# ---- video_layer_mix ----
### Metal 1, video_layer_mix

Drawn at 2 px/um. Supply wires on this layer in gray. Cells faint in the background.
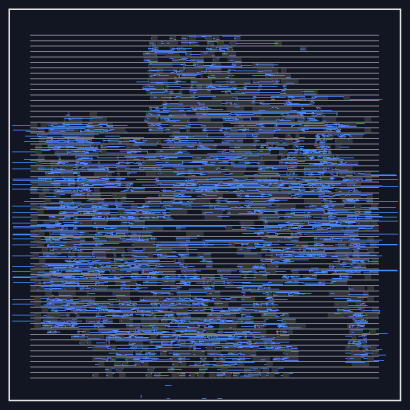
### The metal 2 layer, video_layer_mix

Drawn at 2 px/um.
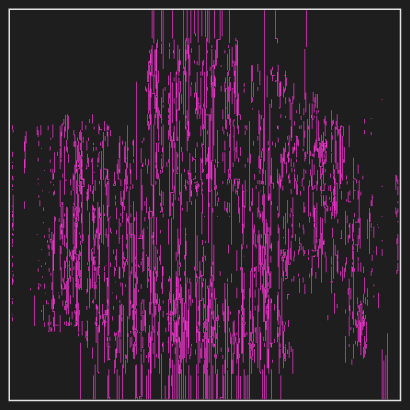
$ cat src/rtl/video_mix_pkg.sv
// Shared constants, types and helpers for the video layer mixer.
package video_mix_pkg;

    localparam logic [3:0] C_BG_ID      = 4'd15;
    localparam int         C_MAX_LAYERS = 8;
    localparam int         C_MAX_DAT_W  = 16;

    // Widest supported component size; narrower builds use the low bits.
    typedef struct packed {
        logic [C_MAX_DAT_W-1:0] y;
        logic [C_MAX_DAT_W-1:0] u;
        logic [C_MAX_DAT_W-1:0] v;
    } yuv_t;

    function automatic logic [C_MAX_DAT_W-1:0] midscale(input int dat_w);
        return C_MAX_DAT_W'(1) << (dat_w - 1);
    endfunction

endpackage

$ cat src/rtl/boxcar_avg.sv
// Running boxcar average over the last 2^C_LOG2 enabled samples.
module boxcar_avg #(
    parameter int C_WIDTH = 8,
    parameter int C_LOG2  = 3
) (
    input  logic               CK_i,
    input  logic               SYS_R_i,
    input  logic               EN_i,
    input  logic [C_WIDTH-1:0] D_i,
    output logic [C_WIDTH-1:0] Q_o
);

    localparam int C_LEN   = 1 << C_LOG2;
    localparam int C_SUM_W = C_WIDTH + C_LOG2;

    logic [C_WIDTH-1:0] hist [C_LEN];
    logic [C_SUM_W-1:0] sum;
    logic [C_SUM_W-1:0] sum_nx;

    // The true running sum always fits in C_SUM_W, so wrap-around here cancels out.
    assign sum_nx = sum + C_SUM_W'(D_i) - C_SUM_W'(hist[C_LEN-1]);

    always_ff @(posedge CK_i) begin
        if (SYS_R_i) begin
            for (int i = 0; i < C_LEN; i++) hist[i] <= '0;
            sum <= '0;
            Q_o <= '0;
        end else if (EN_i) begin
            hist[0] <= D_i;
            for (int i = 1; i < C_LEN; i++) hist[i] <= hist[i-1];
            sum <= sum_nx;
            Q_o <= sum_nx[C_SUM_W-1:C_LOG2];
        end
    end

endmodule

$ cat src/rtl/video_layer_mix.sv
// Overlay mixer: prescaled pixel enable, two-stage layer select, frame counter, luma boxcar.
// Optional per-layer blinking is built with VIDEO_LAYER_MIX_BLINK_EN.
module video_layer_mix
    import video_mix_pkg::*;
#(
    parameter int C_LAYERS   = 4,
    parameter int C_DAT_W    = 8,
    parameter int C_DIV_W    = 3,
    parameter int C_AVG_LOG2 = 3
) (
    input  logic                            CK_i,
    input  logic                            SYS_R_i,
    input  logic [C_DIV_W-1:0]              DIV_i,
    output logic                            CK_EE_o,
    input  logic                            XHD_i,
    input  logic                            XVD_i,
    output logic                            XHD_o,
    output logic                            XVD_o,
    input  logic [C_DAT_W-1:0]              BG_YYs_i,
    input  logic [C_DAT_W-1:0]              BG_UUs_i,
    input  logic [C_DAT_W-1:0]              BG_VVs_i,
    input  logic [C_LAYERS-1:0]             LAYER_ON_i,
    input  logic [C_LAYERS-1:0]             LAYER_CHAR_i,
    input  logic [C_LAYERS-1:0]             LAYER_FUCHI_i,
`ifdef VIDEO_LAYER_MIX_BLINK_EN
    input  logic [C_LAYERS-1:0]             BLINK_i,
`endif
    input  logic [3*C_LAYERS*C_DAT_W-1:0]   LAYER_YUVs_i,
    input  logic                            FUCHI_MASK_i,
    output logic [C_DAT_W-1:0]              YYs_o,
    output logic [C_DAT_W-1:0]              UUs_o,
    output logic [C_DAT_W-1:0]              VVs_o,
    output logic [3:0]                      LAYER_IDs_o,
    output logic [C_DAT_W-1:0]              YYs_DD_o,
    output logic [7:0]                      FCTRs_o
);

    logic [C_DIV_W-1:0]            div_cnt;
    logic [C_DAT_W-1:0]            s1_bg_y, s1_bg_u, s1_bg_v;
    logic [C_LAYERS-1:0]           s1_on, s1_char, s1_fuchi;
    logic [3*C_LAYERS*C_DAT_W-1:0] s1_yuv;
    logic                          s1_mask, s1_xhd, s1_xvd;
`ifdef VIDEO_LAYER_MIX_BLINK_EN
    logic [C_LAYERS-1:0]           s1_blink;
`endif
    logic [C_LAYERS-1:0]           on_eff;
    logic [C_DAT_W-1:0]            mix_y, mix_u, mix_v;
    logic [3:0]                    mix_id;
    logic                          hit_char, hit_fuchi;

    always_ff @(posedge CK_i) begin
        if (SYS_R_i) begin
            div_cnt <= '0;
            CK_EE_o <= 1'b0;
        end else if (div_cnt >= DIV_i) begin
            div_cnt <= '0;
            CK_EE_o <= 1'b1;
        end else begin
            div_cnt <= div_cnt + C_DIV_W'(1);
            CK_EE_o <= 1'b0;
        end
    end

    // Glyph pixels of any layer win over outlines of any layer; lowest index wins within a class.
    always_comb begin
        on_eff    = s1_on;
`ifdef VIDEO_LAYER_MIX_BLINK_EN
        on_eff    = s1_on & ~(s1_blink & {C_LAYERS{FCTRs_o[4]}});
`endif
        mix_y     = s1_bg_y;
        mix_u     = s1_bg_u;
        mix_v     = s1_bg_v;
        mix_id    = C_BG_ID;
        hit_char  = 1'b0;
        hit_fuchi = 1'b0;
        for (int i = 0; i < C_LAYERS; i++) begin
            if (!hit_char && on_eff[i] && s1_char[i]) begin
                hit_char = 1'b1;
                mix_y    = s1_yuv[3*C_DAT_W*i + 2*C_DAT_W +: C_DAT_W];
                mix_u    = s1_yuv[3*C_DAT_W*i + C_DAT_W +: C_DAT_W];
                mix_v    = s1_yuv[3*C_DAT_W*i +: C_DAT_W];
                mix_id   = 4'(i);
            end
        end
        for (int i = 0; i < C_LAYERS; i++) begin
            if (!hit_char && !hit_fuchi && on_eff[i] && s1_fuchi[i] && !s1_mask) begin
                hit_fuchi = 1'b1;
                mix_y     = '0;
                mix_u     = C_DAT_W'(midscale(C_DAT_W));
                mix_v     = C_DAT_W'(midscale(C_DAT_W));
                mix_id    = 4'(i);
            end
        end
    end

    always_ff @(posedge CK_i) begin
        if (SYS_R_i) begin
            s1_bg_y     <= '0;
            s1_bg_u     <= '0;
            s1_bg_v     <= '0;
            s1_on       <= '0;
            s1_char     <= '0;
            s1_fuchi    <= '0;
            s1_yuv      <= '0;
            s1_mask     <= 1'b0;
            s1_xhd      <= 1'b1;
            s1_xvd      <= 1'b1;
`ifdef VIDEO_LAYER_MIX_BLINK_EN
            s1_blink    <= '0;
`endif
            YYs_o       <= '0;
            UUs_o       <= '0;
            VVs_o       <= '0;
            LAYER_IDs_o <= C_BG_ID;
            XHD_o       <= 1'b1;
            XVD_o       <= 1'b1;
            FCTRs_o     <= '0;
        end else if (CK_EE_o) begin
            s1_bg_y     <= BG_YYs_i;
            s1_bg_u     <= BG_UUs_i;
            s1_bg_v     <= BG_VVs_i;
            s1_on       <= LAYER_ON_i;
            s1_char     <= LAYER_CHAR_i;
            s1_fuchi    <= LAYER_FUCHI_i;
            s1_yuv      <= LAYER_YUVs_i;
            s1_mask     <= FUCHI_MASK_i;
            s1_xhd      <= XHD_i;
            s1_xvd      <= XVD_i;
`ifdef VIDEO_LAYER_MIX_BLINK_EN
            s1_blink    <= BLINK_i;
`endif
            if (s1_xvd && !XVD_i) FCTRs_o <= FCTRs_o + 8'd1;
            YYs_o       <= mix_y;
            UUs_o       <= mix_u;
            VVs_o       <= mix_v;
            LAYER_IDs_o <= mix_id;
            XHD_o       <= s1_xhd;
            XVD_o       <= s1_xvd;
        end
    end

    boxcar_avg #(
        .C_WIDTH (C_DAT_W),
        .C_LOG2  (C_AVG_LOG2)
    ) u_boxcar (
        .CK_i    (CK_i),
        .SYS_R_i (SYS_R_i),
        .EN_i    (CK_EE_o),
        .D_i     (YYs_o),
        .Q_o     (YYs_DD_o)
    );

endmodule

$ cat config.mk
export PLATFORM = sky130hd
export DESIGN_NAME = video_layer_mix
export DESIGN_NICKNAME = d
export VERILOG_FILES = /design/src/rtl/video_mix_pkg.sv /design/src/rtl/boxcar_avg.sv /design/src/rtl/video_layer_mix.sv
export SDC_FILE = /design/constraint.sdc
export NUM_CORES = 1
export LEC_CHECK = 0
export CAP_MARGIN = 20
export CORE_MARGIN = 10
export CORE_UTILIZATION = 35
export CTS_CLUSTER_DIAMETER = 40
export DETAILED_ROUTE_END_ITERATION = 8
export SYNTH_ARGS = -nofsm -noshare
export SYNTH_HDL_FRONTEND = slang
export SYNTH_SLANG_ARGS = --single-unit
export TNS_END_PERCENT = 100
$ cat constraint.sdc
create_clock -name CK_i -period 7.7 [get_ports CK_i]
set_clock_uncertainty 0.2 [all_clocks]
set_input_delay 2.31 -clock CK_i [delete_from_list [all_inputs] [get_ports CK_i]]
set_output_delay 2.31 -clock CK_i [all_outputs]
set_load 0.02 [all_outputs]
==> results.rst <==
Metrics
=======

.. list-table::
   :header-rows: 1

   * - Metric
     - Value
   * - Detailed placer's ending HPWL
     - 20.3 mm
   * - Number of buffers inserted by port buffering
     - 186
   * - Clock power frac
     - 46.1%
   * - Run status
     - finished, final reports clean
   * - Num rows
     - 63
   * - Beginning of the critical path
     - SYS_R_i
   * - Routability-driven placement congestion ratio
     - 0.768
   * - Leakage
     - 5.27 nW
   * - Top cell type by total area after synthesis
     - dfxtp_1
   * - Overall die width
     - between 150 and 200 um
   * - Post-Synthesis Cells
     - 1057
   * - Floorplan die area
     - 38000 um^2
   * - Hold Fails Final Rpt
     - 0
   * - Worst hold stages
     - 1
   * - Top cell type's share of synthesized area
     - 35.0%
   * - Number of buffers created by CTS
     - 39
   * - Root buffer cell
     - clkbuf_16
   * - Longest Clk Path Bufs
     - 3
   * - Area post-placement
     - 12700 um^2
   * - Number of DRC violations after detailed-routing iteration 0
     - 472
   * - Critical path peak fanout
     - ~94
   * - Cts hold-fix bufs
     - 0
   * - # nets final
     - 1382
   * - Required time reported for the critical path endpoint
     - just under 8 ns
   * - Critical path launch point type
     - input port
## Picture notes: 'Metal 1' of video_layer_mix
The wires run mostly horizontal. The longest straight run is 106 um. The layer holds 45% of the routed length.

## Picture notes: 'The metal 2 layer' of video_layer_mix
The wires run mostly vertical. The longest straight run is 75.4 um. 1127 nets have wire on it. The layer carries 13500 um of wire.

-- logic make-up after synthesis --
| group | Yosys count |
|---|---|
| AOI/OAI and AO/OA | 129 |
| xor gates and xnor gates | 14 |
| DFF | 251 |
| adders and majority gates | 24 |
| muxes | 135 |
| buffers and inverters | 119 |
| and+or+nand+nor | 385 |
-- routing by layer --
layer / vias to the layer above / wire [um]
li1: 3959 / -
met1: 3710 / 13100
met2: 204 / 13500
met3: 47 / 2170
met4: 10 / 448
met5: - / 69
-- power groups by stage --
stage               logic (mW)  clock network [mW]  registers, mW
floorplan                0.346                   0           1.53
detailed placement       0.518                   0           1.54
CTS                      0.521                1.77           1.51
global route             0.572                1.83           1.52
finish                   0.517                1.74           1.51
global placement         0.511                   0           1.54
-- area by class of cell --
class	count	area, um^2
antenna	3	7.51
tap	390	488
clock inverter	24	265
clock buffer	47	1060
inverter	42	158
multi-input combinational	687	4490
fill	2758	15800
timing repair buffer	197	1970
sequential	251	5670
-- critical path, delay by kind of cell --
| kind | cells | cell delay, ns |
|---|---|---|
| and+or+nand+nor | 2 | 0.76 |
| AOI/OAI and AO/OA | 1 | 0.19 |
| buffers and inverters | 2 | 1.34 |

# ---- dp_controller ----
### Metal 1, dp_controller

Drawn at 4 px/um. Supply wires on this layer in gray. Cells faint in the background.
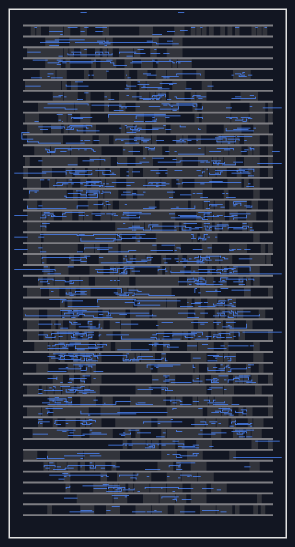
### The metal 2 layer, dp_controller

Drawn at 4 px/um.
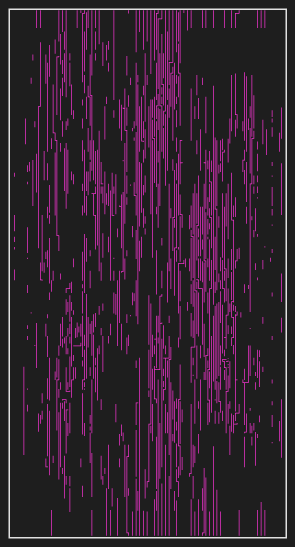
--- config.mk ---
export PLATFORM = sky130hd
export DESIGN_NAME = dp_controller
export DESIGN_NICKNAME = d
export VERILOG_FILES = /design/src/rtl/dp_controller.sv
export SDC_FILE = /design/constraint.sdc
export NUM_CORES = 1
export LEC_CHECK = 0
export ABC_AREA = 1
export CORE_ASPECT_RATIO = 2
export CORE_MARGIN = 3
export CORE_UTILIZATION = 35
export CTS_BUF_LIST = sky130_fd_sc_hd__clkbuf_2 sky130_fd_sc_hd__clkbuf_4 sky130_fd_sc_hd__clkbuf_8
export DETAILED_ROUTE_END_ITERATION = 8
export PLACE_DENSITY_LB_ADDON = 0.12
export SLEW_MARGIN = 20
export SYNTH_ARGS = -nofsm -noshare
export SYNTH_HDL_FRONTEND = slang
export SYNTH_SLANG_ARGS = --single-unit
--- constraint.sdc ---
create_clock -name clk -period 2.2 [get_ports clk]
set_input_delay 0.44 -clock clk [delete_from_list [all_inputs] [get_ports clk]]
set_output_delay 0.44 -clock clk [all_outputs]
set_load 0.02 [all_outputs]
--- src/rtl/dp_controller.sv ---
// Multicycle control FSM for the ARM32 datapath: accepts one data-processing
// instruction, checks legality and condition, then sequences load/execute/write-back.
module dp_controller (
  input  logic        clk,
  input  logic        rst_n,
  input  logic        start,
  input  logic [31:0] instr,
  input  logic [31:0] status_out,
  output logic        waiting,
  output logic        done,
  output logic        illegal,
  output logic [3:0]  w_addr1,
  output logic        w_en1,
  output logic [3:0]  w_addr2,
  output logic        w_en2,
  output logic [3:0]  A_addr,
  output logic [3:0]  B_addr,
  output logic [3:0]  shift_addr,
  output logic [1:0]  sel_A_in,
  output logic [1:0]  sel_B_in,
  output logic        sel_shift_in,
  output logic        en_A,
  output logic        en_B,
  output logic        en_S,
  output logic [31:0] shift_imme,
  output logic        sel_shift,
  output logic [1:0]  shift_op,
  output logic        sel_A,
  output logic        sel_B,
  output logic        sel_post_shift,
  output logic [31:0] imme_data,
  output logic [2:0]  ALU_op,
  output logic        en_status
);

  typedef enum logic [1:0] {IDLE, DECODE, EXEC, DONE} state_t;

  state_t      state, state_nx;
  logic [31:0] ir;
  logic        ill_q;

  logic [3:0]  cond, opcode, rn, rd;
  logic        i_bit, s_bit;
  logic        supported, is_cmp, is_mov, dec_illegal, cond_pass, go;
  logic [2:0]  alu_sel;
  logic        flag_n, flag_z, flag_c, flag_v;
  logic [63:0] imm_dbl;
  logic        status_unused;

  assign cond   = ir[31:28];
  assign i_bit  = ir[25];
  assign opcode = ir[24:21];
  assign s_bit  = ir[20];
  assign rn     = ir[19:16];
  assign rd     = ir[15:12];

  assign flag_n = status_out[31];
  assign flag_z = status_out[30];
  assign flag_c = status_out[29];
  assign flag_v = status_out[28];
  assign status_unused = ^status_out[27:0];

  always_ff @(posedge clk or negedge rst_n) begin
    if (!rst_n) begin
      state <= IDLE;
      ir    <= '0;
      ill_q <= 1'b0;
    end else begin
      state <= state_nx;
      if (state == IDLE && start) ir <= instr;
      if (state == DECODE) ill_q <= dec_illegal;
    end
  end

  always_comb begin
    supported = 1'b1;
    alu_sel   = 3'b000;
    case (opcode)
      4'b0000: alu_sel = 3'b011;
      4'b0001: alu_sel = 3'b101;
      4'b0010: alu_sel = 3'b001;
      4'b0100: alu_sel = 3'b000;
      4'b1010: alu_sel = 3'b001;
      4'b1100: alu_sel = 3'b100;
      4'b1101: alu_sel = 3'b000;
      default: supported = 1'b0;
    endcase
  end

  assign is_cmp = (opcode == 4'b1010);
  assign is_mov = (opcode == 4'b1101);

  // Register-shift form with Rs=PC is rejected only for the register operand (I=0).
  assign dec_illegal = (ir[27:26] != 2'b00) || !supported || (cond == 4'b1111) ||
                       (!is_cmp && rd == 4'd15) ||
                       (!i_bit && ir[4] && ir[11:8] == 4'd15);

  always_comb begin
    cond_pass = 1'b0;
    case (cond)
      4'h0: cond_pass = flag_z;
      4'h1: cond_pass = !flag_z;
      4'h2: cond_pass = flag_c;
      4'h3: cond_pass = !flag_c;
      4'h4: cond_pass = flag_n;
      4'h5: cond_pass = !flag_n;
      4'h6: cond_pass = flag_v;
      4'h7: cond_pass = !flag_v;
      4'h8: cond_pass = flag_c && !flag_z;
      4'h9: cond_pass = !flag_c || flag_z;
      4'hA: cond_pass = (flag_n == flag_v);
      4'hB: cond_pass = (flag_n != flag_v);
      4'hC: cond_pass = !flag_z && (flag_n == flag_v);
      4'hD: cond_pass = flag_z || (flag_n != flag_v);
      4'hE: cond_pass = 1'b1;
      default: cond_pass = 1'b0;
    endcase
  end

  assign go = !dec_illegal && cond_pass;

  // Rotate-right of the 8-bit immediate by doubling the word and shifting.
  assign imm_dbl = {24'b0, ir[7:0], 24'b0, ir[7:0]} >> {ir[11:8], 1'b0};

  always_comb begin
    state_nx = state;
    case (state)
      IDLE:    if (start) state_nx = DECODE;
      DECODE:  state_nx = go ? EXEC : DONE;
      EXEC:    state_nx = DONE;
      DONE:    state_nx = IDLE;
      default: state_nx = IDLE;
    endcase
  end

  always_comb begin
    waiting        = 1'b0;
    done           = 1'b0;
    illegal        = 1'b0;
    w_addr1        = '0;
    w_en1          = 1'b0;
    w_addr2        = '0;
    w_en2          = 1'b0;
    A_addr         = '0;
    B_addr         = '0;
    shift_addr     = '0;
    sel_A_in       = '0;
    sel_B_in       = '0;
    sel_shift_in   = 1'b0;
    en_A           = 1'b0;
    en_B           = 1'b0;
    en_S           = 1'b0;
    shift_imme     = '0;
    sel_shift      = 1'b0;
    shift_op       = '0;
    sel_A          = 1'b0;
    sel_B          = 1'b0;
    sel_post_shift = 1'b0;
    imme_data      = '0;
    ALU_op         = '0;
    en_status      = 1'b0;
    case (state)
      IDLE: waiting = 1'b1;
      DECODE: begin
        if (go) begin
          en_A       = 1'b1;
          en_B       = 1'b1;
          en_S       = 1'b1;
          A_addr     = rn;
          B_addr     = ir[3:0];
          shift_addr = ir[11:8];
          sel_shift  = i_bit ? 1'b0 : ir[4];
          shift_imme = {27'b0, ir[11:7]};
        end
      end
      EXEC: begin
        shift_op  = i_bit ? 2'b00 : ir[6:5];
        sel_B     = i_bit;
        imme_data = imm_dbl[31:0];
        sel_A     = is_mov;
        ALU_op    = alu_sel;
        en_status = s_bit || is_cmp;
        w_en1     = !is_cmp;
        w_addr1   = is_cmp ? 4'd0 : rd;
      end
      DONE: begin
        done    = 1'b1;
        illegal = ill_q;
      end
      default: ;
    endcase
  end

endmodule

==> results.rst <==
Metrics
=======

.. list-table::
   :header-rows: 1

   * - Metric
     - Value
   * - Overall die width
     - 68.9 um
   * - Share of power burned in combinational logic
     - 70.0%
   * - Insertion delay of the later-clocked pin in the worst-skew pair
     - just under 0.3 ns
   * - Beginning of the critical path
     - ir[23]
   * - Area added between synthesis and finish
     - 63.0%
   * - Core utilization of the finished layout
     - 58.9%
   * - Final worst slack
     - -0.152 ns
   * - Total setup violations reported at the end of the flow
     - 21
   * - Hold Fails Final Rpt
     - 0
   * - Critical path capture point
     - shift_imme[3]
   * - Top cell type's share of synthesized area
     - about a third
   * - Routed via count divided by cell count
     - about 4.7
   * - Dominant logic cell types in the final layout
     - buf_4, nor2_1, nand2_1
   * - Run status
     - complete, but fails checks
   * - Failing checks
     - setup timing
   * - Number of fill cells in the layout
     - between 700 and 800
   * - Category of the most critical setup path
     - reg2out
About 'Metal 1' of dp_controller:
The layer holds 31% of the routed length. 496 nets have wire on it. The longest straight run is 20.2 um. The wires run mostly horizontal. The layer carries 2660 um of wire.

About 'The metal 2 layer' of dp_controller:
The wires run mostly vertical. 519 nets have wire on it. The layer holds 58% of the routed length. The layer carries 5000 um of wire.

[power groups by stage]
stage / combinational, mW / clock [mW] / sequential, mW
after floorplan: 2.07 / 0 / 1.13
after global placement: 3.59 / 0 / 1.15
after detailed placement: 3.64 / 0 / 1.16
after CTS: 3.71 / 0.583 / 1.16
after global routing: 4.45 / 0.610 / 1.21
final: 4.07 / 0.568 / 1.17
[worst max-delay path, cell delays in order (launching register included)]
cell and delay, ns:
dfrtp_1 0.43, inv_2 0.12, nand4_4 0.08, nand3_2 0.09, nand3_2 0.11, nor3_4 0.24
nand2_4 0.15, buf_16 0.18, nor2_4 0.10, buf_6 0.13
[kinds of logic (layout without fill, tap and decap cells)]
kind of cell / count (synthesis) / count (layout) / synth area share [%]
buffers and inverters: 107 / 223 / 21.1
adder cells (fa/ha/maj): 4 / 4 / 1.81
other: 1 / 38 / 0.136
multiplexers: 7 / 7 / 2.85
AND/OR/NAND/NOR: 189 / 189 / 29.9
AND-OR/OR-AND: 64 / 64 / 12.5
flip-flops: 35 / 35 / 31.7
[state kept, by name, summed over array words and instances (netlist names)]
name / count
state: 2
ir: 32
ill_q: 1

# ---- regfile_scanner_flat ----
<file path="config.mk">
export PLATFORM = sky130hd
export DESIGN_NAME = regfile_scanner_flat
export DESIGN_NICKNAME = d
export VERILOG_FILES = /design/src/rtl/regfile_scanner_if.sv /design/src/rtl/regfile_scanner.sv /design/src/flat_wrapper.sv
export SDC_FILE = /design/constraint.sdc
export NUM_CORES = 1
export LEC_CHECK = 0
export CAP_MARGIN = 20
export CORE_MARGIN = 1
export CORE_UTILIZATION = 42
export DETAILED_ROUTE_END_ITERATION = 16
export GPL_ROUTABILITY_DRIVEN = 0
export GPL_TIMING_DRIVEN = 0
export PLACE_DENSITY = 0.76
export REMOVE_ABC_BUFFERS = 1
export SYNTH_ARGS = -nofsm -noshare
export SYNTH_HDL_FRONTEND = slang
export SYNTH_SLANG_ARGS = --single-unit
</file>
<file path="constraint.sdc">
create_clock -name clk -period 2 [get_ports clk]
set_input_delay 0.5 -clock clk [delete_from_list [all_inputs] [get_ports clk]]
set_output_delay 0.5 -clock clk [all_outputs]
set_load 0.01 [all_outputs]
</file>
<file path="src/rtl/regfile_scanner_if.sv">
// Stream/read-port bundle between regfile_scanner and its environment.
// The master side is the scanner; the slave side is the register file plus the consumer.
interface regfile_scanner_if #(
  parameter int ADDR_W = 4,
  parameter int DATA_W = 16
);
  logic              start;
  logic [ADDR_W-1:0] first_addr;
  logic [ADDR_W-1:0] last_addr;
  logic [ADDR_W-1:0] rd_addr;
  logic [DATA_W-1:0] rd_data;
  logic              out_valid;
  logic              out_ready;
  logic [DATA_W-1:0] out_data;
  logic [ADDR_W-1:0] out_addr;
  logic              busy;
  logic              done;

  modport master (
    input  start, first_addr, last_addr, rd_data, out_ready,
    output rd_addr, out_valid, out_data, out_addr, busy, done
  );

  modport slave (
    output start, first_addr, last_addr, rd_data, out_ready,
    input  rd_addr, out_valid, out_data, out_addr, busy, done
  );
endinterface

</file>
<file path="src/rtl/regfile_scanner.sv">
// Walks a latched address range over one combinational read port and streams each word with its address.
// Optional REGSCAN_SKIP_ZERO_EN: zero-valued registers are skipped instead of presented.
module regfile_scanner #(
  parameter int ADDR_W = 4,
  parameter int DATA_W = 16
) (
  input  logic                clk,
  input  logic                reset,
  regfile_scanner_if.master   bus
);

  typedef enum logic [1:0] {IDLE, FETCH, HOLD, DONE} state_t;

  state_t            r_state, w_state_nxt;
  logic [ADDR_W-1:0] r_ptr, w_ptr_nxt;
  logic [ADDR_W-1:0] r_end, w_end_nxt;
  logic [ADDR_W-1:0] r_out_addr, w_out_addr_nxt;
  logic [DATA_W-1:0] r_out_data, w_out_data_nxt;
  logic              r_out_valid, w_out_valid_nxt;
  logic              w_last;
  logic              w_skip;

  assign w_last = (r_ptr == r_end);

`ifdef REGSCAN_SKIP_ZERO_EN
  assign w_skip = (bus.rd_data == '0);
`else
  assign w_skip = 1'b0;
`endif

  always_comb begin
    // NOTE: every next-state signal gets a default first so no path leaves it unassigned (no latch).
    w_state_nxt     = r_state;
    w_ptr_nxt       = r_ptr;
    w_end_nxt       = r_end;
    w_out_addr_nxt  = r_out_addr;
    w_out_data_nxt  = r_out_data;
    w_out_valid_nxt = r_out_valid;
    case (r_state)
      IDLE: begin
        if (bus.start) begin
          w_ptr_nxt   = bus.first_addr;
          w_end_nxt   = bus.last_addr;
          w_state_nxt = FETCH;
        end
      end
      FETCH: begin
        if (w_skip) begin
          // Skipped word costs one cycle; the scan stays in FETCH unless it was the last address.
          if (w_last) w_state_nxt = DONE;
          else        w_ptr_nxt   = r_ptr + 1'b1;
        end else begin
          w_out_data_nxt  = bus.rd_data;
          w_out_addr_nxt  = r_ptr;
          w_out_valid_nxt = 1'b1;
          w_state_nxt     = HOLD;
        end
      end
      HOLD: begin
        if (r_out_valid && bus.out_ready) begin
          w_out_valid_nxt = 1'b0;
          if (w_last) begin
            w_state_nxt = DONE;
          end else begin
            w_ptr_nxt   = r_ptr + 1'b1;
            w_state_nxt = FETCH;
          end
        end
      end
      DONE:    w_state_nxt = IDLE;
      default: w_state_nxt = IDLE;
    endcase
  end

  // NOTE: the output data/address registers are reset too, so a reset mid-scan leaves nothing stale on the bus.
  always_ff @(posedge clk or posedge reset) begin
    if (reset) begin
      r_state     <= IDLE;
      r_ptr       <= '0;
      r_end       <= '0;
      r_out_addr  <= '0;
      r_out_data  <= '0;
      r_out_valid <= 1'b0;
    end else begin
      // NOTE: non-blocking assignments so every register samples the same pre-edge values.
      r_state     <= w_state_nxt;
      r_ptr       <= w_ptr_nxt;
      r_end       <= w_end_nxt;
      r_out_addr  <= w_out_addr_nxt;
      r_out_data  <= w_out_data_nxt;
      r_out_valid <= w_out_valid_nxt;
    end
  end

  assign bus.rd_addr   = r_ptr;
  assign bus.out_valid = r_out_valid;
  assign bus.out_data  = r_out_data;
  assign bus.out_addr  = r_out_addr;
  assign bus.busy      = (r_state != IDLE);
  assign bus.done      = (r_state == DONE);

endmodule

</file>
<file path="src/flat_wrapper.sv">
// flat-port wrapper written by rule: the top's interface ports become plain ports
module regfile_scanner_flat 
#(
  parameter int ADDR_W = 4,
  parameter int DATA_W = 16
)
  (clk, reset, bus_start, bus_first_addr, bus_last_addr, bus_rd_data, bus_out_ready, bus_rd_addr, bus_out_valid, bus_out_data, bus_out_addr, bus_busy, bus_done);
  regfile_scanner_if #(.ADDR_W(ADDR_W), .DATA_W(DATA_W)) bus_i ();
  input  logic clk;
  input  logic reset;
  input wire logic [$bits(bus_i.start)-1:0] bus_start;
  input wire logic [$bits(bus_i.first_addr)-1:0] bus_first_addr;
  input wire logic [$bits(bus_i.last_addr)-1:0] bus_last_addr;
  input wire logic [$bits(bus_i.rd_data)-1:0] bus_rd_data;
  input wire logic [$bits(bus_i.out_ready)-1:0] bus_out_ready;
  output wire logic [$bits(bus_i.rd_addr)-1:0] bus_rd_addr;
  output wire logic [$bits(bus_i.out_valid)-1:0] bus_out_valid;
  output wire logic [$bits(bus_i.out_data)-1:0] bus_out_data;
  output wire logic [$bits(bus_i.out_addr)-1:0] bus_out_addr;
  output wire logic [$bits(bus_i.busy)-1:0] bus_busy;
  output wire logic [$bits(bus_i.done)-1:0] bus_done;
  assign bus_i.start = bus_start;
  assign bus_i.first_addr = bus_first_addr;
  assign bus_i.last_addr = bus_last_addr;
  assign bus_i.rd_data = bus_rd_data;
  assign bus_i.out_ready = bus_out_ready;
  assign bus_rd_addr = bus_i.rd_addr;
  assign bus_out_valid = bus_i.out_valid;
  assign bus_out_data = bus_i.out_data;
  assign bus_out_addr = bus_i.out_addr;
  assign bus_busy = bus_i.busy;
  assign bus_done = bus_i.done;
  regfile_scanner #(.ADDR_W(ADDR_W), .DATA_W(DATA_W)) u_core (.clk(clk), .reset(reset), .bus(bus_i));
endmodule
</file>
### Metal 1, regfile_scanner_flat

Drawn at 8 px/um. Supply wires on this layer in gray. Cells faint in the background.
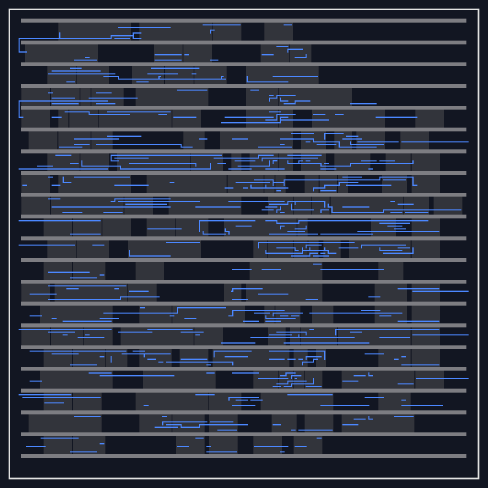
The longest straight run is 16.1 um. The layer holds 42% of the routed length. The layer carries 1210 um of wire. The wires run mostly horizontal.

==> results.rst <==
Metrics
=======

.. list-table::
   :header-rows: 1

   * - Metric
     - Value
   * - Root buffer cell
     - clkbuf_4
   * - Critical path launch point type
     - flip-flop
   * - Largest net degree at the start of global routing
     - 22
   * - Detailed placer's ending HPWL
     - just over 2 mm
   * - Clock network power consumption
     - about 0.35 mW
   * - Post-route non-filler standard cell count
     - 202
   * - Floorplan die area
     - 3420 um^2
   * - Average instance area after synthesis
     - 13.7 um^2
   * - Area-dominant cell class after layout
     - registers
   * - Drt wl/cell
     - 14.3 um
   * - Reported max-cap violation count
     - 0
   * - Slowest stage cell, crit path
     - clkdlybuf4s50_1
   * - Sw Ratio
     - 35.5%
   * - Inverter count of the layout excluding clock inverters
     - 4
   * - Pins over their slew limit
     - 0
   * - Worst R2R Path Depth
     - 2
   * - Core Footprint
     - 3030 um^2
   * - Antenna violations before repair
     - 0
   * - Insertion delay of the later-clocked pin in the worst-skew pair
     - 0.33 ns
   * - Aggregate negative setup slack
     - 0 ns
   * - Num tapcells
     - 44
   * - Hold Fails Final Rpt
     - 0
   * - Arrival time of data at the critical path endpoint
     - 1.43 ns
   * - Run status
     - finished, final reports clean
repair_timing:
item / 4_1_cts / 5_1_grt
cloned: 0 / 0
gates resized: 2 / 2
endpoints found under the setup margin: 2 / 2
Yosys cell counts, types with 2 or more instances:
cell type   n
inv_1       4
buf_2       3
a21oi_1     4
o22ai_1     3
nand2b_1    2
nor2b_1     2
xor2_1      4
dfrtp_1    31
nand2_1     5
mux2_2     24
a2bb2oi_1   3
logic make-up after synthesis:
kind of cell	synth area share, %
AND-OR/OR-AND	8.69
XOR/XNOR	2.62
adder cells (fa/ha/maj)	0.934
buffers and inverters	2.24
flip-flops	57.9
multiplexers	20.2
AND/OR/NAND/NOR	7.38
routing by layer:
layer  global-route usage, %  routed length [um]
met5                       0                   0
met3                    7.91                 250
met1                    21.9                1210
met2                    29.2                1350
met4                    12.9                  80
final timing paths:
path,end,slack [ns]
min in group asynchronous,u_core.bus.out_data[0],0.56
max,bus_done,0.07
max in group asynchronous,u_core.r_state[0],0.92
min reg2reg,u_core.bus.out_data[6],0.52
max reg2reg,u_core.bus.out_addr[0],0.26
min,u_core.bus.out_data[6],0.52

# ---- mult_err_monitor ----
[config.mk]
export PLATFORM = sky130hd
export DESIGN_NAME = mult_err_monitor
export DESIGN_NICKNAME = d
export VERILOG_FILES = /design/src/rtl/mult_err_pkg.sv /design/src/rtl/mult_err_calc.sv /design/src/rtl/mult_err_monitor.sv
export SDC_FILE = /design/constraint.sdc
export NUM_CORES = 1
export LEC_CHECK = 0
export ABC_AREA = 1
export CORE_UTILIZATION = 35
export CTS_BUF_LIST = sky130_fd_sc_hd__clkbuf_8 sky130_fd_sc_hd__clkbuf_16
export DETAILED_ROUTE_END_ITERATION = 8
export GPL_TIMING_DRIVEN = 1
export HOLD_SLACK_MARGIN = 0.1
export SETUP_SLACK_MARGIN = 0.3
export SLEW_MARGIN = 25
export SYNTH_ARGS = -nofsm -noshare
export SYNTH_HDL_FRONTEND = slang
export SYNTH_SLANG_ARGS = --single-unit
[constraint.sdc]
create_clock -name clk -period 7.9 [get_ports clk]
set_clock_uncertainty 0.15 [all_clocks]
set_input_delay 1.58 -clock clk [delete_from_list [all_inputs] [get_ports clk]]
set_output_delay 1.58 -clock clk [all_outputs]
set_load 0.005 [all_outputs]
[src/rtl/mult_err_pkg.sv]
// Shared widths and FSM state type for the squarer error monitor.
package mult_err_pkg;

  localparam int unsigned DEF_BIT_WIDTH = 6;
  localparam int unsigned DEF_OUT_WIDTH = 2 * DEF_BIT_WIDTH;
  localparam int unsigned DEF_CNT_WIDTH = 17;
  localparam int unsigned DEF_ACC_WIDTH = 32;

  typedef enum logic [1:0] {
    IDLE,
    RUN,
    DRAIN,
    DONE
  } state_e;

endpackage

[src/rtl/mult_err_calc.sv]
// Combinational error datapath: exact signed square of inp, signed error of
// the approximate result against it, and the error magnitude.
module mult_err_calc
  import mult_err_pkg::*;
#(
  parameter int unsigned BIT_WIDTH = DEF_BIT_WIDTH,
  parameter int unsigned OUT_WIDTH = 2 * BIT_WIDTH
) (
  input  logic [BIT_WIDTH-1:0] inp,
  input  logic [OUT_WIDTH-1:0] out,
  output logic [OUT_WIDTH:0]   err,
  output logic [OUT_WIDTH:0]   abs_err
);

  localparam int unsigned EW = OUT_WIDTH + 1;

  logic signed [OUT_WIDTH-1:0] inp_ext;
  logic signed [OUT_WIDTH-1:0] exact;
  logic signed [EW-1:0]        err_s;

  // Square is taken modulo 2^OUT_WIDTH; error gets one extra bit so it never wraps.
  always_comb begin
    inp_ext = OUT_WIDTH'($signed(inp));
    exact   = inp_ext * inp_ext;
    err_s   = EW'($signed(out)) - EW'(exact);
    err     = err_s;
    // Negating the most negative error still yields the right unsigned magnitude.
    abs_err = err_s[EW-1] ? (~err_s + EW'(1)) : err_s;
  end

endmodule

[src/rtl/mult_err_monitor.sv]
// Error monitor for an approximate signed squarer: accepts (inp, out) beats,
// runs a two-stage pipeline and accumulates error statistics per run.
// Optional feature: define ERR_SQ_EN to add the saturating sum_sq_err output.
module mult_err_monitor
  import mult_err_pkg::*;
#(
  parameter int unsigned BIT_WIDTH = DEF_BIT_WIDTH,
  parameter int unsigned OUT_WIDTH = 2 * BIT_WIDTH,
  parameter int unsigned CNT_WIDTH = DEF_CNT_WIDTH,
  parameter int unsigned ACC_WIDTH = DEF_ACC_WIDTH
) (
  input  logic                 clk,
  input  logic                 rst,
  input  logic                 start,
  input  logic [CNT_WIDTH-1:0] num_samples,
  input  logic                 in_valid,
  output logic                 in_ready,
  input  logic [BIT_WIDTH-1:0] inp,
  input  logic [OUT_WIDTH-1:0] out,
  output logic                 busy,
  output logic                 done,
  output logic [CNT_WIDTH-1:0] sample_cnt,
  output logic [CNT_WIDTH-1:0] err_cnt,
  output logic [OUT_WIDTH:0]   max_abs_err,
  output logic [ACC_WIDTH-1:0] sum_abs_err,
  output logic                 ovf
`ifdef ERR_SQ_EN
  ,
  output logic [2*ACC_WIDTH-1:0] sum_sq_err
`endif
);

  localparam int unsigned EW = OUT_WIDTH + 1;
  localparam int unsigned SW = ((ACC_WIDTH > EW) ? ACC_WIDTH : EW) + 1;

  state_e               state_q;
  logic [CNT_WIDTH-1:0] num_q;
  logic [CNT_WIDTH-1:0] acc_q;
  logic                 s1_valid_q;
  logic [BIT_WIDTH-1:0] s1_inp_q;
  logic [OUT_WIDTH-1:0] s1_out_q;

  logic                 accept;
  logic                 start_ok;
  logic [EW-1:0]        err;
  logic [EW-1:0]        abs_err;
  logic [SW-1:0]        sum_ext;
  logic                 sum_sat;
  logic [ACC_WIDTH-1:0] sum_nxt;

  assign accept   = in_valid && in_ready;
  // A start is honoured only when no run is in progress.
  assign start_ok = start && ((state_q == IDLE) || (state_q == DONE));

  mult_err_calc #(
    .BIT_WIDTH(BIT_WIDTH),
    .OUT_WIDTH(OUT_WIDTH)
  ) u_calc (
    .inp    (s1_inp_q),
    .out    (s1_out_q),
    .err    (err),
    .abs_err(abs_err)
  );

  // Saturating next value of the absolute-error sum.
  always_comb begin
    sum_ext = SW'(sum_abs_err) + SW'(abs_err);
    sum_sat = |sum_ext[SW-1:ACC_WIDTH];
    sum_nxt = sum_sat ? '1 : sum_ext[ACC_WIDTH-1:0];
  end

`ifdef ERR_SQ_EN
  localparam int unsigned QW = ((2 * ACC_WIDTH > 2 * EW) ? 2 * ACC_WIDTH : 2 * EW) + 1;

  logic [2*EW-1:0]        sq_err;
  logic [QW-1:0]          sq_ext;
  logic                   sq_sat;
  logic [2*ACC_WIDTH-1:0] sq_nxt;

  // Saturating next value of the squared-error sum.
  always_comb begin
    sq_err = abs_err * abs_err;
    sq_ext = QW'(sum_sq_err) + QW'(sq_err);
    sq_sat = |sq_ext[QW-1:2*ACC_WIDTH];
    sq_nxt = sq_sat ? '1 : sq_ext[2*ACC_WIDTH-1:0];
  end
`endif

  // Run control FSM with registered handshake and status outputs.
  always_ff @(posedge clk or posedge rst) begin
    if (rst) begin
      state_q  <= IDLE;
      num_q    <= '0;
      acc_q    <= '0;
      in_ready <= 1'b0;
      busy     <= 1'b0;
      done     <= 1'b0;
    end else begin
      unique case (state_q)
        IDLE, DONE: begin
          if (start) begin
            num_q <= num_samples;
            acc_q <= '0;
            busy  <= 1'b1;
            done  <= 1'b0;
            if (num_samples == '0) begin
              state_q  <= DRAIN;
              in_ready <= 1'b0;
            end else begin
              state_q  <= RUN;
              in_ready <= 1'b1;
            end
          end
        end
        RUN: begin
          if (accept) begin
            acc_q <= acc_q + CNT_WIDTH'(1);
            // Leave RUN on the edge that takes the final beat.
            if (acc_q == num_q - CNT_WIDTH'(1)) begin
              state_q  <= DRAIN;
              in_ready <= 1'b0;
            end
          end
        end
        DRAIN: begin
          if (!s1_valid_q) begin
            state_q <= DONE;
            busy    <= 1'b0;
            done    <= 1'b1;
          end
        end
        default: state_q <= IDLE;
      endcase
    end
  end

  // Stage 1: capture each accepted beat.
  always_ff @(posedge clk or posedge rst) begin
    if (rst) begin
      s1_valid_q <= 1'b0;
      s1_inp_q   <= '0;
      s1_out_q   <= '0;
    end else begin
      s1_valid_q <= accept;
      if (accept) begin
        s1_inp_q <= inp;
        s1_out_q <= out;
      end
    end
  end

  // Stage 2: fold the stage-1 beat into the saturating statistics.
  always_ff @(posedge clk or posedge rst) begin
    if (rst) begin
      sample_cnt  <= '0;
      err_cnt     <= '0;
      max_abs_err <= '0;
      sum_abs_err <= '0;
      ovf         <= 1'b0;
`ifdef ERR_SQ_EN
      sum_sq_err  <= '0;
`endif
    end else if (start_ok) begin
      sample_cnt  <= '0;
      err_cnt     <= '0;
      max_abs_err <= '0;
      sum_abs_err <= '0;
      ovf         <= 1'b0;
`ifdef ERR_SQ_EN
      sum_sq_err  <= '0;
`endif
    end else if (s1_valid_q) begin
      if (!(&sample_cnt)) sample_cnt <= sample_cnt + CNT_WIDTH'(1);
      if ((|err) && !(&err_cnt)) err_cnt <= err_cnt + CNT_WIDTH'(1);
      if (abs_err > max_abs_err) max_abs_err <= abs_err;
      sum_abs_err <= sum_nxt;
`ifdef ERR_SQ_EN
      sum_sq_err  <= sq_nxt;
      ovf <= ovf | sum_sat | sq_sat | (&sample_cnt) | ((|err) && (&err_cnt));
`else
      ovf <= ovf | sum_sat | (&sample_cnt) | ((|err) && (&err_cnt));
`endif
    end
  end

endmodule

### The metal 2 layer, mult_err_monitor

Drawn at 3 px/um.
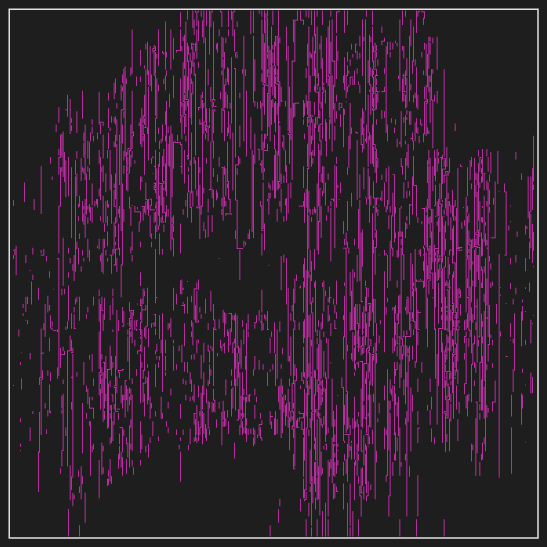
The layer holds 47% of the routed length. 1310 nets have wire on it. The layer carries 13500 um of wire. The longest straight run is 74.5 um.

==> results.rst <==
Metrics
=======

.. list-table::
   :header-rows: 1

   * - Metric
     - Value
   * - Run status
     - finished, final reports clean
   * - Number of buffers created by CTS
     - 17
   * - Floorplan die area
     - about 31000 um^2
   * - Number of buffers inserted by port buffering
     - 121
   * - Routed via count divided by cell count
     - around 4.9
   * - Pins over their slew limit
     - 0
   * - DRC
     - 0
   * - Top cell type's share of synthesized area
     - 32.7%
   * - Fmax achieved
     - approximately 140 MHz
   * - Overall die width
     - between 150 and 200 um
   * - Sequential cell area fraction in the yosys report
     - 32.7%
   * - Critical path launch point type
     - flip-flop
   * - Yosys warning count
     - 0
   * - Period minus WS final
     - around 7.1 ns
   * - Number of flip-flops under the largest register name
     - 32
   * - Longest Clk Path Bufs
     - 2
   * - Routability-driven placement congestion ratio
     - approximately 0.93
   * - Num rows
     - 63
   * - Number of clock sinks seen by CTS
     - 138
   * - Wire length of the first global-routing pass
     - 47.6 mm
   * - Antenna violations before repair
     - 0
   * - Worst hold stages
     - 2
   * - Post-synth area from yosys stat
     - 10600 um^2
   * - Mapped Area
     - 10600 um^2
   * - Area of all placed cells without fillers
     - around 13000 um^2
   * - Relative max-transition margin
     - between 10% and 20%
   * - Aggregate negative setup slack
     - 0 ns
   * - Most frequent logic cell in the layout
     - nand2_1
### M3 wires, mult_err_monitor

Drawn at 3 px/um. Cells faint in the background.
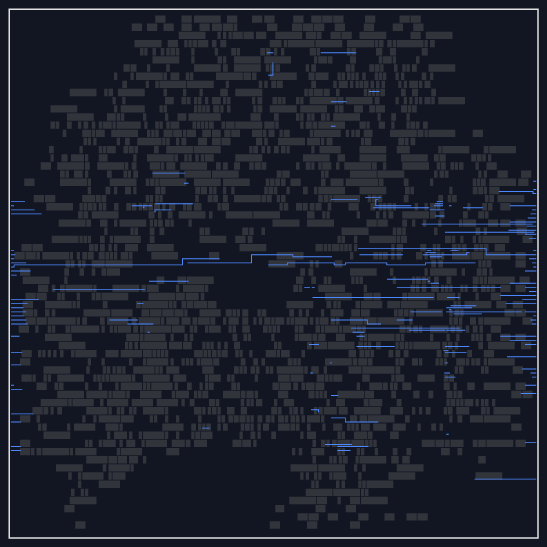
The longest straight run is 56.1 um. The wires run mostly horizontal.

==> cell type report <==
class / count / share of cell area [%]
clock buffer: 17 / 3.32
multi-input combinational: 1041 / 48.2
tap: 390 / 3.80
timing repair buffer: 129 / 9.91
sequential: 138 / 26.9
clock inverter: 15 / 1.38
inverter: 217 / 6.44
==> final timing paths <==
| kind | start | to |
|---|---|---|
| worst max-delay path | s1_inp_q[5] | sum_abs_err[5] |
| worst min-delay path | num_q[16] | num_q[16] |
| worst max register to register | s1_inp_q[5] | sum_abs_err[5] |
| worst min register to register | num_q[16] | num_q[16] |
| max in group asynchronous | rst | s1_inp_q[2] |
| min in group asynchronous | rst | s1_out_q[11] |
==> critical path: cells and delay by family, from the launching register on <==
kind,cells,cell delay (ns)
fa+ha+maj,6,2.90
simple gates,14,1.98
compound gates,6,1.22
flops,1,0.51
buf+inv,4,0.26
==> kinds of logic (layout without fill, tap and decap cells) <==
kind of cell             Yosys count  count (layout)  share of synthesized area, %
XOR/XNOR                          63              63                          5.68
AND-OR/OR-AND                    186             186                          9.56
AND/OR/NAND/NOR                  701             703                          29.9
buffers and inverters            247             378                          9.28
adder cells (fa/ha/maj)           89              89                          12.9
flip-flops                       138             138                          32.7

# ---- mem_port_arbiter_flat ----
$ cat src/rtl/mem_port_arbiter_pkg.sv
// simple_pkg: definitions shared by the memory port arbiter slice.
//   DEF_DATA_W / DEF_ADDR_W : default data and address widths
//   chan_tag_e              : owner of an in-flight read (none / fetch / data)
package simple_pkg;

   localparam int DEF_DATA_W = 16;
   localparam int DEF_ADDR_W = 12;

   typedef enum logic [1:0] {
      TAG_NONE = 2'd0,
      TAG_IF   = 2'd1,
      TAG_D    = 2'd2
   } chan_tag_e;

endpackage

$ cat src/rtl/mem_port_arbiter_if.sv
// mem_port_arbiter_if: fetch channel, data channel and single memory port
// bundled together.
//   slave  : arbiter view (takes requests and m_q, drives grants/read data/memory bus)
//   master : environment view (requesters plus memory)
interface mem_port_arbiter_if
   import simple_pkg::*;
#(
   parameter int DATA_W = DEF_DATA_W,
   parameter int ADDR_W = DEF_ADDR_W
);
   // fetch channel
   logic              if_req;
   logic [ADDR_W-1:0] if_addr;
   logic              if_gnt;
   logic              if_rvalid;
   logic [DATA_W-1:0] if_rdata;
   // data channel
   logic              d_req;
   logic              d_we;
   logic [ADDR_W-1:0] d_addr;
   logic [DATA_W-1:0] d_wdata;
   logic              d_gnt;
   logic              d_rvalid;
   logic [DATA_W-1:0] d_rdata;
   // fetch-stage freeze
   logic              stall;
   // memory port
   logic [ADDR_W-1:0] m_addr;
   logic [DATA_W-1:0] m_data;
   logic              m_rw;
   logic [DATA_W-1:0] m_q;

   modport slave (
      input  if_req, if_addr, d_req, d_we, d_addr, d_wdata, m_q,
      output if_gnt, if_rvalid, if_rdata, d_gnt, d_rvalid, d_rdata,
             stall, m_addr, m_data, m_rw
   );

   modport master (
      output if_req, if_addr, d_req, d_we, d_addr, d_wdata, m_q,
      input  if_gnt, if_rvalid, if_rdata, d_gnt, d_rvalid, d_rdata,
             stall, m_addr, m_data, m_rw
   );

endinterface

$ cat src/rtl/mem_port_arbiter_rd_tag_pipe.sv
// rd_tag_pipe: RD_LAT-deep delay line recording which channel owns each
// read in flight. Shifts every cycle; reset empties every slot so reads in
// flight across a reset are forgotten.
//   clock, reset : clock, synchronous active-high reset
//   tag_in       : owner of the access issued this cycle (TAG_NONE for stores/idle)
//   tag_out      : owner of the read whose data is on m_q this cycle
module rd_tag_pipe
   import simple_pkg::*;
#(
   parameter int RD_LAT = 1
) (
   input  logic      clock,
   input  logic      reset,
   input  chan_tag_e tag_in,
   output chan_tag_e tag_out
);

   chan_tag_e tag_q [RD_LAT];

   always_ff @(posedge clock) begin
      if (reset) begin
         for (int i = 0; i < RD_LAT; i++) tag_q[i] <= TAG_NONE;
      end else begin
         tag_q[0] <= tag_in;
         for (int i = 1; i < RD_LAT; i++) tag_q[i] <= tag_q[i-1];
      end
   end

   assign tag_out = tag_q[RD_LAT-1];

endmodule

$ cat src/rtl/mem_port_arbiter.sv
// mem_port_arbiter: shares one synchronous memory port between a fetch
// channel and a data channel. Data wins ties, except that after
// MAX_D_STREAK consecutive data grants with fetch waiting, fetch gets one
// slot (MAX_D_STREAK = 0 keeps strict data priority). Read data comes back
// RD_LAT cycles after issue and is steered to the owning channel.
//   clock, reset : clock, synchronous active-high reset
//   bus          : fetch/data request channels, stall, memory port (slave view)
module mem_port_arbiter
   import simple_pkg::*;
#(
   parameter int DATA_W       = DEF_DATA_W,
   parameter int ADDR_W       = DEF_ADDR_W,
   parameter int RD_LAT       = 1,
   parameter int MAX_D_STREAK = 4
) (
   input  logic               clock,
   input  logic               reset,
   mem_port_arbiter_if.slave  bus
);

   localparam int SW = (MAX_D_STREAK < 1) ? 1 : $clog2(MAX_D_STREAK + 1);
   localparam logic [SW-1:0] STREAK_MAX = SW'(MAX_D_STREAK);

   logic [SW-1:0]     streak_q;
   logic              force_if;
   logic              if_gnt;
   logic              d_gnt;
   logic              m_rw;
   logic [ADDR_W-1:0] m_addr;
   chan_tag_e         tag_in;
   chan_tag_e         tag_out;
   logic              if_rvalid;
   logic              d_rvalid;

   // Grants are gated by reset so nothing reaches memory while resetting.
   always_comb begin
      force_if = 1'b0;
      if (MAX_D_STREAK != 0)
         force_if = bus.if_req && bus.d_req && (streak_q == STREAK_MAX);
      d_gnt  = !reset && bus.d_req && !force_if;
      if_gnt = !reset && bus.if_req && !d_gnt;
   end

   always_comb begin
      m_addr = '0;
      if (if_gnt)     m_addr = bus.if_addr;
      else if (d_gnt) m_addr = bus.d_addr;
   end

   assign m_rw = d_gnt && bus.d_we;

   always_comb begin
      tag_in = TAG_NONE;
      if (if_gnt)                  tag_in = TAG_IF;
      else if (d_gnt && !bus.d_we) tag_in = TAG_D;
   end

   // Counts data grants that made fetch wait; saturates at the limit.
   always_ff @(posedge clock) begin
      if (reset)
         streak_q <= '0;
      else if (if_gnt || !bus.if_req)
         streak_q <= '0;
      else if (d_gnt && streak_q != STREAK_MAX)
         streak_q <= streak_q + 1'b1;
   end

   rd_tag_pipe #(.RD_LAT(RD_LAT)) u_tag_pipe (
      .clock   (clock),
      .reset   (reset),
      .tag_in  (tag_in),
      .tag_out (tag_out)
   );

   // The pipe still holds pre-reset tags during the first reset cycle.
   assign if_rvalid = !reset && (tag_out == TAG_IF);
   assign d_rvalid  = !reset && (tag_out == TAG_D);

   assign bus.if_gnt    = if_gnt;
   assign bus.d_gnt     = d_gnt;
   assign bus.stall     = bus.if_req && !if_gnt;
   assign bus.m_addr    = m_addr;
   assign bus.m_rw      = m_rw;
   assign bus.m_data    = m_rw ? bus.d_wdata : '0;
   assign bus.if_rvalid = if_rvalid;
   assign bus.if_rdata  = if_rvalid ? bus.m_q : '0;
   assign bus.d_rvalid  = d_rvalid;
   assign bus.d_rdata   = d_rvalid ? bus.m_q : '0;

endmodule
$ cat src/flat_wrapper.sv
// flat-port wrapper written by rule: the top's interface ports become plain ports
module mem_port_arbiter_flat import simple_pkg::*;
#(
   parameter int DATA_W       = DEF_DATA_W,
   parameter int ADDR_W       = DEF_ADDR_W,
   parameter int RD_LAT       = 1,
   parameter int MAX_D_STREAK = 4
)
  (clock, reset, bus_if_req, bus_if_addr, bus_d_req, bus_d_we, bus_d_addr, bus_d_wdata, bus_m_q, bus_if_gnt, bus_if_rvalid, bus_if_rdata, bus_d_gnt, bus_d_rvalid, bus_d_rdata, bus_stall, bus_m_addr, bus_m_data, bus_m_rw);
  mem_port_arbiter_if #(.DATA_W(DATA_W), .ADDR_W(ADDR_W)) bus_i ();
  input  logic clock;
  input  logic reset;
  input wire logic [$bits(bus_i.if_req)-1:0] bus_if_req;
  input wire logic [$bits(bus_i.if_addr)-1:0] bus_if_addr;
  input wire logic [$bits(bus_i.d_req)-1:0] bus_d_req;
  input wire logic [$bits(bus_i.d_we)-1:0] bus_d_we;
  input wire logic [$bits(bus_i.d_addr)-1:0] bus_d_addr;
  input wire logic [$bits(bus_i.d_wdata)-1:0] bus_d_wdata;
  input wire logic [$bits(bus_i.m_q)-1:0] bus_m_q;
  output wire logic [$bits(bus_i.if_gnt)-1:0] bus_if_gnt;
  output wire logic [$bits(bus_i.if_rvalid)-1:0] bus_if_rvalid;
  output wire logic [$bits(bus_i.if_rdata)-1:0] bus_if_rdata;
  output wire logic [$bits(bus_i.d_gnt)-1:0] bus_d_gnt;
  output wire logic [$bits(bus_i.d_rvalid)-1:0] bus_d_rvalid;
  output wire logic [$bits(bus_i.d_rdata)-1:0] bus_d_rdata;
  output wire logic [$bits(bus_i.stall)-1:0] bus_stall;
  output wire logic [$bits(bus_i.m_addr)-1:0] bus_m_addr;
  output wire logic [$bits(bus_i.m_data)-1:0] bus_m_data;
  output wire logic [$bits(bus_i.m_rw)-1:0] bus_m_rw;
  assign bus_i.if_req = bus_if_req;
  assign bus_i.if_addr = bus_if_addr;
  assign bus_i.d_req = bus_d_req;
  assign bus_i.d_we = bus_d_we;
  assign bus_i.d_addr = bus_d_addr;
  assign bus_i.d_wdata = bus_d_wdata;
  assign bus_i.m_q = bus_m_q;
  assign bus_if_gnt = bus_i.if_gnt;
  assign bus_if_rvalid = bus_i.if_rvalid;
  assign bus_if_rdata = bus_i.if_rdata;
  assign bus_d_gnt = bus_i.d_gnt;
  assign bus_d_rvalid = bus_i.d_rvalid;
  assign bus_d_rdata = bus_i.d_rdata;
  assign bus_stall = bus_i.stall;
  assign bus_m_addr = bus_i.m_addr;
  assign bus_m_data = bus_i.m_data;
  assign bus_m_rw = bus_i.m_rw;
  mem_port_arbiter #(.DATA_W(DATA_W), .ADDR_W(ADDR_W), .RD_LAT(RD_LAT), .MAX_D_STREAK(MAX_D_STREAK)) u_core (.clock(clock), .reset(reset), .bus(bus_i));
endmodule
$ cat config.mk
export PLATFORM = sky130hd
export DESIGN_NAME = mem_port_arbiter_flat
export DESIGN_NICKNAME = d
export VERILOG_FILES = /design/src/rtl/mem_port_arbiter_pkg.sv /design/src/rtl/mem_port_arbiter_if.sv /design/src/rtl/mem_port_arbiter_rd_tag_pipe.sv /design/src/rtl/mem_port_arbiter.sv /design/src/flat_wrapper.sv
export SDC_FILE = /design/constraint.sdc
export NUM_CORES = 1
export LEC_CHECK = 0
export ABC_AREA = 0
export CAP_MARGIN = 40
export CORE_MARGIN = 4
export CORE_UTILIZATION = 22
export DETAILED_ROUTE_END_ITERATION = 8
export PLACE_DENSITY = 0.88
export SLEW_MARGIN = 15
export SYNTH_ARGS = -nofsm -noshare
export SYNTH_HDL_FRONTEND = slang
export SYNTH_SLANG_ARGS = --single-unit
export TNS_END_PERCENT = 1
$ cat constraint.sdc
create_clock -name clock -period 3.3 [get_ports clock]
set_input_delay 0.495 -clock clock [delete_from_list [all_inputs] [get_ports clock]]
set_output_delay 0.495 -clock clock [all_outputs]
set_load 0.005 [all_outputs]
### Metal 1, mem_port_arbiter_flat

Drawn at 8 px/um. Supply wires on this layer in gray. Cells faint in the background.
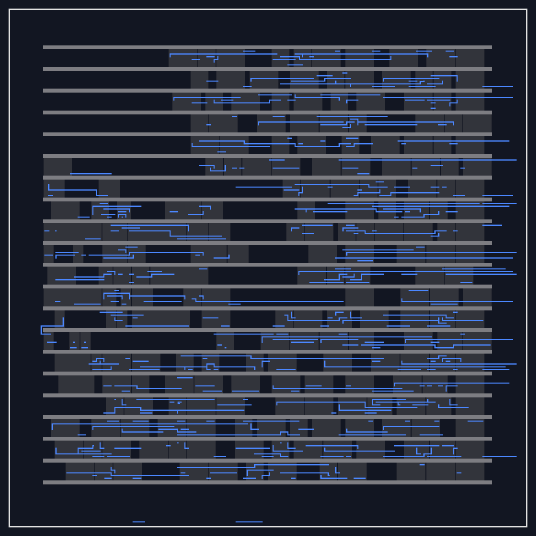
The layer holds 38% of the routed length. The longest straight run is 26.7 um.

### The metal 2 layer, mem_port_arbiter_flat

Drawn at 8 px/um.
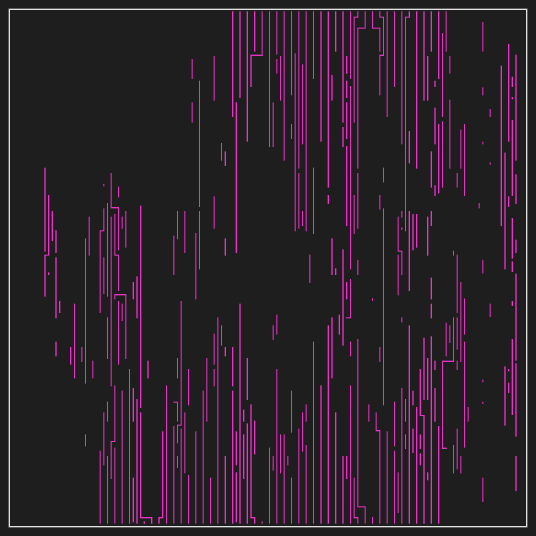
The wires run mostly vertical. The longest straight run is 27.4 um. 236 nets have wire on it.

==> results.rst <==
Metrics
=======

.. list-table::
   :header-rows: 1

   * - Metric
     - Value
   * - Clock Pin Slew Worst Setup and Hold Paths
     - 0.04 ns
   * - Register with the most flip-flops
     - u_core.streak_q
   * - Count of state elements after synthesis
     - 5
   * - # Post-CTS Setup Buffers
     - 0
   * - Total number of warnings across the stage logs
     - 27
   * - Aggregate negative setup slack
     - 0 ns
   * - Area fraction in compound gates after synthesis
     - 16.9%
   * - Core utilization of the finished layout
     - between 60% and 70%
   * - Hold Fails Final Rpt
     - 0
   * - Register cell area after layout
     - around 100 um^2
   * - Unrepaired setup endpoints after global routing
     - no
   * - Switching Power
     - 0.0688 mW
   * - Number of clock sinks seen by CTS
     - 5
   * - Number of buffers created by CTS
     - 3
   * - Count of flip-flops and latches
     - 5
   * - Number of fill cells in the layout
     - 264
   * - Run status
     - finished, final reports clean
   * - Reported max-cap violation count
     - 0
   * - Period utilization
     - 86.0%
   * - Relative max-transition margin
     - 68.0%
-- worst max-delay path: cells and delay by family --
| kind | cells | cell delay, ns |
|---|---|---|
| and+or+nand+nor | 2 | 0.36 |
| AOI/OAI and AO/OA | 1 | 0.18 |
| buffers and inverters | 3 | 1.29 |
-- cell usage in the layout, fill, tap and decap left out, types with 3 or more instances in the layout --
cell type / instances
inv_1: 3
a22o_1: 12
clkdlybuf4s50_1: 126
and2_1: 33
clkbuf_4: 3
and3_1: 17
dfxtp_1: 5
buf_4: 4
nor2_1: 4
-- per-layer routing --
metal,global-route usage [%],vias to the layer above,routed length [um]
li1,-,586,-
met1,19.3,485,1460
met2,34.3,54,2040
met3,3.99,4,292
met4,3.43,0,36
met5,0,-,0
-- metrics by stage --
stage / setup slack [ns] / power (mW)
2_1_floorplan: 1.63 / 0.101
3_3_place_gp: 0.513 / 0.222
3_5_place_dp: 0.467 / 0.225
4_1_cts: 0.454 / 0.298
5_1_grt: 0.353 / 0.313
6_report: 0.461 / 0.293

# ---- bin_2_bcd_seq ----
### Metal 1, bin_2_bcd_seq

Drawn at 4 px/um. Supply wires on this layer in gray. Cells faint in the background.
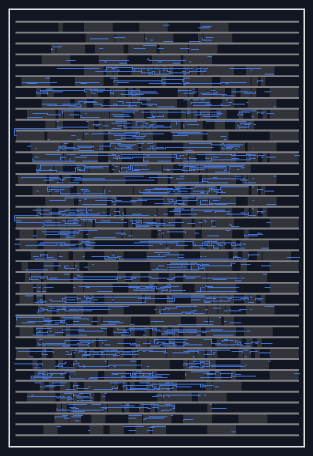
### The metal 2 layer, bin_2_bcd_seq

Drawn at 4 px/um.
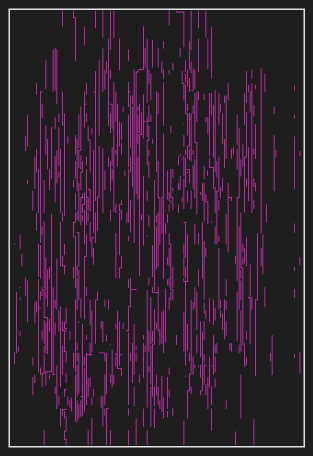
### M3 wires, bin_2_bcd_seq

Drawn at 4 px/um. Cells faint in the background.
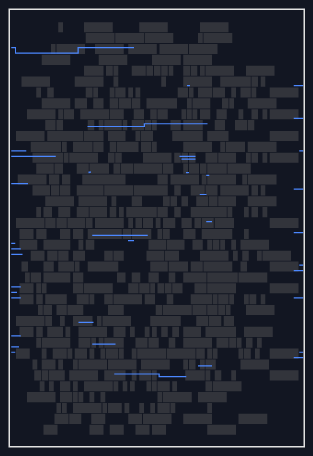
===== src/rtl/bcd_pkg.sv =====
// Shared types and helpers for the sequential binary-to-BCD converter.
//   bcd_state_t : converter FSM states
//   bcd_digits  : minimum number of decimal digits needed for a w-bit unsigned value
//   BCD_ADJ_MIN / BCD_ADJ : double-dabble correction threshold and offset
package bcd_pkg;

  typedef enum logic [1:0] {IDLE, SHIFT, FINISH} bcd_state_t;

  localparam logic [3:0] BCD_ADJ_MIN = 4'd5;
  localparam logic [3:0] BCD_ADJ     = 4'd3;

  // ceil(w*log10(2)) in integer arithmetic. w*log10(2) is never an integer
  // for w >= 1, so this also equals the digit count of 2^w-1.
  function automatic int bcd_digits(int w);
    return (w * 30103 + 99999) / 100000;
  endfunction

endpackage


===== src/rtl/bcd_add3.sv =====
// Double-dabble digit correction: adds 3 to a BCD digit that is >= 5 so the
// following left shift carries correctly into the next decimal digit.
//   digit : current 4-bit BCD digit
//   adj   : corrected digit (combinational)
module bcd_add3
  import bcd_pkg::*;
(
  input  logic [3:0] digit,
  output logic [3:0] adj
);

  assign adj = (digit >= BCD_ADJ_MIN) ? digit + BCD_ADJ : digit;

endmodule


===== src/rtl/bin_2_bcd_seq.sv =====
// Sequential binary-to-BCD converter (shift-and-add-3, one bit per clock).
// Feeds the 7-segment decoders and flags leading-zero digits for blanking.
//   clk   : clock, rising edge
//   reset : synchronous, active-high
//   start : conversion request, sampled only while idle
//   bin   : unsigned input, captured when start is accepted
//   busy  : high while converting
//   done  : one-cycle pulse when bcd/blank update
//   bcd   : digit k at bcd[4k+3:4k], digit 0 least significant
//   blank : leading-zero flags, blank[0] always 0
module bin_2_bcd_seq
  import bcd_pkg::*;
#(
  parameter int BIN_WIDTH = 16,
  parameter int DIGITS    = 5
) (
  input  logic                  clk,
  input  logic                  reset,
  input  logic                  start,
  input  logic [BIN_WIDTH-1:0]  bin,
  output logic                  busy,
  output logic                  done,
  output logic [4*DIGITS-1:0]   bcd,
  output logic [DIGITS-1:0]     blank
);

  localparam int CNT_W = (BIN_WIDTH > 1) ? $clog2(BIN_WIDTH) : 1;
  localparam logic [DIGITS-1:0] RST_BLANK = ~(DIGITS'(1));

  if (BIN_WIDTH < 1) begin : g_bad_width
    $error("bin_2_bcd_seq: BIN_WIDTH must be >= 1");
  end
  if (DIGITS < bcd_digits(BIN_WIDTH)) begin : g_bad_digits
    $error("bin_2_bcd_seq: DIGITS too small for BIN_WIDTH");
  end

  bcd_state_t                 state;
  logic [CNT_W-1:0]           cnt;
  logic [BIN_WIDTH-1:0]       shift_reg;
  logic [DIGITS-1:0][3:0]     scratch;
  logic [DIGITS-1:0][3:0]     scratch_adj;
  logic [4*DIGITS-1:0]        adj_flat;
  logic [DIGITS-1:0]          blank_nxt;

  // Per-digit correction; digits are independent, no carry between them.
  for (genvar k = 0; k < DIGITS; k++) begin : g_add3
    bcd_add3 u_add3 (
      .digit (scratch[k]),
      .adj   (scratch_adj[k])
    );
  end

  assign adj_flat = scratch_adj;

  // A digit is blank when it and every digit above it are zero.
  // Digit 0 is never blanked so a zero value still shows "0".
  always_comb begin
    logic zeros;
    blank_nxt = '0;
    zeros     = 1'b1;
    for (int k = DIGITS - 1; k >= 1; k--) begin
      zeros        = zeros && (scratch[k] == 4'd0);
      blank_nxt[k] = zeros;
    end
  end

  always_ff @(posedge clk) begin
    if (reset) begin
      state     <= IDLE;
      busy      <= 1'b0;
      done      <= 1'b0;
      bcd       <= '0;
      blank     <= RST_BLANK;
      cnt       <= '0;
      shift_reg <= '0;
      scratch   <= '0;
    end else begin
      done <= 1'b0;
      case (state)
        IDLE: begin
          if (start) begin
            shift_reg <= bin;
            scratch   <= '0;
            cnt       <= CNT_W'(BIN_WIDTH - 1);
            busy      <= 1'b1;
            state     <= SHIFT;
          end
        end
        SHIFT: begin
          // Correct first, then shift the next binary MSB into digit 0.
          scratch   <= {adj_flat[4*DIGITS-2:0], shift_reg[BIN_WIDTH-1]};
          shift_reg <= shift_reg << 1;
          if (cnt == '0) state <= FINISH;
          else           cnt   <= cnt - 1'b1;
        end
        FINISH: begin
          bcd   <= scratch;
          blank <= blank_nxt;
          done  <= 1'b1;
          busy  <= 1'b0;
          state <= IDLE;
        end
        default: state <= IDLE;
      endcase
    end
  end

endmodule

===== config.mk =====
export PLATFORM = sky130hd
export DESIGN_NAME = bin_2_bcd_seq
export DESIGN_NICKNAME = d
export VERILOG_FILES = /design/src/rtl/bcd_pkg.sv /design/src/rtl/bcd_add3.sv /design/src/rtl/bin_2_bcd_seq.sv
export SDC_FILE = /design/constraint.sdc
export NUM_CORES = 1
export LEC_CHECK = 0
export CAP_MARGIN = 20
export CORE_ASPECT_RATIO = 1.5
export CORE_UTILIZATION = 40
export CTS_CLUSTER_SIZE = 20
export DETAILED_ROUTE_END_ITERATION = 8
export SYNTH_ARGS = -nofsm -noshare
export SYNTH_HDL_FRONTEND = slang
export SYNTH_SLANG_ARGS = --single-unit

===== constraint.sdc =====
create_clock -name clk -period 1.4 [get_ports clk]
set_input_delay 0.28 -clock clk [delete_from_list [all_inputs] [get_ports clk]]
set_output_delay 0.28 -clock clk [all_outputs]
set_load 0.1 [all_outputs]

==> results.rst <==
Metrics
=======

.. list-table::
   :header-rows: 1

   * - Metric
     - Value
   * - Antenna violations before repair
     - 0
   * - Class of the most critical hold timing path
     - in2reg
   * - Sequential Power Share
     - 47.2%
   * - Yosys warning count
     - 0
   * - Boundary pin count
     - roughly 46
   * - Met2 wire length
     - 3.72 mm
   * - Category of the most critical setup path
     - reg2reg
   * - Dominant logic cell types in the final layout
     - nand2_1, dfxtp_1, buf_4
   * - Largest net degree at the start of global routing
     - 26
   * - First-pass iteration count of the detailed router
     - 4
   * - Critical path launch point type
     - flip-flop
   * - Worst hold slack across all endpoints
     - 0.270 ns
   * - Wire length of the first global-routing pass
     - about 12 mm
   * - Detail Route met3 WL
     - approximately 170 um
   * - Required time reported for the critical path endpoint
     - roughly 1.6 ns
   * - Vias in the first global route
     - between 2000 and 3000
   * - Run status
     - finished, final reports clean
   * - Switching Power
     - roughly 1.2 mW
   * - Post-Synthesis Cells
     - 361
   * - Mapped Area
     - 3050 um^2
   * - Pre-Place Util
     - 41.7%
   * - Period minus WS final
     - 1.35 ns
   * - # Post-CTS Setup Buffers
     - 0
   * - Number of clock sinks seen by CTS
     - 68
   * - Highest-utilization routing layer at the global route stage
     - met2
   * - Floorplan die area
     - 8000 um^2
   * - Hold Fails Final Rpt
     - 0
   * - Share of synthesized cell area in full adder, half adder and majority cells
     - around 5.7%
   * - Pins over their slew limit
     - 0
   * - Drt wl/cell
     - 13.1 um
   * - Root buffer cell
     - clkbuf_8
   * - Average instance area after synthesis
     - 8.46 um^2
About 'Metal 1' of bin_2_bcd_seq:
421 nets have wire on it. The wires run mostly horizontal. The layer carries 3060 um of wire. The longest straight run is 28.5 um. The layer holds 43% of the routed length.

About 'The metal 2 layer' of bin_2_bcd_seq:
The longest straight run is 43.2 um. The layer holds 52% of the routed length. 375 nets have wire on it.

About 'M3 wires' of bin_2_bcd_seq:
The wires run mostly horizontal. The layer carries 169 um of wire. The longest straight run is 15.6 um. 29 nets have wire on it. The layer holds 2.4% of the routed length.

-- synth_stat cells (3+ instances only) --
cell,instances,area (um^2)
a211oi_1,4,30.0
a21oi_1,40,200
a22o_1,5,43.8
a311oi_1,13,114
buf_2,4,20.0
buf_4,5,37.5
clkbuf_1,12,45.0
dfxtp_1,68,1360
ha_1,14,175
inv_1,15,56.3
mux2i_1,5,50.1
nand2_1,75,282
nand2b_1,7,43.8
nand3_1,5,25.0
nor2_1,29,109
nor2b_1,3,18.8
nor3_1,5,25.0
o21ai_0,14,70.1
o31ai_1,4,30.0
xnor2_1,6,52.6
xor2_1,4,35.0
-- final cells by class --
type	count	area [um^2]	area share (%)
flip-flops and latches	68	1380	30.7
multi-input cells	254	1660	36.9
well taps	100	125	2.79
inverters	15	56.3	1.26
clock inverters	4	48.8	1.09
repair buffers	90	1080	24.0
clock buffers	12	145	3.24
-- through the flow --
step           total power, mW  util, %  instances  area, um^2
2_1_floorplan             2.55        -        361        3060
3_3_place_gp              2.81     56.1        525        4110
3_5_place_dp              2.83     56.1        525        4110
4_1_cts                   4.43     59.3        541        4350
5_1_grt                   4.66     61.3        543        4490
6_report                  4.45     61.3        543        4490

# ---- register_chain_loader ----
$ cat src/rtl/register_chain_loader.sv
// rtl/register_chain_loader.sv - serial configuration chain master (readback option: REGISTER_CHAIN_LOADER_READBACK_EN)
module register_chain_loader #(
    parameter int WIDTH         = 32,
    parameter int SETTLE_CYCLES = 1
) (
    input  logic             clk,
    input  logic             reset,
    input  logic [WIDTH-1:0] in_data,
    input  logic             in_valid,
    output logic             in_ready,
    output logic             chain_data,
    output logic             chain_enable,
    output logic             chain_update,
    output logic             busy,
`ifdef REGISTER_CHAIN_LOADER_READBACK_EN
    output logic [WIDTH-1:0] rd_data,
    output logic             rd_valid,
`endif
    input  logic             chain_return
);

    localparam int CW = $clog2(WIDTH);
    // A zero-length settle phase still needs a legal (unused) counter.
    localparam int SW = (SETTLE_CYCLES > 0) ? $clog2(SETTLE_CYCLES + 1) : 1;
    localparam logic [CW-1:0] SHIFT_LAST  = CW'(WIDTH - 1);
    localparam logic [SW-1:0] SETTLE_LAST = SW'((SETTLE_CYCLES > 0) ? SETTLE_CYCLES - 1 : 0);

    typedef enum logic [1:0] {
        ST_IDLE,
        ST_SHIFT,
        ST_SETTLE,
        ST_UPDATE
    } state_t;

    state_t           state;
    state_t           state_next;
    logic [CW-1:0]    shift_cnt;
    logic [CW-1:0]    shift_cnt_next;
    logic [SW-1:0]    settle_cnt;
    logic [SW-1:0]    settle_cnt_next;
    logic [WIDTH-1:0] word_sr;
    logic             transfer;
    logic             last_shift;

    // in_ready is registered and only high in IDLE, so it doubles as the accept gate.
    assign transfer   = in_valid && in_ready;
    assign last_shift = (shift_cnt == SHIFT_LAST);

    // Next-state and counter logic; counters stop at their terminal values, never wrap.
    always_comb begin
        state_next      = state;
        shift_cnt_next  = shift_cnt;
        settle_cnt_next = settle_cnt;
        case (state)
            ST_IDLE: begin
                if (transfer) begin
                    state_next     = ST_SHIFT;
                    shift_cnt_next = '0;
                end
            end
            ST_SHIFT: begin
                if (last_shift) begin
                    state_next      = (SETTLE_CYCLES > 0) ? ST_SETTLE : ST_UPDATE;
                    settle_cnt_next = '0;
                end else begin
                    shift_cnt_next = shift_cnt + 1'b1;
                end
            end
            ST_SETTLE: begin
                if (settle_cnt == SETTLE_LAST) begin
                    state_next = ST_UPDATE;
                end else begin
                    settle_cnt_next = settle_cnt + 1'b1;
                end
            end
            ST_UPDATE: begin
                state_next = ST_IDLE;
            end
            default: begin
                state_next = ST_IDLE;
            end
        endcase
    end

    // State and counter registers.
    always_ff @(posedge clk) begin
        if (reset) begin
            state      <= ST_IDLE;
            shift_cnt  <= '0;
            settle_cnt <= '0;
        end else begin
            state      <= state_next;
            shift_cnt  <= shift_cnt_next;
            settle_cnt <= settle_cnt_next;
        end
    end

    // Control outputs are decoded from the next state so they line up with the state they describe.
    always_ff @(posedge clk) begin
        if (reset) begin
            in_ready     <= 1'b0;
            chain_enable <= 1'b0;
            chain_update <= 1'b0;
            busy         <= 1'b0;
        end else begin
            in_ready     <= (state_next == ST_IDLE);
            chain_enable <= (state_next == ST_SHIFT);
            chain_update <= (state_next == ST_UPDATE);
            busy         <= (state_next != ST_IDLE);
        end
    end

    // MSB-first serializer: the top bit goes out on the accept edge, the rest follow one per shift edge.
    always_ff @(posedge clk) begin
        if (reset) begin
            chain_data <= 1'b0;
            word_sr    <= '0;
        end else if (transfer) begin
            chain_data <= in_data[WIDTH-1];
            word_sr    <= {in_data[WIDTH-2:0], 1'b0};
        end else if ((state == ST_SHIFT) && !last_shift) begin
            chain_data <= word_sr[WIDTH-1];
            word_sr    <= {word_sr[WIDTH-2:0], 1'b0};
        end
    end

`ifdef REGISTER_CHAIN_LOADER_READBACK_EN
    logic [WIDTH-1:0] rd_sr;
    logic [WIDTH-1:0] rd_sr_next;

    // The farthest cell emerges first, so shifting in at the LSB leaves cell k at bit k.
    assign rd_sr_next = {rd_sr[WIDTH-2:0], chain_return};

    // Collect the old chain contents during SHIFT and publish them with the update pulse.
    always_ff @(posedge clk) begin
        if (reset) begin
            rd_sr    <= '0;
            rd_data  <= '0;
            rd_valid <= 1'b0;
        end else begin
            if (state == ST_SHIFT) begin
                rd_sr <= rd_sr_next;
            end
            if (state_next == ST_UPDATE) begin
                rd_data <= (state == ST_SHIFT) ? rd_sr_next : rd_sr;
            end
            rd_valid <= (state_next == ST_UPDATE);
        end
    end
`else
    logic unused_chain_return;
    assign unused_chain_return = chain_return;
`endif

endmodule

$ cat config.mk
export PLATFORM = sky130hd
export DESIGN_NAME = register_chain_loader
export DESIGN_NICKNAME = d
export VERILOG_FILES = /design/src/rtl/register_chain_loader.sv
export SDC_FILE = /design/constraint.sdc
export NUM_CORES = 1
export LEC_CHECK = 0
export ABC_AREA = 1
export CORE_MARGIN = 8
export CORE_UTILIZATION = 51
export CTS_CLUSTER_DIAMETER = 30
export DETAILED_ROUTE_END_ITERATION = 10
export PLACE_DENSITY = 0.79
export SLEW_MARGIN = 20
export SYNTH_ARGS = -nofsm -noshare
export SYNTH_HDL_FRONTEND = slang
export SYNTH_SLANG_ARGS = --single-unit
$ cat constraint.sdc
create_clock -name clk -period 2.13 [get_ports clk]
set_input_delay 0.5325 -clock clk [delete_from_list [all_inputs] [get_ports clk]]
set_output_delay 0.5325 -clock clk [all_outputs]
set_load 0.1 [all_outputs]
### Routing congestion map, register_chain_loader

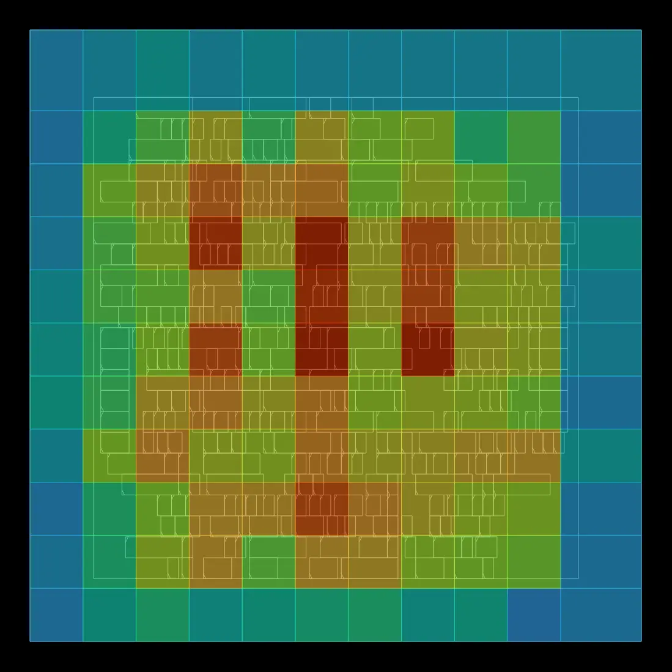
drt wl/cell: 11.1 um
overall routing resource usage: 15.2%

==> results.rst <==
Metrics
=======

.. list-table::
   :header-rows: 1

   * - Metric
     - Value
   * - Run status
     - finished, final reports clean
   * - Maximum cell stage delay along the critical path
     - 0.39 ns
   * - Cell with the most instances after synthesis
     - nand2_1
   * - Arrival time of data at the critical path endpoint
     - 2.04 ns
   * - Core Footprint
     - ~3900 um^2
   * - Category of the most critical setup path
     - reg2reg
   * - Top routing layer used
     - met4
   * - Leakage
     - 1.08 nW
   * - Count of flip-flops and latches
     - 43
   * - Register with the most flip-flops
     - word_sr
   * - Number of buffers inserted by port buffering
     - 39
   * - Total number of warnings across the stage logs
     - 27
   * - Largest vdd supply drop
     - 0.460 mV
   * - Non-CTS buffers
     - 47
   * - Aggregate negative setup slack
     - 0 ns
   * - Fin Clk Skew
     - 0.00626 ns
   * - WHS Endpoint
     - word_sr[1]
   * - Async S/R FF share, synth
     - 0%
   * - Final WL
     - 4.36 mm
-- where the power goes --
group / switching, mW / total [mW] / internal [mW] / leakage [nW]
Clock: 0.276 / 0.505 / 0.229 / 0.0412
Combinational: 0.221 / 0.361 / 0.140 / 0.689
Sequential: 0.0204 / 0.859 / 0.839 / 0.349
Total: 0.517 / 1.73 / 1.21 / 1.08
-- logic make-up after synthesis --
family	synth area share (%)
adder cells (fa/ha/maj)	1.22
flip-flops	41.9
AND/OR/NAND/NOR	39.0
buffers and inverters	7.97
AND-OR/OR-AND	9.92
-- layout by cell type, fill, tap and decap left out --
| master | instances |
|---|---|
| a21oi_1 | 29 |
| a21oi_2 | 4 |
| a31o_2 | 1 |
| buf_12 | 2 |
| buf_4 | 11 |
| clkbuf_1 | 1 |
| clkbuf_8 | 5 |
| clkdlybuf4s50_1 | 34 |
| clkinv_2 | 1 |
| clkinvlp_4 | 1 |
| dfxtp_1 | 43 |
| ha_1 | 2 |
| inv_1 | 11 |
| inv_2 | 1 |
| nand2_1 | 139 |
| nand2_2 | 5 |
| nand2_4 | 1 |
| nand3_1 | 32 |
| nand3_4 | 1 |
| nor2_1 | 13 |
| nor2_2 | 1 |
| nor3_1 | 1 |
| o21ai_0 | 3 |

# ---- time_gated_arbiter ----
### Metal 1, time_gated_arbiter

Drawn at 2 px/um. Supply wires on this layer in gray. Cells faint in the background.
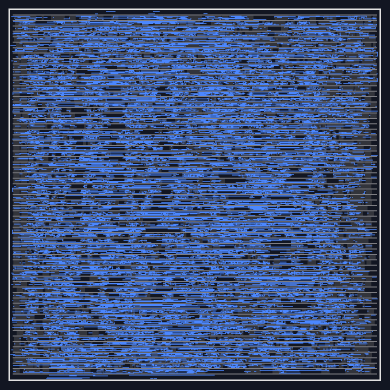
### The metal 2 layer, time_gated_arbiter

Drawn at 2 px/um.
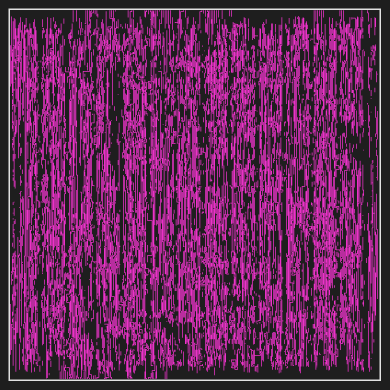
--- src/rtl/time_gated_arbiter.sv ---
// Arbiter for one dequeue port shared by N_REQ timestamped requesters.
// Only requests whose time has come are granted, and the most overdue one is granted first.
//
// state  | meaning
// S_IDLE | no entry presented; arbitrate among eligible requests each cycle
// S_HOLD | granted entry presented on out_*; wait for out_ready
module time_gated_arbiter #(
  parameter int          N_REQ    = 4,
  parameter int          TIME_LOG = 32,
  parameter int unsigned LATE_MAX = 1000,
  parameter int          IDX_W    = $clog2(N_REQ)
) (
  input  logic                      clk,
  input  logic                      rst,
  input  logic [TIME_LOG-1:0]       curr_time,
  input  logic [N_REQ-1:0]          req_valid,
  input  logic [N_REQ*TIME_LOG-1:0] req_time,
  output logic [N_REQ-1:0]          req_ready,
  output logic                      out_valid,
  input  logic                      out_ready,
  output logic [IDX_W-1:0]          out_idx,
  output logic [TIME_LOG-1:0]       out_time,
  output logic [TIME_LOG-1:0]       out_late,
  output logic [15:0]               late_cnt
);

  localparam int LW = (TIME_LOG > 32) ? TIME_LOG : 32;

  typedef enum logic {S_IDLE, S_HOLD} state_t;

  state_t              r_state;
  state_t              w_state_nxt;
  logic [N_REQ-1:0]    r_req_ready;
  logic [IDX_W-1:0]    r_out_idx;
  logic [TIME_LOG-1:0] r_out_time;
  logic [TIME_LOG-1:0] r_out_late;
  logic [IDX_W-1:0]    r_rr_ptr;
  logic [15:0]         r_late_cnt;

  logic [TIME_LOG-1:0] w_lat [N_REQ];
  logic [N_REQ-1:0]    w_elig;
  logic [IDX_W:0]      w_cand;
  logic [IDX_W-1:0]    w_idx;
  logic                w_found;
  logic [IDX_W-1:0]    w_win;
  logic [TIME_LOG-1:0] w_win_lat;
  logic                w_grant;
  logic [IDX_W-1:0]    w_rr_nxt;
  logic                w_is_late;
  logic [N_REQ-1:0]    w_onehot;

  // Lateness is modular, so a timestamp more than half the range behind reads as future.
  always_comb begin
    for (int i = 0; i < N_REQ; i++) begin
      w_lat[i]  = curr_time - req_time[i*TIME_LOG +: TIME_LOG];
      w_elig[i] = req_valid[i] & ~w_lat[i][TIME_LOG-1];
    end
  end

  // Scan starting at rr_ptr; strict '>' keeps the first tied index in cyclic order.
  always_comb begin
    w_found   = 1'b0;
    w_win     = '0;
    w_win_lat = '0;
    w_cand    = '0;
    w_idx     = '0;
    for (int k = 0; k < N_REQ; k++) begin
      w_cand = {1'b0, r_rr_ptr} + (IDX_W+1)'(k);
      if (w_cand >= (IDX_W+1)'(N_REQ))
        w_cand = w_cand - (IDX_W+1)'(N_REQ);
      w_idx = w_cand[IDX_W-1:0];
      if (w_elig[w_idx] && (!w_found || (w_lat[w_idx] > w_win_lat))) begin
        w_found   = 1'b1;
        w_win     = w_idx;
        w_win_lat = w_lat[w_idx];
      end
    end
  end

  always_comb begin
    w_state_nxt = r_state;
    w_grant     = 1'b0;
    case (r_state)
      S_IDLE: begin
        if (w_found) begin
          w_grant     = 1'b1;
          w_state_nxt = S_HOLD;
        end
      end
      S_HOLD: begin
        if (out_ready)
          w_state_nxt = S_IDLE;
      end
      default: w_state_nxt = S_IDLE;
    endcase
  end

  assign w_rr_nxt  = (w_win == IDX_W'(N_REQ-1)) ? '0 : w_win + 1'b1;
  assign w_is_late = LW'(w_win_lat) > LW'(LATE_MAX);
  assign w_onehot  = {{(N_REQ-1){1'b0}}, 1'b1} << w_win;

  always_ff @(posedge clk) begin
    if (rst) begin
      r_state     <= S_IDLE;
      r_req_ready <= '0;
      r_out_idx   <= '0;
      r_out_time  <= '0;
      r_out_late  <= '0;
      r_rr_ptr    <= '0;
      r_late_cnt  <= '0;
    end else begin
      r_state     <= w_state_nxt;
      r_req_ready <= '0;
      if (w_grant) begin
        r_req_ready <= w_onehot;
        r_out_idx   <= w_win;
        r_out_time  <= req_time[w_win*TIME_LOG +: TIME_LOG];
        r_out_late  <= w_win_lat;
        r_rr_ptr    <= w_rr_nxt;
        if (w_is_late && (r_late_cnt != 16'hFFFF))
          r_late_cnt <= r_late_cnt + 16'd1;
      end
    end
  end

  assign req_ready = r_req_ready;
  assign out_valid = (r_state == S_HOLD);
  assign out_idx   = r_out_idx;
  assign out_time  = r_out_time;
  assign out_late  = r_out_late;
  assign late_cnt  = r_late_cnt;

endmodule

--- config.mk ---
export PLATFORM = sky130hd
export DESIGN_NAME = time_gated_arbiter
export DESIGN_NICKNAME = d
export VERILOG_FILES = /design/src/rtl/time_gated_arbiter.sv
export SDC_FILE = /design/constraint.sdc
export NUM_CORES = 1
export LEC_CHECK = 0
export ABC_CLOCK_PERIOD_IN_PS = 17600
export CORE_UTILIZATION = 59
export CTS_CLUSTER_SIZE = 28
export DETAILED_ROUTE_END_ITERATION = 6
export MAX_ROUTING_LAYER = met4
export PLACE_DENSITY = 0.95
export SYNTH_ARGS = -nofsm -noshare
export SYNTH_HDL_FRONTEND = slang
export SYNTH_SLANG_ARGS = --single-unit
--- constraint.sdc ---
create_clock -name clk -period 17.6 [get_ports clk]
set_clock_uncertainty 0.1 [all_clocks]
set_input_delay 1.76 -clock clk [delete_from_list [all_inputs] [get_ports clk]]
set_output_delay 1.76 -clock clk [all_outputs]
set_load 0.1 [all_outputs]
==> results.rst <==
Metrics
=======

.. list-table::
   :header-rows: 1

   * - Metric
     - Value
   * - Run status
     - complete, but fails checks
   * - Failing checks
     - DRC
   * - Dominant logic cell types in the final layout
     - nand2_1, a21oi_1, nor2_1, clkdlybuf4s50_1, ha_1
   * - Drt wl/cell
     - 23.5 um
   * - Total grt overflow
     - 0
   * - Layout multi-input combinational cell count
     - 2365
   * - CTS tree
     - done
   * - Total setup violations reported at the end of the flow
     - 0
   * - Area of all placed cells without fillers
     - roughly 23000 um^2
   * - Fmax achieved
     - 58.9 MHz
   * - Share of synthesized cell area in full adder, half adder and majority cells
     - between 10% and 20%
   * - Routability-driven placement congestion ratio
     - 1.10
   * - Largest vdd supply drop
     - between 0.15 and 0.2 mV
   * - Cell mode on critical path
     - buf_4
   * - Portion of the layout cell area used by non-clock buffers
     - 13.6%
   * - Detailed placer's ending HPWL
     - 65.6 mm
   * - Number of buffers inserted by port buffering
     - about 250
   * - Async S/R FF share, synth
     - 0%
   * - Non-CTS buffers
     - 327
   * - Clk tree area frac
     - 1.28%
   * - Slowest stage cell, crit path
     - a2111oi_0
   * - Top cells by count, synth
     - nand2_1, a21oi_1, nor2_1
   * - Class of the most critical hold timing path
     - reg2reg
   * - Reported max-cap violation count
     - 0
   * - Antenna cell count
     - 0
   * - RR Endpoint
     - late_cnt[0]
   * - Leakage
     - 10.0 nW
   * - Critical path launch point type
     - input port
   * - Slew at the pin closest to its max-slew limit
     - 1.22 ns
   * - Overall routing resource usage
     - between 40% and 50%
   * - DRC
     - 1
   * - Insertion delay of the later-clocked pin in the worst-skew pair
     - 0.41 ns
   * - Maximum cell stage delay along the critical path
     - 0.80 ns
   * - Htree depth
     - 3
   * - Category of the most critical setup path
     - in2reg
   * - Largest cells by area after synthesis
     - ha_1, dfxtp_1, a21oi_1
   * - Via count
     - 23585
   * - Overall die width
     - approximately 180 um
   * - Required time reported for the critical path endpoint
     - 17.79 ns
   * - Clock Pin Slew Worst Setup and Hold Paths
     - around 0.1 ns
   * - Hold Fails Final Rpt
     - 0
   * - Flop-to-flop setup slack
     - about 2.6 ns
   * - WHS Endpoint
     - out_time[26]
   * - Simple share
     - 21.2%
   * - Pins over their slew limit
     - 0
## Picture notes: 'Metal 1' of time_gated_arbiter
The layer carries 32.1 mm of wire. The layer holds 40% of the routed length. The longest straight run is 60.7 um. The wires run mostly horizontal. 3183 nets have wire on it.

## Picture notes: 'The metal 2 layer' of time_gated_arbiter
The layer carries 34.0 mm of wire. The longest straight run is 116 um. 2997 nets have wire on it.

layer usage:
layer	global-route usage, %	up-vias	wire (um)
met3	12.4	263	10500
met2	70.4	1594	34000
met4	23.0	0	4260
met1	59.7	11033	32100
li1	-	10695	-
met5	-	-	0
per-stage QoR:
step | util, % | total power [mW] | hold WS [ns] | worst slack, ns | instances
detailed placement | 69.5 | 3.62 | 0.347 | 0.752 | 3421
floorplan | - | 2.67 | 0.784 | 3.28 | 2815
CTS | 70.4 | 3.86 | 0.362 | 1.13 | 3437
finish | 70.4 | 3.98 | 0.360 | 0.636 | 3437
global placement | 69.5 | 3.53 | 0.341 | 1.08 | 3421
global route | 70.4 | 4.21 | 0.383 | 0.227 | 3437
power breakdown:
group | switching (mW) | internal, mW
Sequential | 0.0592 | 0.271
Combinational | 2.22 | 1.21
Clock | 0.122 | 0.101
critical path: cells and delay by family:
family	cells	cell delay, ns
muxes	2	0.78
buffers and inverters	10	2.11
AOI/OAI and AO/OA	20	6.77
adders and majority gates	4	1.19
and+or+nand+nor	19	4.48
repair_timing:
item | in CTS | in global routing
setup endpoints to repair | 0 | 15
gates resized | 0 | 1
hold buffers | 0 | 0

# ---- hdmi_qsys_frame_reader ----
### Metal 1, hdmi_qsys_frame_reader

Drawn at 2 px/um. Supply wires on this layer in gray. Cells faint in the background.
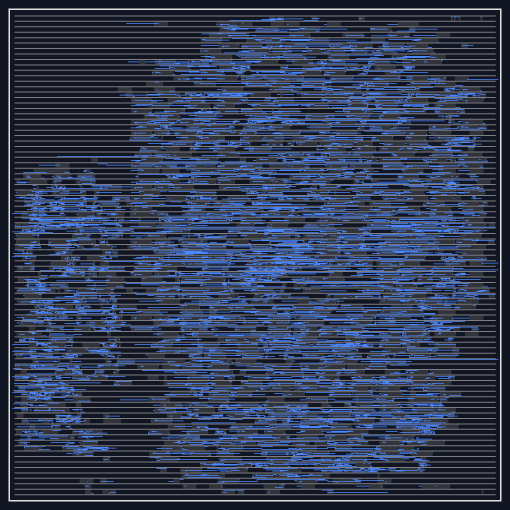
### The metal 2 layer, hdmi_qsys_frame_reader

Drawn at 2 px/um.
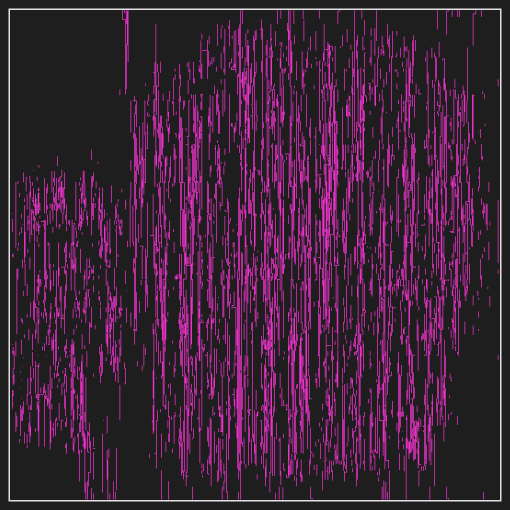
$ cat src/rtl/hdmi_qsys_frame_reader.sv
// Avalon-MM frame fetcher feeding an Avalon-ST pixel stream through a credit-limited FIFO.
// Define FRAME_LOOP_EN to make scanout repeat continuously instead of stopping after one frame.
module hdmi_qsys_frame_reader #(
  parameter int unsigned ADDR_W       = 17,
  parameter int unsigned DATA_W       = 32,
  parameter int unsigned FRAME_WORDS  = 76800,
  parameter int unsigned FIFO_DEPTH   = 16,
  parameter int unsigned READ_LATENCY = 1
) (
  input  logic                clk,
  input  logic                reset_n,
  input  logic                start,
  input  logic [ADDR_W-1:0]   base_addr,
  output logic                busy,
  output logic                done,
  output logic [ADDR_W-1:0]   avm_address,
  output logic                avm_chipselect,
  output logic                avm_write,
  output logic [DATA_W/8-1:0] avm_byteenable,
  input  logic [DATA_W-1:0]   avm_readdata,
  output logic [DATA_W-1:0]   src_data,
  output logic                src_valid,
  input  logic                src_ready,
  output logic                src_sop,
  output logic                src_eop
);

  localparam int unsigned CNT_W  = ADDR_W + 1;
  localparam int unsigned PTR_W  = $clog2(FIFO_DEPTH);
  localparam int unsigned FCNT_W = PTR_W + 1;

  typedef enum logic [1:0] {IDLE, FETCH, DRAIN} state_t;

  state_t                  state_q, state_d;
  logic [ADDR_W-1:0]       addr_q, addr_d;
  logic [CNT_W-1:0]        issue_cnt_q, issue_cnt_d;
  logic [CNT_W-1:0]        out_cnt_q, out_cnt_d;
  logic                    cs_q, cs_d;
  logic                    busy_q, busy_d;
  logic                    done_q, done_d;
  logic [READ_LATENCY-1:0] pipe_q, pipe_d;
  logic [PTR_W-1:0]        wr_ptr_q, wr_ptr_d;
  logic [PTR_W-1:0]        rd_ptr_q, rd_ptr_d;
  logic [FCNT_W-1:0]       fcnt_q, fcnt_d;
  logic [DATA_W-1:0]       fifo_mem [FIFO_DEPTH];

  logic        push, pop, last_out, eop_pop;
  int unsigned credit;

  assign push     = pipe_q[READ_LATENCY-1];
  assign src_valid = (fcnt_q != '0);
  assign pop      = src_valid && src_ready;
  assign last_out = (out_cnt_q == CNT_W'(FRAME_WORDS - 1));
  assign eop_pop  = pop && last_out;

  assign src_data       = fifo_mem[rd_ptr_q];
  assign src_sop        = src_valid && (out_cnt_q == '0);
  assign src_eop        = src_valid && last_out;
  assign busy           = busy_q;
  assign done           = done_q;
  assign avm_address    = addr_q;
  assign avm_chipselect = cs_q;
  assign avm_write      = 1'b0;
  assign avm_byteenable = '1;

  always_comb begin
    state_d     = state_q;
    addr_d      = addr_q;
    issue_cnt_d = issue_cnt_q;
    out_cnt_d   = out_cnt_q;
    busy_d      = busy_q;
    done_d      = 1'b0;
    wr_ptr_d    = wr_ptr_q + PTR_W'(push);
    rd_ptr_d    = rd_ptr_q + PTR_W'(pop);
    fcnt_d      = fcnt_q + FCNT_W'(push) - FCNT_W'(pop);
    pipe_d      = (pipe_q << 1) | READ_LATENCY'(cs_q);

    if (cs_q) begin
      addr_d      = addr_q + ADDR_W'(1);
      issue_cnt_d = issue_cnt_q + CNT_W'(1);
    end
    if (pop) out_cnt_d = out_cnt_q + CNT_W'(1);

    unique case (state_q)
      IDLE: begin
        if (start) begin
          state_d     = FETCH;
          addr_d      = base_addr;
          issue_cnt_d = '0;
          out_cnt_d   = '0;
          busy_d      = 1'b1;
        end
      end
      FETCH: begin
        if (cs_q && (issue_cnt_q == CNT_W'(FRAME_WORDS - 1))) state_d = DRAIN;
      end
      DRAIN: begin
        if (eop_pop) begin
          done_d = 1'b1;
`ifdef FRAME_LOOP_EN
          state_d     = FETCH;
          addr_d      = base_addr;
          issue_cnt_d = '0;
          out_cnt_d   = '0;
`else
          state_d = IDLE;
          busy_d  = 1'b0;
`endif
        end
      end
      default: state_d = IDLE;
    endcase

    // chipselect is registered, so the credit test looks at next-cycle occupancy,
    // counting the read issued this cycle as already in flight.
    credit = 32'(fcnt_d) + 32'($countones(pipe_d));
    cs_d   = (state_d == FETCH) && (credit < FIFO_DEPTH);
  end

  always_ff @(posedge clk or negedge reset_n) begin
    if (!reset_n) begin
      state_q     <= IDLE;
      addr_q      <= '0;
      issue_cnt_q <= '0;
      out_cnt_q   <= '0;
      cs_q        <= 1'b0;
      busy_q      <= 1'b0;
      done_q      <= 1'b0;
      pipe_q      <= '0;
      wr_ptr_q    <= '0;
      rd_ptr_q    <= '0;
      fcnt_q      <= '0;
    end else begin
      state_q     <= state_d;
      addr_q      <= addr_d;
      issue_cnt_q <= issue_cnt_d;
      out_cnt_q   <= out_cnt_d;
      cs_q        <= cs_d;
      busy_q      <= busy_d;
      done_q      <= done_d;
      pipe_q      <= pipe_d;
      wr_ptr_q    <= wr_ptr_d;
      rd_ptr_q    <= rd_ptr_d;
      fcnt_q      <= fcnt_d;
    end
  end

  always_ff @(posedge clk) begin
    if (push) fifo_mem[wr_ptr_q] <= avm_readdata;
  end

  a_no_overflow: assert property (@(posedge clk) disable iff (!reset_n)
    !(push && !pop && (fcnt_q == FCNT_W'(FIFO_DEPTH))));

endmodule

$ cat config.mk
export PLATFORM = sky130hd
export DESIGN_NAME = hdmi_qsys_frame_reader
export DESIGN_NICKNAME = d
export VERILOG_FILES = /design/src/rtl/hdmi_qsys_frame_reader.sv
export SDC_FILE = /design/constraint.sdc
export NUM_CORES = 1
export LEC_CHECK = 0
export CAP_MARGIN = 20
export CORE_MARGIN = 2
export CORE_UTILIZATION = 40
export DETAILED_ROUTE_END_ITERATION = 10
export GPL_ROUTABILITY_DRIVEN = 1
export PLACE_DENSITY_LB_ADDON = 0.2
export RECOVER_POWER = 50
export SLEW_MARGIN = 5
export SYNTH_ARGS = -nofsm -noshare
export SYNTH_HDL_FRONTEND = slang
export SYNTH_SLANG_ARGS = --single-unit
$ cat constraint.sdc
create_clock -name clk -period 4.8 [get_ports clk]
set_clock_uncertainty 0.1 [all_clocks]
set_input_delay 0.96 -clock clk [delete_from_list [all_inputs] [get_ports clk]]
set_output_delay 0.96 -clock clk [all_outputs]
set_load 0.1 [all_outputs]
==> results.rst <==
Metrics
=======

.. list-table::
   :header-rows: 1

   * - Metric
     - Value
   * - Run status
     - complete, but fails checks
   * - Failing checks
     - capacitance limit, slew limit
   * - Reported max-cap violation count
     - 2
   * - Period utilization
     - 91.0%
   * - Pins over their slew limit
     - between 100 and 150
   * - Boundary pin count
     - 113
   * - Met2 Usage GRT
     - 29.5%
   * - Overall die width
     - between 200 and 250 um
   * - Core Footprint
     - ~58000 um^2
   * - Routed via count divided by cell count
     - 5.32
   * - Top delay family on crit path
     - simple AND/OR/NAND/NOR gates
   * - Met3 global-route usage
     - 3.12%
   * - Vias in the first global route
     - 12624
   * - Register with the most flip-flops
     - fifo_mem
   * - Top cells by count, synth
     - edfxtp_1, mux2i_1, o21ai_0
   * - Core utilization of the finished layout
     - 47.9%
   * - Total cells reported by yosys after synthesis
     - 1350
   * - Top cell type by total area after synthesis
     - edfxtp_1
   * - Switching Power
     - ~7.9 mW
   * - Number of buffers created by CTS
     - 60
   * - Routed metal-1 wirelength
     - 23.7 mm
   * - Root buffer cell
     - clkbuf_16
   * - Met1 track demand over resource
     - 24.2%
   * - Num rows
     - 88
## Picture notes: 'Metal 1' of hdmi_qsys_frame_reader
1458 nets have wire on it. The layer carries 23.7 mm of wire. The longest straight run is 75.0 um. The layer holds 45% of the routed length. The wires run mostly horizontal.

## Picture notes: 'The metal 2 layer' of hdmi_qsys_frame_reader
The layer carries 25.7 mm of wire. The wires run mostly vertical. 1316 nets have wire on it. The layer holds 49% of the routed length. The longest straight run is 98.9 um.

-- final cells by class --
class / instances / area [um^2]
clock buffer: 80 / 1590
clock inverter: 34 / 288
tap: 765 / 957
multi-input combinational: 684 / 5810
fill: 4860 / 30000
timing repair buffer: 145 / 1710
sequential: 584 / 17200
inverter: 15 / 56.3
-- power by group through the flow --
stage | Sequential [mW] | Combinational (mW) | Clock (mW)
3_3_place_gp | 6.89 | 8.45 | 0
4_1_cts | 6.81 | 8.50 | 4.56
3_5_place_dp | 6.91 | 8.49 | 0
6_report | 6.80 | 8.37 | 4.44
5_1_grt | 6.89 | 8.84 | 4.77
2_1_floorplan | 7.02 | 5.33 | 0
-- cell usage in the layout (no fill, tap or decap), drive strengths merged, types with 5 or more instances in the layout --
cell             n
and4             6
conb             5
clkdlybuf4s50   41
nor2            56
edfxtp         512
clkbuf          84
nor4             7
buf             67
or3              5
nand3           13
and3            10
dfrtp           72
clkinv          26
nand2           77
o21ai           86
dlygate4sd3     33
a22oi           32
nand4           15
mux2i           98
a221oi          32
nor3            17
ha              14
xor2            22
mux2            32
inv             17
xnor2           31
a21oi           40
mux4            64

# ---- kinematics_scheduler ----
`src/rtl/kinematics_scheduler.sv`:
```
// Sequences three kinematics channels (VX, VY, WZ) through one shared serial multiplier
// and commits all three products atomically, with stale-done guard, timeout and overrun flags.
module kinematics_scheduler #(
  parameter int                 N_WIDTH        = 17,
  parameter int                 Q_WIDTH        = 8,
  parameter logic [N_WIDTH-1:0] COEF_VX        = 17'h00002,
  parameter logic [N_WIDTH-1:0] COEF_VY        = 17'h00002,
  parameter logic [N_WIDTH-1:0] COEF_WZ        = 17'h00002,
  parameter int                 TIMEOUT_CYCLES = 64
) (
  input  logic               KINEMATICS_SCHEDULER_CLOCK_50,
  input  logic               KINEMATICS_SCHEDULER_Reset_InHigh,
  input  logic               KINEMATICS_SCHEDULER_Sample_InHigh,
  input  logic [N_WIDTH-1:0] KINEMATICS_SCHEDULER_SumVX_InBus,
  input  logic [N_WIDTH-1:0] KINEMATICS_SCHEDULER_SumVY_InBus,
  input  logic [N_WIDTH-1:0] KINEMATICS_SCHEDULER_SumWZ_InBus,
  input  logic [N_WIDTH-1:0] KINEMATICS_SCHEDULER_MultResult_InBus,
  input  logic               KINEMATICS_SCHEDULER_MultComplete_InHigh,
  input  logic               KINEMATICS_SCHEDULER_MultOverflow_InHigh,
  output logic [N_WIDTH-1:0] KINEMATICS_SCHEDULER_MultA_OutBus,
  output logic [N_WIDTH-1:0] KINEMATICS_SCHEDULER_MultB_OutBus,
  output logic               KINEMATICS_SCHEDULER_MultStart_Out,
  output logic [N_WIDTH-1:0] KINEMATICS_SCHEDULER_VX_OutBus,
  output logic [N_WIDTH-1:0] KINEMATICS_SCHEDULER_VY_OutBus,
  output logic [N_WIDTH-1:0] KINEMATICS_SCHEDULER_WZ_OutBus,
  output logic [2:0]         KINEMATICS_SCHEDULER_Ovf_OutBus,
  output logic               KINEMATICS_SCHEDULER_Valid_OutHigh,
  output logic               KINEMATICS_SCHEDULER_Busy_OutHigh,
  output logic [1:0]         KINEMATICS_SCHEDULER_Error_OutHigh
);

  localparam int CNT_W = $clog2(TIMEOUT_CYCLES + 1);
  localparam logic [CNT_W-1:0] LAST_WAIT = CNT_W'(TIMEOUT_CYCLES - 1);

  localparam logic [1:0] ST_IDLE  = 2'd0;
  localparam logic [1:0] ST_ISSUE = 2'd1;
  localparam logic [1:0] ST_WAIT  = 2'd2;
  localparam logic [1:0] ST_DONE  = 2'd3;

  logic [1:0]         r_state;
  logic [1:0]         r_ch;
  logic [CNT_W-1:0]   r_wait_cnt;
  logic [N_WIDTH-1:0] r_op_vx, r_op_vy, r_op_wz;
  logic [N_WIDTH-1:0] r_sh_vx, r_sh_vy, r_sh_wz;
  logic [2:0]         r_sh_ovf;
  logic [N_WIDTH-1:0] r_vx, r_vy, r_wz;
  logic [2:0]         r_ovf;
  logic               r_valid;
  logic [1:0]         r_err;

  logic [N_WIDTH-1:0] w_sel_op;
  logic [N_WIDTH-1:0] w_sel_coef;
  logic               w_mult_phase;
  logic               w_capture;
  logic               w_timeout;

  always_comb begin
    w_sel_op   = r_op_vx;
    w_sel_coef = COEF_VX;
    case (r_ch)
      2'd1: begin
        w_sel_op   = r_op_vy;
        w_sel_coef = COEF_VY;
      end
      2'd2: begin
        w_sel_op   = r_op_wz;
        w_sel_coef = COEF_WZ;
      end
      default: ;
    endcase
  end

  assign w_mult_phase = (r_state == ST_ISSUE) || (r_state == ST_WAIT);
  // A done level seen in the first WAIT cycle may belong to the previous channel.
  assign w_capture = (r_state == ST_WAIT) && (r_wait_cnt != '0) &&
                     KINEMATICS_SCHEDULER_MultComplete_InHigh;
  assign w_timeout = (r_state == ST_WAIT) && !w_capture && (r_wait_cnt == LAST_WAIT);

  always_ff @(posedge KINEMATICS_SCHEDULER_CLOCK_50) begin
    if (KINEMATICS_SCHEDULER_Reset_InHigh) begin
      r_state    <= ST_IDLE;
      r_ch       <= 2'd0;
      r_wait_cnt <= '0;
      r_op_vx    <= '0;
      r_op_vy    <= '0;
      r_op_wz    <= '0;
      r_sh_vx    <= '0;
      r_sh_vy    <= '0;
      r_sh_wz    <= '0;
      r_sh_ovf   <= 3'b000;
      r_vx       <= '0;
      r_vy       <= '0;
      r_wz       <= '0;
      r_ovf      <= 3'b000;
      r_valid    <= 1'b0;
      r_err      <= 2'b00;
    end else begin
      r_valid <= 1'b0;
      if (KINEMATICS_SCHEDULER_Sample_InHigh && (r_state != ST_IDLE)) begin
        r_err[1] <= 1'b1;
      end
      case (r_state)
        ST_IDLE: begin
          if (KINEMATICS_SCHEDULER_Sample_InHigh) begin
            r_op_vx <= KINEMATICS_SCHEDULER_SumVX_InBus;
            r_op_vy <= KINEMATICS_SCHEDULER_SumVY_InBus;
            r_op_wz <= KINEMATICS_SCHEDULER_SumWZ_InBus;
            r_ch    <= 2'd0;
            r_state <= ST_ISSUE;
          end
        end
        ST_ISSUE: begin
          r_wait_cnt <= '0;
          r_state    <= ST_WAIT;
        end
        ST_WAIT: begin
          r_wait_cnt <= r_wait_cnt + 1'b1;
          if (w_capture) begin
            case (r_ch)
              2'd1:    r_sh_vy <= KINEMATICS_SCHEDULER_MultResult_InBus;
              2'd2:    r_sh_wz <= KINEMATICS_SCHEDULER_MultResult_InBus;
              default: r_sh_vx <= KINEMATICS_SCHEDULER_MultResult_InBus;
            endcase
            r_sh_ovf[r_ch] <= KINEMATICS_SCHEDULER_MultOverflow_InHigh;
            if (r_ch == 2'd2) begin
              r_state <= ST_DONE;
            end else begin
              r_ch    <= r_ch + 2'd1;
              r_state <= ST_ISSUE;
            end
          end else if (w_timeout) begin
            r_err[0] <= 1'b1;
            r_sh_vx  <= '0;
            r_sh_vy  <= '0;
            r_sh_wz  <= '0;
            r_sh_ovf <= 3'b000;
            r_ch     <= 2'd0;
            r_state  <= ST_IDLE;
          end
        end
        ST_DONE: begin
          // All three channels land on the same edge so no partial set is ever visible.
          r_vx    <= r_sh_vx;
          r_vy    <= r_sh_vy;
          r_wz    <= r_sh_wz;
          r_ovf   <= r_sh_ovf;
          r_valid <= 1'b1;
          r_ch    <= 2'd0;
          r_state <= ST_IDLE;
        end
        default: r_state <= ST_IDLE;
      endcase
    end
  end

  assign KINEMATICS_SCHEDULER_MultA_OutBus    = w_mult_phase ? w_sel_op : '0;
  assign KINEMATICS_SCHEDULER_MultB_OutBus    = w_mult_phase ? w_sel_coef : '0;
  assign KINEMATICS_SCHEDULER_MultStart_Out   = (r_state == ST_ISSUE);
  assign KINEMATICS_SCHEDULER_VX_OutBus       = r_vx;
  assign KINEMATICS_SCHEDULER_VY_OutBus       = r_vy;
  assign KINEMATICS_SCHEDULER_WZ_OutBus       = r_wz;
  assign KINEMATICS_SCHEDULER_Ovf_OutBus      = r_ovf;
  assign KINEMATICS_SCHEDULER_Valid_OutHigh   = r_valid;
  assign KINEMATICS_SCHEDULER_Busy_OutHigh    = (r_state != ST_IDLE);
  assign KINEMATICS_SCHEDULER_Error_OutHigh   = r_err;

endmodule

```
`config.mk`:
```
export PLATFORM = sky130hd
export DESIGN_NAME = kinematics_scheduler
export DESIGN_NICKNAME = d
export VERILOG_FILES = /design/src/rtl/kinematics_scheduler.sv
export SDC_FILE = /design/constraint.sdc
export NUM_CORES = 1
export LEC_CHECK = 0
export ABC_CLOCK_PERIOD_IN_PS = 2400
export CAP_MARGIN = 20
export CORE_AREA = 2 2 107 151
export CTS_BUF_LIST = sky130_fd_sc_hd__clkbuf_16
export CTS_CLUSTER_DIAMETER = 30
export DETAILED_ROUTE_END_ITERATION = 10
export DIE_AREA = 0 0 109 153
export PLACE_DENSITY = 0.79
export SYNTH_ARGS = -nofsm -noshare
export SYNTH_HDL_FRONTEND = slang
export SYNTH_SLANG_ARGS = --single-unit
```
`constraint.sdc`:
```
create_clock -name KINEMATICS_SCHEDULER_CLOCK_50 -period 2.4 [get_ports KINEMATICS_SCHEDULER_CLOCK_50]
set_input_delay 0.48 -clock KINEMATICS_SCHEDULER_CLOCK_50 [delete_from_list [all_inputs] [get_ports KINEMATICS_SCHEDULER_CLOCK_50]]
set_output_delay 0.48 -clock KINEMATICS_SCHEDULER_CLOCK_50 [all_outputs]
set_load 0.02 [all_outputs]
```
==> results.rst <==
Metrics
=======

.. list-table::
   :header-rows: 1

   * - Metric
     - Value
   * - Sequential Power Share
     - 43.7%
   * - Inverter count of the layout excluding clock inverters
     - 9
   * - Run status
     - finished, final reports clean
   * - Count of buffering cells on the critical path with inverters included
     - 3
   * - Fraction of standard cell area that is sequential
     - 38.7%
   * - Post-Synthesis Cells
     - 707
   * - Group with the largest share of power
     - registers
   * - Ordered cell list for the critical path
     - inv_1 -> ha_1 -> buf_6 -> a22oi_1 -> nand2_1 -> o211a_1 -> clkdlybuf4s15_2
   * - Longest Clk Path Bufs
     - 2
   * - Pins over their slew limit
     - 0
   * - DRC
     - 0
   * - Largest net degree at the start of global routing
     - 53
   * - Maximum cell stage delay along the critical path
     - around 0.36 ns
   * - Sequential cell area fraction in the yosys report
     - 52.4%
   * - Aggregate negative setup slack
     - 0 ns
   * - Number of buffers created by CTS
     - 17
   * - Required time reported for the critical path endpoint
     - about 1.9 ns
   * - Boundary pin count
     - approximately 170
   * - Power of the sequential group
     - roughly 3.1 mW
   * - Final WL
     - about 16 mm
   * - Worst hold slack across all endpoints
     - between 0.4 and 0.5 ns
   * - Drt wl/cell
     - 15.6 um
   * - Core utilization of the finished layout
     - roughly three fifths
==> path summary, 6_finish.rpt <==
kind                                     start                               endpoint  slack, ns
min reg2reg                         r_op_wz[4]                             r_op_wz[4]       0.45
max                                    r_ch[0]  KINEMATICS_SCHEDULER_MultA_OutBus[10]       0.03
min          KINEMATICS_SCHEDULER_Reset_InHigh                            r_sh_ovf[2]       0.44
max reg2reg                      r_wait_cnt[5]                                r_ch[0]       0.16
==> cell families after synthesis <==
group                    synth area share (%)
AND/OR/NAND/NOR                          14.0
flip-flops                               52.4
AND-OR/OR-AND                            17.1
buffers and inverters                    5.32
multiplexers                             8.94
adder cells (fa/ha/maj)                  1.70
XOR/XNOR                                0.530
other                                  0.0567
==> Yosys cell counts, types with 3 or more instances <==
library cell	number	area [um^2]
a21oi_1	56	280
a22o_1	34	298
a22oi_1	35	263
buf_1	12	45.0
buf_4	17	128
clkbuf_1	36	135
dfxtp_1	173	3460
ha_1	9	113
inv_1	9	33.8
mux2i_1	59	591
nand2_1	125	469
nand4_1	3	18.8
nor2_1	86	323
o211a_1	17	170
o21ai_0	3	15.0
or3_1	3	18.8
xor2_1	3	26.3
### Metal 1, kinematics_scheduler

Drawn at 3 px/um. Supply wires on this layer in gray. Cells faint in the background.
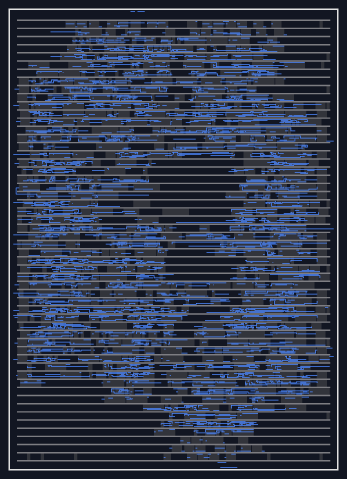
The layer holds 41% of the routed length. 806 nets have wire on it. The longest straight run is 29.9 um. The layer carries 6790 um of wire.

### The metal 2 layer, kinematics_scheduler

Drawn at 3 px/um.
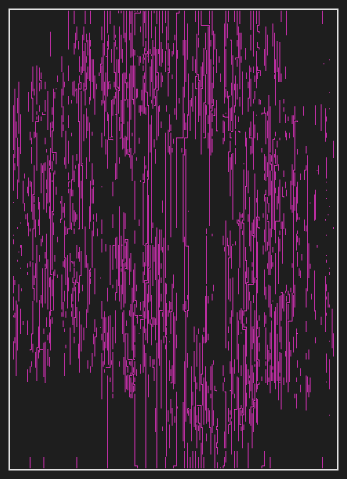
The layer carries 8510 um of wire. The longest straight run is 66.8 um. The layer holds 52% of the routed length. The wires run mostly vertical. 744 nets have wire on it.

### M3 wires, kinematics_scheduler

Drawn at 4 px/um. Cells faint in the background.
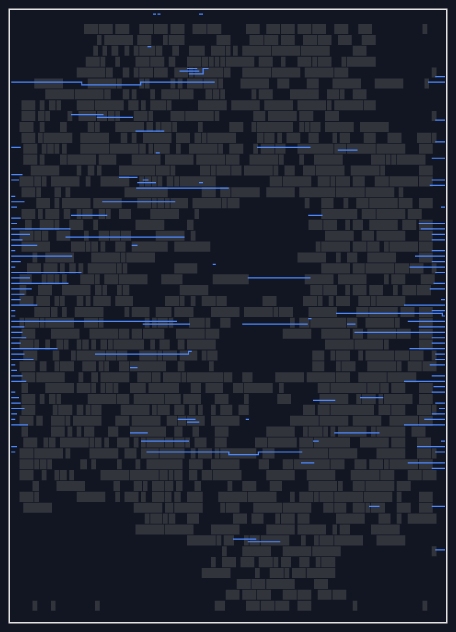
The wires run mostly horizontal. The longest straight run is 41.2 um. The layer carries 823 um of wire.


# ---- ymux_arbiter_flat ----
### Metal 1, ymux_arbiter_flat

Drawn at 4 px/um. Supply wires on this layer in gray. Cells faint in the background.
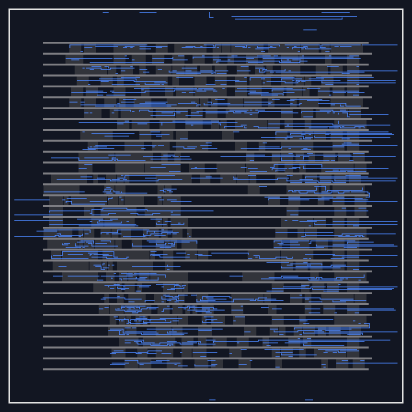
===== config.mk =====
export PLATFORM = sky130hd
export DESIGN_NAME = ymux_arbiter_flat
export DESIGN_NICKNAME = d
export VERILOG_FILES = /design/src/rtl/ymux_arbiter_pkg.sv /design/src/rtl/ymux_arbiter_if.sv /design/src/rtl/ymux_arbiter_ymux_n.sv /design/src/rtl/ymux_arbiter.sv /design/src/flat_wrapper.sv
export SDC_FILE = /design/constraint.sdc
export NUM_CORES = 1
export LEC_CHECK = 0
export CAP_MARGIN = 25
export CORE_MARGIN = 8
export CORE_UTILIZATION = 28
export DETAILED_ROUTE_END_ITERATION = 8
export GPL_ROUTABILITY_DRIVEN = 0
export HOLD_SLACK_MARGIN = 0.12
export PLACE_DENSITY = 0.76
export SYNTH_ARGS = -nofsm -noshare
export SYNTH_HDL_FRONTEND = slang
export SYNTH_SLANG_ARGS = --single-unit

===== constraint.sdc =====
create_clock -name clk -period 2.5 [get_ports clk]
set_clock_uncertainty 0.15 [all_clocks]
set_input_delay 0.625 -clock clk [delete_from_list [all_inputs] [get_ports clk]]
set_output_delay 0.625 -clock clk [all_outputs]
set_load 0.005 [all_outputs]

===== src/rtl/ymux_arbiter_pkg.sv =====
// rtl/ymux_arbiter_pkg.sv - shared constants, state type and pick helpers for ymux_arbiter
package ymux_arb_pkg;

    localparam logic ST_IDLE  = 1'b0;
    localparam logic ST_GRANT = 1'b1;

    localparam int DEF_N        = 4;
    localparam int DEF_SELW     = 2;
    localparam int DEF_WIDTH    = 32;
    localparam int DEF_MAX_HOLD = 8;

    // Helpers work on the largest supported N; callers zero-extend and truncate.
    localparam int MAXN = 8;
    localparam int IDXW = 3;

    typedef enum logic {
        S_IDLE  = ST_IDLE,
        S_GRANT = ST_GRANT
    } arb_state_t;

    function automatic logic [MAXN-1:0] onehot(input logic [IDXW-1:0] idx);
        onehot = '0;
        onehot[idx] = 1'b1;
    endfunction

    // Zero-padded upper bits never win, so scanning mod MAXN equals scanning mod N.
    function automatic logic [IDXW-1:0] rr_pick(input logic [MAXN-1:0] req, input logic [IDXW-1:0] ptr);
        logic [IDXW-1:0] idx;
        rr_pick = ptr;
        for (int k = MAXN - 1; k >= 0; k--) begin
            idx = ptr + IDXW'(k);
            if (req[idx]) rr_pick = idx;
        end
    endfunction

endpackage


===== src/rtl/ymux_arbiter_if.sv =====
// rtl/ymux_arbiter_if.sv - requester/arbiter bundle for the shared yMux data path
interface ymux_arbiter_if #(
    parameter int N     = 4,
    parameter int SELW  = 2,
    parameter int WIDTH = 32
);
    logic [N-1:0]       req;
    logic [N-1:0]       done;
    logic [N*WIDTH-1:0] din;
    logic [N-1:0]       gnt;
    logic [SELW-1:0]    sel;
    logic               valid;
    logic [WIDTH-1:0]   dout;
    logic               timeout;

    modport master (
        output req, done, din,
        input  gnt, sel, valid, dout, timeout
    );

    modport slave (
        input  req, done, din,
        output gnt, sel, valid, dout, timeout
    );
endinterface


===== src/rtl/ymux_arbiter_ymux_n.sv =====
// rtl/ymux_arbiter_ymux_n.sv - N-to-1 data mux built as a tree of 2:1 yMux stages
module ymux_n #(
    parameter int N     = 4,
    parameter int SELW  = 2,
    parameter int WIDTH = 32
) (
    input  logic [SELW-1:0]    sel,
    input  logic [N*WIDTH-1:0] din,
    output logic [WIDTH-1:0]   dout
);

    // Level l holds N>>l candidates; sel[l-1] picks within each adjacent pair.
    for (genvar l = 0; l <= SELW; l++) begin : g_lvl
        logic [(N>>l)*WIDTH-1:0] v;
        if (l == 0) begin : g_leaf
            assign v = din;
        end else begin : g_stage
            for (genvar k = 0; k < (N >> l); k++) begin : g_ymux
                assign v[k*WIDTH +: WIDTH] = sel[l-1] ? g_lvl[l-1].v[(2*k+1)*WIDTH +: WIDTH]
                                                      : g_lvl[l-1].v[(2*k)*WIDTH +: WIDTH];
            end
        end
    end

    assign dout = g_lvl[SELW].v;

endmodule


===== src/rtl/ymux_arbiter.sv =====
// rtl/ymux_arbiter.sv - round-robin owner arbiter with bounded hold driving the shared yMux select
module ymux_arbiter
    import ymux_arb_pkg::*;
#(
    parameter int N        = DEF_N,
    parameter int SELW     = DEF_SELW,
    parameter int WIDTH    = DEF_WIDTH,
    parameter int MAX_HOLD = DEF_MAX_HOLD
) (
    input  logic         clk,
    input  logic         rst,
    ymux_arbiter_if.slave bus
);

    localparam int HCW = $clog2(MAX_HOLD);

    arb_state_t      state_q, state_n;
    logic [N-1:0]    gnt_q, gnt_n;
    logic [SELW-1:0] sel_q, sel_n;
    logic [SELW-1:0] ptr_q, ptr_n;
    logic [HCW-1:0]  hold_q, hold_n;
    logic            to_q, to_n;

    logic [IDXW-1:0] winner;
    logic [MAXN-1:0] win_oh;
    logic            owner_done;
    logic            owner_drop;
    logic            hold_limit;
    logic            valid;
    logic [WIDTH-1:0] mux_out;

    always_comb begin
        winner     = rr_pick(MAXN'(bus.req), IDXW'(ptr_q));
        win_oh     = onehot(winner);
        owner_done = bus.done[sel_q];
        owner_drop = ~bus.req[sel_q];
        hold_limit = (hold_q == HCW'(MAX_HOLD - 1));

        state_n = state_q;
        gnt_n   = gnt_q;
        sel_n   = sel_q;
        ptr_n   = ptr_q;
        hold_n  = hold_q;
        to_n    = 1'b0;

        case (state_q)
            S_IDLE: begin
                if (|bus.req) begin
                    gnt_n   = N'(win_oh);
                    sel_n   = SELW'(winner);
                    ptr_n   = SELW'(winner) + 1'b1;
                    hold_n  = '0;
                    state_n = S_GRANT;
                end
            end
            S_GRANT: begin
                if (owner_done || owner_drop || hold_limit) begin
                    gnt_n   = '0;
                    state_n = S_IDLE;
                    // Only a forced revoke counts as a timeout.
                    to_n    = hold_limit && !owner_done && !owner_drop;
                end else begin
                    hold_n = hold_q + 1'b1;
                end
            end
            default: begin
                gnt_n   = '0;
                state_n = S_IDLE;
            end
        endcase
    end

    always_ff @(posedge clk or posedge rst) begin
        if (rst) begin
            state_q <= S_IDLE;
            gnt_q   <= '0;
            sel_q   <= '0;
            ptr_q   <= '0;
            hold_q  <= '0;
            to_q    <= 1'b0;
        end else begin
            state_q <= state_n;
            gnt_q   <= gnt_n;
            sel_q   <= sel_n;
            ptr_q   <= ptr_n;
            hold_q  <= hold_n;
            to_q    <= to_n;
        end
    end

    ymux_n #(
        .N     (N),
        .SELW  (SELW),
        .WIDTH (WIDTH)
    ) u_ymux_n (
        .sel  (sel_q),
        .din  (bus.din),
        .dout (mux_out)
    );

    assign valid       = |gnt_q;
    assign bus.gnt     = gnt_q;
    assign bus.sel     = sel_q;
    assign bus.valid   = valid;
    assign bus.timeout = to_q;
    assign bus.dout    = valid ? mux_out : '0;

endmodule


===== src/flat_wrapper.sv =====
// flat-port wrapper written by rule: the top's interface ports become plain ports
module ymux_arbiter_flat import ymux_arb_pkg::*;
#(
    parameter int N        = DEF_N,
    parameter int SELW     = DEF_SELW,
    parameter int WIDTH    = DEF_WIDTH,
    parameter int MAX_HOLD = DEF_MAX_HOLD
)
  (clk, rst, bus_req, bus_done, bus_din, bus_gnt, bus_sel, bus_valid, bus_dout, bus_timeout);
  ymux_arbiter_if #(.N(N), .SELW(SELW), .WIDTH(WIDTH)) bus_i ();
  input  logic clk;
  input  logic rst;
  input wire logic [$bits(bus_i.req)-1:0] bus_req;
  input wire logic [$bits(bus_i.done)-1:0] bus_done;
  input wire logic [$bits(bus_i.din)-1:0] bus_din;
  output wire logic [$bits(bus_i.gnt)-1:0] bus_gnt;
  output wire logic [$bits(bus_i.sel)-1:0] bus_sel;
  output wire logic [$bits(bus_i.valid)-1:0] bus_valid;
  output wire logic [$bits(bus_i.dout)-1:0] bus_dout;
  output wire logic [$bits(bus_i.timeout)-1:0] bus_timeout;
  assign bus_i.req = bus_req;
  assign bus_i.done = bus_done;
  assign bus_i.din = bus_din;
  assign bus_gnt = bus_i.gnt;
  assign bus_sel = bus_i.sel;
  assign bus_valid = bus_i.valid;
  assign bus_dout = bus_i.dout;
  assign bus_timeout = bus_i.timeout;
  ymux_arbiter #(.N(N), .SELW(SELW), .WIDTH(WIDTH), .MAX_HOLD(MAX_HOLD)) u_core (.clk(clk), .rst(rst), .bus(bus_i));
endmodule

==> results.rst <==
Metrics
=======

.. list-table::
   :header-rows: 1

   * - Metric
     - Value
   * - Number of buffers inserted by port buffering
     - roughly 180
   * - Overall routing resource usage
     - around a fifth
   * - Most frequent logic cell in the layout
     - dlygate4sd2_1
   * - Share of power burned in combinational logic
     - 84.7%
   * - Pins over their slew limit
     - 0
   * - Number of buffers created by CTS
     - 3
   * - Run status
     - finished, final reports clean
   * - Post-route non-filler standard cell count
     - 446
   * - Logic share of the area
     - roughly two fifths
   * - Wire length of the first global-routing pass
     - 14.4 mm
   * - Fraction of standard cell area that is sequential
     - 8.62%
   * - Quantity of gates resized following cts
     - about 260
   * - Post-Synthesis Cells
     - 168
   * - Clk tree area frac
     - 1.19%
   * - Yosys warning count
     - 0
Notes on 'Metal 1' of ymux_arbiter_flat above:
The longest straight run is 40.0 um. 466 nets have wire on it. The wires run mostly horizontal. The layer holds 38% of the routed length. The layer carries 3720 um of wire.

[path summary, 6_finish.rpt]
check / endpoint / slack, ns / cells after the start
worst max-delay path: bus_dout[7] / 0.06 / 4
worst min-delay path: u_core.hold_q[0] / 0.36 / 1
worst max register to register: u_core.ptr_q[1] / 0.14 / 8
worst min register to register: u_core.hold_q[0] / 0.36 / 1
max in group asynchronous: u_core.bus.sel[0] / 1.29 / 2
min in group asynchronous: u_core.bus.gnt[2] / 0.55 / 2
[worst max-delay path: cells and delay by family, from the launching register on]
kind | cells | cell delay [ns]
mux | 1 | 0.52
flops | 1 | 0.42
buf+inv | 2 | 0.34
simple gates | 1 | 0.14
[Yosys cell counts, types with 3 or more instances]
| cell type | instances |
|---|---|
| mux4_2 | 33 |
| nor2b_1 | 33 |
| dfrtp_1 | 13 |
| inv_1 | 10 |
| nand2_1 | 10 |
| clkbuf_1 | 7 |
| o21ai_0 | 5 |
| buf_2 | 4 |
| ha_1 | 4 |
| nor2_1 | 4 |
| a21oi_1 | 3 |
| nand3_1 | 3 |
| nor3_1 | 3 |

# ---- amba3_apb_arbiter ----
### Metal 1, amba3_apb_arbiter

Drawn at 3 px/um. Supply wires on this layer in gray. Cells faint in the background.
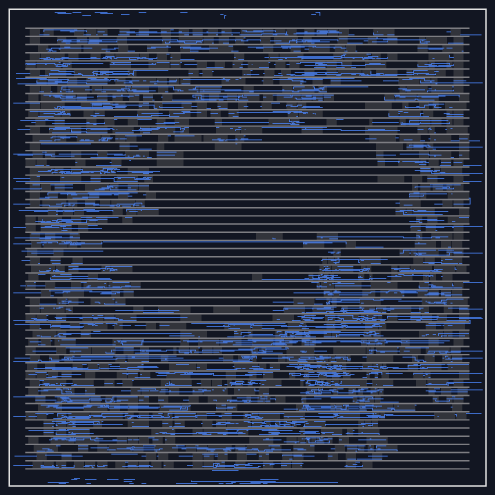
`config.mk`:
```
export PLATFORM = sky130hd
export DESIGN_NAME = amba3_apb_arbiter
export DESIGN_NICKNAME = d
export VERILOG_FILES = /design/src/rtl/pkg_amba3.sv /design/src/rtl/amba3_rr_picker.sv /design/src/rtl/amba3_apb_arbiter.sv
export SDC_FILE = /design/constraint.sdc
export NUM_CORES = 1
export LEC_CHECK = 0
export CAP_MARGIN = 20
export CELL_PAD_IN_SITES_DETAIL_PLACEMENT = 0
export CELL_PAD_IN_SITES_GLOBAL_PLACEMENT = 1
export CORE_MARGIN = 5
export CORE_UTILIZATION = 25
export CTS_CLUSTER_SIZE = 8
export DETAILED_ROUTE_END_ITERATION = 10
export PLACE_DENSITY = 0.78
export REMOVE_ABC_BUFFERS = 1
export SETUP_SLACK_MARGIN = 0.5
export SLEW_MARGIN = 30
export SYNTH_ARGS = -nofsm -noshare
export SYNTH_HDL_FRONTEND = slang
export SYNTH_HIERARCHICAL = 1
export SYNTH_SLANG_ARGS = --single-unit
```
`constraint.sdc`:
```
create_clock -name pclk -period 4.5 [get_ports pclk]
set_input_delay 0.45 -clock pclk [delete_from_list [all_inputs] [get_ports pclk]]
set_output_delay 0.45 -clock pclk [all_outputs]
set_load 0.02 [all_outputs]
```
`src/rtl/pkg_amba3.sv`:
```
`default_nettype none
// pkg_amba3: shared types for the AMBA3 APB requester arbiter.
package pkg_amba3;

  typedef enum logic [1:0] {
    APB_ARB_IDLE   = 2'd0,
    APB_ARB_SETUP  = 2'd1,
    APB_ARB_ACCESS = 2'd2
  } apb_arb_state_e;

endpackage
`default_nettype wire

```
`src/rtl/amba3_rr_picker.sv`:
```
`default_nettype none
// amba3_rr_picker: combinational round-robin pick, first set request at or above ptr, wrapping.
module amba3_rr_picker #(
  parameter int N = 4
) (
  input  logic [N-1:0]         req,
  input  logic [$clog2(N)-1:0] ptr,
  output logic [N-1:0]         gnt_onehot,
  output logic [$clog2(N)-1:0] gnt_idx,
  output logic                 any
);

  localparam int IW = $clog2(N);

  logic [2*N-1:0] w_dbl;
  logic [2*N-1:0] w_masked;
  int             w_first;

  // Upper copy keeps every bit so the wrap-around search lands there when the lower half is masked out.
  always_comb begin
    w_dbl    = {req, req};
    w_masked = '0;
    for (int i = 0; i < 2*N; i++) begin
      if (i >= int'(ptr)) w_masked[i] = w_dbl[i];
    end
    w_first = 0;
    for (int i = 2*N-1; i >= 0; i--) begin
      if (w_masked[i]) w_first = i;
    end
  end

  assign any        = |req;
  assign gnt_idx    = IW'(w_first % N);
  assign gnt_onehot = any ? (N'(1) << gnt_idx) : '0;

endmodule
`default_nettype wire

```
`src/rtl/amba3_apb_arbiter.sv`:
```
`default_nettype none
// amba3_apb_arbiter: shares one AMBA3 APB master port among NUM_REQ requesters, round-robin,
// with SETUP/ACCESS sequencing, pready wait and a bounded-wait timeout abort.
module amba3_apb_arbiter
  import pkg_amba3::*;
#(
  parameter int NUM_REQ   = 4,
  parameter int ADDR_SIZE = 32,
  parameter int DATA_SIZE = 32,
  parameter int TIMEOUT   = 16
) (
  input  logic                           pclk,
  input  logic                           preset_n,
  input  logic [NUM_REQ-1:0]             req_valid,
  input  logic [NUM_REQ-1:0]             req_write,
  input  logic [NUM_REQ*ADDR_SIZE-1:0]   req_addr,
  input  logic [NUM_REQ*DATA_SIZE-1:0]   req_wdata,
  output logic [NUM_REQ-1:0]             rsp_done,
  output logic [DATA_SIZE-1:0]           rsp_rdata,
  output logic                           rsp_err,
  output logic [ADDR_SIZE-1:0]           paddr,
  output logic                           psel,
  output logic                           penable,
  output logic                           pwrite,
  output logic [DATA_SIZE-1:0]           pwdata,
  input  logic                           pready,
  input  logic [DATA_SIZE-1:0]           prdata
);

  localparam int            IW         = $clog2(NUM_REQ);
  localparam int            CW         = (TIMEOUT > 0) ? $clog2(TIMEOUT + 1) : 1;
  localparam bit            C_TO_EN    = (TIMEOUT != 0);
  localparam logic [CW-1:0] C_CNT_LAST = (TIMEOUT > 0) ? CW'(TIMEOUT - 1) : '0;
  localparam logic [IW-1:0] C_IDX_LAST = IW'(NUM_REQ - 1);

  apb_arb_state_e       r_state;
  apb_arb_state_e       w_state_nxt;

  logic [IW-1:0]        r_rr_ptr,   w_rr_ptr_nxt;
  logic [NUM_REQ-1:0]   r_gnt_oh,   w_gnt_oh_nxt;
  logic [CW-1:0]        r_cnt,      w_cnt_nxt;
  logic [ADDR_SIZE-1:0] r_paddr,    w_paddr_nxt;
  logic [DATA_SIZE-1:0] r_pwdata,   w_pwdata_nxt;
  logic                 r_psel,     w_psel_nxt;
  logic                 r_penable,  w_penable_nxt;
  logic                 r_pwrite,   w_pwrite_nxt;
  logic [NUM_REQ-1:0]   r_rsp_done, w_rsp_done_nxt;
  logic [DATA_SIZE-1:0] r_rsp_rdata, w_rsp_rdata_nxt;
  logic                 r_rsp_err,  w_rsp_err_nxt;

  logic [NUM_REQ-1:0]   w_elig;
  logic [NUM_REQ-1:0]   w_pick_oh;
  logic [IW-1:0]        w_pick_idx;
  logic                 w_pick_any;
  logic                 w_timeout;
  logic                 w_complete;
  logic                 w_load;

  logic [ADDR_SIZE-1:0] w_addr_arr  [NUM_REQ];
  logic [DATA_SIZE-1:0] w_wdata_arr [NUM_REQ];

  for (genvar gi = 0; gi < NUM_REQ; gi++) begin : g_unpack
    assign w_addr_arr[gi]  = req_addr[gi*ADDR_SIZE +: ADDR_SIZE];
    assign w_wdata_arr[gi] = req_wdata[gi*DATA_SIZE +: DATA_SIZE];
  end

  assign w_timeout  = C_TO_EN && (r_state == APB_ARB_ACCESS) && !pready && (r_cnt == C_CNT_LAST);
  assign w_complete = (r_state == APB_ARB_ACCESS) && (pready || w_timeout);

  // A requester still holding req_valid while being pulsed, or while finishing now, was already served.
  assign w_elig = req_valid & ~r_rsp_done & ~(w_complete ? r_gnt_oh : '0);

  amba3_rr_picker #(
    .N (NUM_REQ)
  ) u_picker (
    .req        (w_elig),
    .ptr        (r_rr_ptr),
    .gnt_onehot (w_pick_oh),
    .gnt_idx    (w_pick_idx),
    .any        (w_pick_any)
  );

  always_ff @(posedge pclk) begin
    if (!preset_n) r_state <= APB_ARB_IDLE;
    else           r_state <= w_state_nxt;
  end

  always_comb begin
    w_state_nxt = r_state;
    case (r_state)
      APB_ARB_IDLE:   if (w_pick_any) w_state_nxt = APB_ARB_SETUP;
      APB_ARB_SETUP:  w_state_nxt = APB_ARB_ACCESS;
      APB_ARB_ACCESS: if (w_complete) w_state_nxt = w_pick_any ? APB_ARB_SETUP : APB_ARB_IDLE;
      default:        w_state_nxt = APB_ARB_IDLE;
    endcase
  end

  always_comb begin
    w_rr_ptr_nxt    = r_rr_ptr;
    w_gnt_oh_nxt    = r_gnt_oh;
    w_cnt_nxt       = r_cnt;
    w_paddr_nxt     = r_paddr;
    w_pwdata_nxt    = r_pwdata;
    w_psel_nxt      = r_psel;
    w_penable_nxt   = r_penable;
    w_pwrite_nxt    = r_pwrite;
    w_rsp_done_nxt  = '0;
    w_rsp_rdata_nxt = '0;
    w_rsp_err_nxt   = 1'b0;
    w_load          = 1'b0;
    case (r_state)
      APB_ARB_IDLE: w_load = w_pick_any;
      APB_ARB_SETUP: begin
        w_penable_nxt = 1'b1;
        w_cnt_nxt     = '0;
      end
      APB_ARB_ACCESS: begin
        if (w_complete) begin
          w_rsp_done_nxt  = r_gnt_oh;
          w_rsp_rdata_nxt = (pready && !r_pwrite) ? prdata : '0;
          w_rsp_err_nxt   = w_timeout;
          w_penable_nxt   = 1'b0;
          if (w_pick_any) begin
            w_load = 1'b1;
          end else begin
            w_psel_nxt   = 1'b0;
            w_paddr_nxt  = '0;
            w_pwrite_nxt = 1'b0;
            w_pwdata_nxt = '0;
          end
        end else begin
          w_cnt_nxt = r_cnt + 1'b1;
        end
      end
      default: ;
    endcase
    if (w_load) begin
      w_paddr_nxt   = w_addr_arr[w_pick_idx];
      w_pwrite_nxt  = req_write[w_pick_idx];
      w_pwdata_nxt  = req_write[w_pick_idx] ? w_wdata_arr[w_pick_idx] : '0;
      w_psel_nxt    = 1'b1;
      w_penable_nxt = 1'b0;
      w_gnt_oh_nxt  = w_pick_oh;
      w_rr_ptr_nxt  = (w_pick_idx == C_IDX_LAST) ? '0 : w_pick_idx + 1'b1;
      w_cnt_nxt     = '0;
    end
  end

  always_ff @(posedge pclk) begin
    if (!preset_n) begin
      r_rr_ptr    <= '0;
      r_gnt_oh    <= '0;
      r_cnt       <= '0;
      r_paddr     <= '0;
      r_pwdata    <= '0;
      r_psel      <= 1'b0;
      r_penable   <= 1'b0;
      r_pwrite    <= 1'b0;
      r_rsp_done  <= '0;
      r_rsp_rdata <= '0;
      r_rsp_err   <= 1'b0;
    end else begin
      r_rr_ptr    <= w_rr_ptr_nxt;
      r_gnt_oh    <= w_gnt_oh_nxt;
      r_cnt       <= w_cnt_nxt;
      r_paddr     <= w_paddr_nxt;
      r_pwdata    <= w_pwdata_nxt;
      r_psel      <= w_psel_nxt;
      r_penable   <= w_penable_nxt;
      r_pwrite    <= w_pwrite_nxt;
      r_rsp_done  <= w_rsp_done_nxt;
      r_rsp_rdata <= w_rsp_rdata_nxt;
      r_rsp_err   <= w_rsp_err_nxt;
    end
  end

  assign rsp_done  = r_rsp_done;
  assign rsp_rdata = r_rsp_rdata;
  assign rsp_err   = r_rsp_err;
  assign paddr     = r_paddr;
  assign psel      = r_psel;
  assign penable   = r_penable;
  assign pwrite    = r_pwrite;
  assign pwdata    = r_pwdata;

endmodule
`default_nettype wire

```
==> results.rst <==
Metrics
=======

.. list-table::
   :header-rows: 1

   * - Metric
     - Value
   * - Multi-input gate area
     - 2980 um^2
   * - Unrepaired setup endpoints after global routing
     - no
   * - Area added between synthesis and finish
     - 90.2%
   * - Arrival time of data at the critical path endpoint
     - 3.97 ns
   * - Crit. End Element
     - flip-flop
   * - Total cells reported by yosys after synthesis
     - 437
   * - Num tapcells
     - 280
   * - Hold Fails Final Rpt
     - 0
   * - Slowest stage cell, crit path
     - a21oi_1
   * - Longest Clk Path Bufs
     - 2
   * - Run status
     - finished, final reports clean
   * - Root buffer cell
     - clkbuf_16
   * - Layout multi-input combinational cell count
     - approximately 280
   * - Pre-Place Util
     - 25.3%
   * - Vertical die dimension
     - 158 um
   * - Beginning of the critical path
     - r_cnt[0]
   * - DRC
     - 0
   * - Via count
     - 5364
   * - Area of all placed cells without fillers
     - about 10000 um^2
   * - Reported max-cap violation count
     - 0
   * - Period minus WS final
     - 3.68 ns
   * - Mapped Area
     - 5510 um^2
   * - Insertion delay of the later-clocked pin in the worst-skew pair
     - roughly 0.4 ns
   * - Number of buffers inserted by port buffering
     - 402
   * - Post-synth area from yosys stat
     - 5510 um^2
   * - Number of DRC violations after detailed-routing iteration 0
     - about 180
   * - Clk tree area frac
     - 5.75%
   * - Worst R2R Path Depth
     - 11
   * - CTS tree
     - done
   * - Leakage
     - 3.82 nW
   * - Fmax achieved
     - 272 MHz
   * - Core utilization of the finished layout
     - 48.1%
   * - Largest cells by area after synthesis
     - dfxtp_1, mux4_2, a22o_1
   * - Count of state elements after synthesis
     - between 100 and 150
   * - Power per Cell Area
     - 361 nW/um^2
About 'Metal 1' of amba3_apb_arbiter:
The wires run mostly horizontal. The layer holds 36% of the routed length.

[cell families (layout without fill, tap and decap cells)]
logic type / after synthesis / count (layout) / synth area share, %
AND-OR/OR-AND: 116 / 116 / 16.3
adder cells (fa/ha/maj): 3 / 3 / 0.682
buffers and inverters: 43 / 454 / 3.86
flip-flops: 117 / 117 / 42.5
multiplexers: 65 / 65 / 26.6
other: 0 / 6 / 0
AND/OR/NAND/NOR: 93 / 93 / 10.0
[what timing repair did]
item | 4_1_cts | 5_1_grt
hold endpoints to repair | 0 | 0
gates resized | 0 | 2
endpoints found under the setup margin | 0 | 25
[metal layers]
| metal | up-vias | global-route usage, % |
|---|---|---|
| met5 | - | 0 |
| met4 | 0 | 6.62 |
| met3 | 21 | 8.07 |
| met2 | 256 | 31.4 |
| met1 | 2572 | 19.9 |
| li1 | 2515 | - |
[sequential cells by signal, summed over array words and instances (netlist names)]
signal	flops
r_state	2
psel	1
rsp_done	4
pwdata	32
paddr	32
rsp_rdata	32
r_rr_ptr	2
pwrite	1
rsp_err	1
r_gnt_oh	4
r_cnt	5
penable	1
[report_power, final]
part,internal (mW),switching (mW)
logic,0.710,0.471
registers,1.14,0.0618
clock network,0.889,0.510

# ---- pie_cmd_encoder_flat ----
`config.mk`:
```
export PLATFORM = sky130hd
export DESIGN_NAME = pie_cmd_encoder_flat
export DESIGN_NICKNAME = d
export VERILOG_FILES = /design/src/rtl/pie_cmd_encoder_if.sv /design/src/rtl/pie_cmd_encoder.sv /design/src/flat_wrapper.sv
export SDC_FILE = /design/constraint.sdc
export NUM_CORES = 1
export LEC_CHECK = 0
export CAP_MARGIN = 20
export CORE_MARGIN = 2
export CORE_UTILIZATION = 35
export CTS_CLUSTER_DIAMETER = 100
export DETAILED_ROUTE_END_ITERATION = 7
export GPL_ROUTABILITY_DRIVEN = 0
export SLEW_MARGIN = 20
export SYNTH_ARGS = -nofsm -noshare
export SYNTH_HDL_FRONTEND = slang
export SYNTH_SLANG_ARGS = --single-unit
```
`constraint.sdc`:
```
create_clock -name clk_10m -period 5.4 [get_ports clk_10m]
set_input_delay 0.81 -clock clk_10m [delete_from_list [all_inputs] [get_ports clk_10m]]
set_output_delay 0.81 -clock clk_10m [all_outputs]
set_load 0.02 [all_outputs]
```
`src/rtl/pie_cmd_encoder_if.sv`:
```
// Command and bit-stream bundle for the PIE command encoder.
// master: command/bit source; slave: encoder (drives bit_ready).
interface pie_cmd_encoder_if #(
    parameter int LEN_W = 8
);
    logic             cmd_start;
    logic             cmd_preamble;
    logic [LEN_W-1:0] cmd_len;
    logic             cmd_abort;
    logic             bit_data;
    logic             bit_valid;
    logic             bit_ready;

    modport master (
        output cmd_start,
        output cmd_preamble,
        output cmd_len,
        output cmd_abort,
        output bit_data,
        output bit_valid,
        input  bit_ready
    );

    modport slave (
        input  cmd_start,
        input  cmd_preamble,
        input  cmd_len,
        input  cmd_abort,
        input  bit_data,
        input  bit_valid,
        output bit_ready
    );
endinterface

```
`src/rtl/pie_cmd_encoder.sv`:
```
// Reader-to-tag PIE command encoder: delimiter, data-0, RTCAL,
// optional TRCAL, then PIE-coded bits fetched over cmd_if.
// Ports: clk_10m, rst_n (async low), cmd_if (slave),
// rd_data (1=carrier), busy, done/err_underrun (1-cycle pulses).
module pie_cmd_encoder #(
    parameter int TARI_CYC  = 125,
    parameter int DATA1_CYC = 250,
    parameter int PW_CYC    = 63,
    parameter int DELIM_CYC = 125,
    parameter int TRCAL_CYC = 500,
    parameter int LEN_W     = 8,
    parameter int CNT_W     = 12
) (
    input  logic             clk_10m,
    input  logic             rst_n,
    pie_cmd_encoder_if.slave cmd_if,
    output logic             rd_data,
    output logic             busy,
    output logic             done,
    output logic             err_underrun
);

    typedef enum logic [2:0] {
        IDLE,
        DELIM,
        D0,
        RTCAL,
        TRCAL,
        DATA
    } state_t;

    localparam logic [CNT_W-1:0] L_TARI  = CNT_W'(TARI_CYC);
    localparam logic [CNT_W-1:0] L_DATA1 = CNT_W'(DATA1_CYC);
    localparam logic [CNT_W-1:0] L_PW    = CNT_W'(PW_CYC);
    localparam logic [CNT_W-1:0] L_DELIM = CNT_W'(DELIM_CYC);
    localparam logic [CNT_W-1:0] L_TRCAL = CNT_W'(TRCAL_CYC);
    localparam logic [CNT_W-1:0] L_RTCAL =
        CNT_W'(TARI_CYC + DATA1_CYC);

    state_t           state;
    state_t           nxt_state;
    logic [CNT_W-1:0] sym_cnt;
    logic [CNT_W-1:0] sym_len;
    logic [CNT_W-1:0] nxt_cnt;
    logic [CNT_W-1:0] nxt_len;
    logic [LEN_W-1:0] bits_left;
    logic [LEN_W-1:0] nxt_bits;
    logic             preamble;
    logic             nxt_pre;
    logic             nxt_done;
    logic             nxt_under;
    logic             nxt_fetch;
    logic             nxt_rd;
    logic             bit_ready;
    logic             last;
    logic             fetch_go;
    logic             to_idle;

    assign cmd_if.bit_ready = bit_ready;
    assign last = (sym_cnt == sym_len - CNT_W'(1));

    always_comb begin
        nxt_state = state;
        nxt_cnt   = sym_cnt + CNT_W'(1);
        nxt_len   = sym_len;
        nxt_bits  = bits_left;
        nxt_pre   = preamble;
        nxt_done  = 1'b0;
        nxt_under = 1'b0;
        fetch_go  = 1'b0;
        to_idle   = 1'b0;

        if (state == IDLE) begin
            nxt_cnt = '0;
            // abort wins over a same-cycle start
            if (!cmd_if.cmd_abort && cmd_if.cmd_start &&
                cmd_if.cmd_len != '0) begin
                nxt_state = DELIM;
                nxt_len   = L_DELIM;
                nxt_bits  = cmd_if.cmd_len;
                nxt_pre   = cmd_if.cmd_preamble;
            end
        end else if (cmd_if.cmd_abort) begin
            to_idle = 1'b1;
        end else if (last) begin
            nxt_cnt = '0;
            unique case (state)
                DELIM: begin
                    nxt_state = D0;
                    nxt_len   = L_TARI;
                end
                D0: begin
                    nxt_state = RTCAL;
                    nxt_len   = L_RTCAL;
                end
                RTCAL: begin
                    if (preamble) begin
                        nxt_state = TRCAL;
                        nxt_len   = L_TRCAL;
                    end else begin
                        fetch_go = 1'b1;
                    end
                end
                TRCAL: fetch_go = 1'b1;
                DATA: begin
                    // bits_left counts the symbol now ending
                    if (bits_left == LEN_W'(1)) begin
                        to_idle  = 1'b1;
                        nxt_done = 1'b1;
                    end else begin
                        nxt_bits = bits_left - LEN_W'(1);
                        fetch_go = 1'b1;
                    end
                end
                default: to_idle = 1'b1;
            endcase

            if (fetch_go) begin
                if (cmd_if.bit_valid) begin
                    nxt_state = DATA;
                    nxt_len   = cmd_if.bit_data ? L_DATA1 : L_TARI;
                end else begin
                    to_idle   = 1'b1;
                    nxt_under = 1'b1;
                end
            end
        end

        if (to_idle) begin
            nxt_state = IDLE;
            nxt_cnt   = '0;
            nxt_len   = '0;
            nxt_bits  = '0;
        end
    end

    // Outputs are registered from the next state so that they line
    // up with the symbol position held in state/sym_cnt.
    always_comb begin
        nxt_rd    = 1'b1;
        nxt_fetch = 1'b0;
        unique case (1'b1)
            (nxt_state == IDLE):  nxt_rd = 1'b1;
            (nxt_state == DELIM): nxt_rd = 1'b0;
            default: nxt_rd = (nxt_cnt < nxt_len - L_PW);
        endcase
        if (nxt_cnt == nxt_len - CNT_W'(1)) begin
            unique case (1'b1)
                (nxt_state == RTCAL): nxt_fetch = !nxt_pre;
                (nxt_state == TRCAL): nxt_fetch = 1'b1;
                (nxt_state == DATA):
                    nxt_fetch = (nxt_bits != LEN_W'(1));
                default: nxt_fetch = 1'b0;
            endcase
        end
    end

    always_ff @(posedge clk_10m or negedge rst_n) begin
        if (!rst_n) begin
            state        <= IDLE;
            sym_cnt      <= '0;
            sym_len      <= '0;
            bits_left    <= '0;
            preamble     <= 1'b0;
            rd_data      <= 1'b1;
            busy         <= 1'b0;
            done         <= 1'b0;
            err_underrun <= 1'b0;
            bit_ready    <= 1'b0;
        end else begin
            state        <= nxt_state;
            sym_cnt      <= nxt_cnt;
            sym_len      <= nxt_len;
            bits_left    <= nxt_bits;
            preamble     <= nxt_pre;
            rd_data      <= nxt_rd;
            busy         <= (nxt_state != IDLE);
            done         <= nxt_done;
            err_underrun <= nxt_under;
            bit_ready    <= nxt_fetch;
        end
    end

endmodule

```
`src/flat_wrapper.sv`:
```
// flat-port wrapper written by rule: the top's interface ports become plain ports
module pie_cmd_encoder_flat 
#(
    parameter int TARI_CYC  = 125,
    parameter int DATA1_CYC = 250,
    parameter int PW_CYC    = 63,
    parameter int DELIM_CYC = 125,
    parameter int TRCAL_CYC = 500,
    parameter int LEN_W     = 8,
    parameter int CNT_W     = 12
)
  (clk_10m, rst_n, rd_data, busy, done, err_underrun, cmd_if_cmd_start, cmd_if_cmd_preamble, cmd_if_cmd_len, cmd_if_cmd_abort, cmd_if_bit_data, cmd_if_bit_valid, cmd_if_bit_ready);
  pie_cmd_encoder_if #(.LEN_W(LEN_W)) cmd_if_i ();
  input  logic clk_10m;
  input  logic rst_n;
  output logic rd_data;
  output logic busy;
  output logic done;
  output logic err_underrun;
  input wire logic [$bits(cmd_if_i.cmd_start)-1:0] cmd_if_cmd_start;
  input wire logic [$bits(cmd_if_i.cmd_preamble)-1:0] cmd_if_cmd_preamble;
  input wire logic [$bits(cmd_if_i.cmd_len)-1:0] cmd_if_cmd_len;
  input wire logic [$bits(cmd_if_i.cmd_abort)-1:0] cmd_if_cmd_abort;
  input wire logic [$bits(cmd_if_i.bit_data)-1:0] cmd_if_bit_data;
  input wire logic [$bits(cmd_if_i.bit_valid)-1:0] cmd_if_bit_valid;
  output wire logic [$bits(cmd_if_i.bit_ready)-1:0] cmd_if_bit_ready;
  assign cmd_if_i.cmd_start = cmd_if_cmd_start;
  assign cmd_if_i.cmd_preamble = cmd_if_cmd_preamble;
  assign cmd_if_i.cmd_len = cmd_if_cmd_len;
  assign cmd_if_i.cmd_abort = cmd_if_cmd_abort;
  assign cmd_if_i.bit_data = cmd_if_bit_data;
  assign cmd_if_i.bit_valid = cmd_if_bit_valid;
  assign cmd_if_bit_ready = cmd_if_i.bit_ready;
  pie_cmd_encoder #(.TARI_CYC(TARI_CYC), .DATA1_CYC(DATA1_CYC), .PW_CYC(PW_CYC), .DELIM_CYC(DELIM_CYC), .TRCAL_CYC(TRCAL_CYC), .LEN_W(LEN_W), .CNT_W(CNT_W)) u_core (.clk_10m(clk_10m), .rst_n(rst_n), .cmd_if(cmd_if_i), .rd_data(rd_data), .busy(busy), .done(done), .err_underrun(err_underrun));
endmodule
```
### Metal 1, pie_cmd_encoder_flat

Drawn at 4 px/um. Supply wires on this layer in gray. Cells faint in the background.
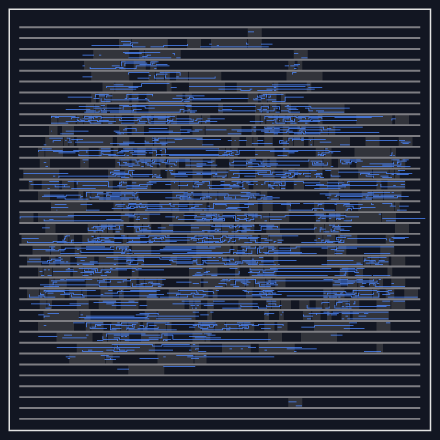
455 nets have wire on it. The layer carries 4660 um of wire. The wires run mostly horizontal.

==> results.rst <==
Metrics
=======

.. list-table::
   :header-rows: 1

   * - Metric
     - Value
   * - Via count
     - ~3300
   * - Run status
     - finished, final reports clean
   * - Slowest stage cell, crit path
     - or4_1
   * - DRC
     - 0
   * - Sequential Power Share
     - 36.4%
   * - Antenna violations before repair
     - 0
   * - Fin Clk Skew
     - 0.0113 ns
   * - Critical path launch point type
     - flip-flop
   * - Total number of warnings across the stage logs
     - 28
   * - Average instance area after synthesis
     - 8.24 um^2
   * - Clock Pin Slew Worst Setup and Hold Paths
     - around 0.090 ns
   * - Num rows
     - 36
   * - Power of the sequential group
     - about 0.43 mW
   * - Worst min-delay path startpoint
     - u_core.sym_len[11]
   * - WHS Endpoint
     - u_core.sym_len[11]
   * - Post-synth area from yosys stat
     - 3570 um^2
   * - Period utilization
     - 92.8%
   * - Mapped Area
     - 3570 um^2
### The metal 2 layer, pie_cmd_encoder_flat

Drawn at 4 px/um.
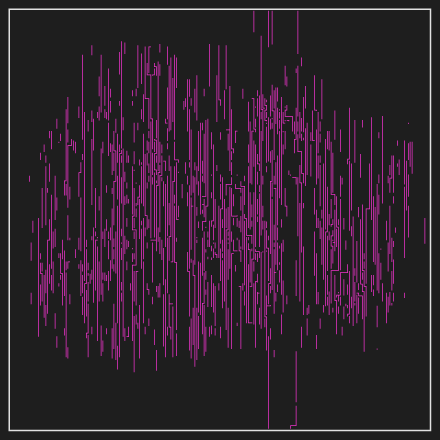
The layer holds 47% of the routed length. The wires run mostly vertical. The longest straight run is 50.8 um.

area by class of cell:
| class | instances | area (um^2) |
|---|---|---|
| Fill cell | 1022 | 5730 |
| Clock inverter | 1 | 7.51 |
| Timing Repair Buffer | 31 | 275 |
| Sequential cell | 41 | 1030 |
| Inverter | 24 | 90.1 |
| Multi-Input combinational cell | 352 | 2430 |
| Clock buffer | 7 | 86.3 |
| Tap cell | 133 | 166 |
state kept, by name (all words and copies together) (netlist names):
register / count
u_core.cmd_if.bit_ready: 1
u_core.sym_len: 12
u_core.sym_cnt: 12
u_core.rd_data: 1
u_core.bits_left: 8
u_core.done: 1
u_core.err_underrun: 1
u_core.preamble: 1
u_core.busy: 1
u_core.state: 3
cell families after synthesis:
kind of cell               synth area share (%)
muxes                                      1.72
adders and majority gates                  6.32
xor gates and xnor gates                   11.9
DFF                                        28.8
and+or+nand+nor                            30.2
AOI/OAI and AO/OA                          16.4
buffers and inverters                      4.56
metal layers:
metal	GRT usage, %	up-vias	routed length, um
met2	31.8	139	4980
met4	5.43	0	211
met1	25.6	1571	4660
li1	-	1607	-
met5	0	-	0
met3	2.99	21	721

# ---- mem_system ----
### Metal 1, mem_system

Drawn at 1 px/um. Supply wires on this layer in gray. Cells faint in the background.
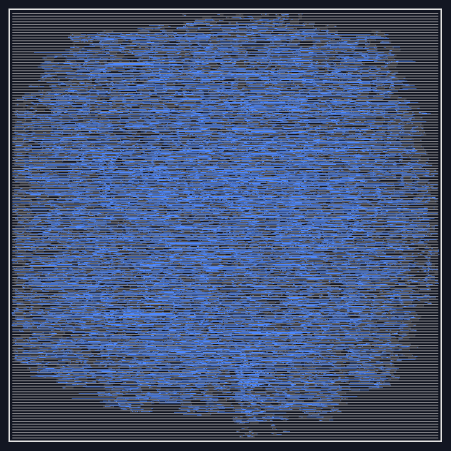
$ cat src/rtl/mem_system.sv
// 256x8 memory with post-reset init sweep, one-entry write stage,
// registered read port with forwarding and an injectable stuck-at fault.
module mem_system #(
  parameter logic [7:0] INIT_VAL   = 8'h00,
  parameter logic [7:0] FAULT_ADDR = 8'h00,
  parameter logic [7:0] FAULT_MASK = 8'h01,
  parameter logic [7:0] FAULT_VAL  = 8'h00
) (
  input  logic       clock,
  input  logic       reset,
  input  logic       we,
  input  logic [7:0] wra,
  input  logic [7:0] wrd,
  input  logic [7:0] rda,
  input  logic       fault_en,
  output logic [7:0] rdd,
  output logic       ready,
  output logic [8:0] wcount
);

  typedef enum logic {
    SWEEP = 1'b0,
    RUN   = 1'b1
  } state_t;

  state_t     r_state;
  state_t     w_next;
  logic [7:0] r_mem [0:255];
  logic [7:0] r_ptr;
  logic       r_ready;
  logic       r_wb_valid;
  logic [7:0] r_wb_addr;
  logic [7:0] r_wb_data;
  logic [8:0] r_wcount;
  logic [7:0] r_rdd;

  logic       w_mem_we;
  logic [7:0] w_mem_addr;
  logic [7:0] w_mem_data;
  logic [7:0] w_src;
  logic [7:0] w_rd_val;
  logic       w_fault;

  always_ff @(posedge clock or negedge reset) begin
    if (!reset) r_state <= SWEEP;
    else        r_state <= w_next;
  end

  always_comb begin
    w_next     = r_state;
    w_mem_we   = 1'b0;
    w_mem_addr = r_ptr;
    w_mem_data = INIT_VAL;
    unique case (r_state)
      SWEEP: begin
        w_mem_we = 1'b1;
        if (r_ptr == 8'hFF) w_next = RUN;
      end
      RUN: begin
        w_mem_we   = r_wb_valid;
        w_mem_addr = r_wb_addr;
        w_mem_data = r_wb_data;
      end
    endcase
  end

  // Only a stage captured on an earlier edge is forwarded.
  assign w_src = (r_wb_valid && r_wb_addr == rda) ?
                 r_wb_data : r_mem[rda];
  assign w_fault = fault_en && (rda == FAULT_ADDR);
  assign w_rd_val = w_fault ?
    ((w_src & ~FAULT_MASK) | (FAULT_VAL & FAULT_MASK)) : w_src;

  always_ff @(posedge clock) begin
    if (w_mem_we && reset) r_mem[w_mem_addr] <= w_mem_data;
  end

  always_ff @(posedge clock or negedge reset) begin
    if (!reset) begin
      r_ptr      <= 8'h00;
      r_ready    <= 1'b0;
      r_wb_valid <= 1'b0;
      r_wb_addr  <= 8'h00;
      r_wb_data  <= 8'h00;
      r_wcount   <= 9'h000;
      r_rdd      <= 8'h00;
    end else if (r_state == SWEEP) begin
      r_ptr      <= r_ptr + 8'h01;
      r_wb_valid <= 1'b0;
      r_rdd      <= 8'h00;
      if (r_ptr == 8'hFF) r_ready <= 1'b1;
    end else begin
      r_rdd      <= w_rd_val;
      r_wb_valid <= we;
      r_wb_addr  <= wra;
      r_wb_data  <= wrd;
      if (r_wb_valid && r_wcount != 9'h1FF)
        r_wcount <= r_wcount + 9'h001;
    end
  end

  assign rdd    = r_rdd;
  assign ready  = r_ready;
  assign wcount = r_wcount;

endmodule

$ cat config.mk
export PLATFORM = sky130hd
export DESIGN_NAME = mem_system
export DESIGN_NICKNAME = d
export VERILOG_FILES = /design/src/rtl/mem_system.sv
export SDC_FILE = /design/constraint.sdc
export NUM_CORES = 2
export LEC_CHECK = 0
export CORE_MARGIN = 2
export CORE_UTILIZATION = 45
export DETAILED_ROUTE_END_ITERATION = 6
export GPL_TIMING_DRIVEN = 0
export PLACE_DENSITY = 0.57
export SYNTH_ARGS = -nofsm -noshare
export SYNTH_HDL_FRONTEND = slang
export SYNTH_SLANG_ARGS = --single-unit
export TNS_END_PERCENT = 20
$ cat constraint.sdc
create_clock -name clock -period 5.85 [get_ports clock]
set_input_delay 1.17 -clock clock [delete_from_list [all_inputs] [get_ports clock]]
set_output_delay 1.17 -clock clock [all_outputs]
set_load 0.005 [all_outputs]
==> results.rst <==
Metrics
=======

.. list-table::
   :header-rows: 1

   * - Metric
     - Value
   * - # Post-CTS Setup Buffers
     - 0
   * - Failing checks
     - capacitance limit, slew limit, setup timing
   * - Pins over their slew limit
     - 22
   * - Number of cells in the design after placement
     - 6399
   * - Post-synth EDFFs
     - between 2000 and 2500
   * - Power of the sequential group
     - 16.2 mW
   * - Reported max-cap violation count
     - 2
   * - Layout clock buffers
     - 269
   * - Fin Clk Skew
     - around 0.046 ns
   * - Layout multi-input combinational cell count
     - 1613
   * - Root buffer cell
     - clkbuf_16
   * - Most frequent logic cell in the layout
     - edfxtp_1
   * - Final worst slack
     - -0.299 ns
   * - Prevailing logic family in the synthesized netlist
     - multiplexers
   * - Number of buffers inserted by port buffering
     - roughly 42
   * - Total setup violations reported at the end of the flow
     - 4
   * - Run status
     - complete, but fails checks
   * - RR Endpoint
     - r_mem[176][1]
Notes on 'Metal 1' of mem_system above:
4189 nets have wire on it. The layer holds 35% of the routed length. The longest straight run is 195 um. The wires run mostly horizontal.

==> worst max-delay path: stages <==
cell and delay (ns):
clkdlybuf4s50_1 0.65, buf_4 0.45, buf_2 0.70, buf_2 0.48
buf_4 0.56, clkbuf_2 0.72, mux4_2 0.48, o21ai_0 0.75
a41oi_1 0.62
==> routing by layer <==
metal / track usage [%] / vias to the layer above / part of all wire, %
li1: - / 16944 / -
met1: 43.4 / 24595 / 35
met2: 49.4 / 3580 / 44
met3: 11.6 / 844 / 13
met4: 21.1 / 16 / 7.4
met5: 0 / - / 0.036
==> cell usage after synthesis (16+ instances only) <==
cell / number
a211oi_1: 16
a21oi_1: 70
a221oi_1: 22
a22oi_1: 49
a31oi_1: 21
buf_2: 64
buf_4: 41
buf_6: 36
clkbuf_1: 67
dfrtp_1: 44
edfxtp_1: 2048
inv_1: 19
mux2_2: 27
mux2i_1: 186
mux4_2: 462
nand2_1: 163
nand3_1: 23
nor2_1: 290
nor2b_1: 17
o21ai_0: 71
o22ai_1: 29
==> through the flow <==
stage | power (mW) | utilization (%)
after global placement | 17.8 | 47.2
after CTS | 30.6 | 51.3
after floorplan | 17.1 | -
after global routing | 31.1 | 51.3
final | 30.6 | 51.3
after detailed placement | 17.8 | 47.7

# ---- sbox_share_ctrl_flat ----
==> config.mk <==
export PLATFORM = sky130hd
export DESIGN_NAME = sbox_share_ctrl_flat
export DESIGN_NICKNAME = d
export VERILOG_FILES = /design/src/rtl/sbox_share_ctrl_if.sv /design/src/rtl/sbox_share_ctrl.sv /design/src/flat_wrapper.sv
export SDC_FILE = /design/constraint.sdc
export NUM_CORES = 2
export LEC_CHECK = 0
export CAP_MARGIN = 10
export CORE_UTILIZATION = 30
export CTS_BUF_LIST = sky130_fd_sc_hd__clkbuf_8
export CTS_CLUSTER_SIZE = 30
export DETAILED_ROUTE_END_ITERATION = 6
export GPL_TIMING_DRIVEN = 0
export PLACE_DENSITY = 0.42
export REMOVE_ABC_BUFFERS = 1
export SLEW_MARGIN = 20
export SYNTH_ARGS = -nofsm -noshare
export SYNTH_HDL_FRONTEND = slang
export SYNTH_SLANG_ARGS = --single-unit
==> constraint.sdc <==
create_clock -name i_clk -period 24.4 [get_ports i_clk]
set_input_delay 4.88 -clock i_clk [delete_from_list [all_inputs] [get_ports i_clk]]
set_output_delay 4.88 -clock i_clk [all_outputs]
set_load 0.05 [all_outputs]
==> src/rtl/sbox_share_ctrl_if.sv <==
//------------------------------------------------------------------------------
// sbox_share_ctrl_if : request/result bundle between the AES round controller,
// the key scheduler and the shared S-Box scheduler.  Rev 1.0
//------------------------------------------------------------------------------
`default_nettype none

interface sbox_share_ctrl_if;
    logic         i_st_valid;
    logic         o_st_ready;
    logic [127:0] i_st_data;
    logic         o_st_done;
    logic [127:0] o_st_data;
    logic         i_kw_valid;
    logic         o_kw_ready;
    logic [31:0]  i_kw_data;
    logic         o_kw_done;
    logic [31:0]  o_kw_data;
    logic         o_busy;

    modport slave (
        input  i_st_valid, i_st_data, i_kw_valid, i_kw_data,
        output o_st_ready, o_st_done, o_st_data,
        output o_kw_ready, o_kw_done, o_kw_data, o_busy
    );

    modport master (
        output i_st_valid, i_st_data, i_kw_valid, i_kw_data,
        input  o_st_ready, o_st_done, o_st_data,
        input  o_kw_ready, o_kw_done, o_kw_data, o_busy
    );
endinterface

`default_nettype wire

==> src/rtl/sbox_share_ctrl.sv <==
//------------------------------------------------------------------------------
// sbox_share_ctrl : shares four S-Box lanes between round SubBytes (4 beats)
// and key-expansion SubWord (1 beat).  Rev 1.0
//------------------------------------------------------------------------------
`default_nettype none

module sbox_share_ctrl #(
    parameter int LANES = 4,
    parameter bit RR_EN = 1'b1
) (
    input  logic             i_clk,
    input  logic             i_rst_n,
    sbox_share_ctrl_if.slave bus
);

    typedef enum logic [1:0] {
        IDLE   = 2'd0,
        KW_RUN = 2'd1,
        ST_RUN = 2'd2
    } state_t;

    state_t       state_q;
    logic [1:0]   beat_q;
    logic [1:0]   beat_d;
    logic         last_st_q;
    logic [127:0] work_q;
    logic [127:0] st_data_q;
    logic [31:0]  kw_data_q;
    logic         st_done_q;
    logic         kw_done_q;

    logic         w_idle;
    logic         w_kw_ready;
    logic         w_st_ready;
    logic         w_kw_acc;
    logic         w_st_acc;
    logic [31:0]  w_lane_in;
    logic [31:0]  w_lane_out;

    function automatic logic [7:0] gf_mul(input logic [7:0] a, input logic [7:0] b);
        logic [7:0] p;
        logic [7:0] aa;
        p  = 8'h00;
        aa = a;
        for (int i = 0; i < 8; i++) begin
            if (b[i]) p = p ^ aa;
            aa = {aa[6:0], 1'b0} ^ (aa[7] ? 8'h1b : 8'h00);
        end
        return p;
    endfunction

    // Multiplicative inverse as x^254 (zero maps to zero), then the AES affine map.
    function automatic logic [7:0] sbox_byte(input logic [7:0] x);
        logic [7:0] sq;
        logic [7:0] inv;
        sq  = x;
        inv = 8'h01;
        for (int i = 1; i < 8; i++) begin
            sq  = gf_mul(sq, sq);
            inv = gf_mul(inv, sq);
        end
        return inv ^ {inv[6:0], inv[7]} ^ {inv[5:0], inv[7:6]}
                   ^ {inv[4:0], inv[7:5]} ^ {inv[3:0], inv[7:4]} ^ 8'h63;
    endfunction

    assign w_idle     = (state_q == IDLE);
    // On a tie the key side wins unless round-robin says the state side is due.
    assign w_kw_ready = w_idle && (!bus.i_st_valid || !RR_EN || last_st_q);
    assign w_st_ready = w_idle && (!bus.i_kw_valid || (RR_EN && !last_st_q));
    assign w_kw_acc   = bus.i_kw_valid && w_kw_ready;
    assign w_st_acc   = bus.i_st_valid && w_st_ready;
    assign beat_d     = beat_q + 2'd1;

    always_comb begin
        w_lane_in = 32'h0;
        case (state_q)
            KW_RUN:  w_lane_in = work_q[31:0];
            ST_RUN:  w_lane_in = work_q[{beat_q, 5'd0} +: 32];
            default: w_lane_in = 32'h0;
        endcase
    end

    for (genvar j = 0; j < LANES; j++) begin : g_lane
        assign w_lane_out[8*j +: 8] = sbox_byte(w_lane_in[8*j +: 8]);
    end

    always_ff @(posedge i_clk or negedge i_rst_n) begin
        if (!i_rst_n) begin
            state_q   <= IDLE;
            beat_q    <= 2'd0;
            last_st_q <= 1'b1;
            work_q    <= 128'h0;
            st_data_q <= 128'h0;
            kw_data_q <= 32'h0;
            st_done_q <= 1'b0;
            kw_done_q <= 1'b0;
        end else begin
            st_done_q <= 1'b0;
            kw_done_q <= 1'b0;
            case (state_q)
                IDLE: begin
                    if (w_kw_acc) begin
                        work_q    <= {96'h0, bus.i_kw_data};
                        last_st_q <= 1'b0;
                        state_q   <= KW_RUN;
                    end else if (w_st_acc) begin
                        work_q    <= bus.i_st_data;
                        last_st_q <= 1'b1;
                        state_q   <= ST_RUN;
                    end
                end
                KW_RUN: begin
                    kw_data_q <= w_lane_out;
                    kw_done_q <= 1'b1;
                    state_q   <= IDLE;
                end
                ST_RUN: begin
                    work_q[{beat_q, 5'd0} +: 32] <= w_lane_out;
                    beat_q <= beat_d;
                    if (beat_q == 2'd3) begin
                        // Last slice comes straight from the lanes; the rest is already in work_q.
                        st_data_q <= {w_lane_out, work_q[95:0]};
                        st_done_q <= 1'b1;
                        state_q   <= IDLE;
                    end
                end
                default: state_q <= IDLE;
            endcase
        end
    end

    assign bus.o_st_ready = w_st_ready;
    assign bus.o_kw_ready = w_kw_ready;
    assign bus.o_st_done  = st_done_q;
    assign bus.o_kw_done  = kw_done_q;
    assign bus.o_st_data  = st_data_q;
    assign bus.o_kw_data  = kw_data_q;
    assign bus.o_busy     = !w_idle;

endmodule

`default_nettype wire
==> src/flat_wrapper.sv <==
// flat-port wrapper written by rule: the top's interface ports become plain ports
module sbox_share_ctrl_flat 
#(
    parameter int LANES = 4,
    parameter bit RR_EN = 1'b1
)
  (i_clk, i_rst_n, bus_i_st_valid, bus_i_st_data, bus_i_kw_valid, bus_i_kw_data, bus_o_st_ready, bus_o_st_done, bus_o_st_data, bus_o_kw_ready, bus_o_kw_done, bus_o_kw_data, bus_o_busy);
  sbox_share_ctrl_if bus_i ();
  input  logic i_clk;
  input  logic i_rst_n;
  input wire logic [$bits(bus_i.i_st_valid)-1:0] bus_i_st_valid;
  input wire logic [$bits(bus_i.i_st_data)-1:0] bus_i_st_data;
  input wire logic [$bits(bus_i.i_kw_valid)-1:0] bus_i_kw_valid;
  input wire logic [$bits(bus_i.i_kw_data)-1:0] bus_i_kw_data;
  output wire logic [$bits(bus_i.o_st_ready)-1:0] bus_o_st_ready;
  output wire logic [$bits(bus_i.o_st_done)-1:0] bus_o_st_done;
  output wire logic [$bits(bus_i.o_st_data)-1:0] bus_o_st_data;
  output wire logic [$bits(bus_i.o_kw_ready)-1:0] bus_o_kw_ready;
  output wire logic [$bits(bus_i.o_kw_done)-1:0] bus_o_kw_done;
  output wire logic [$bits(bus_i.o_kw_data)-1:0] bus_o_kw_data;
  output wire logic [$bits(bus_i.o_busy)-1:0] bus_o_busy;
  assign bus_i.i_st_valid = bus_i_st_valid;
  assign bus_i.i_st_data = bus_i_st_data;
  assign bus_i.i_kw_valid = bus_i_kw_valid;
  assign bus_i.i_kw_data = bus_i_kw_data;
  assign bus_o_st_ready = bus_i.o_st_ready;
  assign bus_o_st_done = bus_i.o_st_done;
  assign bus_o_st_data = bus_i.o_st_data;
  assign bus_o_kw_ready = bus_i.o_kw_ready;
  assign bus_o_kw_done = bus_i.o_kw_done;
  assign bus_o_kw_data = bus_i.o_kw_data;
  assign bus_o_busy = bus_i.o_busy;
  sbox_share_ctrl #(.LANES(LANES), .RR_EN(RR_EN)) u_core (.i_clk(i_clk), .i_rst_n(i_rst_n), .bus(bus_i));
endmodule
### Metal 1, sbox_share_ctrl_flat

Drawn at 1 px/um. Supply wires on this layer in gray. Cells faint in the background.
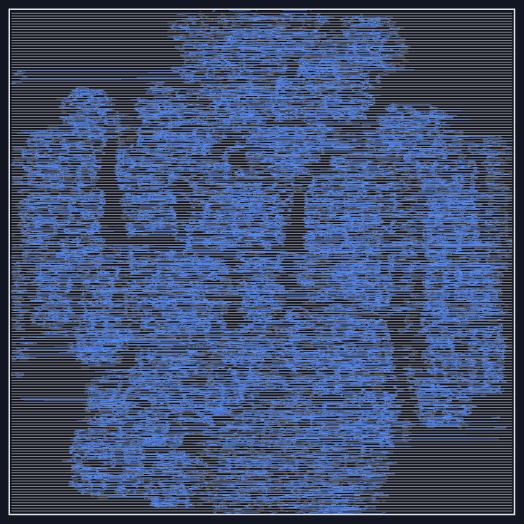
The wires run mostly horizontal. The layer carries 136 mm of wire.

-- cell type report --
cell class	instances	area share [%]
diodes	12	0.0348
repair buffers	535	7.39
clock inverters	30	0.320
clock buffers	83	1.32
flip-flops and latches	295	8.55
multi-input cells	8572	77.0
inverters	132	0.581
repair inverters	1	0.00579
well taps	3330	4.82
-- worst max-delay path by stage --
stage,slack [ns],depth (start not counted),end
2_1_floorplan,1.73,57,u_core.work_q[102]
3_3_place_gp,-12.31,55,u_core.work_q[96]
3_5_place_dp,-0.39,68,u_core.work_q[36]
4_1_cts,0.03,65,u_core.work_q[82]
5_1_grt,0.04,64,u_core.work_q[42]
6_report,1.50,61,u_core.work_q[114]
-- metrics by stage --
step | cells
global placement | 12656
floorplan | 8998
finish | 12990
CTS | 12976
detailed placement | 12863
global route | 12986
==> results.rst <==
Metrics
=======

.. list-table::
   :header-rows: 1

   * - Metric
     - Value
   * - Period utilization
     - 93.8%
   * - # Post-CTS Setup Buffers
     - 0
   * - Largest cells by area after synthesis
     - xnor2_1, dfrtp_1, xnor3_1
   * - Fmax achieved
     - 43.7 MHz
   * - Period minus WS final
     - around 23 ns
   * - Num rows
     - 183
   * - Relative max-transition margin
     - between 10% and 20%
   * - Area of all placed cells without fillers
     - slightly below 90000 um^2
   * - Overall routing resource usage
     - 23.4%
   * - Register cell area after layout
     - 7390 um^2
   * - Run status
     - finished, final reports clean
   * - Mapped Area
     - 75500 um^2
   * - Area fraction in compound gates after synthesis
     - around a fifth
   * - Root buffer cell
     - clkbuf_8
   * - Flop-to-flop setup slack
     - 1.50 ns

# ---- memory_dp_flat ----
File: src/rtl/mem_pkg.sv
// Shared types and elaboration helpers for the memory_dp slice.
package mem_pkg;

    typedef enum logic {CLEAR, READY} state_t;

    localparam int unsigned LEGAL_LAT [2] = '{1, 2};

    function automatic int unsigned lanes_of(input int unsigned data_width,
                                             input int unsigned lane_width);
        return data_width / lane_width;
    endfunction

    function automatic bit lat_is_legal(input int unsigned lat);
        return (lat == LEGAL_LAT[0]) || (lat == LEGAL_LAT[1]);
    endfunction

endpackage

File: src/rtl/memory_dp_if.sv
// Write/read port bundle for memory_dp; MEM_PARITY_EN adds pinj and rerr.
interface memory_dp_if #(
    parameter int unsigned addr_width = 5,
    parameter int unsigned data_width = 16,
    parameter int unsigned lane_width = 8
);
    import mem_pkg::*;

    localparam int unsigned lanes = lanes_of(data_width, lane_width);

    logic                  wr;
    logic [addr_width-1:0] waddr;
    logic [data_width-1:0] wdata;
    logic [lanes-1:0]      wstrb;
    logic                  rd;
    logic [addr_width-1:0] raddr;
    logic [data_width-1:0] rdata;
    logic                  rvalid;
    logic                  busy;
`ifdef MEM_PARITY_EN
    logic                  pinj;
    logic                  rerr;

    modport master (output wr, waddr, wdata, wstrb, rd, raddr, pinj,
                    input  rdata, rvalid, busy, rerr);
    modport slave  (input  wr, waddr, wdata, wstrb, rd, raddr, pinj,
                    output rdata, rvalid, busy, rerr);
`else
    modport master (output wr, waddr, wdata, wstrb, rd, raddr,
                    input  rdata, rvalid, busy);
    modport slave  (input  wr, waddr, wdata, wstrb, rd, raddr,
                    output rdata, rvalid, busy);
`endif

endinterface

File: src/rtl/memory_clear_fsm.sv
// Post-reset zeroing sweep: walks every address once, then releases busy.
module memory_clear_fsm #(
    parameter int unsigned addr_width = 5
) (
    input  logic                  clk,
    input  logic                  rst,
    output logic                  busy,
    output logic                  clr_we_c,
    output logic [addr_width-1:0] clr_addr
);
    import mem_pkg::*;

    state_t                state;
    logic [addr_width-1:0] cnt;

    always_ff @(posedge clk or posedge rst) begin
        if (rst) begin
            state <= CLEAR;
            cnt   <= '0;
            busy  <= 1'b1;
        end else begin
            case (state)
                CLEAR: begin
                    cnt <= cnt + addr_width'(1);
                    // last address written this cycle; busy falls with it
                    if (cnt == '1) begin
                        state <= READY;
                        busy  <= 1'b0;
                    end
                end
                READY: busy <= 1'b0;
                default: begin
                    state <= CLEAR;
                    cnt   <= '0;
                    busy  <= 1'b1;
                end
            endcase
        end
    end

    assign clr_we_c = (state == CLEAR);
    assign clr_addr = cnt;

endmodule

File: src/rtl/memory_dp.sv
// Dual-port (1W/1R) strobed memory with write-first bypass and clear sweep.
// Build option MEM_PARITY_EN: per-lane even parity with pinj/rerr.
module memory_dp #(
    parameter int unsigned addr_width = 5,
    parameter int unsigned data_width = 16,
    parameter int unsigned lane_width = 8,
    parameter int unsigned rd_latency = 1
) (
    input  logic        clk,
    input  logic        rst,
    memory_dp_if.slave  bus
);
    import mem_pkg::*;

    localparam int unsigned lanes = lanes_of(data_width, lane_width);
    localparam int unsigned depth = 2 ** addr_width;

    if (data_width % lane_width != 0) begin : g_bad_lane
        $error("memory_dp: data_width must be a multiple of lane_width");
    end
    if (!lat_is_legal(rd_latency)) begin : g_bad_lat
        $error("memory_dp: rd_latency must be 1 or 2");
    end

    logic                  busy_q;
    logic                  clr_we_c;
    logic [addr_width-1:0] clr_addr;

    memory_clear_fsm #(.addr_width(addr_width)) u_clear (
        .clk      (clk),
        .rst      (rst),
        .busy     (busy_q),
        .clr_we_c (clr_we_c),
        .clr_addr (clr_addr)
    );

    logic [data_width-1:0] mem [depth];
    logic                  wr_acc_c;
    logic                  rd_acc_c;
    logic                  same_addr_c;
    logic [data_width-1:0] rd_merged_c;

    assign wr_acc_c    = bus.wr & ~busy_q;
    assign rd_acc_c    = bus.rd & ~busy_q;
    assign same_addr_c = wr_acc_c && (bus.waddr == bus.raddr);

    // Write-first: strobed lanes of a colliding write override array contents
    always_comb begin
        rd_merged_c = mem[bus.raddr];
        for (int unsigned i = 0; i < lanes; i++) begin
            if (same_addr_c && bus.wstrb[i])
                rd_merged_c[i*lane_width +: lane_width] = bus.wdata[i*lane_width +: lane_width];
        end
    end

`ifdef MEM_PARITY_EN
    logic [lanes-1:0] par [depth];
    logic [lanes-1:0] wpar_c;
    logic [lanes-1:0] rd_par_c;
    logic             rd_perr_c;

    // Stored parity is even parity of the lane, optionally inverted by pinj
    always_comb begin
        wpar_c    = '0;
        rd_par_c  = par[bus.raddr];
        rd_perr_c = 1'b0;
        for (int unsigned i = 0; i < lanes; i++) begin
            wpar_c[i] = (^bus.wdata[i*lane_width +: lane_width]) ^ bus.pinj;
            if (same_addr_c && bus.wstrb[i])
                rd_par_c[i] = wpar_c[i];
            if ((^rd_merged_c[i*lane_width +: lane_width]) != rd_par_c[i])
                rd_perr_c = 1'b1;
        end
    end

    always_ff @(posedge clk) begin
        if (clr_we_c) begin
            par[clr_addr] <= '0;
        end else if (wr_acc_c) begin
            for (int unsigned i = 0; i < lanes; i++) begin
                if (bus.wstrb[i]) par[bus.waddr][i] <= wpar_c[i];
            end
        end
    end
`endif

    always_ff @(posedge clk) begin
        if (clr_we_c) begin
            mem[clr_addr] <= '0;
        end else if (wr_acc_c) begin
            for (int unsigned i = 0; i < lanes; i++) begin
                if (bus.wstrb[i])
                    mem[bus.waddr][i*lane_width +: lane_width] <= bus.wdata[i*lane_width +: lane_width];
            end
        end
    end

    logic                  rv1;
    logic [data_width-1:0] rd1;
    logic                  re1;

    // Array output register; rdata holds between reads
    always_ff @(posedge clk or posedge rst) begin
        if (rst) begin
            rv1 <= 1'b0;
            rd1 <= '0;
            re1 <= 1'b0;
        end else begin
            rv1 <= rd_acc_c;
            if (rd_acc_c) rd1 <= rd_merged_c;
`ifdef MEM_PARITY_EN
            re1 <= rd_acc_c & rd_perr_c;
`else
            re1 <= 1'b0;
`endif
        end
    end

    logic                  rv_o;
    logic [data_width-1:0] rd_o;
    logic                  re_o;

    if (rd_latency == 2) begin : g_lat2
        logic                  rv2;
        logic [data_width-1:0] rd2;
        logic                  re2;

        always_ff @(posedge clk or posedge rst) begin
            if (rst) begin
                rv2 <= 1'b0;
                rd2 <= '0;
                re2 <= 1'b0;
            end else begin
                rv2 <= rv1;
                if (rv1) rd2 <= rd1;
                re2 <= re1;
            end
        end

        assign rv_o = rv2;
        assign rd_o = rd2;
        assign re_o = re2;
    end else begin : g_lat1
        assign rv_o = rv1;
        assign rd_o = rd1;
        assign re_o = re1;
    end

    assign bus.rvalid = rv_o;
    assign bus.rdata  = rd_o;
    assign bus.busy   = busy_q;
`ifdef MEM_PARITY_EN
    assign bus.rerr   = re_o;
`else
    logic unused_re;
    assign unused_re = re_o;
`endif

endmodule

File: src/flat_wrapper.sv
// flat-port wrapper written by rule: the top's interface ports become plain ports
module memory_dp_flat import mem_pkg::*;
#(
    parameter int unsigned addr_width = 5,
    parameter int unsigned data_width = 16,
    parameter int unsigned lane_width = 8,
    parameter int unsigned rd_latency = 1
)
  (clk, rst, bus_wr, bus_waddr, bus_wdata, bus_wstrb, bus_rd, bus_raddr, bus_rdata, bus_rvalid, bus_busy);
  memory_dp_if #(.addr_width(addr_width), .data_width(data_width), .lane_width(lane_width)) bus_i ();
  input  logic clk;
  input  logic rst;
  input wire logic [$bits(bus_i.wr)-1:0] bus_wr;
  input wire logic [$bits(bus_i.waddr)-1:0] bus_waddr;
  input wire logic [$bits(bus_i.wdata)-1:0] bus_wdata;
  input wire logic [$bits(bus_i.wstrb)-1:0] bus_wstrb;
  input wire logic [$bits(bus_i.rd)-1:0] bus_rd;
  input wire logic [$bits(bus_i.raddr)-1:0] bus_raddr;
  output wire logic [$bits(bus_i.rdata)-1:0] bus_rdata;
  output wire logic [$bits(bus_i.rvalid)-1:0] bus_rvalid;
  output wire logic [$bits(bus_i.busy)-1:0] bus_busy;
  assign bus_i.wr = bus_wr;
  assign bus_i.waddr = bus_waddr;
  assign bus_i.wdata = bus_wdata;
  assign bus_i.wstrb = bus_wstrb;
  assign bus_i.rd = bus_rd;
  assign bus_i.raddr = bus_raddr;
  assign bus_rdata = bus_i.rdata;
  assign bus_rvalid = bus_i.rvalid;
  assign bus_busy = bus_i.busy;
  memory_dp #(.addr_width(addr_width), .data_width(data_width), .lane_width(lane_width), .rd_latency(rd_latency)) u_core (.clk(clk), .rst(rst), .bus(bus_i));
endmodule
File: config.mk
export PLATFORM = sky130hd
export DESIGN_NAME = memory_dp_flat
export DESIGN_NICKNAME = d
export VERILOG_FILES = /design/src/rtl/mem_pkg.sv /design/src/rtl/memory_dp_if.sv /design/src/rtl/memory_clear_fsm.sv /design/src/rtl/memory_dp.sv /design/src/flat_wrapper.sv
export SDC_FILE = /design/constraint.sdc
export NUM_CORES = 1
export LEC_CHECK = 0
export CORE_AREA = 2 2 144 251
export CTS_CLUSTER_DIAMETER = 80
export DETAILED_ROUTE_END_ITERATION = 6
export DIE_AREA = 0 0 146 253
export GPL_TIMING_DRIVEN = 0
export MAX_ROUTING_LAYER = met4
export PLACE_DENSITY = 0.75
export SLEW_MARGIN = 0
export SYNTH_ARGS = -nofsm -noshare
export SYNTH_HDL_FRONTEND = slang
export SYNTH_SLANG_ARGS = --single-unit
File: constraint.sdc
create_clock -name clk -period 2.71 [get_ports clk]
set_input_delay 0.271 -clock clk [delete_from_list [all_inputs] [get_ports clk]]
set_output_delay 0.271 -clock clk [all_outputs]
set_load 0.02 [all_outputs]
==> results.rst <==
Metrics
=======

.. list-table::
   :header-rows: 1

   * - Metric
     - Value
   * - Total number of warnings across the stage logs
     - 28
   * - DRC
     - 0
   * - Floorplan die area
     - 36900 um^2
   * - Via count
     - about 11000
   * - Run status
     - finished, final reports clean
   * - Reported max-cap violation count
     - 0
   * - Core utilization of the finished layout
     - 72.0%
   * - Period minus WS final
     - ~2.7 ns
   * - Htree depth
     - 2
   * - Fraction of standard cell area that is sequential
     - 63.3%
   * - Non-CTS buffers
     - around 130
   * - CTS tree
     - done
   * - Fin Clk Skew
     - 0.0142 ns
   * - Average instance area after synthesis
     - 20.0 um^2
   * - Beginning of the critical path
     - u_core.u_clear.busy
   * - Arrival time of data at the critical path endpoint
     - 2.94 ns
   * - Highest-utilization routing layer at the global route stage
     - met2
   * - Number of clock sinks seen by CTS
     - 536
   * - Routed via count divided by cell count
     - 6.68
   * - Pre-Place Util
     - 61.1%
   * - Quantity of gates resized following cts
     - 158
   * - Flop-to-flop setup slack
     - 0.0008 ns
   * - Power per Cell Area
     - between 600 and 700 nW/um^2
   * - Logic share of the area
     - between 20 and 25%
report_power, final:
group / internal, mW / switching [mW]
Clock: 3.85 / 2.87
Combinational: 0.391 / 0.671
Sequential: 9.11 / 0.0235
Total: 13.3 / 3.56
critical path, stage by stage, from the launching register on:
cell and delay (ns):
dfstp_2 0.39, nor2b_4 0.20, o211a_1 0.17, buf_2 0.23
mux2i_2 0.51, nand2_2 0.43, nor2_4 0.42
kinds of logic (layout without fill, tap and decap cells):
logic type / Yosys count / in the layout / synth area share [%]
adders and majority gates: 2 / 2 / 0.117
buffers and inverters: 64 / 229 / 2.12
and+or+nand+nor: 201 / 201 / 4.36
other: 0 / 2 / 0
xor gates and xnor gates: 8 / 8 / 0.327
muxes: 161 / 161 / 15.1
DFF: 536 / 536 / 74.6
AOI/OAI and AO/OA: 99 / 99 / 3.36
metrics by stage:
step / TNS (ns) / hold slack, ns
finish: 0 / 0.349
global placement: -848.60 / 0.467
global route: -2.84 / 0.353
floorplan: 0 / 0.285
detailed placement: -908.61 / 0.476
CTS: -64.84 / 0.324
### Metal 1, memory_dp_flat

Drawn at 2 px/um. Supply wires on this layer in gray. Cells faint in the background.
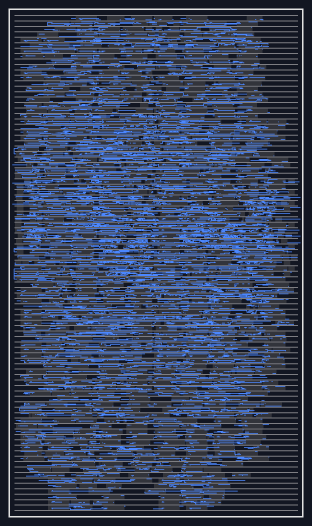
The wires run mostly horizontal. The layer carries 17500 um of wire. 1166 nets have wire on it. The longest straight run is 45.5 um.

### The metal 2 layer, memory_dp_flat

Drawn at 2 px/um.
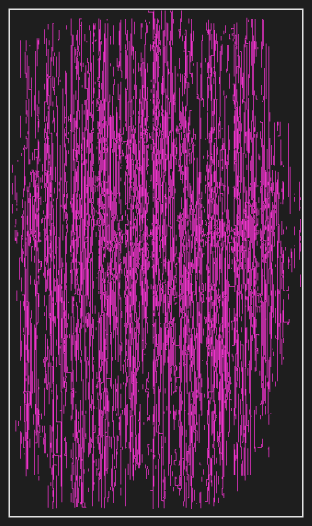
The longest straight run is 125 um. 1136 nets have wire on it. The wires run mostly vertical. The layer holds 53% of the routed length.

### M3 wires, memory_dp_flat

Drawn at 3 px/um. Cells faint in the background.
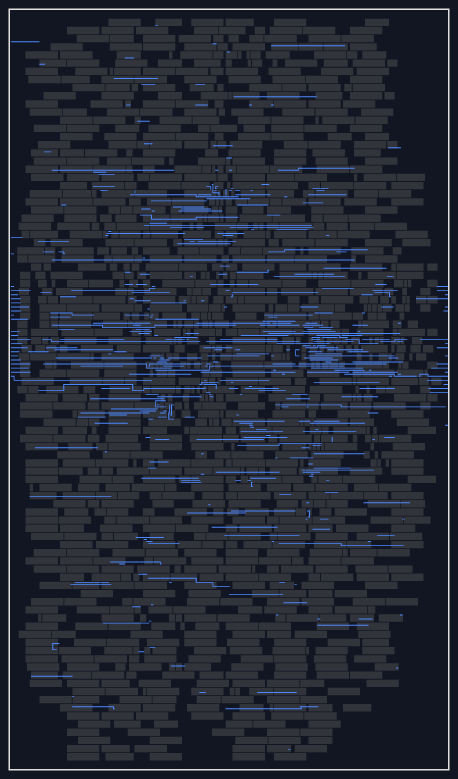
The longest straight run is 101 um. The layer carries 3520 um of wire. 245 nets have wire on it. The layer holds 6.7% of the routed length.


# ---- fu_issue_scheduler ----
--- config.mk ---
export PLATFORM = sky130hd
export DESIGN_NAME = fu_issue_scheduler
export DESIGN_NICKNAME = d
export VERILOG_FILES = /design/src/rtl/fu_issue_scheduler.sv
export SDC_FILE = /design/constraint.sdc
export NUM_CORES = 1
export LEC_CHECK = 0
export ABC_AREA = 0
export ABC_CLOCK_PERIOD_IN_PS = 11500
export CAP_MARGIN = 20
export CORE_MARGIN = 2
export CORE_UTILIZATION = 45
export DETAILED_ROUTE_END_ITERATION = 7
export HOLD_SLACK_MARGIN = 0.05
export PLACE_DENSITY = 0.72
export SLEW_MARGIN = 20
export SYNTH_ARGS = -nofsm -noshare
export SYNTH_HDL_FRONTEND = slang
export SYNTH_SLANG_ARGS = --single-unit
--- constraint.sdc ---
create_clock -name clk -period 11.5 [get_ports clk]
set_clock_uncertainty 0.1 [all_clocks]
set_input_delay 2.875 -clock clk [delete_from_list [all_inputs] [get_ports clk]]
set_output_delay 2.875 -clock clk [all_outputs]
set_load 0.02 [all_outputs]
--- src/rtl/fu_issue_scheduler.sv ---
// Round-robin issue scheduler: moves ready RS entries into per-FU registered issue slots.
// Optional issue-stall counter is built when FU_ISSUE_STALL_CNT_EN is defined.

`ifndef ROB_SIZE_WIDTH
`define ROB_SIZE_WIDTH 6
`endif

module fu_issue_scheduler #(
    parameter int unsigned NUM_REQ   = 8,
    parameter int unsigned NUM_OF_FU = 2
) (
    input  logic                                  clk,
    input  logic                                  reset,
    input  logic                                  flush,
    input  logic [NUM_REQ-1:0]                    req,
    input  logic [NUM_REQ*`ROB_SIZE_WIDTH-1:0]    req_tag,
    output logic [NUM_REQ-1:0]                    grant,
    input  logic [NUM_OF_FU-1:0]                  fu_ready,
    output logic [NUM_OF_FU-1:0]                  fu_valid,
    output logic [NUM_OF_FU*$clog2(NUM_REQ)-1:0]  fu_req_idx,
    output logic [NUM_OF_FU*`ROB_SIZE_WIDTH-1:0]  fu_tag,
    output logic [31:0]                           stall_cnt
);

    localparam int unsigned IDX_W = $clog2(NUM_REQ);
    localparam int unsigned TAG_W = `ROB_SIZE_WIDTH;

    logic [NUM_OF_FU-1:0] fu_valid_q, fu_valid_d;
    logic [IDX_W-1:0]     slot_idx_q [NUM_OF_FU];
    logic [IDX_W-1:0]     slot_idx_d [NUM_OF_FU];
    logic [TAG_W-1:0]     slot_tag_q [NUM_OF_FU];
    logic [TAG_W-1:0]     slot_tag_d [NUM_OF_FU];
    logic [IDX_W-1:0]     rr_ptr_q, rr_ptr_d;
    logic [TAG_W-1:0]     tag_arr    [NUM_REQ];
    logic [NUM_REQ-1:0]   grant_c;
    logic [NUM_OF_FU-1:0] slot_used;
    logic [IDX_W-1:0]     scan_idx;
    logic                 found;

    genvar g;
    generate
        for (g = 0; g < NUM_REQ; g++) begin : g_tag_unpack
            assign tag_arr[g] = req_tag[g*TAG_W +: TAG_W];
        end
        for (g = 0; g < NUM_OF_FU; g++) begin : g_slot_pack
            assign fu_req_idx[g*IDX_W +: IDX_W] = slot_idx_q[g];
            assign fu_tag[g*TAG_W +: TAG_W]     = slot_tag_q[g];
        end
    endgenerate

    // Scan requesters from rr_ptr; each pending one takes the lowest unused free slot.
    always_comb begin
        grant_c    = '0;
        fu_valid_d = fu_valid_q & ~fu_ready;
        slot_idx_d = slot_idx_q;
        slot_tag_d = slot_tag_q;
        rr_ptr_d   = rr_ptr_q;
        slot_used  = '0;
        scan_idx   = '0;
        found      = 1'b0;
        if (flush) begin
            fu_valid_d = '0;
        end else if (!reset) begin
            for (int unsigned i = 0; i < NUM_REQ; i++) begin
                scan_idx = rr_ptr_q + IDX_W'(i);
                found    = 1'b0;
                if (req[scan_idx]) begin
                    for (int unsigned k = 0; k < NUM_OF_FU; k++) begin
                        if (!found && !slot_used[k] && (!fu_valid_q[k] || fu_ready[k])) begin
                            found              = 1'b1;
                            slot_used[k]       = 1'b1;
                            grant_c[scan_idx]  = 1'b1;
                            fu_valid_d[k]      = 1'b1;
                            slot_idx_d[k]      = scan_idx;
                            slot_tag_d[k]      = tag_arr[scan_idx];
                            rr_ptr_d           = scan_idx + IDX_W'(1);
                        end
                    end
                end
            end
        end
    end

    always_ff @(posedge clk) begin
        if (reset) begin
            fu_valid_q <= '0;
            rr_ptr_q   <= '0;
            for (int unsigned k = 0; k < NUM_OF_FU; k++) begin
                slot_idx_q[k] <= '0;
                slot_tag_q[k] <= '0;
            end
        end else begin
            fu_valid_q <= fu_valid_d;
            rr_ptr_q   <= rr_ptr_d;
            for (int unsigned k = 0; k < NUM_OF_FU; k++) begin
                slot_idx_q[k] <= slot_idx_d[k];
                slot_tag_q[k] <= slot_tag_d[k];
            end
        end
    end

    assign grant    = grant_c;
    assign fu_valid = fu_valid_q;

`ifdef FU_ISSUE_STALL_CNT_EN
    logic [31:0] stall_cnt_q, stall_cnt_d;

    // Counts cycles where work was pending but nothing could issue; saturating.
    always_comb begin
        stall_cnt_d = stall_cnt_q;
        if (|req && (grant_c == '0) && !flush && (stall_cnt_q != 32'hFFFF_FFFF)) begin
            stall_cnt_d = stall_cnt_q + 32'd1;
        end
    end

    always_ff @(posedge clk) begin
        if (reset) begin
            stall_cnt_q <= '0;
        end else begin
            stall_cnt_q <= stall_cnt_d;
        end
    end

    assign stall_cnt = stall_cnt_q;
`else
    assign stall_cnt = '0;
`endif

endmodule

### Metal 1, fu_issue_scheduler

Drawn at 4 px/um. Supply wires on this layer in gray. Cells faint in the background.
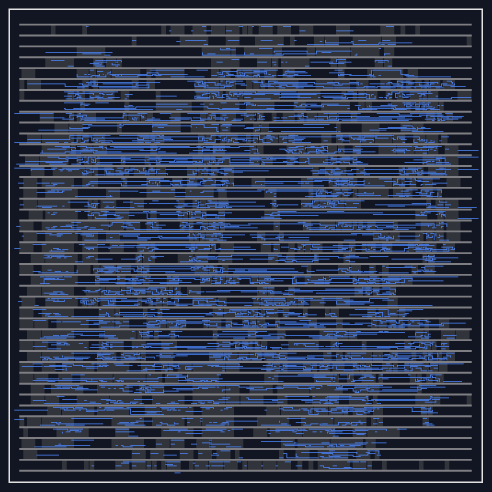
The longest straight run is 36.3 um. The layer carries 8450 um of wire. 746 nets have wire on it.

==> results.rst <==
Metrics
=======

.. list-table::
   :header-rows: 1

   * - Metric
     - Value
   * - First-pass iteration count of the detailed router
     - 6
   * - Insertion delay of the later-clocked pin in the worst-skew pair
     - 0.25 ns
   * - Clock power frac
     - ~4.2%
   * - Maximum cell stage delay along the critical path
     - 0.62 ns
   * - Sw Ratio
     - between 50% and 60%
   * - Slowest stage cell, crit path
     - clkdlybuf4s50_1
   * - Number of buffers inserted by port buffering
     - between 80 and 90
   * - Fraction of final layout cells with drive strength greater than 1
     - 16.9%
   * - Wire length of the first global-routing pass
     - 36.1 mm
   * - Yosys warning count
     - 0
   * - Htree depth
     - 1
   * - Xor and xnor fraction of the mapped netlist area
     - 1.05%
   * - Reported max-cap violation count
     - 0
   * - Worst R2R Path Depth
     - 12
   * - Total number of warnings across the stage logs
     - 32
   * - Arrival time of data at the critical path endpoint
     - 7.26 ns
   * - Simple share
     - roughly 18%
   * - Sequential cell area fraction in the yosys report
     - under 10%
   * - Largest net degree at the start of global routing
     - 59
   * - Run status
     - finished, final reports clean
   * - Async S/R FF share, synth
     - 0%
### The metal 2 layer, fu_issue_scheduler

Drawn at 4 px/um.
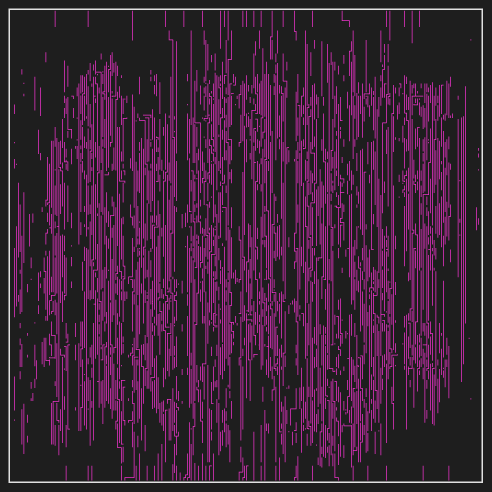
The layer carries 11300 um of wire. The wires run mostly vertical. 747 nets have wire on it.

-- per-stage QoR --
step | total power [mW] | utilization [%] | std cells | area [um^2] | worst slack, ns
2_1_floorplan | 1.30 | - | 749 | 5950 | 2.78
3_3_place_gp | 1.74 | 53.3 | 936 | 6730 | 1.46
3_5_place_dp | 1.75 | 53.3 | 936 | 6730 | 1.31
4_1_cts | 1.83 | 53.9 | 940 | 6810 | 1.31
5_1_grt | 1.99 | 54.0 | 940 | 6810 | 1.05
6_report | 1.87 | 54.0 | 940 | 6810 | 1.26
-- power by group through the flow --
stage	clock (mW)	combinational [mW]	sequential [mW]
floorplan	0	1.16	0.143
global placement	0	1.60	0.138
detailed placement	0	1.61	0.139
CTS	0.0787	1.61	0.138
global route	0.0830	1.77	0.140
finish	0.0782	1.65	0.138
-- layout make-up --
cell class | instances | area, um^2 | area share, %
multi-input combinational | 626 | 4990 | 73.3
tap | 172 | 215 | 3.16
timing repair buffer | 109 | 1040 | 15.2
sequential | 23 | 465 | 6.83
inverter | 6 | 22.5 | 0.331
clock buffer | 4 | 78.8 | 1.16
-- sequential cells by signal, summed over array words and instances, names as in the netlist --
signal,count
fu_req_idx,6
fu_valid,2
fu_tag,12
rr_ptr_q,3

# ---- pc_register_flat ----
### Metal 1, pc_register_flat

Drawn at 4 px/um. Supply wires on this layer in gray. Cells faint in the background.
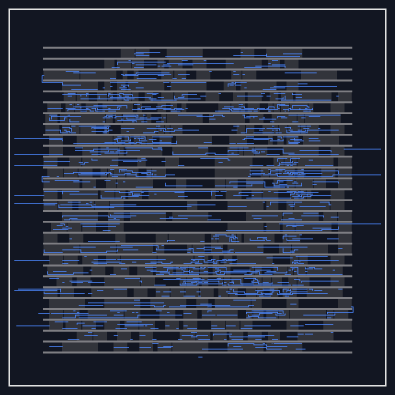
### The metal 2 layer, pc_register_flat

Drawn at 4 px/um.
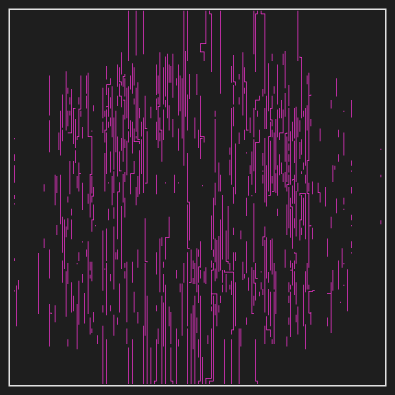
### M3 wires, pc_register_flat

Drawn at 6 px/um. Cells faint in the background.
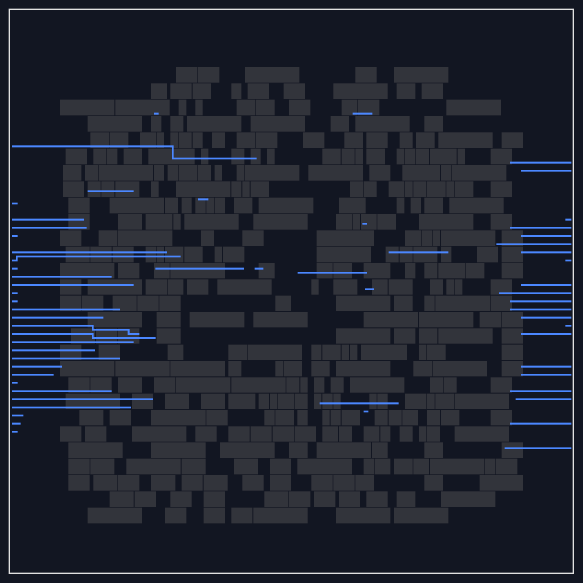
==> src/rtl/pc_register_if.sv <==
// Fetch-stage PC bus: next-PC/hit from the fetch control, PC, stall and
// performance counters back from the register.
interface pc_register_if #(
    parameter int WIDTH     = 16,
    parameter int CNT_WIDTH = 16
);
    logic [WIDTH-1:0]     nextInst;
    logic                 hit;
    logic [WIDTH-1:0]     currentInst;
    logic                 stall;
    logic [CNT_WIDTH-1:0] missCycles;
    logic [CNT_WIDTH-1:0] missEvents;
    logic [CNT_WIDTH-1:0] advances;

    modport master (
        output nextInst, hit,
        input  currentInst, stall, missCycles, missEvents, advances
    );

    modport slave (
        input  nextInst, hit,
        output currentInst, stall, missCycles, missEvents, advances
    );
endinterface

==> src/rtl/pc_register.sv <==
// Program counter for the fetch stage: advances on an I-cache hit, freezes on a
// miss, and keeps saturating miss/advance performance counters.
module pc_register #(
    parameter int               WIDTH     = 16,
    parameter logic [WIDTH-1:0] RESET_PC  = '0,
    parameter int               CNT_WIDTH = 16
) (
    input  logic         clk,
    input  logic         rst_n,
    pc_register_if.slave bus
);
    localparam int CNT_MISS_CYCLES = 0;
    localparam int CNT_MISS_EVENTS = 1;
    localparam int CNT_ADVANCES    = 2;
    localparam int NUM_CNT         = 3;

    logic [WIDTH-1:0]     current_inst_q, current_inst_d;
    logic                 prev_hit_q, prev_hit_d;
    logic [NUM_CNT-1:0]   cnt_inc;
    logic [CNT_WIDTH-1:0] cnt_val [NUM_CNT];

    always_comb begin
        current_inst_d = bus.hit ? bus.nextInst : current_inst_q;
        prev_hit_d     = bus.hit;
        cnt_inc        = '0;
        cnt_inc[CNT_MISS_CYCLES] = !bus.hit;
        cnt_inc[CNT_MISS_EVENTS] = !bus.hit && prev_hit_q;
        cnt_inc[CNT_ADVANCES]    = bus.hit;
    end

    // prev_hit resets to 1 so a miss right after reset counts as a new event.
    always_ff @(posedge clk or negedge rst_n) begin
        if (!rst_n) begin
            current_inst_q <= RESET_PC;
            prev_hit_q     <= 1'b1;
        end else begin
            current_inst_q <= current_inst_d;
            prev_hit_q     <= prev_hit_d;
        end
    end

    genvar gi;
    generate
        for (gi = 0; gi < NUM_CNT; gi++) begin : gen_cnt
            logic [CNT_WIDTH-1:0] cnt_q, cnt_d;

            // Saturate at all-ones rather than wrapping.
            always_comb begin
                cnt_d = cnt_q;
                if (cnt_inc[gi] && (cnt_q != {CNT_WIDTH{1'b1}}))
                    cnt_d = cnt_q + CNT_WIDTH'(1);
            end

            always_ff @(posedge clk or negedge rst_n) begin
                if (!rst_n)
                    cnt_q <= '0;
                else
                    cnt_q <= cnt_d;
            end

            assign cnt_val[gi] = cnt_q;
        end
    endgenerate

    assign bus.currentInst = current_inst_q;
    assign bus.stall       = !bus.hit;
    assign bus.missCycles  = cnt_val[CNT_MISS_CYCLES];
    assign bus.missEvents  = cnt_val[CNT_MISS_EVENTS];
    assign bus.advances    = cnt_val[CNT_ADVANCES];
endmodule

==> src/flat_wrapper.sv <==
// flat-port wrapper written by rule: the top's interface ports become plain ports
module pc_register_flat 
#(
    parameter int               WIDTH     = 16,
    parameter logic [WIDTH-1:0] RESET_PC  = '0,
    parameter int               CNT_WIDTH = 16
)
  (clk, rst_n, bus_nextInst, bus_hit, bus_currentInst, bus_stall, bus_missCycles, bus_missEvents, bus_advances);
  pc_register_if #(.WIDTH(WIDTH), .CNT_WIDTH(CNT_WIDTH)) bus_i ();
  input  logic clk;
  input  logic rst_n;
  input wire logic [$bits(bus_i.nextInst)-1:0] bus_nextInst;
  input wire logic [$bits(bus_i.hit)-1:0] bus_hit;
  output wire logic [$bits(bus_i.currentInst)-1:0] bus_currentInst;
  output wire logic [$bits(bus_i.stall)-1:0] bus_stall;
  output wire logic [$bits(bus_i.missCycles)-1:0] bus_missCycles;
  output wire logic [$bits(bus_i.missEvents)-1:0] bus_missEvents;
  output wire logic [$bits(bus_i.advances)-1:0] bus_advances;
  assign bus_i.nextInst = bus_nextInst;
  assign bus_i.hit = bus_hit;
  assign bus_currentInst = bus_i.currentInst;
  assign bus_stall = bus_i.stall;
  assign bus_missCycles = bus_i.missCycles;
  assign bus_missEvents = bus_i.missEvents;
  assign bus_advances = bus_i.advances;
  pc_register #(.WIDTH(WIDTH), .RESET_PC(RESET_PC), .CNT_WIDTH(CNT_WIDTH)) u_core (.clk(clk), .rst_n(rst_n), .bus(bus_i));
endmodule
==> config.mk <==
export PLATFORM = sky130hd
export DESIGN_NAME = pc_register_flat
export DESIGN_NICKNAME = d
export VERILOG_FILES = /design/src/rtl/pc_register_if.sv /design/src/rtl/pc_register.sv /design/src/flat_wrapper.sv
export SDC_FILE = /design/constraint.sdc
export NUM_CORES = 1
export LEC_CHECK = 0
export CORE_MARGIN = 8
export CORE_UTILIZATION = 49
export CTS_BUF_LIST = sky130_fd_sc_hd__clkbuf_4
export DETAILED_ROUTE_END_ITERATION = 8
export PLACE_DENSITY = 0.86
export SETUP_SLACK_MARGIN = 0.05
export SLEW_MARGIN = 10
export SYNTH_ARGS = -nofsm -noshare
export SYNTH_HDL_FRONTEND = slang
export SYNTH_SLANG_ARGS = --single-unit
export TNS_END_PERCENT = 1
==> constraint.sdc <==
create_clock -name clk -period 2.35 [get_ports clk]
set_clock_uncertainty 0.15 [all_clocks]
set_input_delay 0.47 -clock clk [delete_from_list [all_inputs] [get_ports clk]]
set_output_delay 0.47 -clock clk [all_outputs]
set_load 0.005 [all_outputs]
==> results.rst <==
Metrics
=======

.. list-table::
   :header-rows: 1

   * - Metric
     - Value
   * - Run status
     - finished, final reports clean
   * - Total cells reported by yosys after synthesis
     - 249
   * - Average instance area after synthesis
     - 11.9 um^2
   * - Boundary pin count
     - 84
   * - Switching Power
     - 1.05 mW
   * - Number of clock sinks seen by CTS
     - between 60 and 70
   * - Worst R2R Path Depth
     - 5
   * - Overall routing resource usage
     - 16.4%
   * - Core utilization of the finished layout
     - about 69%
   * - Htree depth
     - 3
   * - Portion of the layout cell area used by non-clock buffers
     - 22.5%
   * - Prevailing logic family in the synthesized netlist
     - simple AND/OR/NAND/NOR gates
   * - DRC
     - 0
   * - Power of the sequential group
     - 1.66 mW
   * - Dominant Register Cell
     - dfrtp_1
   * - Worst min-delay path startpoint
     - bus_hit
   * - # Post-CTS Setup Buffers
     - 0
   * - # nets final
     - 370
   * - Number of antenna-violating nets in the routed design
     - 0
   * - Post-route non-filler standard cell count
     - around 430
   * - Count of buffering cells on the critical path with inverters included
     - 1
   * - Share of power burned in combinational logic
     - 30.6%
   * - Final WL
     - 6.74 mm
   * - Number of DRC violations after detailed-routing iteration 0
     - ~90
   * - Num rows
     - 28
   * - Top cell type by total area after synthesis
     - dfrtp_1
   * - Antenna cell count
     - 0
   * - Leakage
     - 1.72 nW
   * - Worst hold stages
     - 2
   * - Post-synth area from yosys stat
     - 2960 um^2
   * - Multi-input gate area
     - 1310 um^2
   * - Overall die width
     - around 94 um
   * - Dominant logic cell types in the final layout
     - clkdlybuf4s50_1, dfrtp_1, xnor2_1
   * - Vertical die dimension
     - 93.8 um
   * - Pins over their slew limit
     - 0
   * - Largest cells by area after synthesis
     - dfrtp_1, mux2_2, xnor2_1
   * - Yosys warning count
     - 0
   * - CTS tree
     - done
About 'Metal 1' of pc_register_flat:
The longest straight run is 25.3 um. 312 nets have wire on it. The layer carries 2780 um of wire. The layer holds 41% of the routed length. The wires run mostly horizontal.

About 'The metal 2 layer' of pc_register_flat:
335 nets have wire on it. The wires run mostly vertical. The longest straight run is 38.6 um. The layer carries 3270 um of wire. The layer holds 48% of the routed length.

About 'M3 wires' of pc_register_flat:
54 nets have wire on it. The wires run mostly horizontal. The longest straight run is 27.1 um. The layer holds 8.9% of the routed length.

[what timing repair did]
action,4_1_cts,5_1_grt
hold buffers,1,0
hold endpoints to repair,64,0
setup endpoints to repair,0,1
resized,0,1
[per-layer routing]
| layer | wire length (um) | up-vias | track usage [%] |
|---|---|---|---|
| li1 | - | 1095 | - |
| met5 | 0 | - | 0 |
| met2 | 3270 | 67 | 26.6 |
| met4 | 94 | 0 | 6.74 |
| met3 | 601 | 9 | 6.00 |
| met1 | 2780 | 1106 | 19.2 |
[worst max-delay path by stage]
stage,from,endpoint,cells after the start
detailed placement,bus_hit,u_core.bus.missEvents[15],5
global placement,bus_hit,u_core.bus.advances[9],6
CTS,bus_hit,bus_stall,3
floorplan,u_core.bus.missEvents[0],u_core.bus.missEvents[1],5
global route,u_core.bus.missCycles[0],u_core.bus.missCycles[1],5
finish,u_core.bus.missCycles[4],bus_missCycles[4],1
[per-stage QoR]
step,area (um^2),hold slack [ns],TNS (ns)
finish,4040,0.333,0
global route,4040,0.329,0
CTS,4040,0.361,0
detailed placement,3940,0.343,-0.00529
global placement,3940,0.333,0
floorplan,2960,0.0244,0

# ---- instruction_fetch_unit ----
### M3 wires, instruction_fetch_unit

Drawn at 4 px/um. Cells faint in the background.
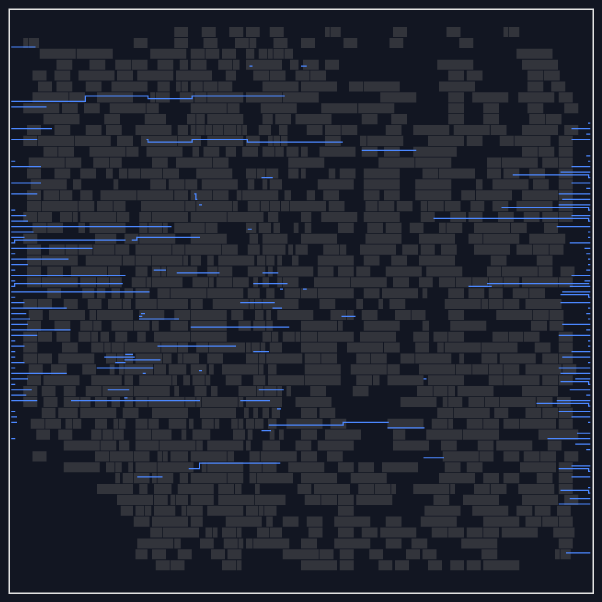
### Routing congestion map, instruction_fetch_unit

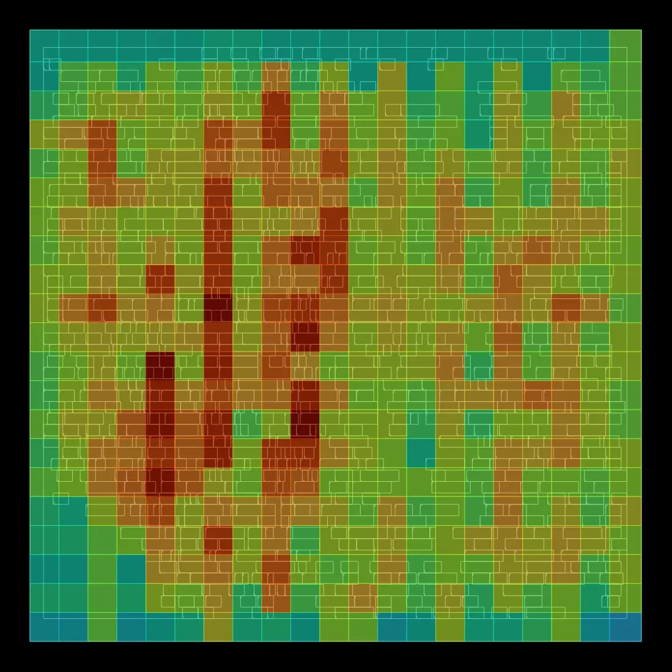
**config.mk**
```make
export PLATFORM = sky130hd
export DESIGN_NAME = instruction_fetch_unit
export DESIGN_NICKNAME = d
export VERILOG_FILES = /design/src/rtl/instruction_fetch_unit.sv
export SDC_FILE = /design/constraint.sdc
export NUM_CORES = 1
export LEC_CHECK = 0
export CAP_MARGIN = 30
export CORE_MARGIN = 3
export CORE_UTILIZATION = 48
export DETAILED_ROUTE_END_ITERATION = 16
export GPL_TIMING_DRIVEN = 0
export PLACE_DENSITY = 0.76
export SLEW_MARGIN = 5
export SYNTH_ARGS = -nofsm -noshare
export SYNTH_HDL_FRONTEND = slang
export SYNTH_SLANG_ARGS = --single-unit
```
**constraint.sdc**
```tcl
create_clock -name clk -period 2.9 [get_ports clk]
set_input_delay 0.29 -clock clk [delete_from_list [all_inputs] [get_ports clk]]
set_output_delay 0.29 -clock clk [all_outputs]
set_load 0.01 [all_outputs]
```
**src/rtl/instruction_fetch_unit.sv**
```systemverilog
// Fetch stage: owns the PC, fetches words (in-order rsp), buffers {pc, word}; response visible 1 cycle later, held until inst_ready.
// Request credit caps in-flight + buffered at FIFO_DEPTH. `FETCH_MISALIGN_CHECK_EN traps misaligned redirect targets.
module instruction_fetch_unit #(
  parameter logic [31:0] RESET_PC   = 32'h0000_0000,
  parameter int          FIFO_DEPTH = 2
) (
  input  logic        clk,
  input  logic        rst_n,
  output logic        imem_req_valid,
  input  logic        imem_req_ready,
  output logic [31:0] imem_req_addr,
  input  logic        imem_rsp_valid,
  input  logic [31:0] imem_rsp_data,
  output logic        inst_valid,
  input  logic        inst_ready,
  output logic [31:0] inst_data,
  output logic [31:0] inst_pc,
  input  logic        redirect_valid,
  input  logic [31:0] redirect_pc,
  input  logic        halt,
  output logic        misalign_fault
);
  localparam int AW = $clog2(FIFO_DEPTH);
  localparam int CW = AW + 1;
  localparam logic [CW:0] DEPTH_C = (CW+1)'(FIFO_DEPTH);

`ifdef FETCH_MISALIGN_CHECK_EN
  typedef enum logic [1:0] {IDLE, RUN, HALTED, FAULT} state_e;
`else
  typedef enum logic [1:0] {IDLE, RUN, HALTED} state_e;
`endif

  typedef struct packed {
    logic [31:0] pc;
    logic [31:0] data;
  } entry_t;

  state_e        state_q, state_d;
  logic [31:0]   fetch_pc_q, fetch_pc_d;
  logic [31:0]   rsp_pc_q, rsp_pc_d;
  logic [CW-1:0] in_flight_q, in_flight_d;
  logic [CW-1:0] discard_q, discard_d;
  logic [CW-1:0] count_q, count_d;
  logic [AW-1:0] wr_ptr_q, wr_ptr_d;
  logic [AW-1:0] rd_ptr_q, rd_ptr_d;
  entry_t        mem_q [FIFO_DEPTH];
  entry_t        push_dat;
  logic          req_fire, push, pop;
  logic [CW:0]   occupancy;
  logic [31:0]   target_pc;

  assign target_pc = {redirect_pc[31:2], 2'b00};

`ifdef FETCH_MISALIGN_CHECK_EN
  logic misalign_q, misalign_d;
  logic bad_target;
  assign bad_target     = redirect_valid && (redirect_pc[1:0] != 2'b00);
  assign misalign_d     = misalign_q | bad_target;
  assign misalign_fault = misalign_q;
`else
  logic unused_redirect_lsb;
  assign unused_redirect_lsb = ^redirect_pc[1:0];
  assign misalign_fault      = 1'b0;
`endif

  assign inst_valid = (state_q == RUN) && (count_q != '0);
  assign inst_pc    = mem_q[rd_ptr_q].pc;
  assign inst_data  = mem_q[rd_ptr_q].data;
  assign pop        = inst_valid && inst_ready && !redirect_valid;
  assign push       = imem_rsp_valid && !redirect_valid && (discard_q == '0);
  assign push_dat   = '{pc: rsp_pc_q, data: imem_rsp_data};

  // A slot freed by this cycle's pop can be re-requested now: its response lands next cycle at the earliest.
  assign occupancy      = {1'b0, in_flight_q} + {1'b0, count_q} - (CW+1)'(pop);
  assign imem_req_valid = (state_q == RUN) && !redirect_valid && (occupancy < DEPTH_C);
  assign imem_req_addr  = fetch_pc_q;
  assign req_fire       = imem_req_valid && imem_req_ready;

  always_comb begin
    state_d = state_q;
    case (state_q)
      IDLE:    state_d = RUN;
      RUN:     if (halt) state_d = HALTED;
      HALTED:  if (!halt) state_d = RUN;
      default: state_d = state_q;
    endcase
`ifdef FETCH_MISALIGN_CHECK_EN
    if (bad_target) state_d = FAULT;
`endif
  end

  always_comb begin
    fetch_pc_d  = fetch_pc_q;
    rsp_pc_d    = rsp_pc_q;
    in_flight_d = in_flight_q + CW'(req_fire) - CW'(imem_rsp_valid);
    discard_d   = discard_q;
    count_d     = count_q;
    wr_ptr_d    = wr_ptr_q;
    rd_ptr_d    = rd_ptr_q;
    if (redirect_valid) begin
      // Everything still outstanding is stale, except a response that is already being dropped now.
      fetch_pc_d = target_pc;
      rsp_pc_d   = target_pc;
      discard_d  = in_flight_q - CW'(imem_rsp_valid);
      count_d    = '0;
      wr_ptr_d   = '0;
      rd_ptr_d   = '0;
    end else begin
      if (req_fire) fetch_pc_d = fetch_pc_q + 32'd4;
      if (imem_rsp_valid && (discard_q != '0)) discard_d = discard_q - CW'(1);
      if (push) begin
        rsp_pc_d = rsp_pc_q + 32'd4;
        wr_ptr_d = wr_ptr_q + AW'(1);
      end
      if (pop) rd_ptr_d = rd_ptr_q + AW'(1);
      count_d = count_q + CW'(push) - CW'(pop);
    end
  end

  always_ff @(posedge clk or negedge rst_n) begin
    if (!rst_n) begin
      state_q     <= IDLE;
      fetch_pc_q  <= RESET_PC;
      rsp_pc_q    <= RESET_PC;
      in_flight_q <= '0;
      discard_q   <= '0;
      count_q     <= '0;
      wr_ptr_q    <= '0;
      rd_ptr_q    <= '0;
      for (int i = 0; i < FIFO_DEPTH; i++) mem_q[i] <= '0;
`ifdef FETCH_MISALIGN_CHECK_EN
      misalign_q  <= 1'b0;
`endif
    end else begin
      state_q     <= state_d;
      fetch_pc_q  <= fetch_pc_d;
      rsp_pc_q    <= rsp_pc_d;
      in_flight_q <= in_flight_d;
      discard_q   <= discard_d;
      count_q     <= count_d;
      wr_ptr_q    <= wr_ptr_d;
      rd_ptr_q    <= rd_ptr_d;
      if (push) mem_q[wr_ptr_q] <= push_dat;
`ifdef FETCH_MISALIGN_CHECK_EN
      misalign_q  <= misalign_d;
`endif
    end
  end
endmodule

```
==> results.rst <==
Metrics
=======

.. list-table::
   :header-rows: 1

   * - Metric
     - Value
   * - Count of buffering cells on the critical path with inverters included
     - 2
   * - CTS tree
     - done
   * - Critical path launch point type
     - flip-flop
   * - Detailed placer's ending HPWL
     - 15.6 mm
   * - Failing checks
     - setup timing
   * - Final WL
     - 22.4 mm
   * - Dominant logic cell types in the final layout
     - mux2_2, dfrtp_1, clkdlybuf4s50_1
   * - Area added between synthesis and finish
     - 32.4%
   * - Period utilization
     - 115%
   * - Crit. End Element
     - flip-flop
   * - Most frequent logic cell in the layout
     - mux2_2
   * - Switching Power
     - about 3 mW
   * - Total grt overflow
     - 0
   * - Final worst slack
     - -0.444 ns
   * - Largest net degree at the start of global routing
     - 99
   * - Total setup violations reported at the end of the flow
     - 30
   * - Run status
     - complete, but fails checks
   * - Category of the most critical setup path
     - reg2reg
   * - Number of buffers inserted by port buffering
     - between 150 and 200
Notes on 'M3 wires' of instruction_fetch_unit above:
The longest straight run is 39.8 um. The layer carries 1150 um of wire.

Notes on 'Routing congestion map' of instruction_fetch_unit above:
met3 global-route usage: 5.39%
met2 Usage GRT: 33.8%
overall routing resource usage: 21.1%

-- synthesized netlist by cell type, types with 2 or more instances --
master    count  area, um^2
nand2_1      30         113
xor2_1       26         228
a31oi_1       4        25.0
nand3_1      17        85.1
o21ai_0       5        25.0
nor2_1       25        93.8
o21a_1        4        30.0
o31a_1        4        35.0
a21oi_1      11        55.1
inv_1        10        37.5
mux2_2      224        2520
ha_1         10         125
buf_2        10        50.1
buf_1         4        15.0
nor4_2        3        37.5
clkbuf_1     17        63.8
nand2b_1      6        37.5
nor3_1       13        65.1
and3_1        7        43.8
nor2b_1       3        18.8
nand4_1      21         131
nor4_1        6        37.5
or3_1         3        18.8
buf_4         6        45.0
and4_1        6        52.6
a21boi_0      4        30.0
dfrtp_1     194        4850
xnor2_1      33         289
nand4b_1      2        17.5
-- area by class of cell --
cell class	count	share of cell area, %
flip-flops and latches	194	39.2
well taps	260	2.63
multi-input cells	487	37.3
repair buffers	177	14.3
clock buffers	19	3.50
inverters	10	0.303
clock inverters	13	1.11
plain buffers	37	1.61

# ---- fetch_ctrl_flat ----
### Metal 1, fetch_ctrl_flat

Drawn at 2 px/um. Supply wires on this layer in gray. Cells faint in the background.
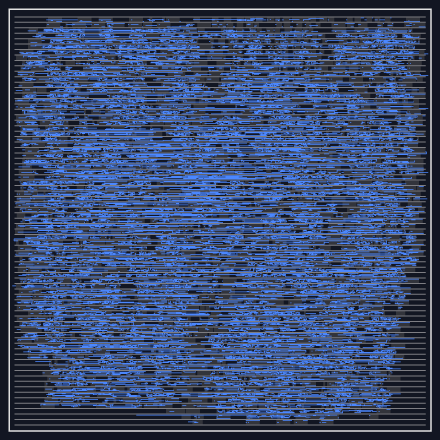
### The metal 2 layer, fetch_ctrl_flat

Drawn at 2 px/um.
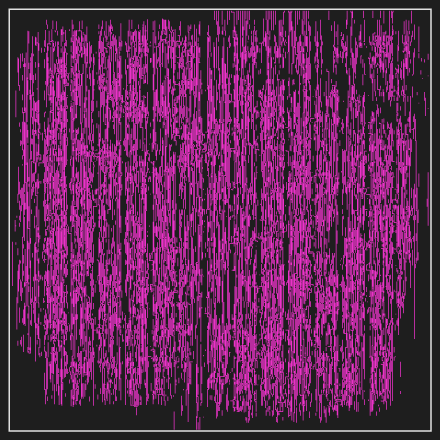
==> src/rtl/fetch_pkg.sv <==
// fetch_pkg: shared widths, PC/counter types, FSM state encoding and the
// saturating counter helper used by the fetch sequencer.
package fetch_pkg;

    localparam int PC_W      = 12;
    localparam int LUT_AW    = 5;
    localparam int CNT_W     = 16;
    localparam int LUT_DEPTH = 32;

    typedef logic [PC_W-1:0]  pc_t;
    typedef logic [CNT_W-1:0] cnt_t;

    localparam pc_t START_ADDR = 12'd0;

    typedef enum logic [1:0] {
        IDLE   = 2'd0,
        ARMED  = 2'd1,
        RUN    = 2'd2,
        HALTED = 2'd3
    } fetch_state_t;

    // Increment that sticks at all-ones instead of wrapping to zero.
    function automatic cnt_t sat_inc(input cnt_t v);
        cnt_t r;
        if (v == {CNT_W{1'b1}}) begin
            r = v;
        end else begin
            r = v + {{(CNT_W-1){1'b0}}, 1'b1};
        end
        return r;
    endfunction

endpackage

==> src/rtl/fetch_ctrl_if.sv <==
// fetch_ctrl_if: bundle of the launch handshake, decoder flags, LUT write
// port and the sequencer outputs.
//   master : drives start, pc_cur, decoder flags, LUT writes; sees outputs
//   slave  : the sequencer itself (fetch_ctrl)
interface fetch_ctrl_if;
    import fetch_pkg::*;

    logic              start;
    pc_t               pc_cur;
    logic              branch_taken;
    logic [LUT_AW-1:0] branch_idx;
    logic              halt_insn;
    logic              lut_we;
    logic [LUT_AW-1:0] lut_waddr;
    pc_t               lut_wdata;
    pc_t               pc_next;
    logic              running;
    logic              done;
    cnt_t              cycle_count;

    modport master (
        output start, pc_cur, branch_taken, branch_idx, halt_insn,
               lut_we, lut_waddr, lut_wdata,
        input  pc_next, running, done, cycle_count
    );

    modport slave (
        input  start, pc_cur, branch_taken, branch_idx, halt_insn,
               lut_we, lut_waddr, lut_wdata,
        output pc_next, running, done, cycle_count
    );

endinterface

==> src/rtl/branch_lut.sv <==
// branch_lut: 32 x PC_W branch-target register file.
//   clk, reset     : clock, synchronous active-high clear of every entry
//   we/waddr/wdata : synchronous write port
//   raddr/rdata    : combinational read port (a same-cycle write to the
//                    read index is visible only after the edge)
module branch_lut
    import fetch_pkg::*;
(
    input  logic              clk,
    input  logic              reset,
    input  logic              we,
    input  logic [LUT_AW-1:0] waddr,
    input  pc_t               wdata,
    input  logic [LUT_AW-1:0] raddr,
    output pc_t               rdata
);

    pc_t mem_q [LUT_DEPTH];
    pc_t mem_d [LUT_DEPTH];

    // Next-state of the table: copy, then overlay the single write.
    always_comb begin
        mem_d = mem_q;
        if (we) begin
            mem_d[waddr] = wdata;
        end else begin
            mem_d[waddr] = mem_q[waddr];
        end
    end

    // Table storage with synchronous clear.
    always_ff @(posedge clk) begin
        if (reset) begin
            for (int i = 0; i < LUT_DEPTH; i++) begin
                mem_q[i] <= 12'd0;
            end
        end else begin
            mem_q <= mem_d;
        end
    end

    assign rdata = mem_q[raddr];

endmodule

==> src/rtl/fetch_ctrl.sv <==
// fetch_ctrl: program lifecycle sequencer feeding the PC register.
//   clk, reset : clock, synchronous active-high reset
//   bus        : fetch_ctrl_if.slave -- start handshake, current PC,
//                decoder branch/halt flags, LUT write port, and the
//                pc_next / running / done / cycle_count outputs
// pc_next is combinational; running, done and cycle_count are registered.
module fetch_ctrl
    import fetch_pkg::*;
(
    input  logic         clk,
    input  logic         reset,
    fetch_ctrl_if.slave  bus
);

    fetch_state_t state_q, state_d;
    logic         running_q, running_d;
    logic         done_q, done_d;
    cnt_t         cnt_q, cnt_d;
    pc_t          lut_rdata_s;
    pc_t          pc_next_s;

    branch_lut u_lut (
        .clk   (clk),
        .reset (reset),
        .we    (bus.lut_we),
        .waddr (bus.lut_waddr),
        .wdata (bus.lut_wdata),
        .raddr (bus.branch_idx),
        .rdata (lut_rdata_s)
    );

    // Next-state, done flag and cycle counter.
    always_comb begin
        state_d   = state_q;
        done_d    = done_q;
        cnt_d     = cnt_q;
        running_d = 1'b0;
        case (state_q)
            IDLE: begin
                if (bus.start) begin
                    state_d = ARMED;
                    done_d  = 1'b0;
                    cnt_d   = 16'd0;
                end else begin
                    state_d = IDLE;
                end
            end
            ARMED: begin
                // Launch happens when start is released.
                if (bus.start) begin
                    state_d = ARMED;
                end else begin
                    state_d = RUN;
                end
            end
            RUN: begin
                // The halt cycle itself is still counted.
                cnt_d = sat_inc(cnt_q);
                if (bus.halt_insn) begin
                    state_d = HALTED;
                    done_d  = 1'b1;
                end else begin
                    state_d = RUN;
                end
            end
            HALTED: begin
                if (bus.start) begin
                    state_d = ARMED;
                    done_d  = 1'b0;
                    cnt_d   = 16'd0;
                end else begin
                    state_d = HALTED;
                end
            end
            default: begin
                state_d = IDLE;
                done_d  = 1'b0;
                cnt_d   = 16'd0;
            end
        endcase
        // running mirrors the state being entered so it lines up with it.
        running_d = (state_d == RUN);
    end

    // Next-PC select; halt has priority over a taken branch.
    always_comb begin
        pc_next_s = START_ADDR;
        case (state_q)
            IDLE, ARMED: begin
                pc_next_s = START_ADDR;
            end
            RUN: begin
                if (bus.halt_insn) begin
                    pc_next_s = bus.pc_cur;
                end else if (bus.branch_taken) begin
                    pc_next_s = lut_rdata_s;
                end else begin
                    pc_next_s = bus.pc_cur + 12'd1;
                end
            end
            HALTED: begin
                pc_next_s = bus.pc_cur;
            end
            default: begin
                pc_next_s = START_ADDR;
            end
        endcase
    end

    // State and registered outputs.
    always_ff @(posedge clk) begin
        if (reset) begin
            state_q   <= IDLE;
            running_q <= 1'b0;
            done_q    <= 1'b0;
            cnt_q     <= 16'd0;
        end else begin
            state_q   <= state_d;
            running_q <= running_d;
            done_q    <= done_d;
            cnt_q     <= cnt_d;
        end
    end

    assign bus.pc_next     = pc_next_s;
    assign bus.running     = running_q;
    assign bus.done        = done_q;
    assign bus.cycle_count = cnt_q;

endmodule

==> src/flat_wrapper.sv <==
// flat-port wrapper written by rule: the top's interface ports become plain ports
module fetch_ctrl_flat import fetch_pkg::*;
  (clk, reset, bus_start, bus_pc_cur, bus_branch_taken, bus_branch_idx, bus_halt_insn, bus_lut_we, bus_lut_waddr, bus_lut_wdata, bus_pc_next, bus_running, bus_done, bus_cycle_count);
  fetch_ctrl_if bus_i ();
  input  logic clk;
  input  logic reset;
  input wire logic [$bits(bus_i.start)-1:0] bus_start;
  input wire logic [$bits(bus_i.pc_cur)-1:0] bus_pc_cur;
  input wire logic [$bits(bus_i.branch_taken)-1:0] bus_branch_taken;
  input wire logic [$bits(bus_i.branch_idx)-1:0] bus_branch_idx;
  input wire logic [$bits(bus_i.halt_insn)-1:0] bus_halt_insn;
  input wire logic [$bits(bus_i.lut_we)-1:0] bus_lut_we;
  input wire logic [$bits(bus_i.lut_waddr)-1:0] bus_lut_waddr;
  input wire logic [$bits(bus_i.lut_wdata)-1:0] bus_lut_wdata;
  output wire logic [$bits(bus_i.pc_next)-1:0] bus_pc_next;
  output wire logic [$bits(bus_i.running)-1:0] bus_running;
  output wire logic [$bits(bus_i.done)-1:0] bus_done;
  output wire logic [$bits(bus_i.cycle_count)-1:0] bus_cycle_count;
  assign bus_i.start = bus_start;
  assign bus_i.pc_cur = bus_pc_cur;
  assign bus_i.branch_taken = bus_branch_taken;
  assign bus_i.branch_idx = bus_branch_idx;
  assign bus_i.halt_insn = bus_halt_insn;
  assign bus_i.lut_we = bus_lut_we;
  assign bus_i.lut_waddr = bus_lut_waddr;
  assign bus_i.lut_wdata = bus_lut_wdata;
  assign bus_pc_next = bus_i.pc_next;
  assign bus_running = bus_i.running;
  assign bus_done = bus_i.done;
  assign bus_cycle_count = bus_i.cycle_count;
  fetch_ctrl u_core (.clk(clk), .reset(reset), .bus(bus_i));
endmodule
==> config.mk <==
export PLATFORM = sky130hd
export DESIGN_NAME = fetch_ctrl_flat
export DESIGN_NICKNAME = d
export VERILOG_FILES = /design/src/rtl/fetch_pkg.sv /design/src/rtl/fetch_ctrl_if.sv /design/src/rtl/branch_lut.sv /design/src/rtl/fetch_ctrl.sv /design/src/flat_wrapper.sv
export SDC_FILE = /design/constraint.sdc
export NUM_CORES = 1
export LEC_CHECK = 0
export ABC_AREA = 1
export CORE_MARGIN = 2
export CORE_UTILIZATION = 50
export CTS_BUF_LIST = sky130_fd_sc_hd__clkbuf_8
export CTS_CLUSTER_DIAMETER = 120
export DETAILED_ROUTE_END_ITERATION = 12
export PLACE_DENSITY = 0.67
export SETUP_SLACK_MARGIN = 0.5
export SYNTH_ARGS = -nofsm -noshare
export SYNTH_HDL_FRONTEND = slang
export SYNTH_SLANG_ARGS = --single-unit
==> constraint.sdc <==
create_clock -name clk -period 2.8 [get_ports clk]
set_input_delay 0.7 -clock clk [delete_from_list [all_inputs] [get_ports clk]]
set_output_delay 0.7 -clock clk [all_outputs]
set_load 0.02 [all_outputs]
==> results.rst <==
Metrics
=======

.. list-table::
   :header-rows: 1

   * - Metric
     - Value
   * - Run status
     - complete, but fails checks
   * - Failing checks
     - setup timing
   * - Aggregate negative setup slack
     - -2.20 ns
   * - Total number of warnings across the stage logs
     - 33
   * - Reg-to-reg critical path startpoint
     - u_core.state_q[1]
   * - Via count
     - ~26000
   * - Largest cells by area after synthesis
     - dfxtp_1, nand2_1, a21oi_1
   * - Ordered cell list for the critical path
     - buf_16 -> buf_12 -> buf_16 -> buf_12 -> buf_16 -> nand2_4 -> nand3_2 -> nand3_2 -> a21oi_2 -> o21ai_2 -> buf_4 -> nand2_4 -> nand2_2 -> nand2_2 -> buf_6
   * - Dominant logic cell types in the final layout
     - nand2_1, a21oi_1, o21ai_0
   * - Share of power burned in combinational logic
     - 17.9%
   * - Met1 track demand over resource
     - 49.0%
   * - Prevailing logic family in the synthesized netlist
     - simple AND/OR/NAND/NOR gates
   * - Slowest stage cell, crit path
     - buf_12
   * - Hold Fails Final Rpt
     - 0
   * - Number of antenna-violating nets in the routed design
     - 0
   * - Total setup violations reported at the end of the flow
     - 12
   * - Count of buffering cells on the critical path with inverters included
     - 7
   * - Area added between synthesis and finish
     - 37.5%
   * - Met3 global-route usage
     - 8.97%
   * - RR Endpoint
     - u_core.bus.cycle_count[12]
   * - Met2 wire length
     - 39.9 mm
   * - Total cells reported by yosys after synthesis
     - around 3400
   * - Antenna violations before repair
     - 0
   * - Pins over their slew limit
     - 0
   * - Boundary pin count
     - approximately 70
   * - Highest-utilization routing layer at the global route stage
     - met2
   * - Cell count along the critical path
     - 15
   * - Cell with the most instances after synthesis
     - nand2_1
   * - Routability-driven placement congestion ratio
     - 0.975
   * - Final worst slack
     - -0.213 ns
   * - Average instance area after synthesis
     - 6.27 um^2
## Picture notes: 'Metal 1' of fetch_ctrl_flat
The layer holds 37% of the routed length. The longest straight run is 59.8 um. The wires run mostly horizontal. The layer carries 33.9 mm of wire. 3385 nets have wire on it.

## Picture notes: 'The metal 2 layer' of fetch_ctrl_flat
2911 nets have wire on it. The layer holds 43% of the routed length.

[power by group through the flow]
stage	combinational, mW	clock [mW]	sequential (mW)
finish	2.60	5.95	5.98
global route	2.68	6.20	5.99
CTS	2.31	5.93	5.98
detailed placement	1.98	0	6.10
global placement	1.95	0	6.09
floorplan	1.04	0	6.08
[repair_timing]
action,in CTS,in global routing
buffers inserted,31,6
endpoints found under the setup margin,419,387
gates cloned,25,15
gates resized,290,168
pin swaps,86,75
[stage by stage]
step / instance area (um^2) / std cells
floorplan: 21800 / 3388
global placement: 24900 / 3998
finish: 29200 / 4207
CTS: 28200 / 4186
detailed placement: 24900 / 3998
global route: 29200 / 4207
[state kept, by name, indices dropped and copies added, names as in the netlist]
signal	count
u_core.u_lut.mem_q	384
u_core.bus.done	1
u_core.bus.cycle_count	16
u_core.state_q	2
u_core.bus.running	1
[tightest hold or removal path, stage by stage (launching register included)]
cell     delay, ns
dfxtp_1       0.30
nand2_1       0.06
a21oi_1       0.05

# ---- tile_out_change_logger ----
**config.mk**
```make
export PLATFORM = sky130hd
export DESIGN_NAME = tile_out_change_logger
export DESIGN_NICKNAME = d
export VERILOG_FILES = /design/src/rtl/tile_out_change_logger.sv
export SDC_FILE = /design/constraint.sdc
export NUM_CORES = 1
export LEC_CHECK = 0
export ABC_AREA = 0
export CORE_MARGIN = 3
export CORE_UTILIZATION = 55
export DETAILED_ROUTE_END_ITERATION = 12
export PLACE_DENSITY = 0.74
export SLEW_MARGIN = 20
export SYNTH_ARGS = -nofsm -noshare
export SYNTH_HDL_FRONTEND = slang
export SYNTH_SLANG_ARGS = --single-unit
```
**constraint.sdc**
```tcl
create_clock -name clk -period 7.4 [get_ports clk]
set_clock_uncertainty 0.05 [all_clocks]
set_input_delay 0.74 -clock clk [delete_from_list [all_inputs] [get_ports clk]]
set_output_delay 0.74 -clock clk [all_outputs]
set_load 0.02 [all_outputs]
```
**src/rtl/tile_out_change_logger.sv**
```systemverilog
`default_nettype none
// ---------------------------------------------------------------------------
// tile_out_change_logger: logs synchronised uo_out changes into a show-ahead
// FIFO; define TILE_LOG_TIMESTAMP_EN for per-entry timestamps.  Rev 1.0
// ---------------------------------------------------------------------------
module tile_out_change_logger #(
   parameter int DATA_W = 8,
   parameter int DEPTH  = 8,
   parameter int TS_W   = 8
) (
   input  logic                     clk,
   input  logic                     rst_n,
   input  logic [DATA_W-1:0]        tile_out,
   input  logic                     en,
   input  logic                     rd_en,
   output logic [DATA_W-1:0]        rd_data,
   output logic [TS_W-1:0]          rd_ts,
   output logic                     empty,
   output logic                     full,
   output logic [$clog2(DEPTH):0]   count,
   output logic                     overflow,
   input  logic                     clr_ovf
);

   localparam int AW = $clog2(DEPTH);
   localparam int CW = AW + 1;
   localparam logic [CW-1:0] DEPTH_CNT = CW'(DEPTH);

   logic [DATA_W-1:0] s1, s2, baseline;
   logic              prime_stage, primed;
   logic [AW-1:0]     wr_ptr, rd_ptr;
   logic [DATA_W-1:0] mem_data [DEPTH];
   logic              changed, push_req, pop, push, ovf_set;

   assign empty    = (count == '0);
   assign full     = (count == DEPTH_CNT);
   assign changed  = primed && (s2 != baseline);
   assign push_req = changed && en;
   assign pop      = rd_en && !empty;
   assign push     = push_req && (!full || pop);
   assign ovf_set  = push_req && full && !pop;

   // Baseline latches s1 (the value s2 takes on this edge) while priming,
   // so the power-up level is absorbed rather than reported as a change.
   always_ff @(posedge clk) begin
      if (!rst_n) begin
         s1          <= '0;
         s2          <= '0;
         baseline    <= '0;
         prime_stage <= 1'b0;
         primed      <= 1'b0;
      end else begin
         s1 <= tile_out;
         s2 <= s1;
         if (!primed) begin
            prime_stage <= 1'b1;
            if (prime_stage) begin
               primed   <= 1'b1;
               baseline <= s1;
            end
         end else if (changed) begin
            baseline <= s2;
         end
      end
   end

   always_ff @(posedge clk) begin
      if (!rst_n) begin
         wr_ptr   <= '0;
         rd_ptr   <= '0;
         count    <= '0;
         overflow <= 1'b0;
      end else begin
         if (push) wr_ptr <= wr_ptr + AW'(1);
         if (pop)  rd_ptr <= rd_ptr + AW'(1);
         case ({push, pop})
            2'b10:   count <= count + CW'(1);
            2'b01:   count <= count - CW'(1);
            default: count <= count;
         endcase
         if (ovf_set)      overflow <= 1'b1;
         else if (clr_ovf) overflow <= 1'b0;
      end
   end

   always_ff @(posedge clk) begin
      if (rst_n && push) mem_data[wr_ptr] <= s2;
   end

   assign rd_data = empty ? '0 : mem_data[rd_ptr];

`ifdef TILE_LOG_TIMESTAMP_EN
   logic [TS_W-1:0] ts;
   logic [TS_W-1:0] mem_ts [DEPTH];

   always_ff @(posedge clk) begin
      if (!rst_n) ts <= '0;
      else        ts <= ts + TS_W'(1);
   end

   always_ff @(posedge clk) begin
      if (rst_n && push) mem_ts[wr_ptr] <= ts;
   end

   assign rd_ts = empty ? '0 : mem_ts[rd_ptr];
`else
   assign rd_ts = '0;
`endif

endmodule
`default_nettype wire

```
### Metal 1, tile_out_change_logger

Drawn at 4 px/um. Supply wires on this layer in gray. Cells faint in the background.
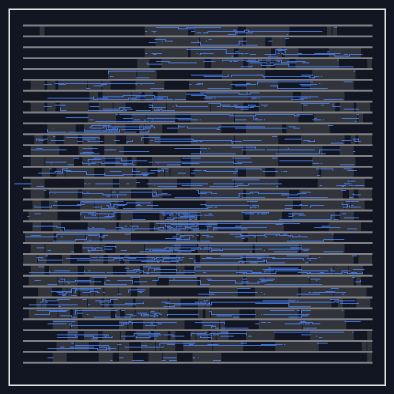
The wires run mostly horizontal. The layer carries 3120 um of wire. 292 nets have wire on it. The longest straight run is 35.9 um.

### The metal 2 layer, tile_out_change_logger

Drawn at 4 px/um.
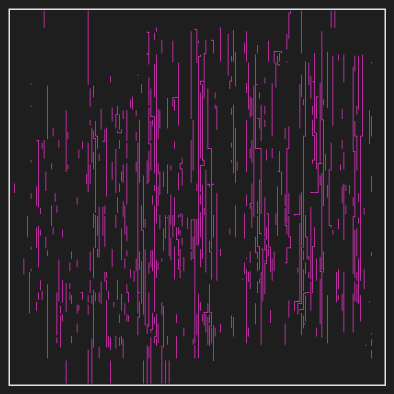
The wires run mostly vertical. The layer carries 3110 um of wire.

==> results.rst <==
Metrics
=======

.. list-table::
   :header-rows: 1

   * - Metric
     - Value
   * - Via count
     - 2202
   * - Dominant Register Cell
     - edfxtp_1
   * - Prevailing logic family in the synthesized netlist
     - multiplexers
   * - Post-Synthesis Cells
     - 283
   * - # Post-CTS Setup Buffers
     - 0
   * - Largest net degree at the start of global routing
     - 29
   * - Mapped Area
     - 4220 um^2
   * - Run status
     - finished, final reports clean
   * - Num rows
     - 31
   * - Drt wl/cell
     - around 16 um
   * - Maximum cell stage delay along the critical path
     - 0.71 ns
   * - Total cells reported by yosys after synthesis
     - 283
   * - Detailed placer's ending HPWL
     - 4.51 mm
   * - Fraction of final layout cells with drive strength greater than 1
     - 18.6%
   * - Area added between synthesis and finish
     - 13.2%
   * - Period utilization
     - 43.0%
   * - Final WL
     - 6.57 mm
   * - Area fraction in compound gates after synthesis
     - 4.74%
   * - Top cells by count, synth
     - edfxtp_1, dfxtp_1, nor2_1
   * - WHS Endpoint
     - prime_stage
   * - Critical path launch point type
     - flip-flop
   * - Relative max-transition margin
     - 40.8%
   * - Boundary pin count
     - 36
   * - Pins over their slew limit
     - 0
   * - Worst min-delay path startpoint
     - prime_stage
   * - Number of unique standard cell types used by synthesis
     - 37
   * - Vias in the first global route
     - between 2000 and 2500
   * - Overall routing resource usage
     - 16.7%
   * - Crit. End Element
     - output pin
   * - CTS tree
     - done
   * - Final worst slack
     - 4.22 ns
   * - Worst hold stages
     - 2
   * - Number of clock sinks seen by CTS
     - 104
   * - Most frequent logic cell in the layout
     - edfxtp_1
   * - Routed via count divided by cell count
     - 5.29
   * - Overall die width
     - roughly 94 um
   * - Fmax achieved
     - 314 MHz
   * - Wire length of the first global-routing pass
     - 10.9 mm
### M3 wires, tile_out_change_logger

Drawn at 6 px/um. Cells faint in the background.
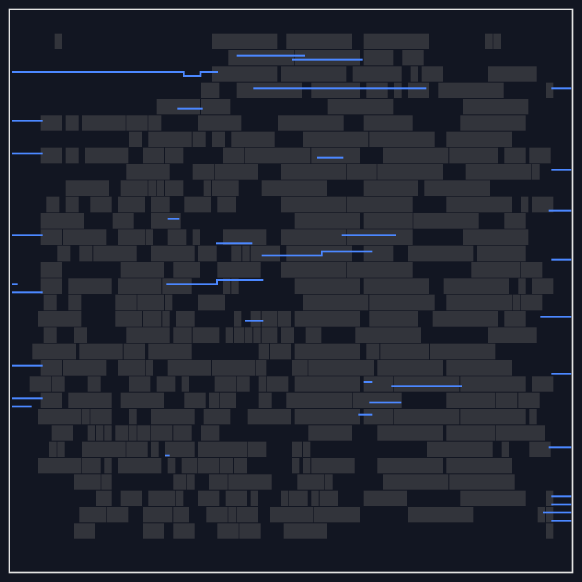
The wires run mostly horizontal. 29 nets have wire on it.

## power breakdown
part | switching (mW) | internal [mW] | leakage (nW)
clock network | 0.193 | 0.157 | 0.107
registers | 0.0472 | 0.640 | 0.919
logic | 0.210 | 0.218 | 0.652
total | 0.451 | 1.02 | 1.68
## metrics by stage
stage / util [%] / power, mW
2_1_floorplan: - / 0.973
3_3_place_gp: 62.1 / 1.13
3_5_place_dp: 62.1 / 1.14
4_1_cts: 64.9 / 1.48
5_1_grt: 64.9 / 1.55
6_report: 64.9 / 1.47
## registers in the layout, summed over array words and instances (netlist names), named ones only
register / flops
prime_stage: 1
rd_ptr: 3
baseline: 8
s1: 8
overflow: 1
primed: 1
mem_data: 64
wr_ptr: 3
s2: 8
count: 4
## tightest hold or removal path, stage by stage, from the launching register on
cell and delay [ns]:
dfxtp_1 0.32, inv_1 0.05, a21oi_1 0.05
## cell type report
type,instances,area (um^2),share of cell area [%]
flip-flops and latches,104,2720,57.0
multi-input cells,158,1400,29.2
repair buffers,32,308,6.44
clock buffers,11,163,3.40
well taps,99,124,2.59
clock inverters,5,41.3,0.864
inverters,7,26.3,0.550

# ---- imm_assembler_flat ----
### Metal 1, imm_assembler_flat

Drawn at 8 px/um. Supply wires on this layer in gray. Cells faint in the background.
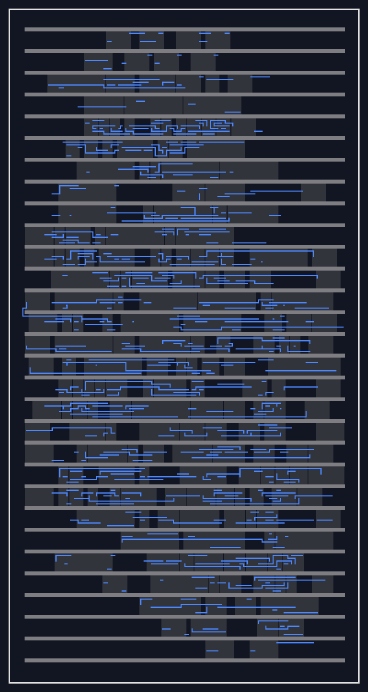
### The metal 2 layer, imm_assembler_flat

Drawn at 8 px/um.
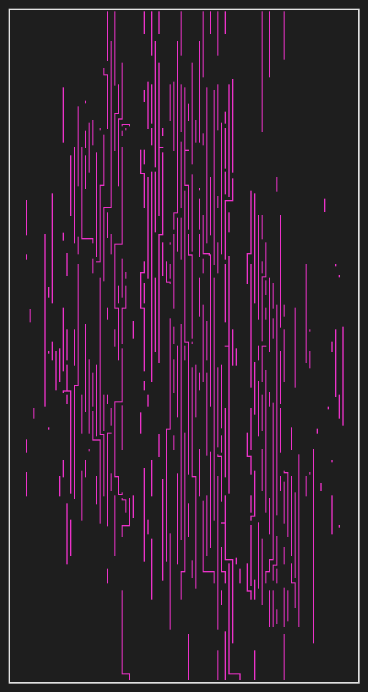
### Routed clock nets over the placement, imm_assembler_flat

Drawn at 4 px/um.
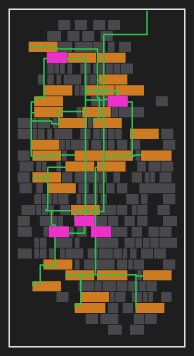
==> src/rtl/imm_assembler_if.sv <==
// Chunk-in / operand-out handshake bundle for the immediate assembler.
// The master side feeds chunks and consumes operands; the slave side is
// the assembler itself.
interface imm_assembler_if;
  // Chunk stream from the decoder
  logic        in_valid;
  logic        in_ready;
  logic [7:0]  in_imm;
  logic        in_last;
  logic        in_zext;
  // Assembled operand to the execute stage
  logic        out_valid;
  logic        out_ready;
  logic [23:0] out_imm;
  logic [1:0]  out_chunks;
  logic        out_err;

  modport master (
    output in_valid, in_imm, in_last, in_zext, out_ready,
    input  in_ready, out_valid, out_imm, out_chunks, out_err
  );

  modport slave (
    input  in_valid, in_imm, in_last, in_zext, out_ready,
    output in_ready, out_valid, out_imm, out_chunks, out_err
  );
endinterface

==> src/rtl/imm_assembler.sv <==
// Immediate assembler: collects one to three 8-bit chunks, sign- or
// zero-extends the first one, shifts the rest in and presents a 24-bit
// operand with a registered valid/ready handshake.
module imm_assembler (
  input  logic             clk,
  input  logic             rst,
  input  logic             flush,
  imm_assembler_if.slave   bus
);

  typedef enum logic [1:0] {
    IDLE  = 2'd0,
    ACCUM = 2'd1,
    HOLD  = 2'd2
  } state_t;

  state_t      state;
  logic [23:0] acc;
  logic [1:0]  cnt;
  logic        err_q;
  logic        valid_q;
  logic        ready_q;

  logic        accept;
  logic [23:0] first_ext;

  // A chunk moves only when the registered ready meets the upstream valid.
  assign accept    = bus.in_valid && ready_q;
  assign first_ext = bus.in_zext ? {16'h0000, bus.in_imm}
                                 : {{16{bus.in_imm[7]}}, bus.in_imm};

  // Sequencer: state, accumulator, chunk count and all registered outputs.
  // NOTE: every register here uses <= so all updates see the pre-edge values.
  always_ff @(posedge clk) begin
    if (rst) begin
      state   <= IDLE;
      acc     <= '0;
      cnt     <= '0;
      err_q   <= 1'b0;
      valid_q <= 1'b0;
      ready_q <= 1'b0;
    end else if (flush) begin
      // Drop anything partial or held; the accumulator value is left as is.
      state   <= IDLE;
      cnt     <= '0;
      err_q   <= 1'b0;
      valid_q <= 1'b0;
      ready_q <= 1'b1;
    end else begin
      case (state)
        IDLE: begin
          ready_q <= 1'b1;
          if (accept) begin
            acc   <= first_ext;
            cnt   <= 2'd1;
            err_q <= 1'b0;
            if (bus.in_last) begin
              state   <= HOLD;
              valid_q <= 1'b1;
              ready_q <= 1'b0;
            end else begin
              state <= ACCUM;
            end
          end
        end

        ACCUM: begin
          if (accept) begin
            acc <= {acc[15:0], bus.in_imm};
            cnt <= cnt + 2'd1;
            // Third chunk closes the operand whether or not it was marked last.
            if (bus.in_last || cnt == 2'd2) begin
              state   <= HOLD;
              valid_q <= 1'b1;
              ready_q <= 1'b0;
              err_q   <= !bus.in_last;
            end
          end
        end

        HOLD: begin
          if (bus.out_ready) begin
            state   <= IDLE;
            valid_q <= 1'b0;
            ready_q <= 1'b1;
            err_q   <= 1'b0;
          end
        end

        default: begin
          state   <= IDLE;
          valid_q <= 1'b0;
          ready_q <= 1'b1;
        end
      endcase
    end
  end

  assign bus.in_ready   = ready_q;
  assign bus.out_valid  = valid_q;
  assign bus.out_imm    = acc;
  assign bus.out_chunks = cnt;
  assign bus.out_err    = err_q;

endmodule

==> src/flat_wrapper.sv <==
// flat-port wrapper written by rule: the top's interface ports become plain ports
module imm_assembler_flat 
  (clk, rst, flush, bus_in_valid, bus_in_imm, bus_in_last, bus_in_zext, bus_out_ready, bus_in_ready, bus_out_valid, bus_out_imm, bus_out_chunks, bus_out_err);
  imm_assembler_if bus_i ();
  input  logic clk;
  input  logic rst;
  input  logic flush;
  input wire logic [$bits(bus_i.in_valid)-1:0] bus_in_valid;
  input wire logic [$bits(bus_i.in_imm)-1:0] bus_in_imm;
  input wire logic [$bits(bus_i.in_last)-1:0] bus_in_last;
  input wire logic [$bits(bus_i.in_zext)-1:0] bus_in_zext;
  input wire logic [$bits(bus_i.out_ready)-1:0] bus_out_ready;
  output wire logic [$bits(bus_i.in_ready)-1:0] bus_in_ready;
  output wire logic [$bits(bus_i.out_valid)-1:0] bus_out_valid;
  output wire logic [$bits(bus_i.out_imm)-1:0] bus_out_imm;
  output wire logic [$bits(bus_i.out_chunks)-1:0] bus_out_chunks;
  output wire logic [$bits(bus_i.out_err)-1:0] bus_out_err;
  assign bus_i.in_valid = bus_in_valid;
  assign bus_i.in_imm = bus_in_imm;
  assign bus_i.in_last = bus_in_last;
  assign bus_i.in_zext = bus_in_zext;
  assign bus_i.out_ready = bus_out_ready;
  assign bus_in_ready = bus_i.in_ready;
  assign bus_out_valid = bus_i.out_valid;
  assign bus_out_imm = bus_i.out_imm;
  assign bus_out_chunks = bus_i.out_chunks;
  assign bus_out_err = bus_i.out_err;
  imm_assembler u_core (.clk(clk), .rst(rst), .flush(flush), .bus(bus_i));
endmodule
==> config.mk <==
export PLATFORM = sky130hd
export DESIGN_NAME = imm_assembler_flat
export DESIGN_NICKNAME = d
export VERILOG_FILES = /design/src/rtl/imm_assembler_if.sv /design/src/rtl/imm_assembler.sv /design/src/flat_wrapper.sv
export SDC_FILE = /design/constraint.sdc
export NUM_CORES = 1
export LEC_CHECK = 0
export CORE_ASPECT_RATIO = 2
export CORE_MARGIN = 1.5
export CORE_UTILIZATION = 40
export CTS_CLUSTER_SIZE = 30
export DETAILED_ROUTE_END_ITERATION = 7
export PLACE_DENSITY = 0.82
export SYNTH_ARGS = -nofsm -noshare
export SYNTH_HDL_FRONTEND = slang
export SYNTH_SLANG_ARGS = --single-unit
==> constraint.sdc <==
create_clock -name clk -period 1.35 [get_ports clk]
set_clock_uncertainty 0.05 [all_clocks]
set_input_delay 0.27 -clock clk [delete_from_list [all_inputs] [get_ports clk]]
set_output_delay 0.27 -clock clk [all_outputs]
set_load 0.01 [all_outputs]
==> results.rst <==
Metrics
=======

.. list-table::
   :header-rows: 1

   * - Metric
     - Value
   * - Run status
     - finished, final reports clean
   * - Cell count along the critical path
     - 4
   * - Layout clock buffers
     - 6
   * - Period minus WS final
     - 1.29 ns
   * - Sequential cell area fraction in the yosys report
     - 47.3%
   * - Top routing layer used
     - met4
   * - Total cells reported by yosys after synthesis
     - 155
   * - Floorplan die area
     - 3650 um^2
   * - Relative max-transition margin
     - between 80 and 90%
   * - Slew at the pin closest to its max-slew limit
     - roughly 0.30 ns
   * - Antenna cell count
     - 0
   * - Net count entering floorplan
     - 171
   * - Total number of warnings across the stage logs
     - 26
   * - Register cell area after layout
     - roughly 620 um^2
   * - Most frequent logic cell in the layout
     - nand2_1
   * - Required time reported for the critical path endpoint
     - 1.50 ns
   * - Met2 wire length
     - 2.04 mm
   * - Reported max-cap violation count
     - 0
   * - Drt wl/cell
     - around 15 um
   * - Sw Ratio
     - between 20% and 30%
   * - Clock power frac
     - a little over a third
   * - Met2 Usage GRT
     - 36.9%
   * - Clk tree area frac
     - 4.38%
   * - Reg-to-reg critical path startpoint
     - u_core.state[1]
   * - Wire length of the first global-routing pass
     - 5.72 mm
   * - Arrival time of data at the critical path endpoint
     - 1.44 ns
   * - Longest Clk Path Bufs
     - 2
   * - Critical path peak fanout
     - 7
   * - Core Footprint
     - about 3200 um^2
   * - Number of fill cells in the layout
     - roughly 260
   * - Area fraction in compound gates after synthesis
     - 23.4%
   * - Boundary pin count
     - 44
   * - Inverter count of the layout excluding clock inverters
     - 4
## Picture notes: 'Metal 1' of imm_assembler_flat
199 nets have wire on it. The longest straight run is 17.5 um.

## Picture notes: 'The metal 2 layer' of imm_assembler_flat
The layer holds 56% of the routed length. The layer carries 2040 um of wire. The wires run mostly vertical. The longest straight run is 30.3 um. 200 nets have wire on it.

## Picture notes: 'Routed clock nets over the placement' of imm_assembler_flat
Key: clock wires = green [length 404 um]; flip-flops = orange [count 31]; clock drivers = magenta [count 5]
There are 6 routed clock nets.

-- synth_stat cells (all sizes together) --
master    n
o2111ai   1
nor3b     1
and3      1
nand3b    3
a21oi    17
a21boi    1
nor2     14
inv       4
nand4bb   1
nand2    35
nand3     1
ha        1
o211a     1
or2b      1
o31a      1
a22oi     1
o21ai    10
a211oi   11
nand4     1
and3b     1
buf       7
clkbuf    4
nor2b     1
dfxtp    31
and4bb    1
o21a      2
nor4      1
o211ai    1
-- power groups by stage --
stage,registers [mW],logic (mW),clock network (mW)
6_report,0.983,0.280,0.726
5_1_grt,0.987,0.305,0.782
4_1_cts,0.982,0.259,0.734
3_5_place_dp,1.00,0.280,0
3_3_place_gp,1.00,0.275,0
2_1_floorplan,1.01,0.101,0
-- stage by stage --
step	hold slack [ns]	setup WS (ns)	util (%)	power (mW)
after floorplan	0.299	0.0385	-	1.11
after global placement	0.414	-0.259	58.7	1.28
after detailed placement	0.409	-0.300	58.7	1.28
after CTS	0.418	0.00654	60.5	1.98
after global routing	0.320	-0.0228	63.3	2.07
final	0.305	0.0601	63.3	1.99

# ---- layer0_mac_sequencer ----
`src/rtl/lstm_fx_pkg.sv`:
```
// Fixed-point defaults, FSM state type and saturation limits
// shared by the LSTM MAC sequencers and their post-processing.
package lstm_fx_pkg;

    localparam int DEF_DATA_W = 16;
    localparam int DEF_FRAC_W = 8;
    localparam int DEF_ACC_W  = 32;

    typedef enum logic [1:0] {
        IDLE  = 2'd0,
        RUN   = 2'd1,
        DRAIN = 2'd2,
        DONE  = 2'd3
    } mac_state_t;

    localparam logic signed [DEF_DATA_W-1:0] SAT_MAX =
        {1'b0, {(DEF_DATA_W-1){1'b1}}};
    localparam logic signed [DEF_DATA_W-1:0] SAT_MIN =
        {1'b1, {(DEF_DATA_W-1){1'b0}}};

endpackage

```
`src/rtl/fx_shift_sat.sv`:
```
// Accumulator to fixed-point result: arithmetic shift right
// by FRAC_W, then clamp into the signed DATA_W range.
module fx_shift_sat
    import lstm_fx_pkg::*;
#(
    parameter int DATA_W = DEF_DATA_W,
    parameter int FRAC_W = DEF_FRAC_W,
    parameter int ACC_W  = DEF_ACC_W
) (
    input  logic [ACC_W-1:0]  acc,
    output logic [DATA_W-1:0] result
);

    localparam longint HI_L = (longint'(1) <<< (DATA_W - 1)) - 1;
    localparam logic signed [ACC_W-1:0] HI = ACC_W'(HI_L);
    localparam logic signed [ACC_W-1:0] LO = ACC_W'(-HI_L - 1);

    logic signed [ACC_W-1:0] shifted;

    assign shifted = $signed(acc) >>> FRAC_W;

    // Clamp the shifted value, otherwise pass its low bits through
    always_comb begin
        result = shifted[DATA_W-1:0];
        if (shifted > HI) begin
            result = HI[DATA_W-1:0];
        end else if (shifted < LO) begin
            result = LO[DATA_W-1:0];
        end
    end

endmodule

```
`src/rtl/layer0_mac_sequencer.sv`:
```
// Layer-0 MAC initiator: streams N operand pairs from memory,
// accumulates onto the bias and presents a saturated result.
module layer0_mac_sequencer
    import lstm_fx_pkg::*;
#(
    parameter int N      = 9,
    parameter int DATA_W = DEF_DATA_W,
    parameter int FRAC_W = DEF_FRAC_W,
    parameter int ACC_W  = DEF_ACC_W,
    localparam int AW    = (N > 1) ? $clog2(N) : 1
) (
    input  logic              clk,
    input  logic              rst,
    input  logic              start,
    input  logic [DATA_W-1:0] bias,
    output logic [AW-1:0]     addr,
    input  logic [DATA_W-1:0] x_data,
    input  logic [DATA_W-1:0] w_data,
    output logic              ack,
    output logic              busy,
    output logic [DATA_W-1:0] result,
    output logic              result_valid,
    input  logic              result_ready
);

    mac_state_t state;
    mac_state_t state_n;

    logic [AW-1:0]              idx;
    logic                       data_v;
    logic                       last_idx;
    logic signed [ACC_W-1:0]    acc;
    logic signed [2*DATA_W-1:0] prod;

    assign last_idx     = (idx == AW'(N - 1));
    assign prod         = $signed(x_data) * $signed(w_data);
    assign addr         = (state == RUN) ? idx : '0;
    assign busy         = (state != IDLE);
    assign result_valid = (state == DONE);

    // State register, updated on the falling edge
    always_ff @(negedge clk) begin
        if (rst) begin
            state <= IDLE;
        end else begin
            state <= state_n;
        end
    end

    // Next-state logic for the fetch/accumulate/hold sequence
    always_comb begin
        state_n = state;
        unique case (state)
            IDLE:  if (start) state_n = RUN;
            RUN:   if (last_idx) state_n = DRAIN;
            DRAIN: if (data_v) state_n = DONE;
            DONE:  if (result_ready) state_n = IDLE;
            default: state_n = IDLE;
        endcase
    end

    // Index counter, data-valid pipe, ack strobe and accumulator
    always_ff @(negedge clk) begin
        if (rst) begin
            idx    <= '0;
            data_v <= 1'b0;
            ack    <= 1'b0;
            acc    <= '0;
        end else begin
            data_v <= (state == RUN);
            ack    <= data_v;
            if (state == IDLE && start) begin
                acc <= ACC_W'($signed(bias)) <<< FRAC_W;
                idx <= '0;
            end else begin
                if (data_v) begin
                    acc <= acc + ACC_W'(prod);
                end
                if (state == RUN) begin
                    idx <= last_idx ? '0 : idx + AW'(1);
                end
            end
        end
    end

    fx_shift_sat #(
        .DATA_W (DATA_W),
        .FRAC_W (FRAC_W),
        .ACC_W  (ACC_W)
    ) u_sat (
        .acc    (acc),
        .result (result)
    );

endmodule

```
`config.mk`:
```
export PLATFORM = sky130hd
export DESIGN_NAME = layer0_mac_sequencer
export DESIGN_NICKNAME = d
export VERILOG_FILES = /design/src/rtl/lstm_fx_pkg.sv /design/src/rtl/fx_shift_sat.sv /design/src/rtl/layer0_mac_sequencer.sv
export SDC_FILE = /design/constraint.sdc
export NUM_CORES = 1
export LEC_CHECK = 0
export CAP_MARGIN = 0
export CORE_ASPECT_RATIO = 0.5
export CORE_MARGIN = 2
export CORE_UTILIZATION = 45
export CTS_CLUSTER_DIAMETER = 150
export DETAILED_ROUTE_END_ITERATION = 8
export PLACE_DENSITY = 0.63
export SLEW_MARGIN = 20
export SYNTH_ARGS = -nofsm -noshare
export SYNTH_HDL_FRONTEND = slang
export SYNTH_HIERARCHICAL = 1
export SYNTH_SLANG_ARGS = --single-unit
export TNS_END_PERCENT = 1
```
`constraint.sdc`:
```
create_clock -name clk -period 16.1 [get_ports clk]
set_input_delay 2.415 -clock clk [delete_from_list [all_inputs] [get_ports clk]]
set_output_delay 2.415 -clock clk [all_outputs]
set_load 0.02 [all_outputs]
```
==> results.rst <==
Metrics
=======

.. list-table::
   :header-rows: 1

   * - Metric
     - Value
   * - Run status
     - finished, final reports clean
   * - Via count
     - 10287
   * - Category of the most critical setup path
     - in2reg
   * - Longest Clk Path Bufs
     - 2
   * - Async S/R FF share, synth
     - 0%
   * - Yosys warning count
     - 6
   * - Area of all placed cells without fillers
     - 16100 um^2
   * - Count of state elements after synthesis
     - 40
   * - Final WL
     - 31.3 mm
   * - Number of buffers created by CTS
     - 5
   * - Cts hold-fix bufs
     - 0
   * - Number of cells in the design after placement
     - between 1500 and 2000
   * - Root buffer cell
     - clkbuf_16
   * - Area post-placement
     - 15100 um^2
   * - Post-synth EDFFs
     - 0
   * - Htree depth
     - 2
   * - Boundary pin count
     - 75
   * - Average instance area after synthesis
     - around 9 um^2
   * - Flop-to-flop setup slack
     - roughly 11 ns
   * - Post-Synthesis Cells
     - 1409
   * - Top cell type by total area after synthesis
     - fa_1
   * - Pins over their slew limit
     - 0
   * - Number of unique standard cell types used by synthesis
     - 59
   * - Largest net degree at the start of global routing
     - 37
   * - Area added between synthesis and finish
     - 24.7%
   * - Cell mode on critical path
     - fa_1
   * - Reg-to-reg critical path startpoint
     - acc[15]
   * - Most frequent logic cell in the layout
     - inv_1
==> final cells by class <==
class / instances / area [um^2] / area share (%)
sequential: 40 / 801 / 4.99
multi-input combinational: 976 / 10900 / 67.6
timing repair buffer: 252 / 2300 / 14.4
clock inverter: 43 / 219 / 1.36
clock buffer: 5 / 125 / 0.779
tap: 382 / 478 / 2.98
inverter: 339 / 1270 / 7.94
==> kinds of logic after synthesis <==
family / count (synthesis)
xor gates and xnor gates: 35
muxes: 20
AOI/OAI and AO/OA: 127
and+or+nand+nor: 397
buffers and inverters: 393
DFF: 40
adders and majority gates: 397
==> routing by layer <==
layer | global-route usage (%) | wire [um]
met3 | 3.58 | 1830
met1 | 28.0 | 13800
met5 | 0 | 27
met2 | 36.7 | 15400
met4 | 3.30 | 302
==> registers in the layout, indices dropped and copies added, names as in the netlist <==
register,cells
data_v,1
ack,1
idx,4
acc,32
state,2
### Metal 1, layer0_mac_sequencer

Drawn at 2 px/um. Supply wires on this layer in gray. Cells faint in the background.
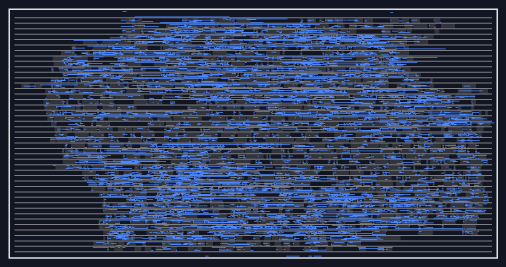
The longest straight run is 52.9 um. The layer carries 13800 um of wire. 1908 nets have wire on it.



==> gallery <==
Routing congestion map.
panel A
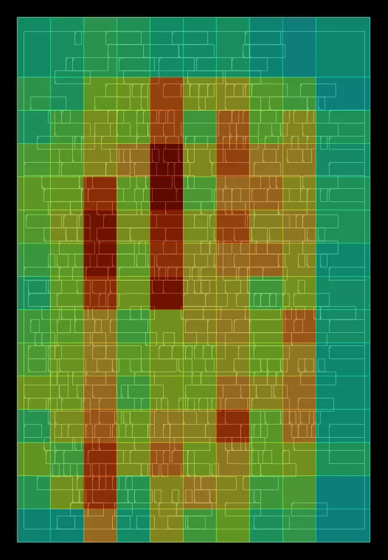
panel B
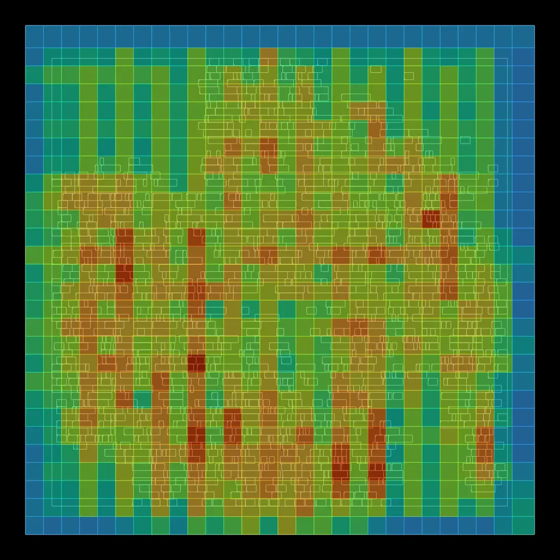
panel C
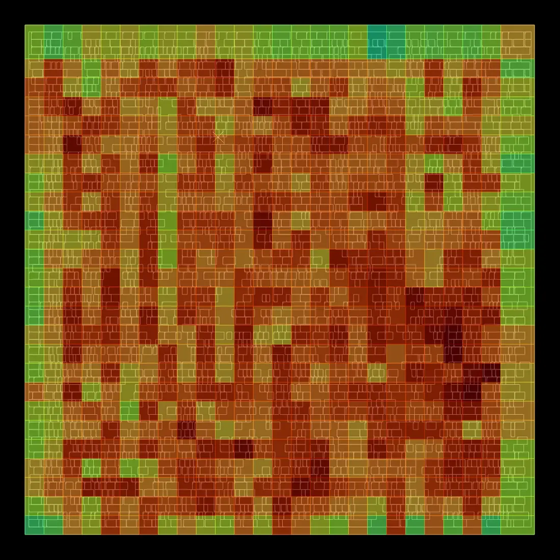
panel D
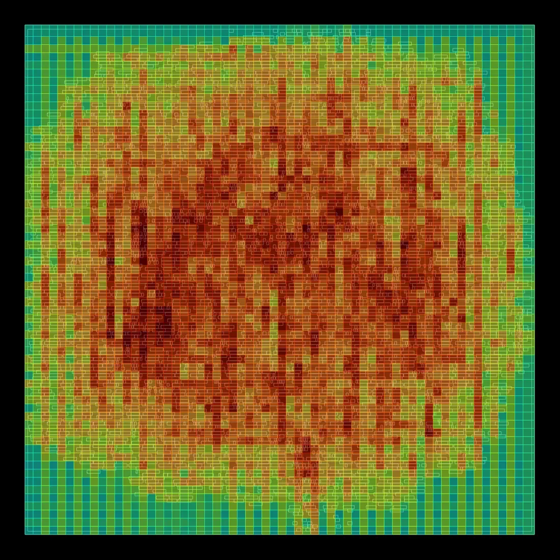
panel E
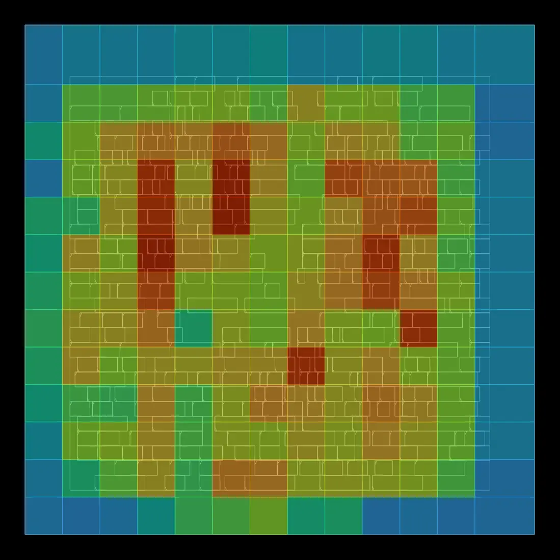
panel F
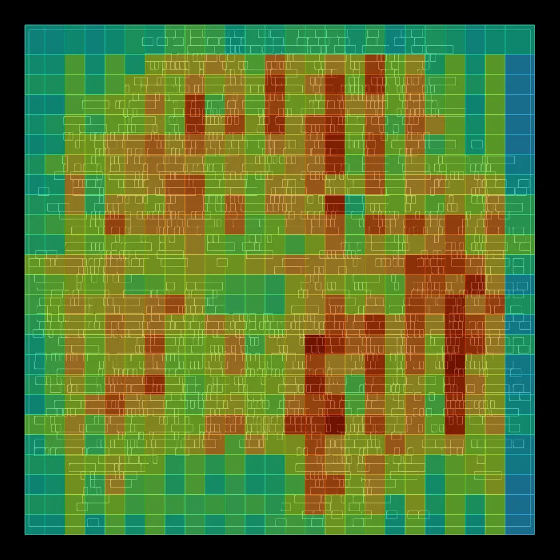
Of these, highest track usage: panel C
| from | picture |
|---|---|
| video_layer_mix | panel B |
| pc_register_flat | panel E |
| mult_err_monitor | panel F |
| mem_system | panel D |
| time_gated_arbiter | panel C |
| bin_2_bcd_seq | panel A |


==> gallery <==
Routing congestion map.
Plate I
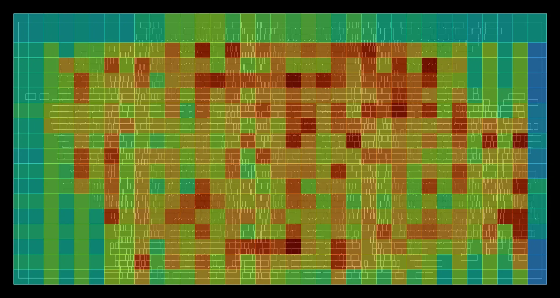
Plate II
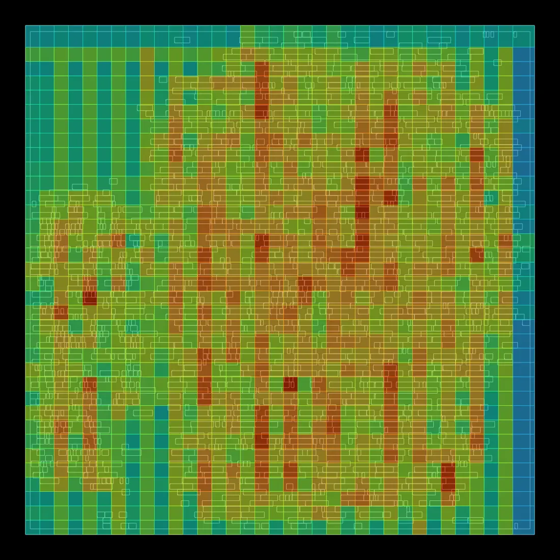
Plate III
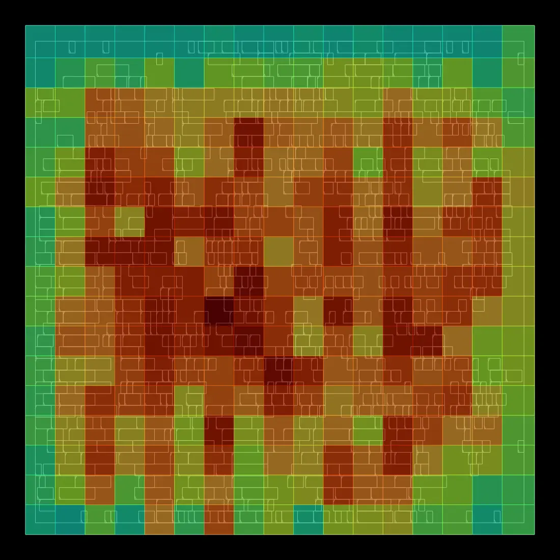
Plate IV
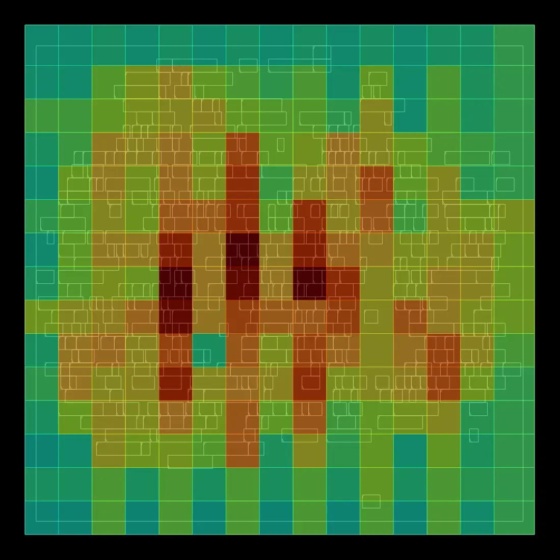
Plate V
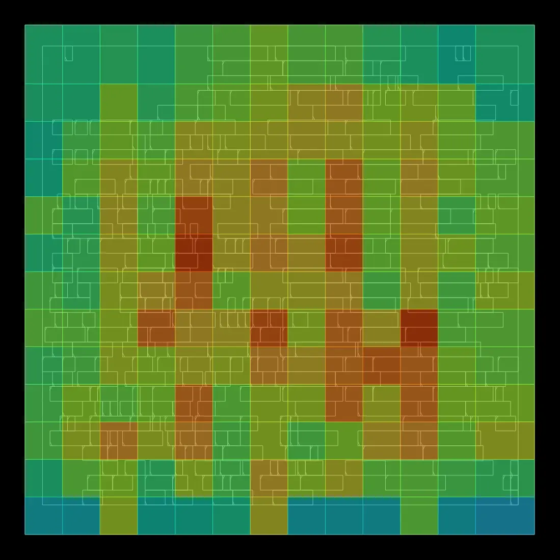
Plate VI
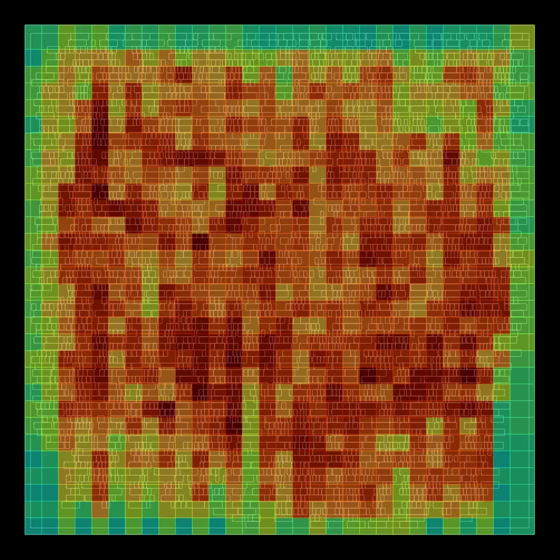
Plate VI comes from fetch_ctrl_flat.
Plate II comes from hdmi_qsys_frame_reader.
Plate I comes from layer0_mac_sequencer.
Plate III comes from fu_issue_scheduler.
Plate V comes from tile_out_change_logger.
Plate IV comes from pie_cmd_encoder_flat.
Of these, highest track usage: Plate VI
Of these, lowest utilization: Plate IV

Power is estimated from default activity; no workload was simulated.
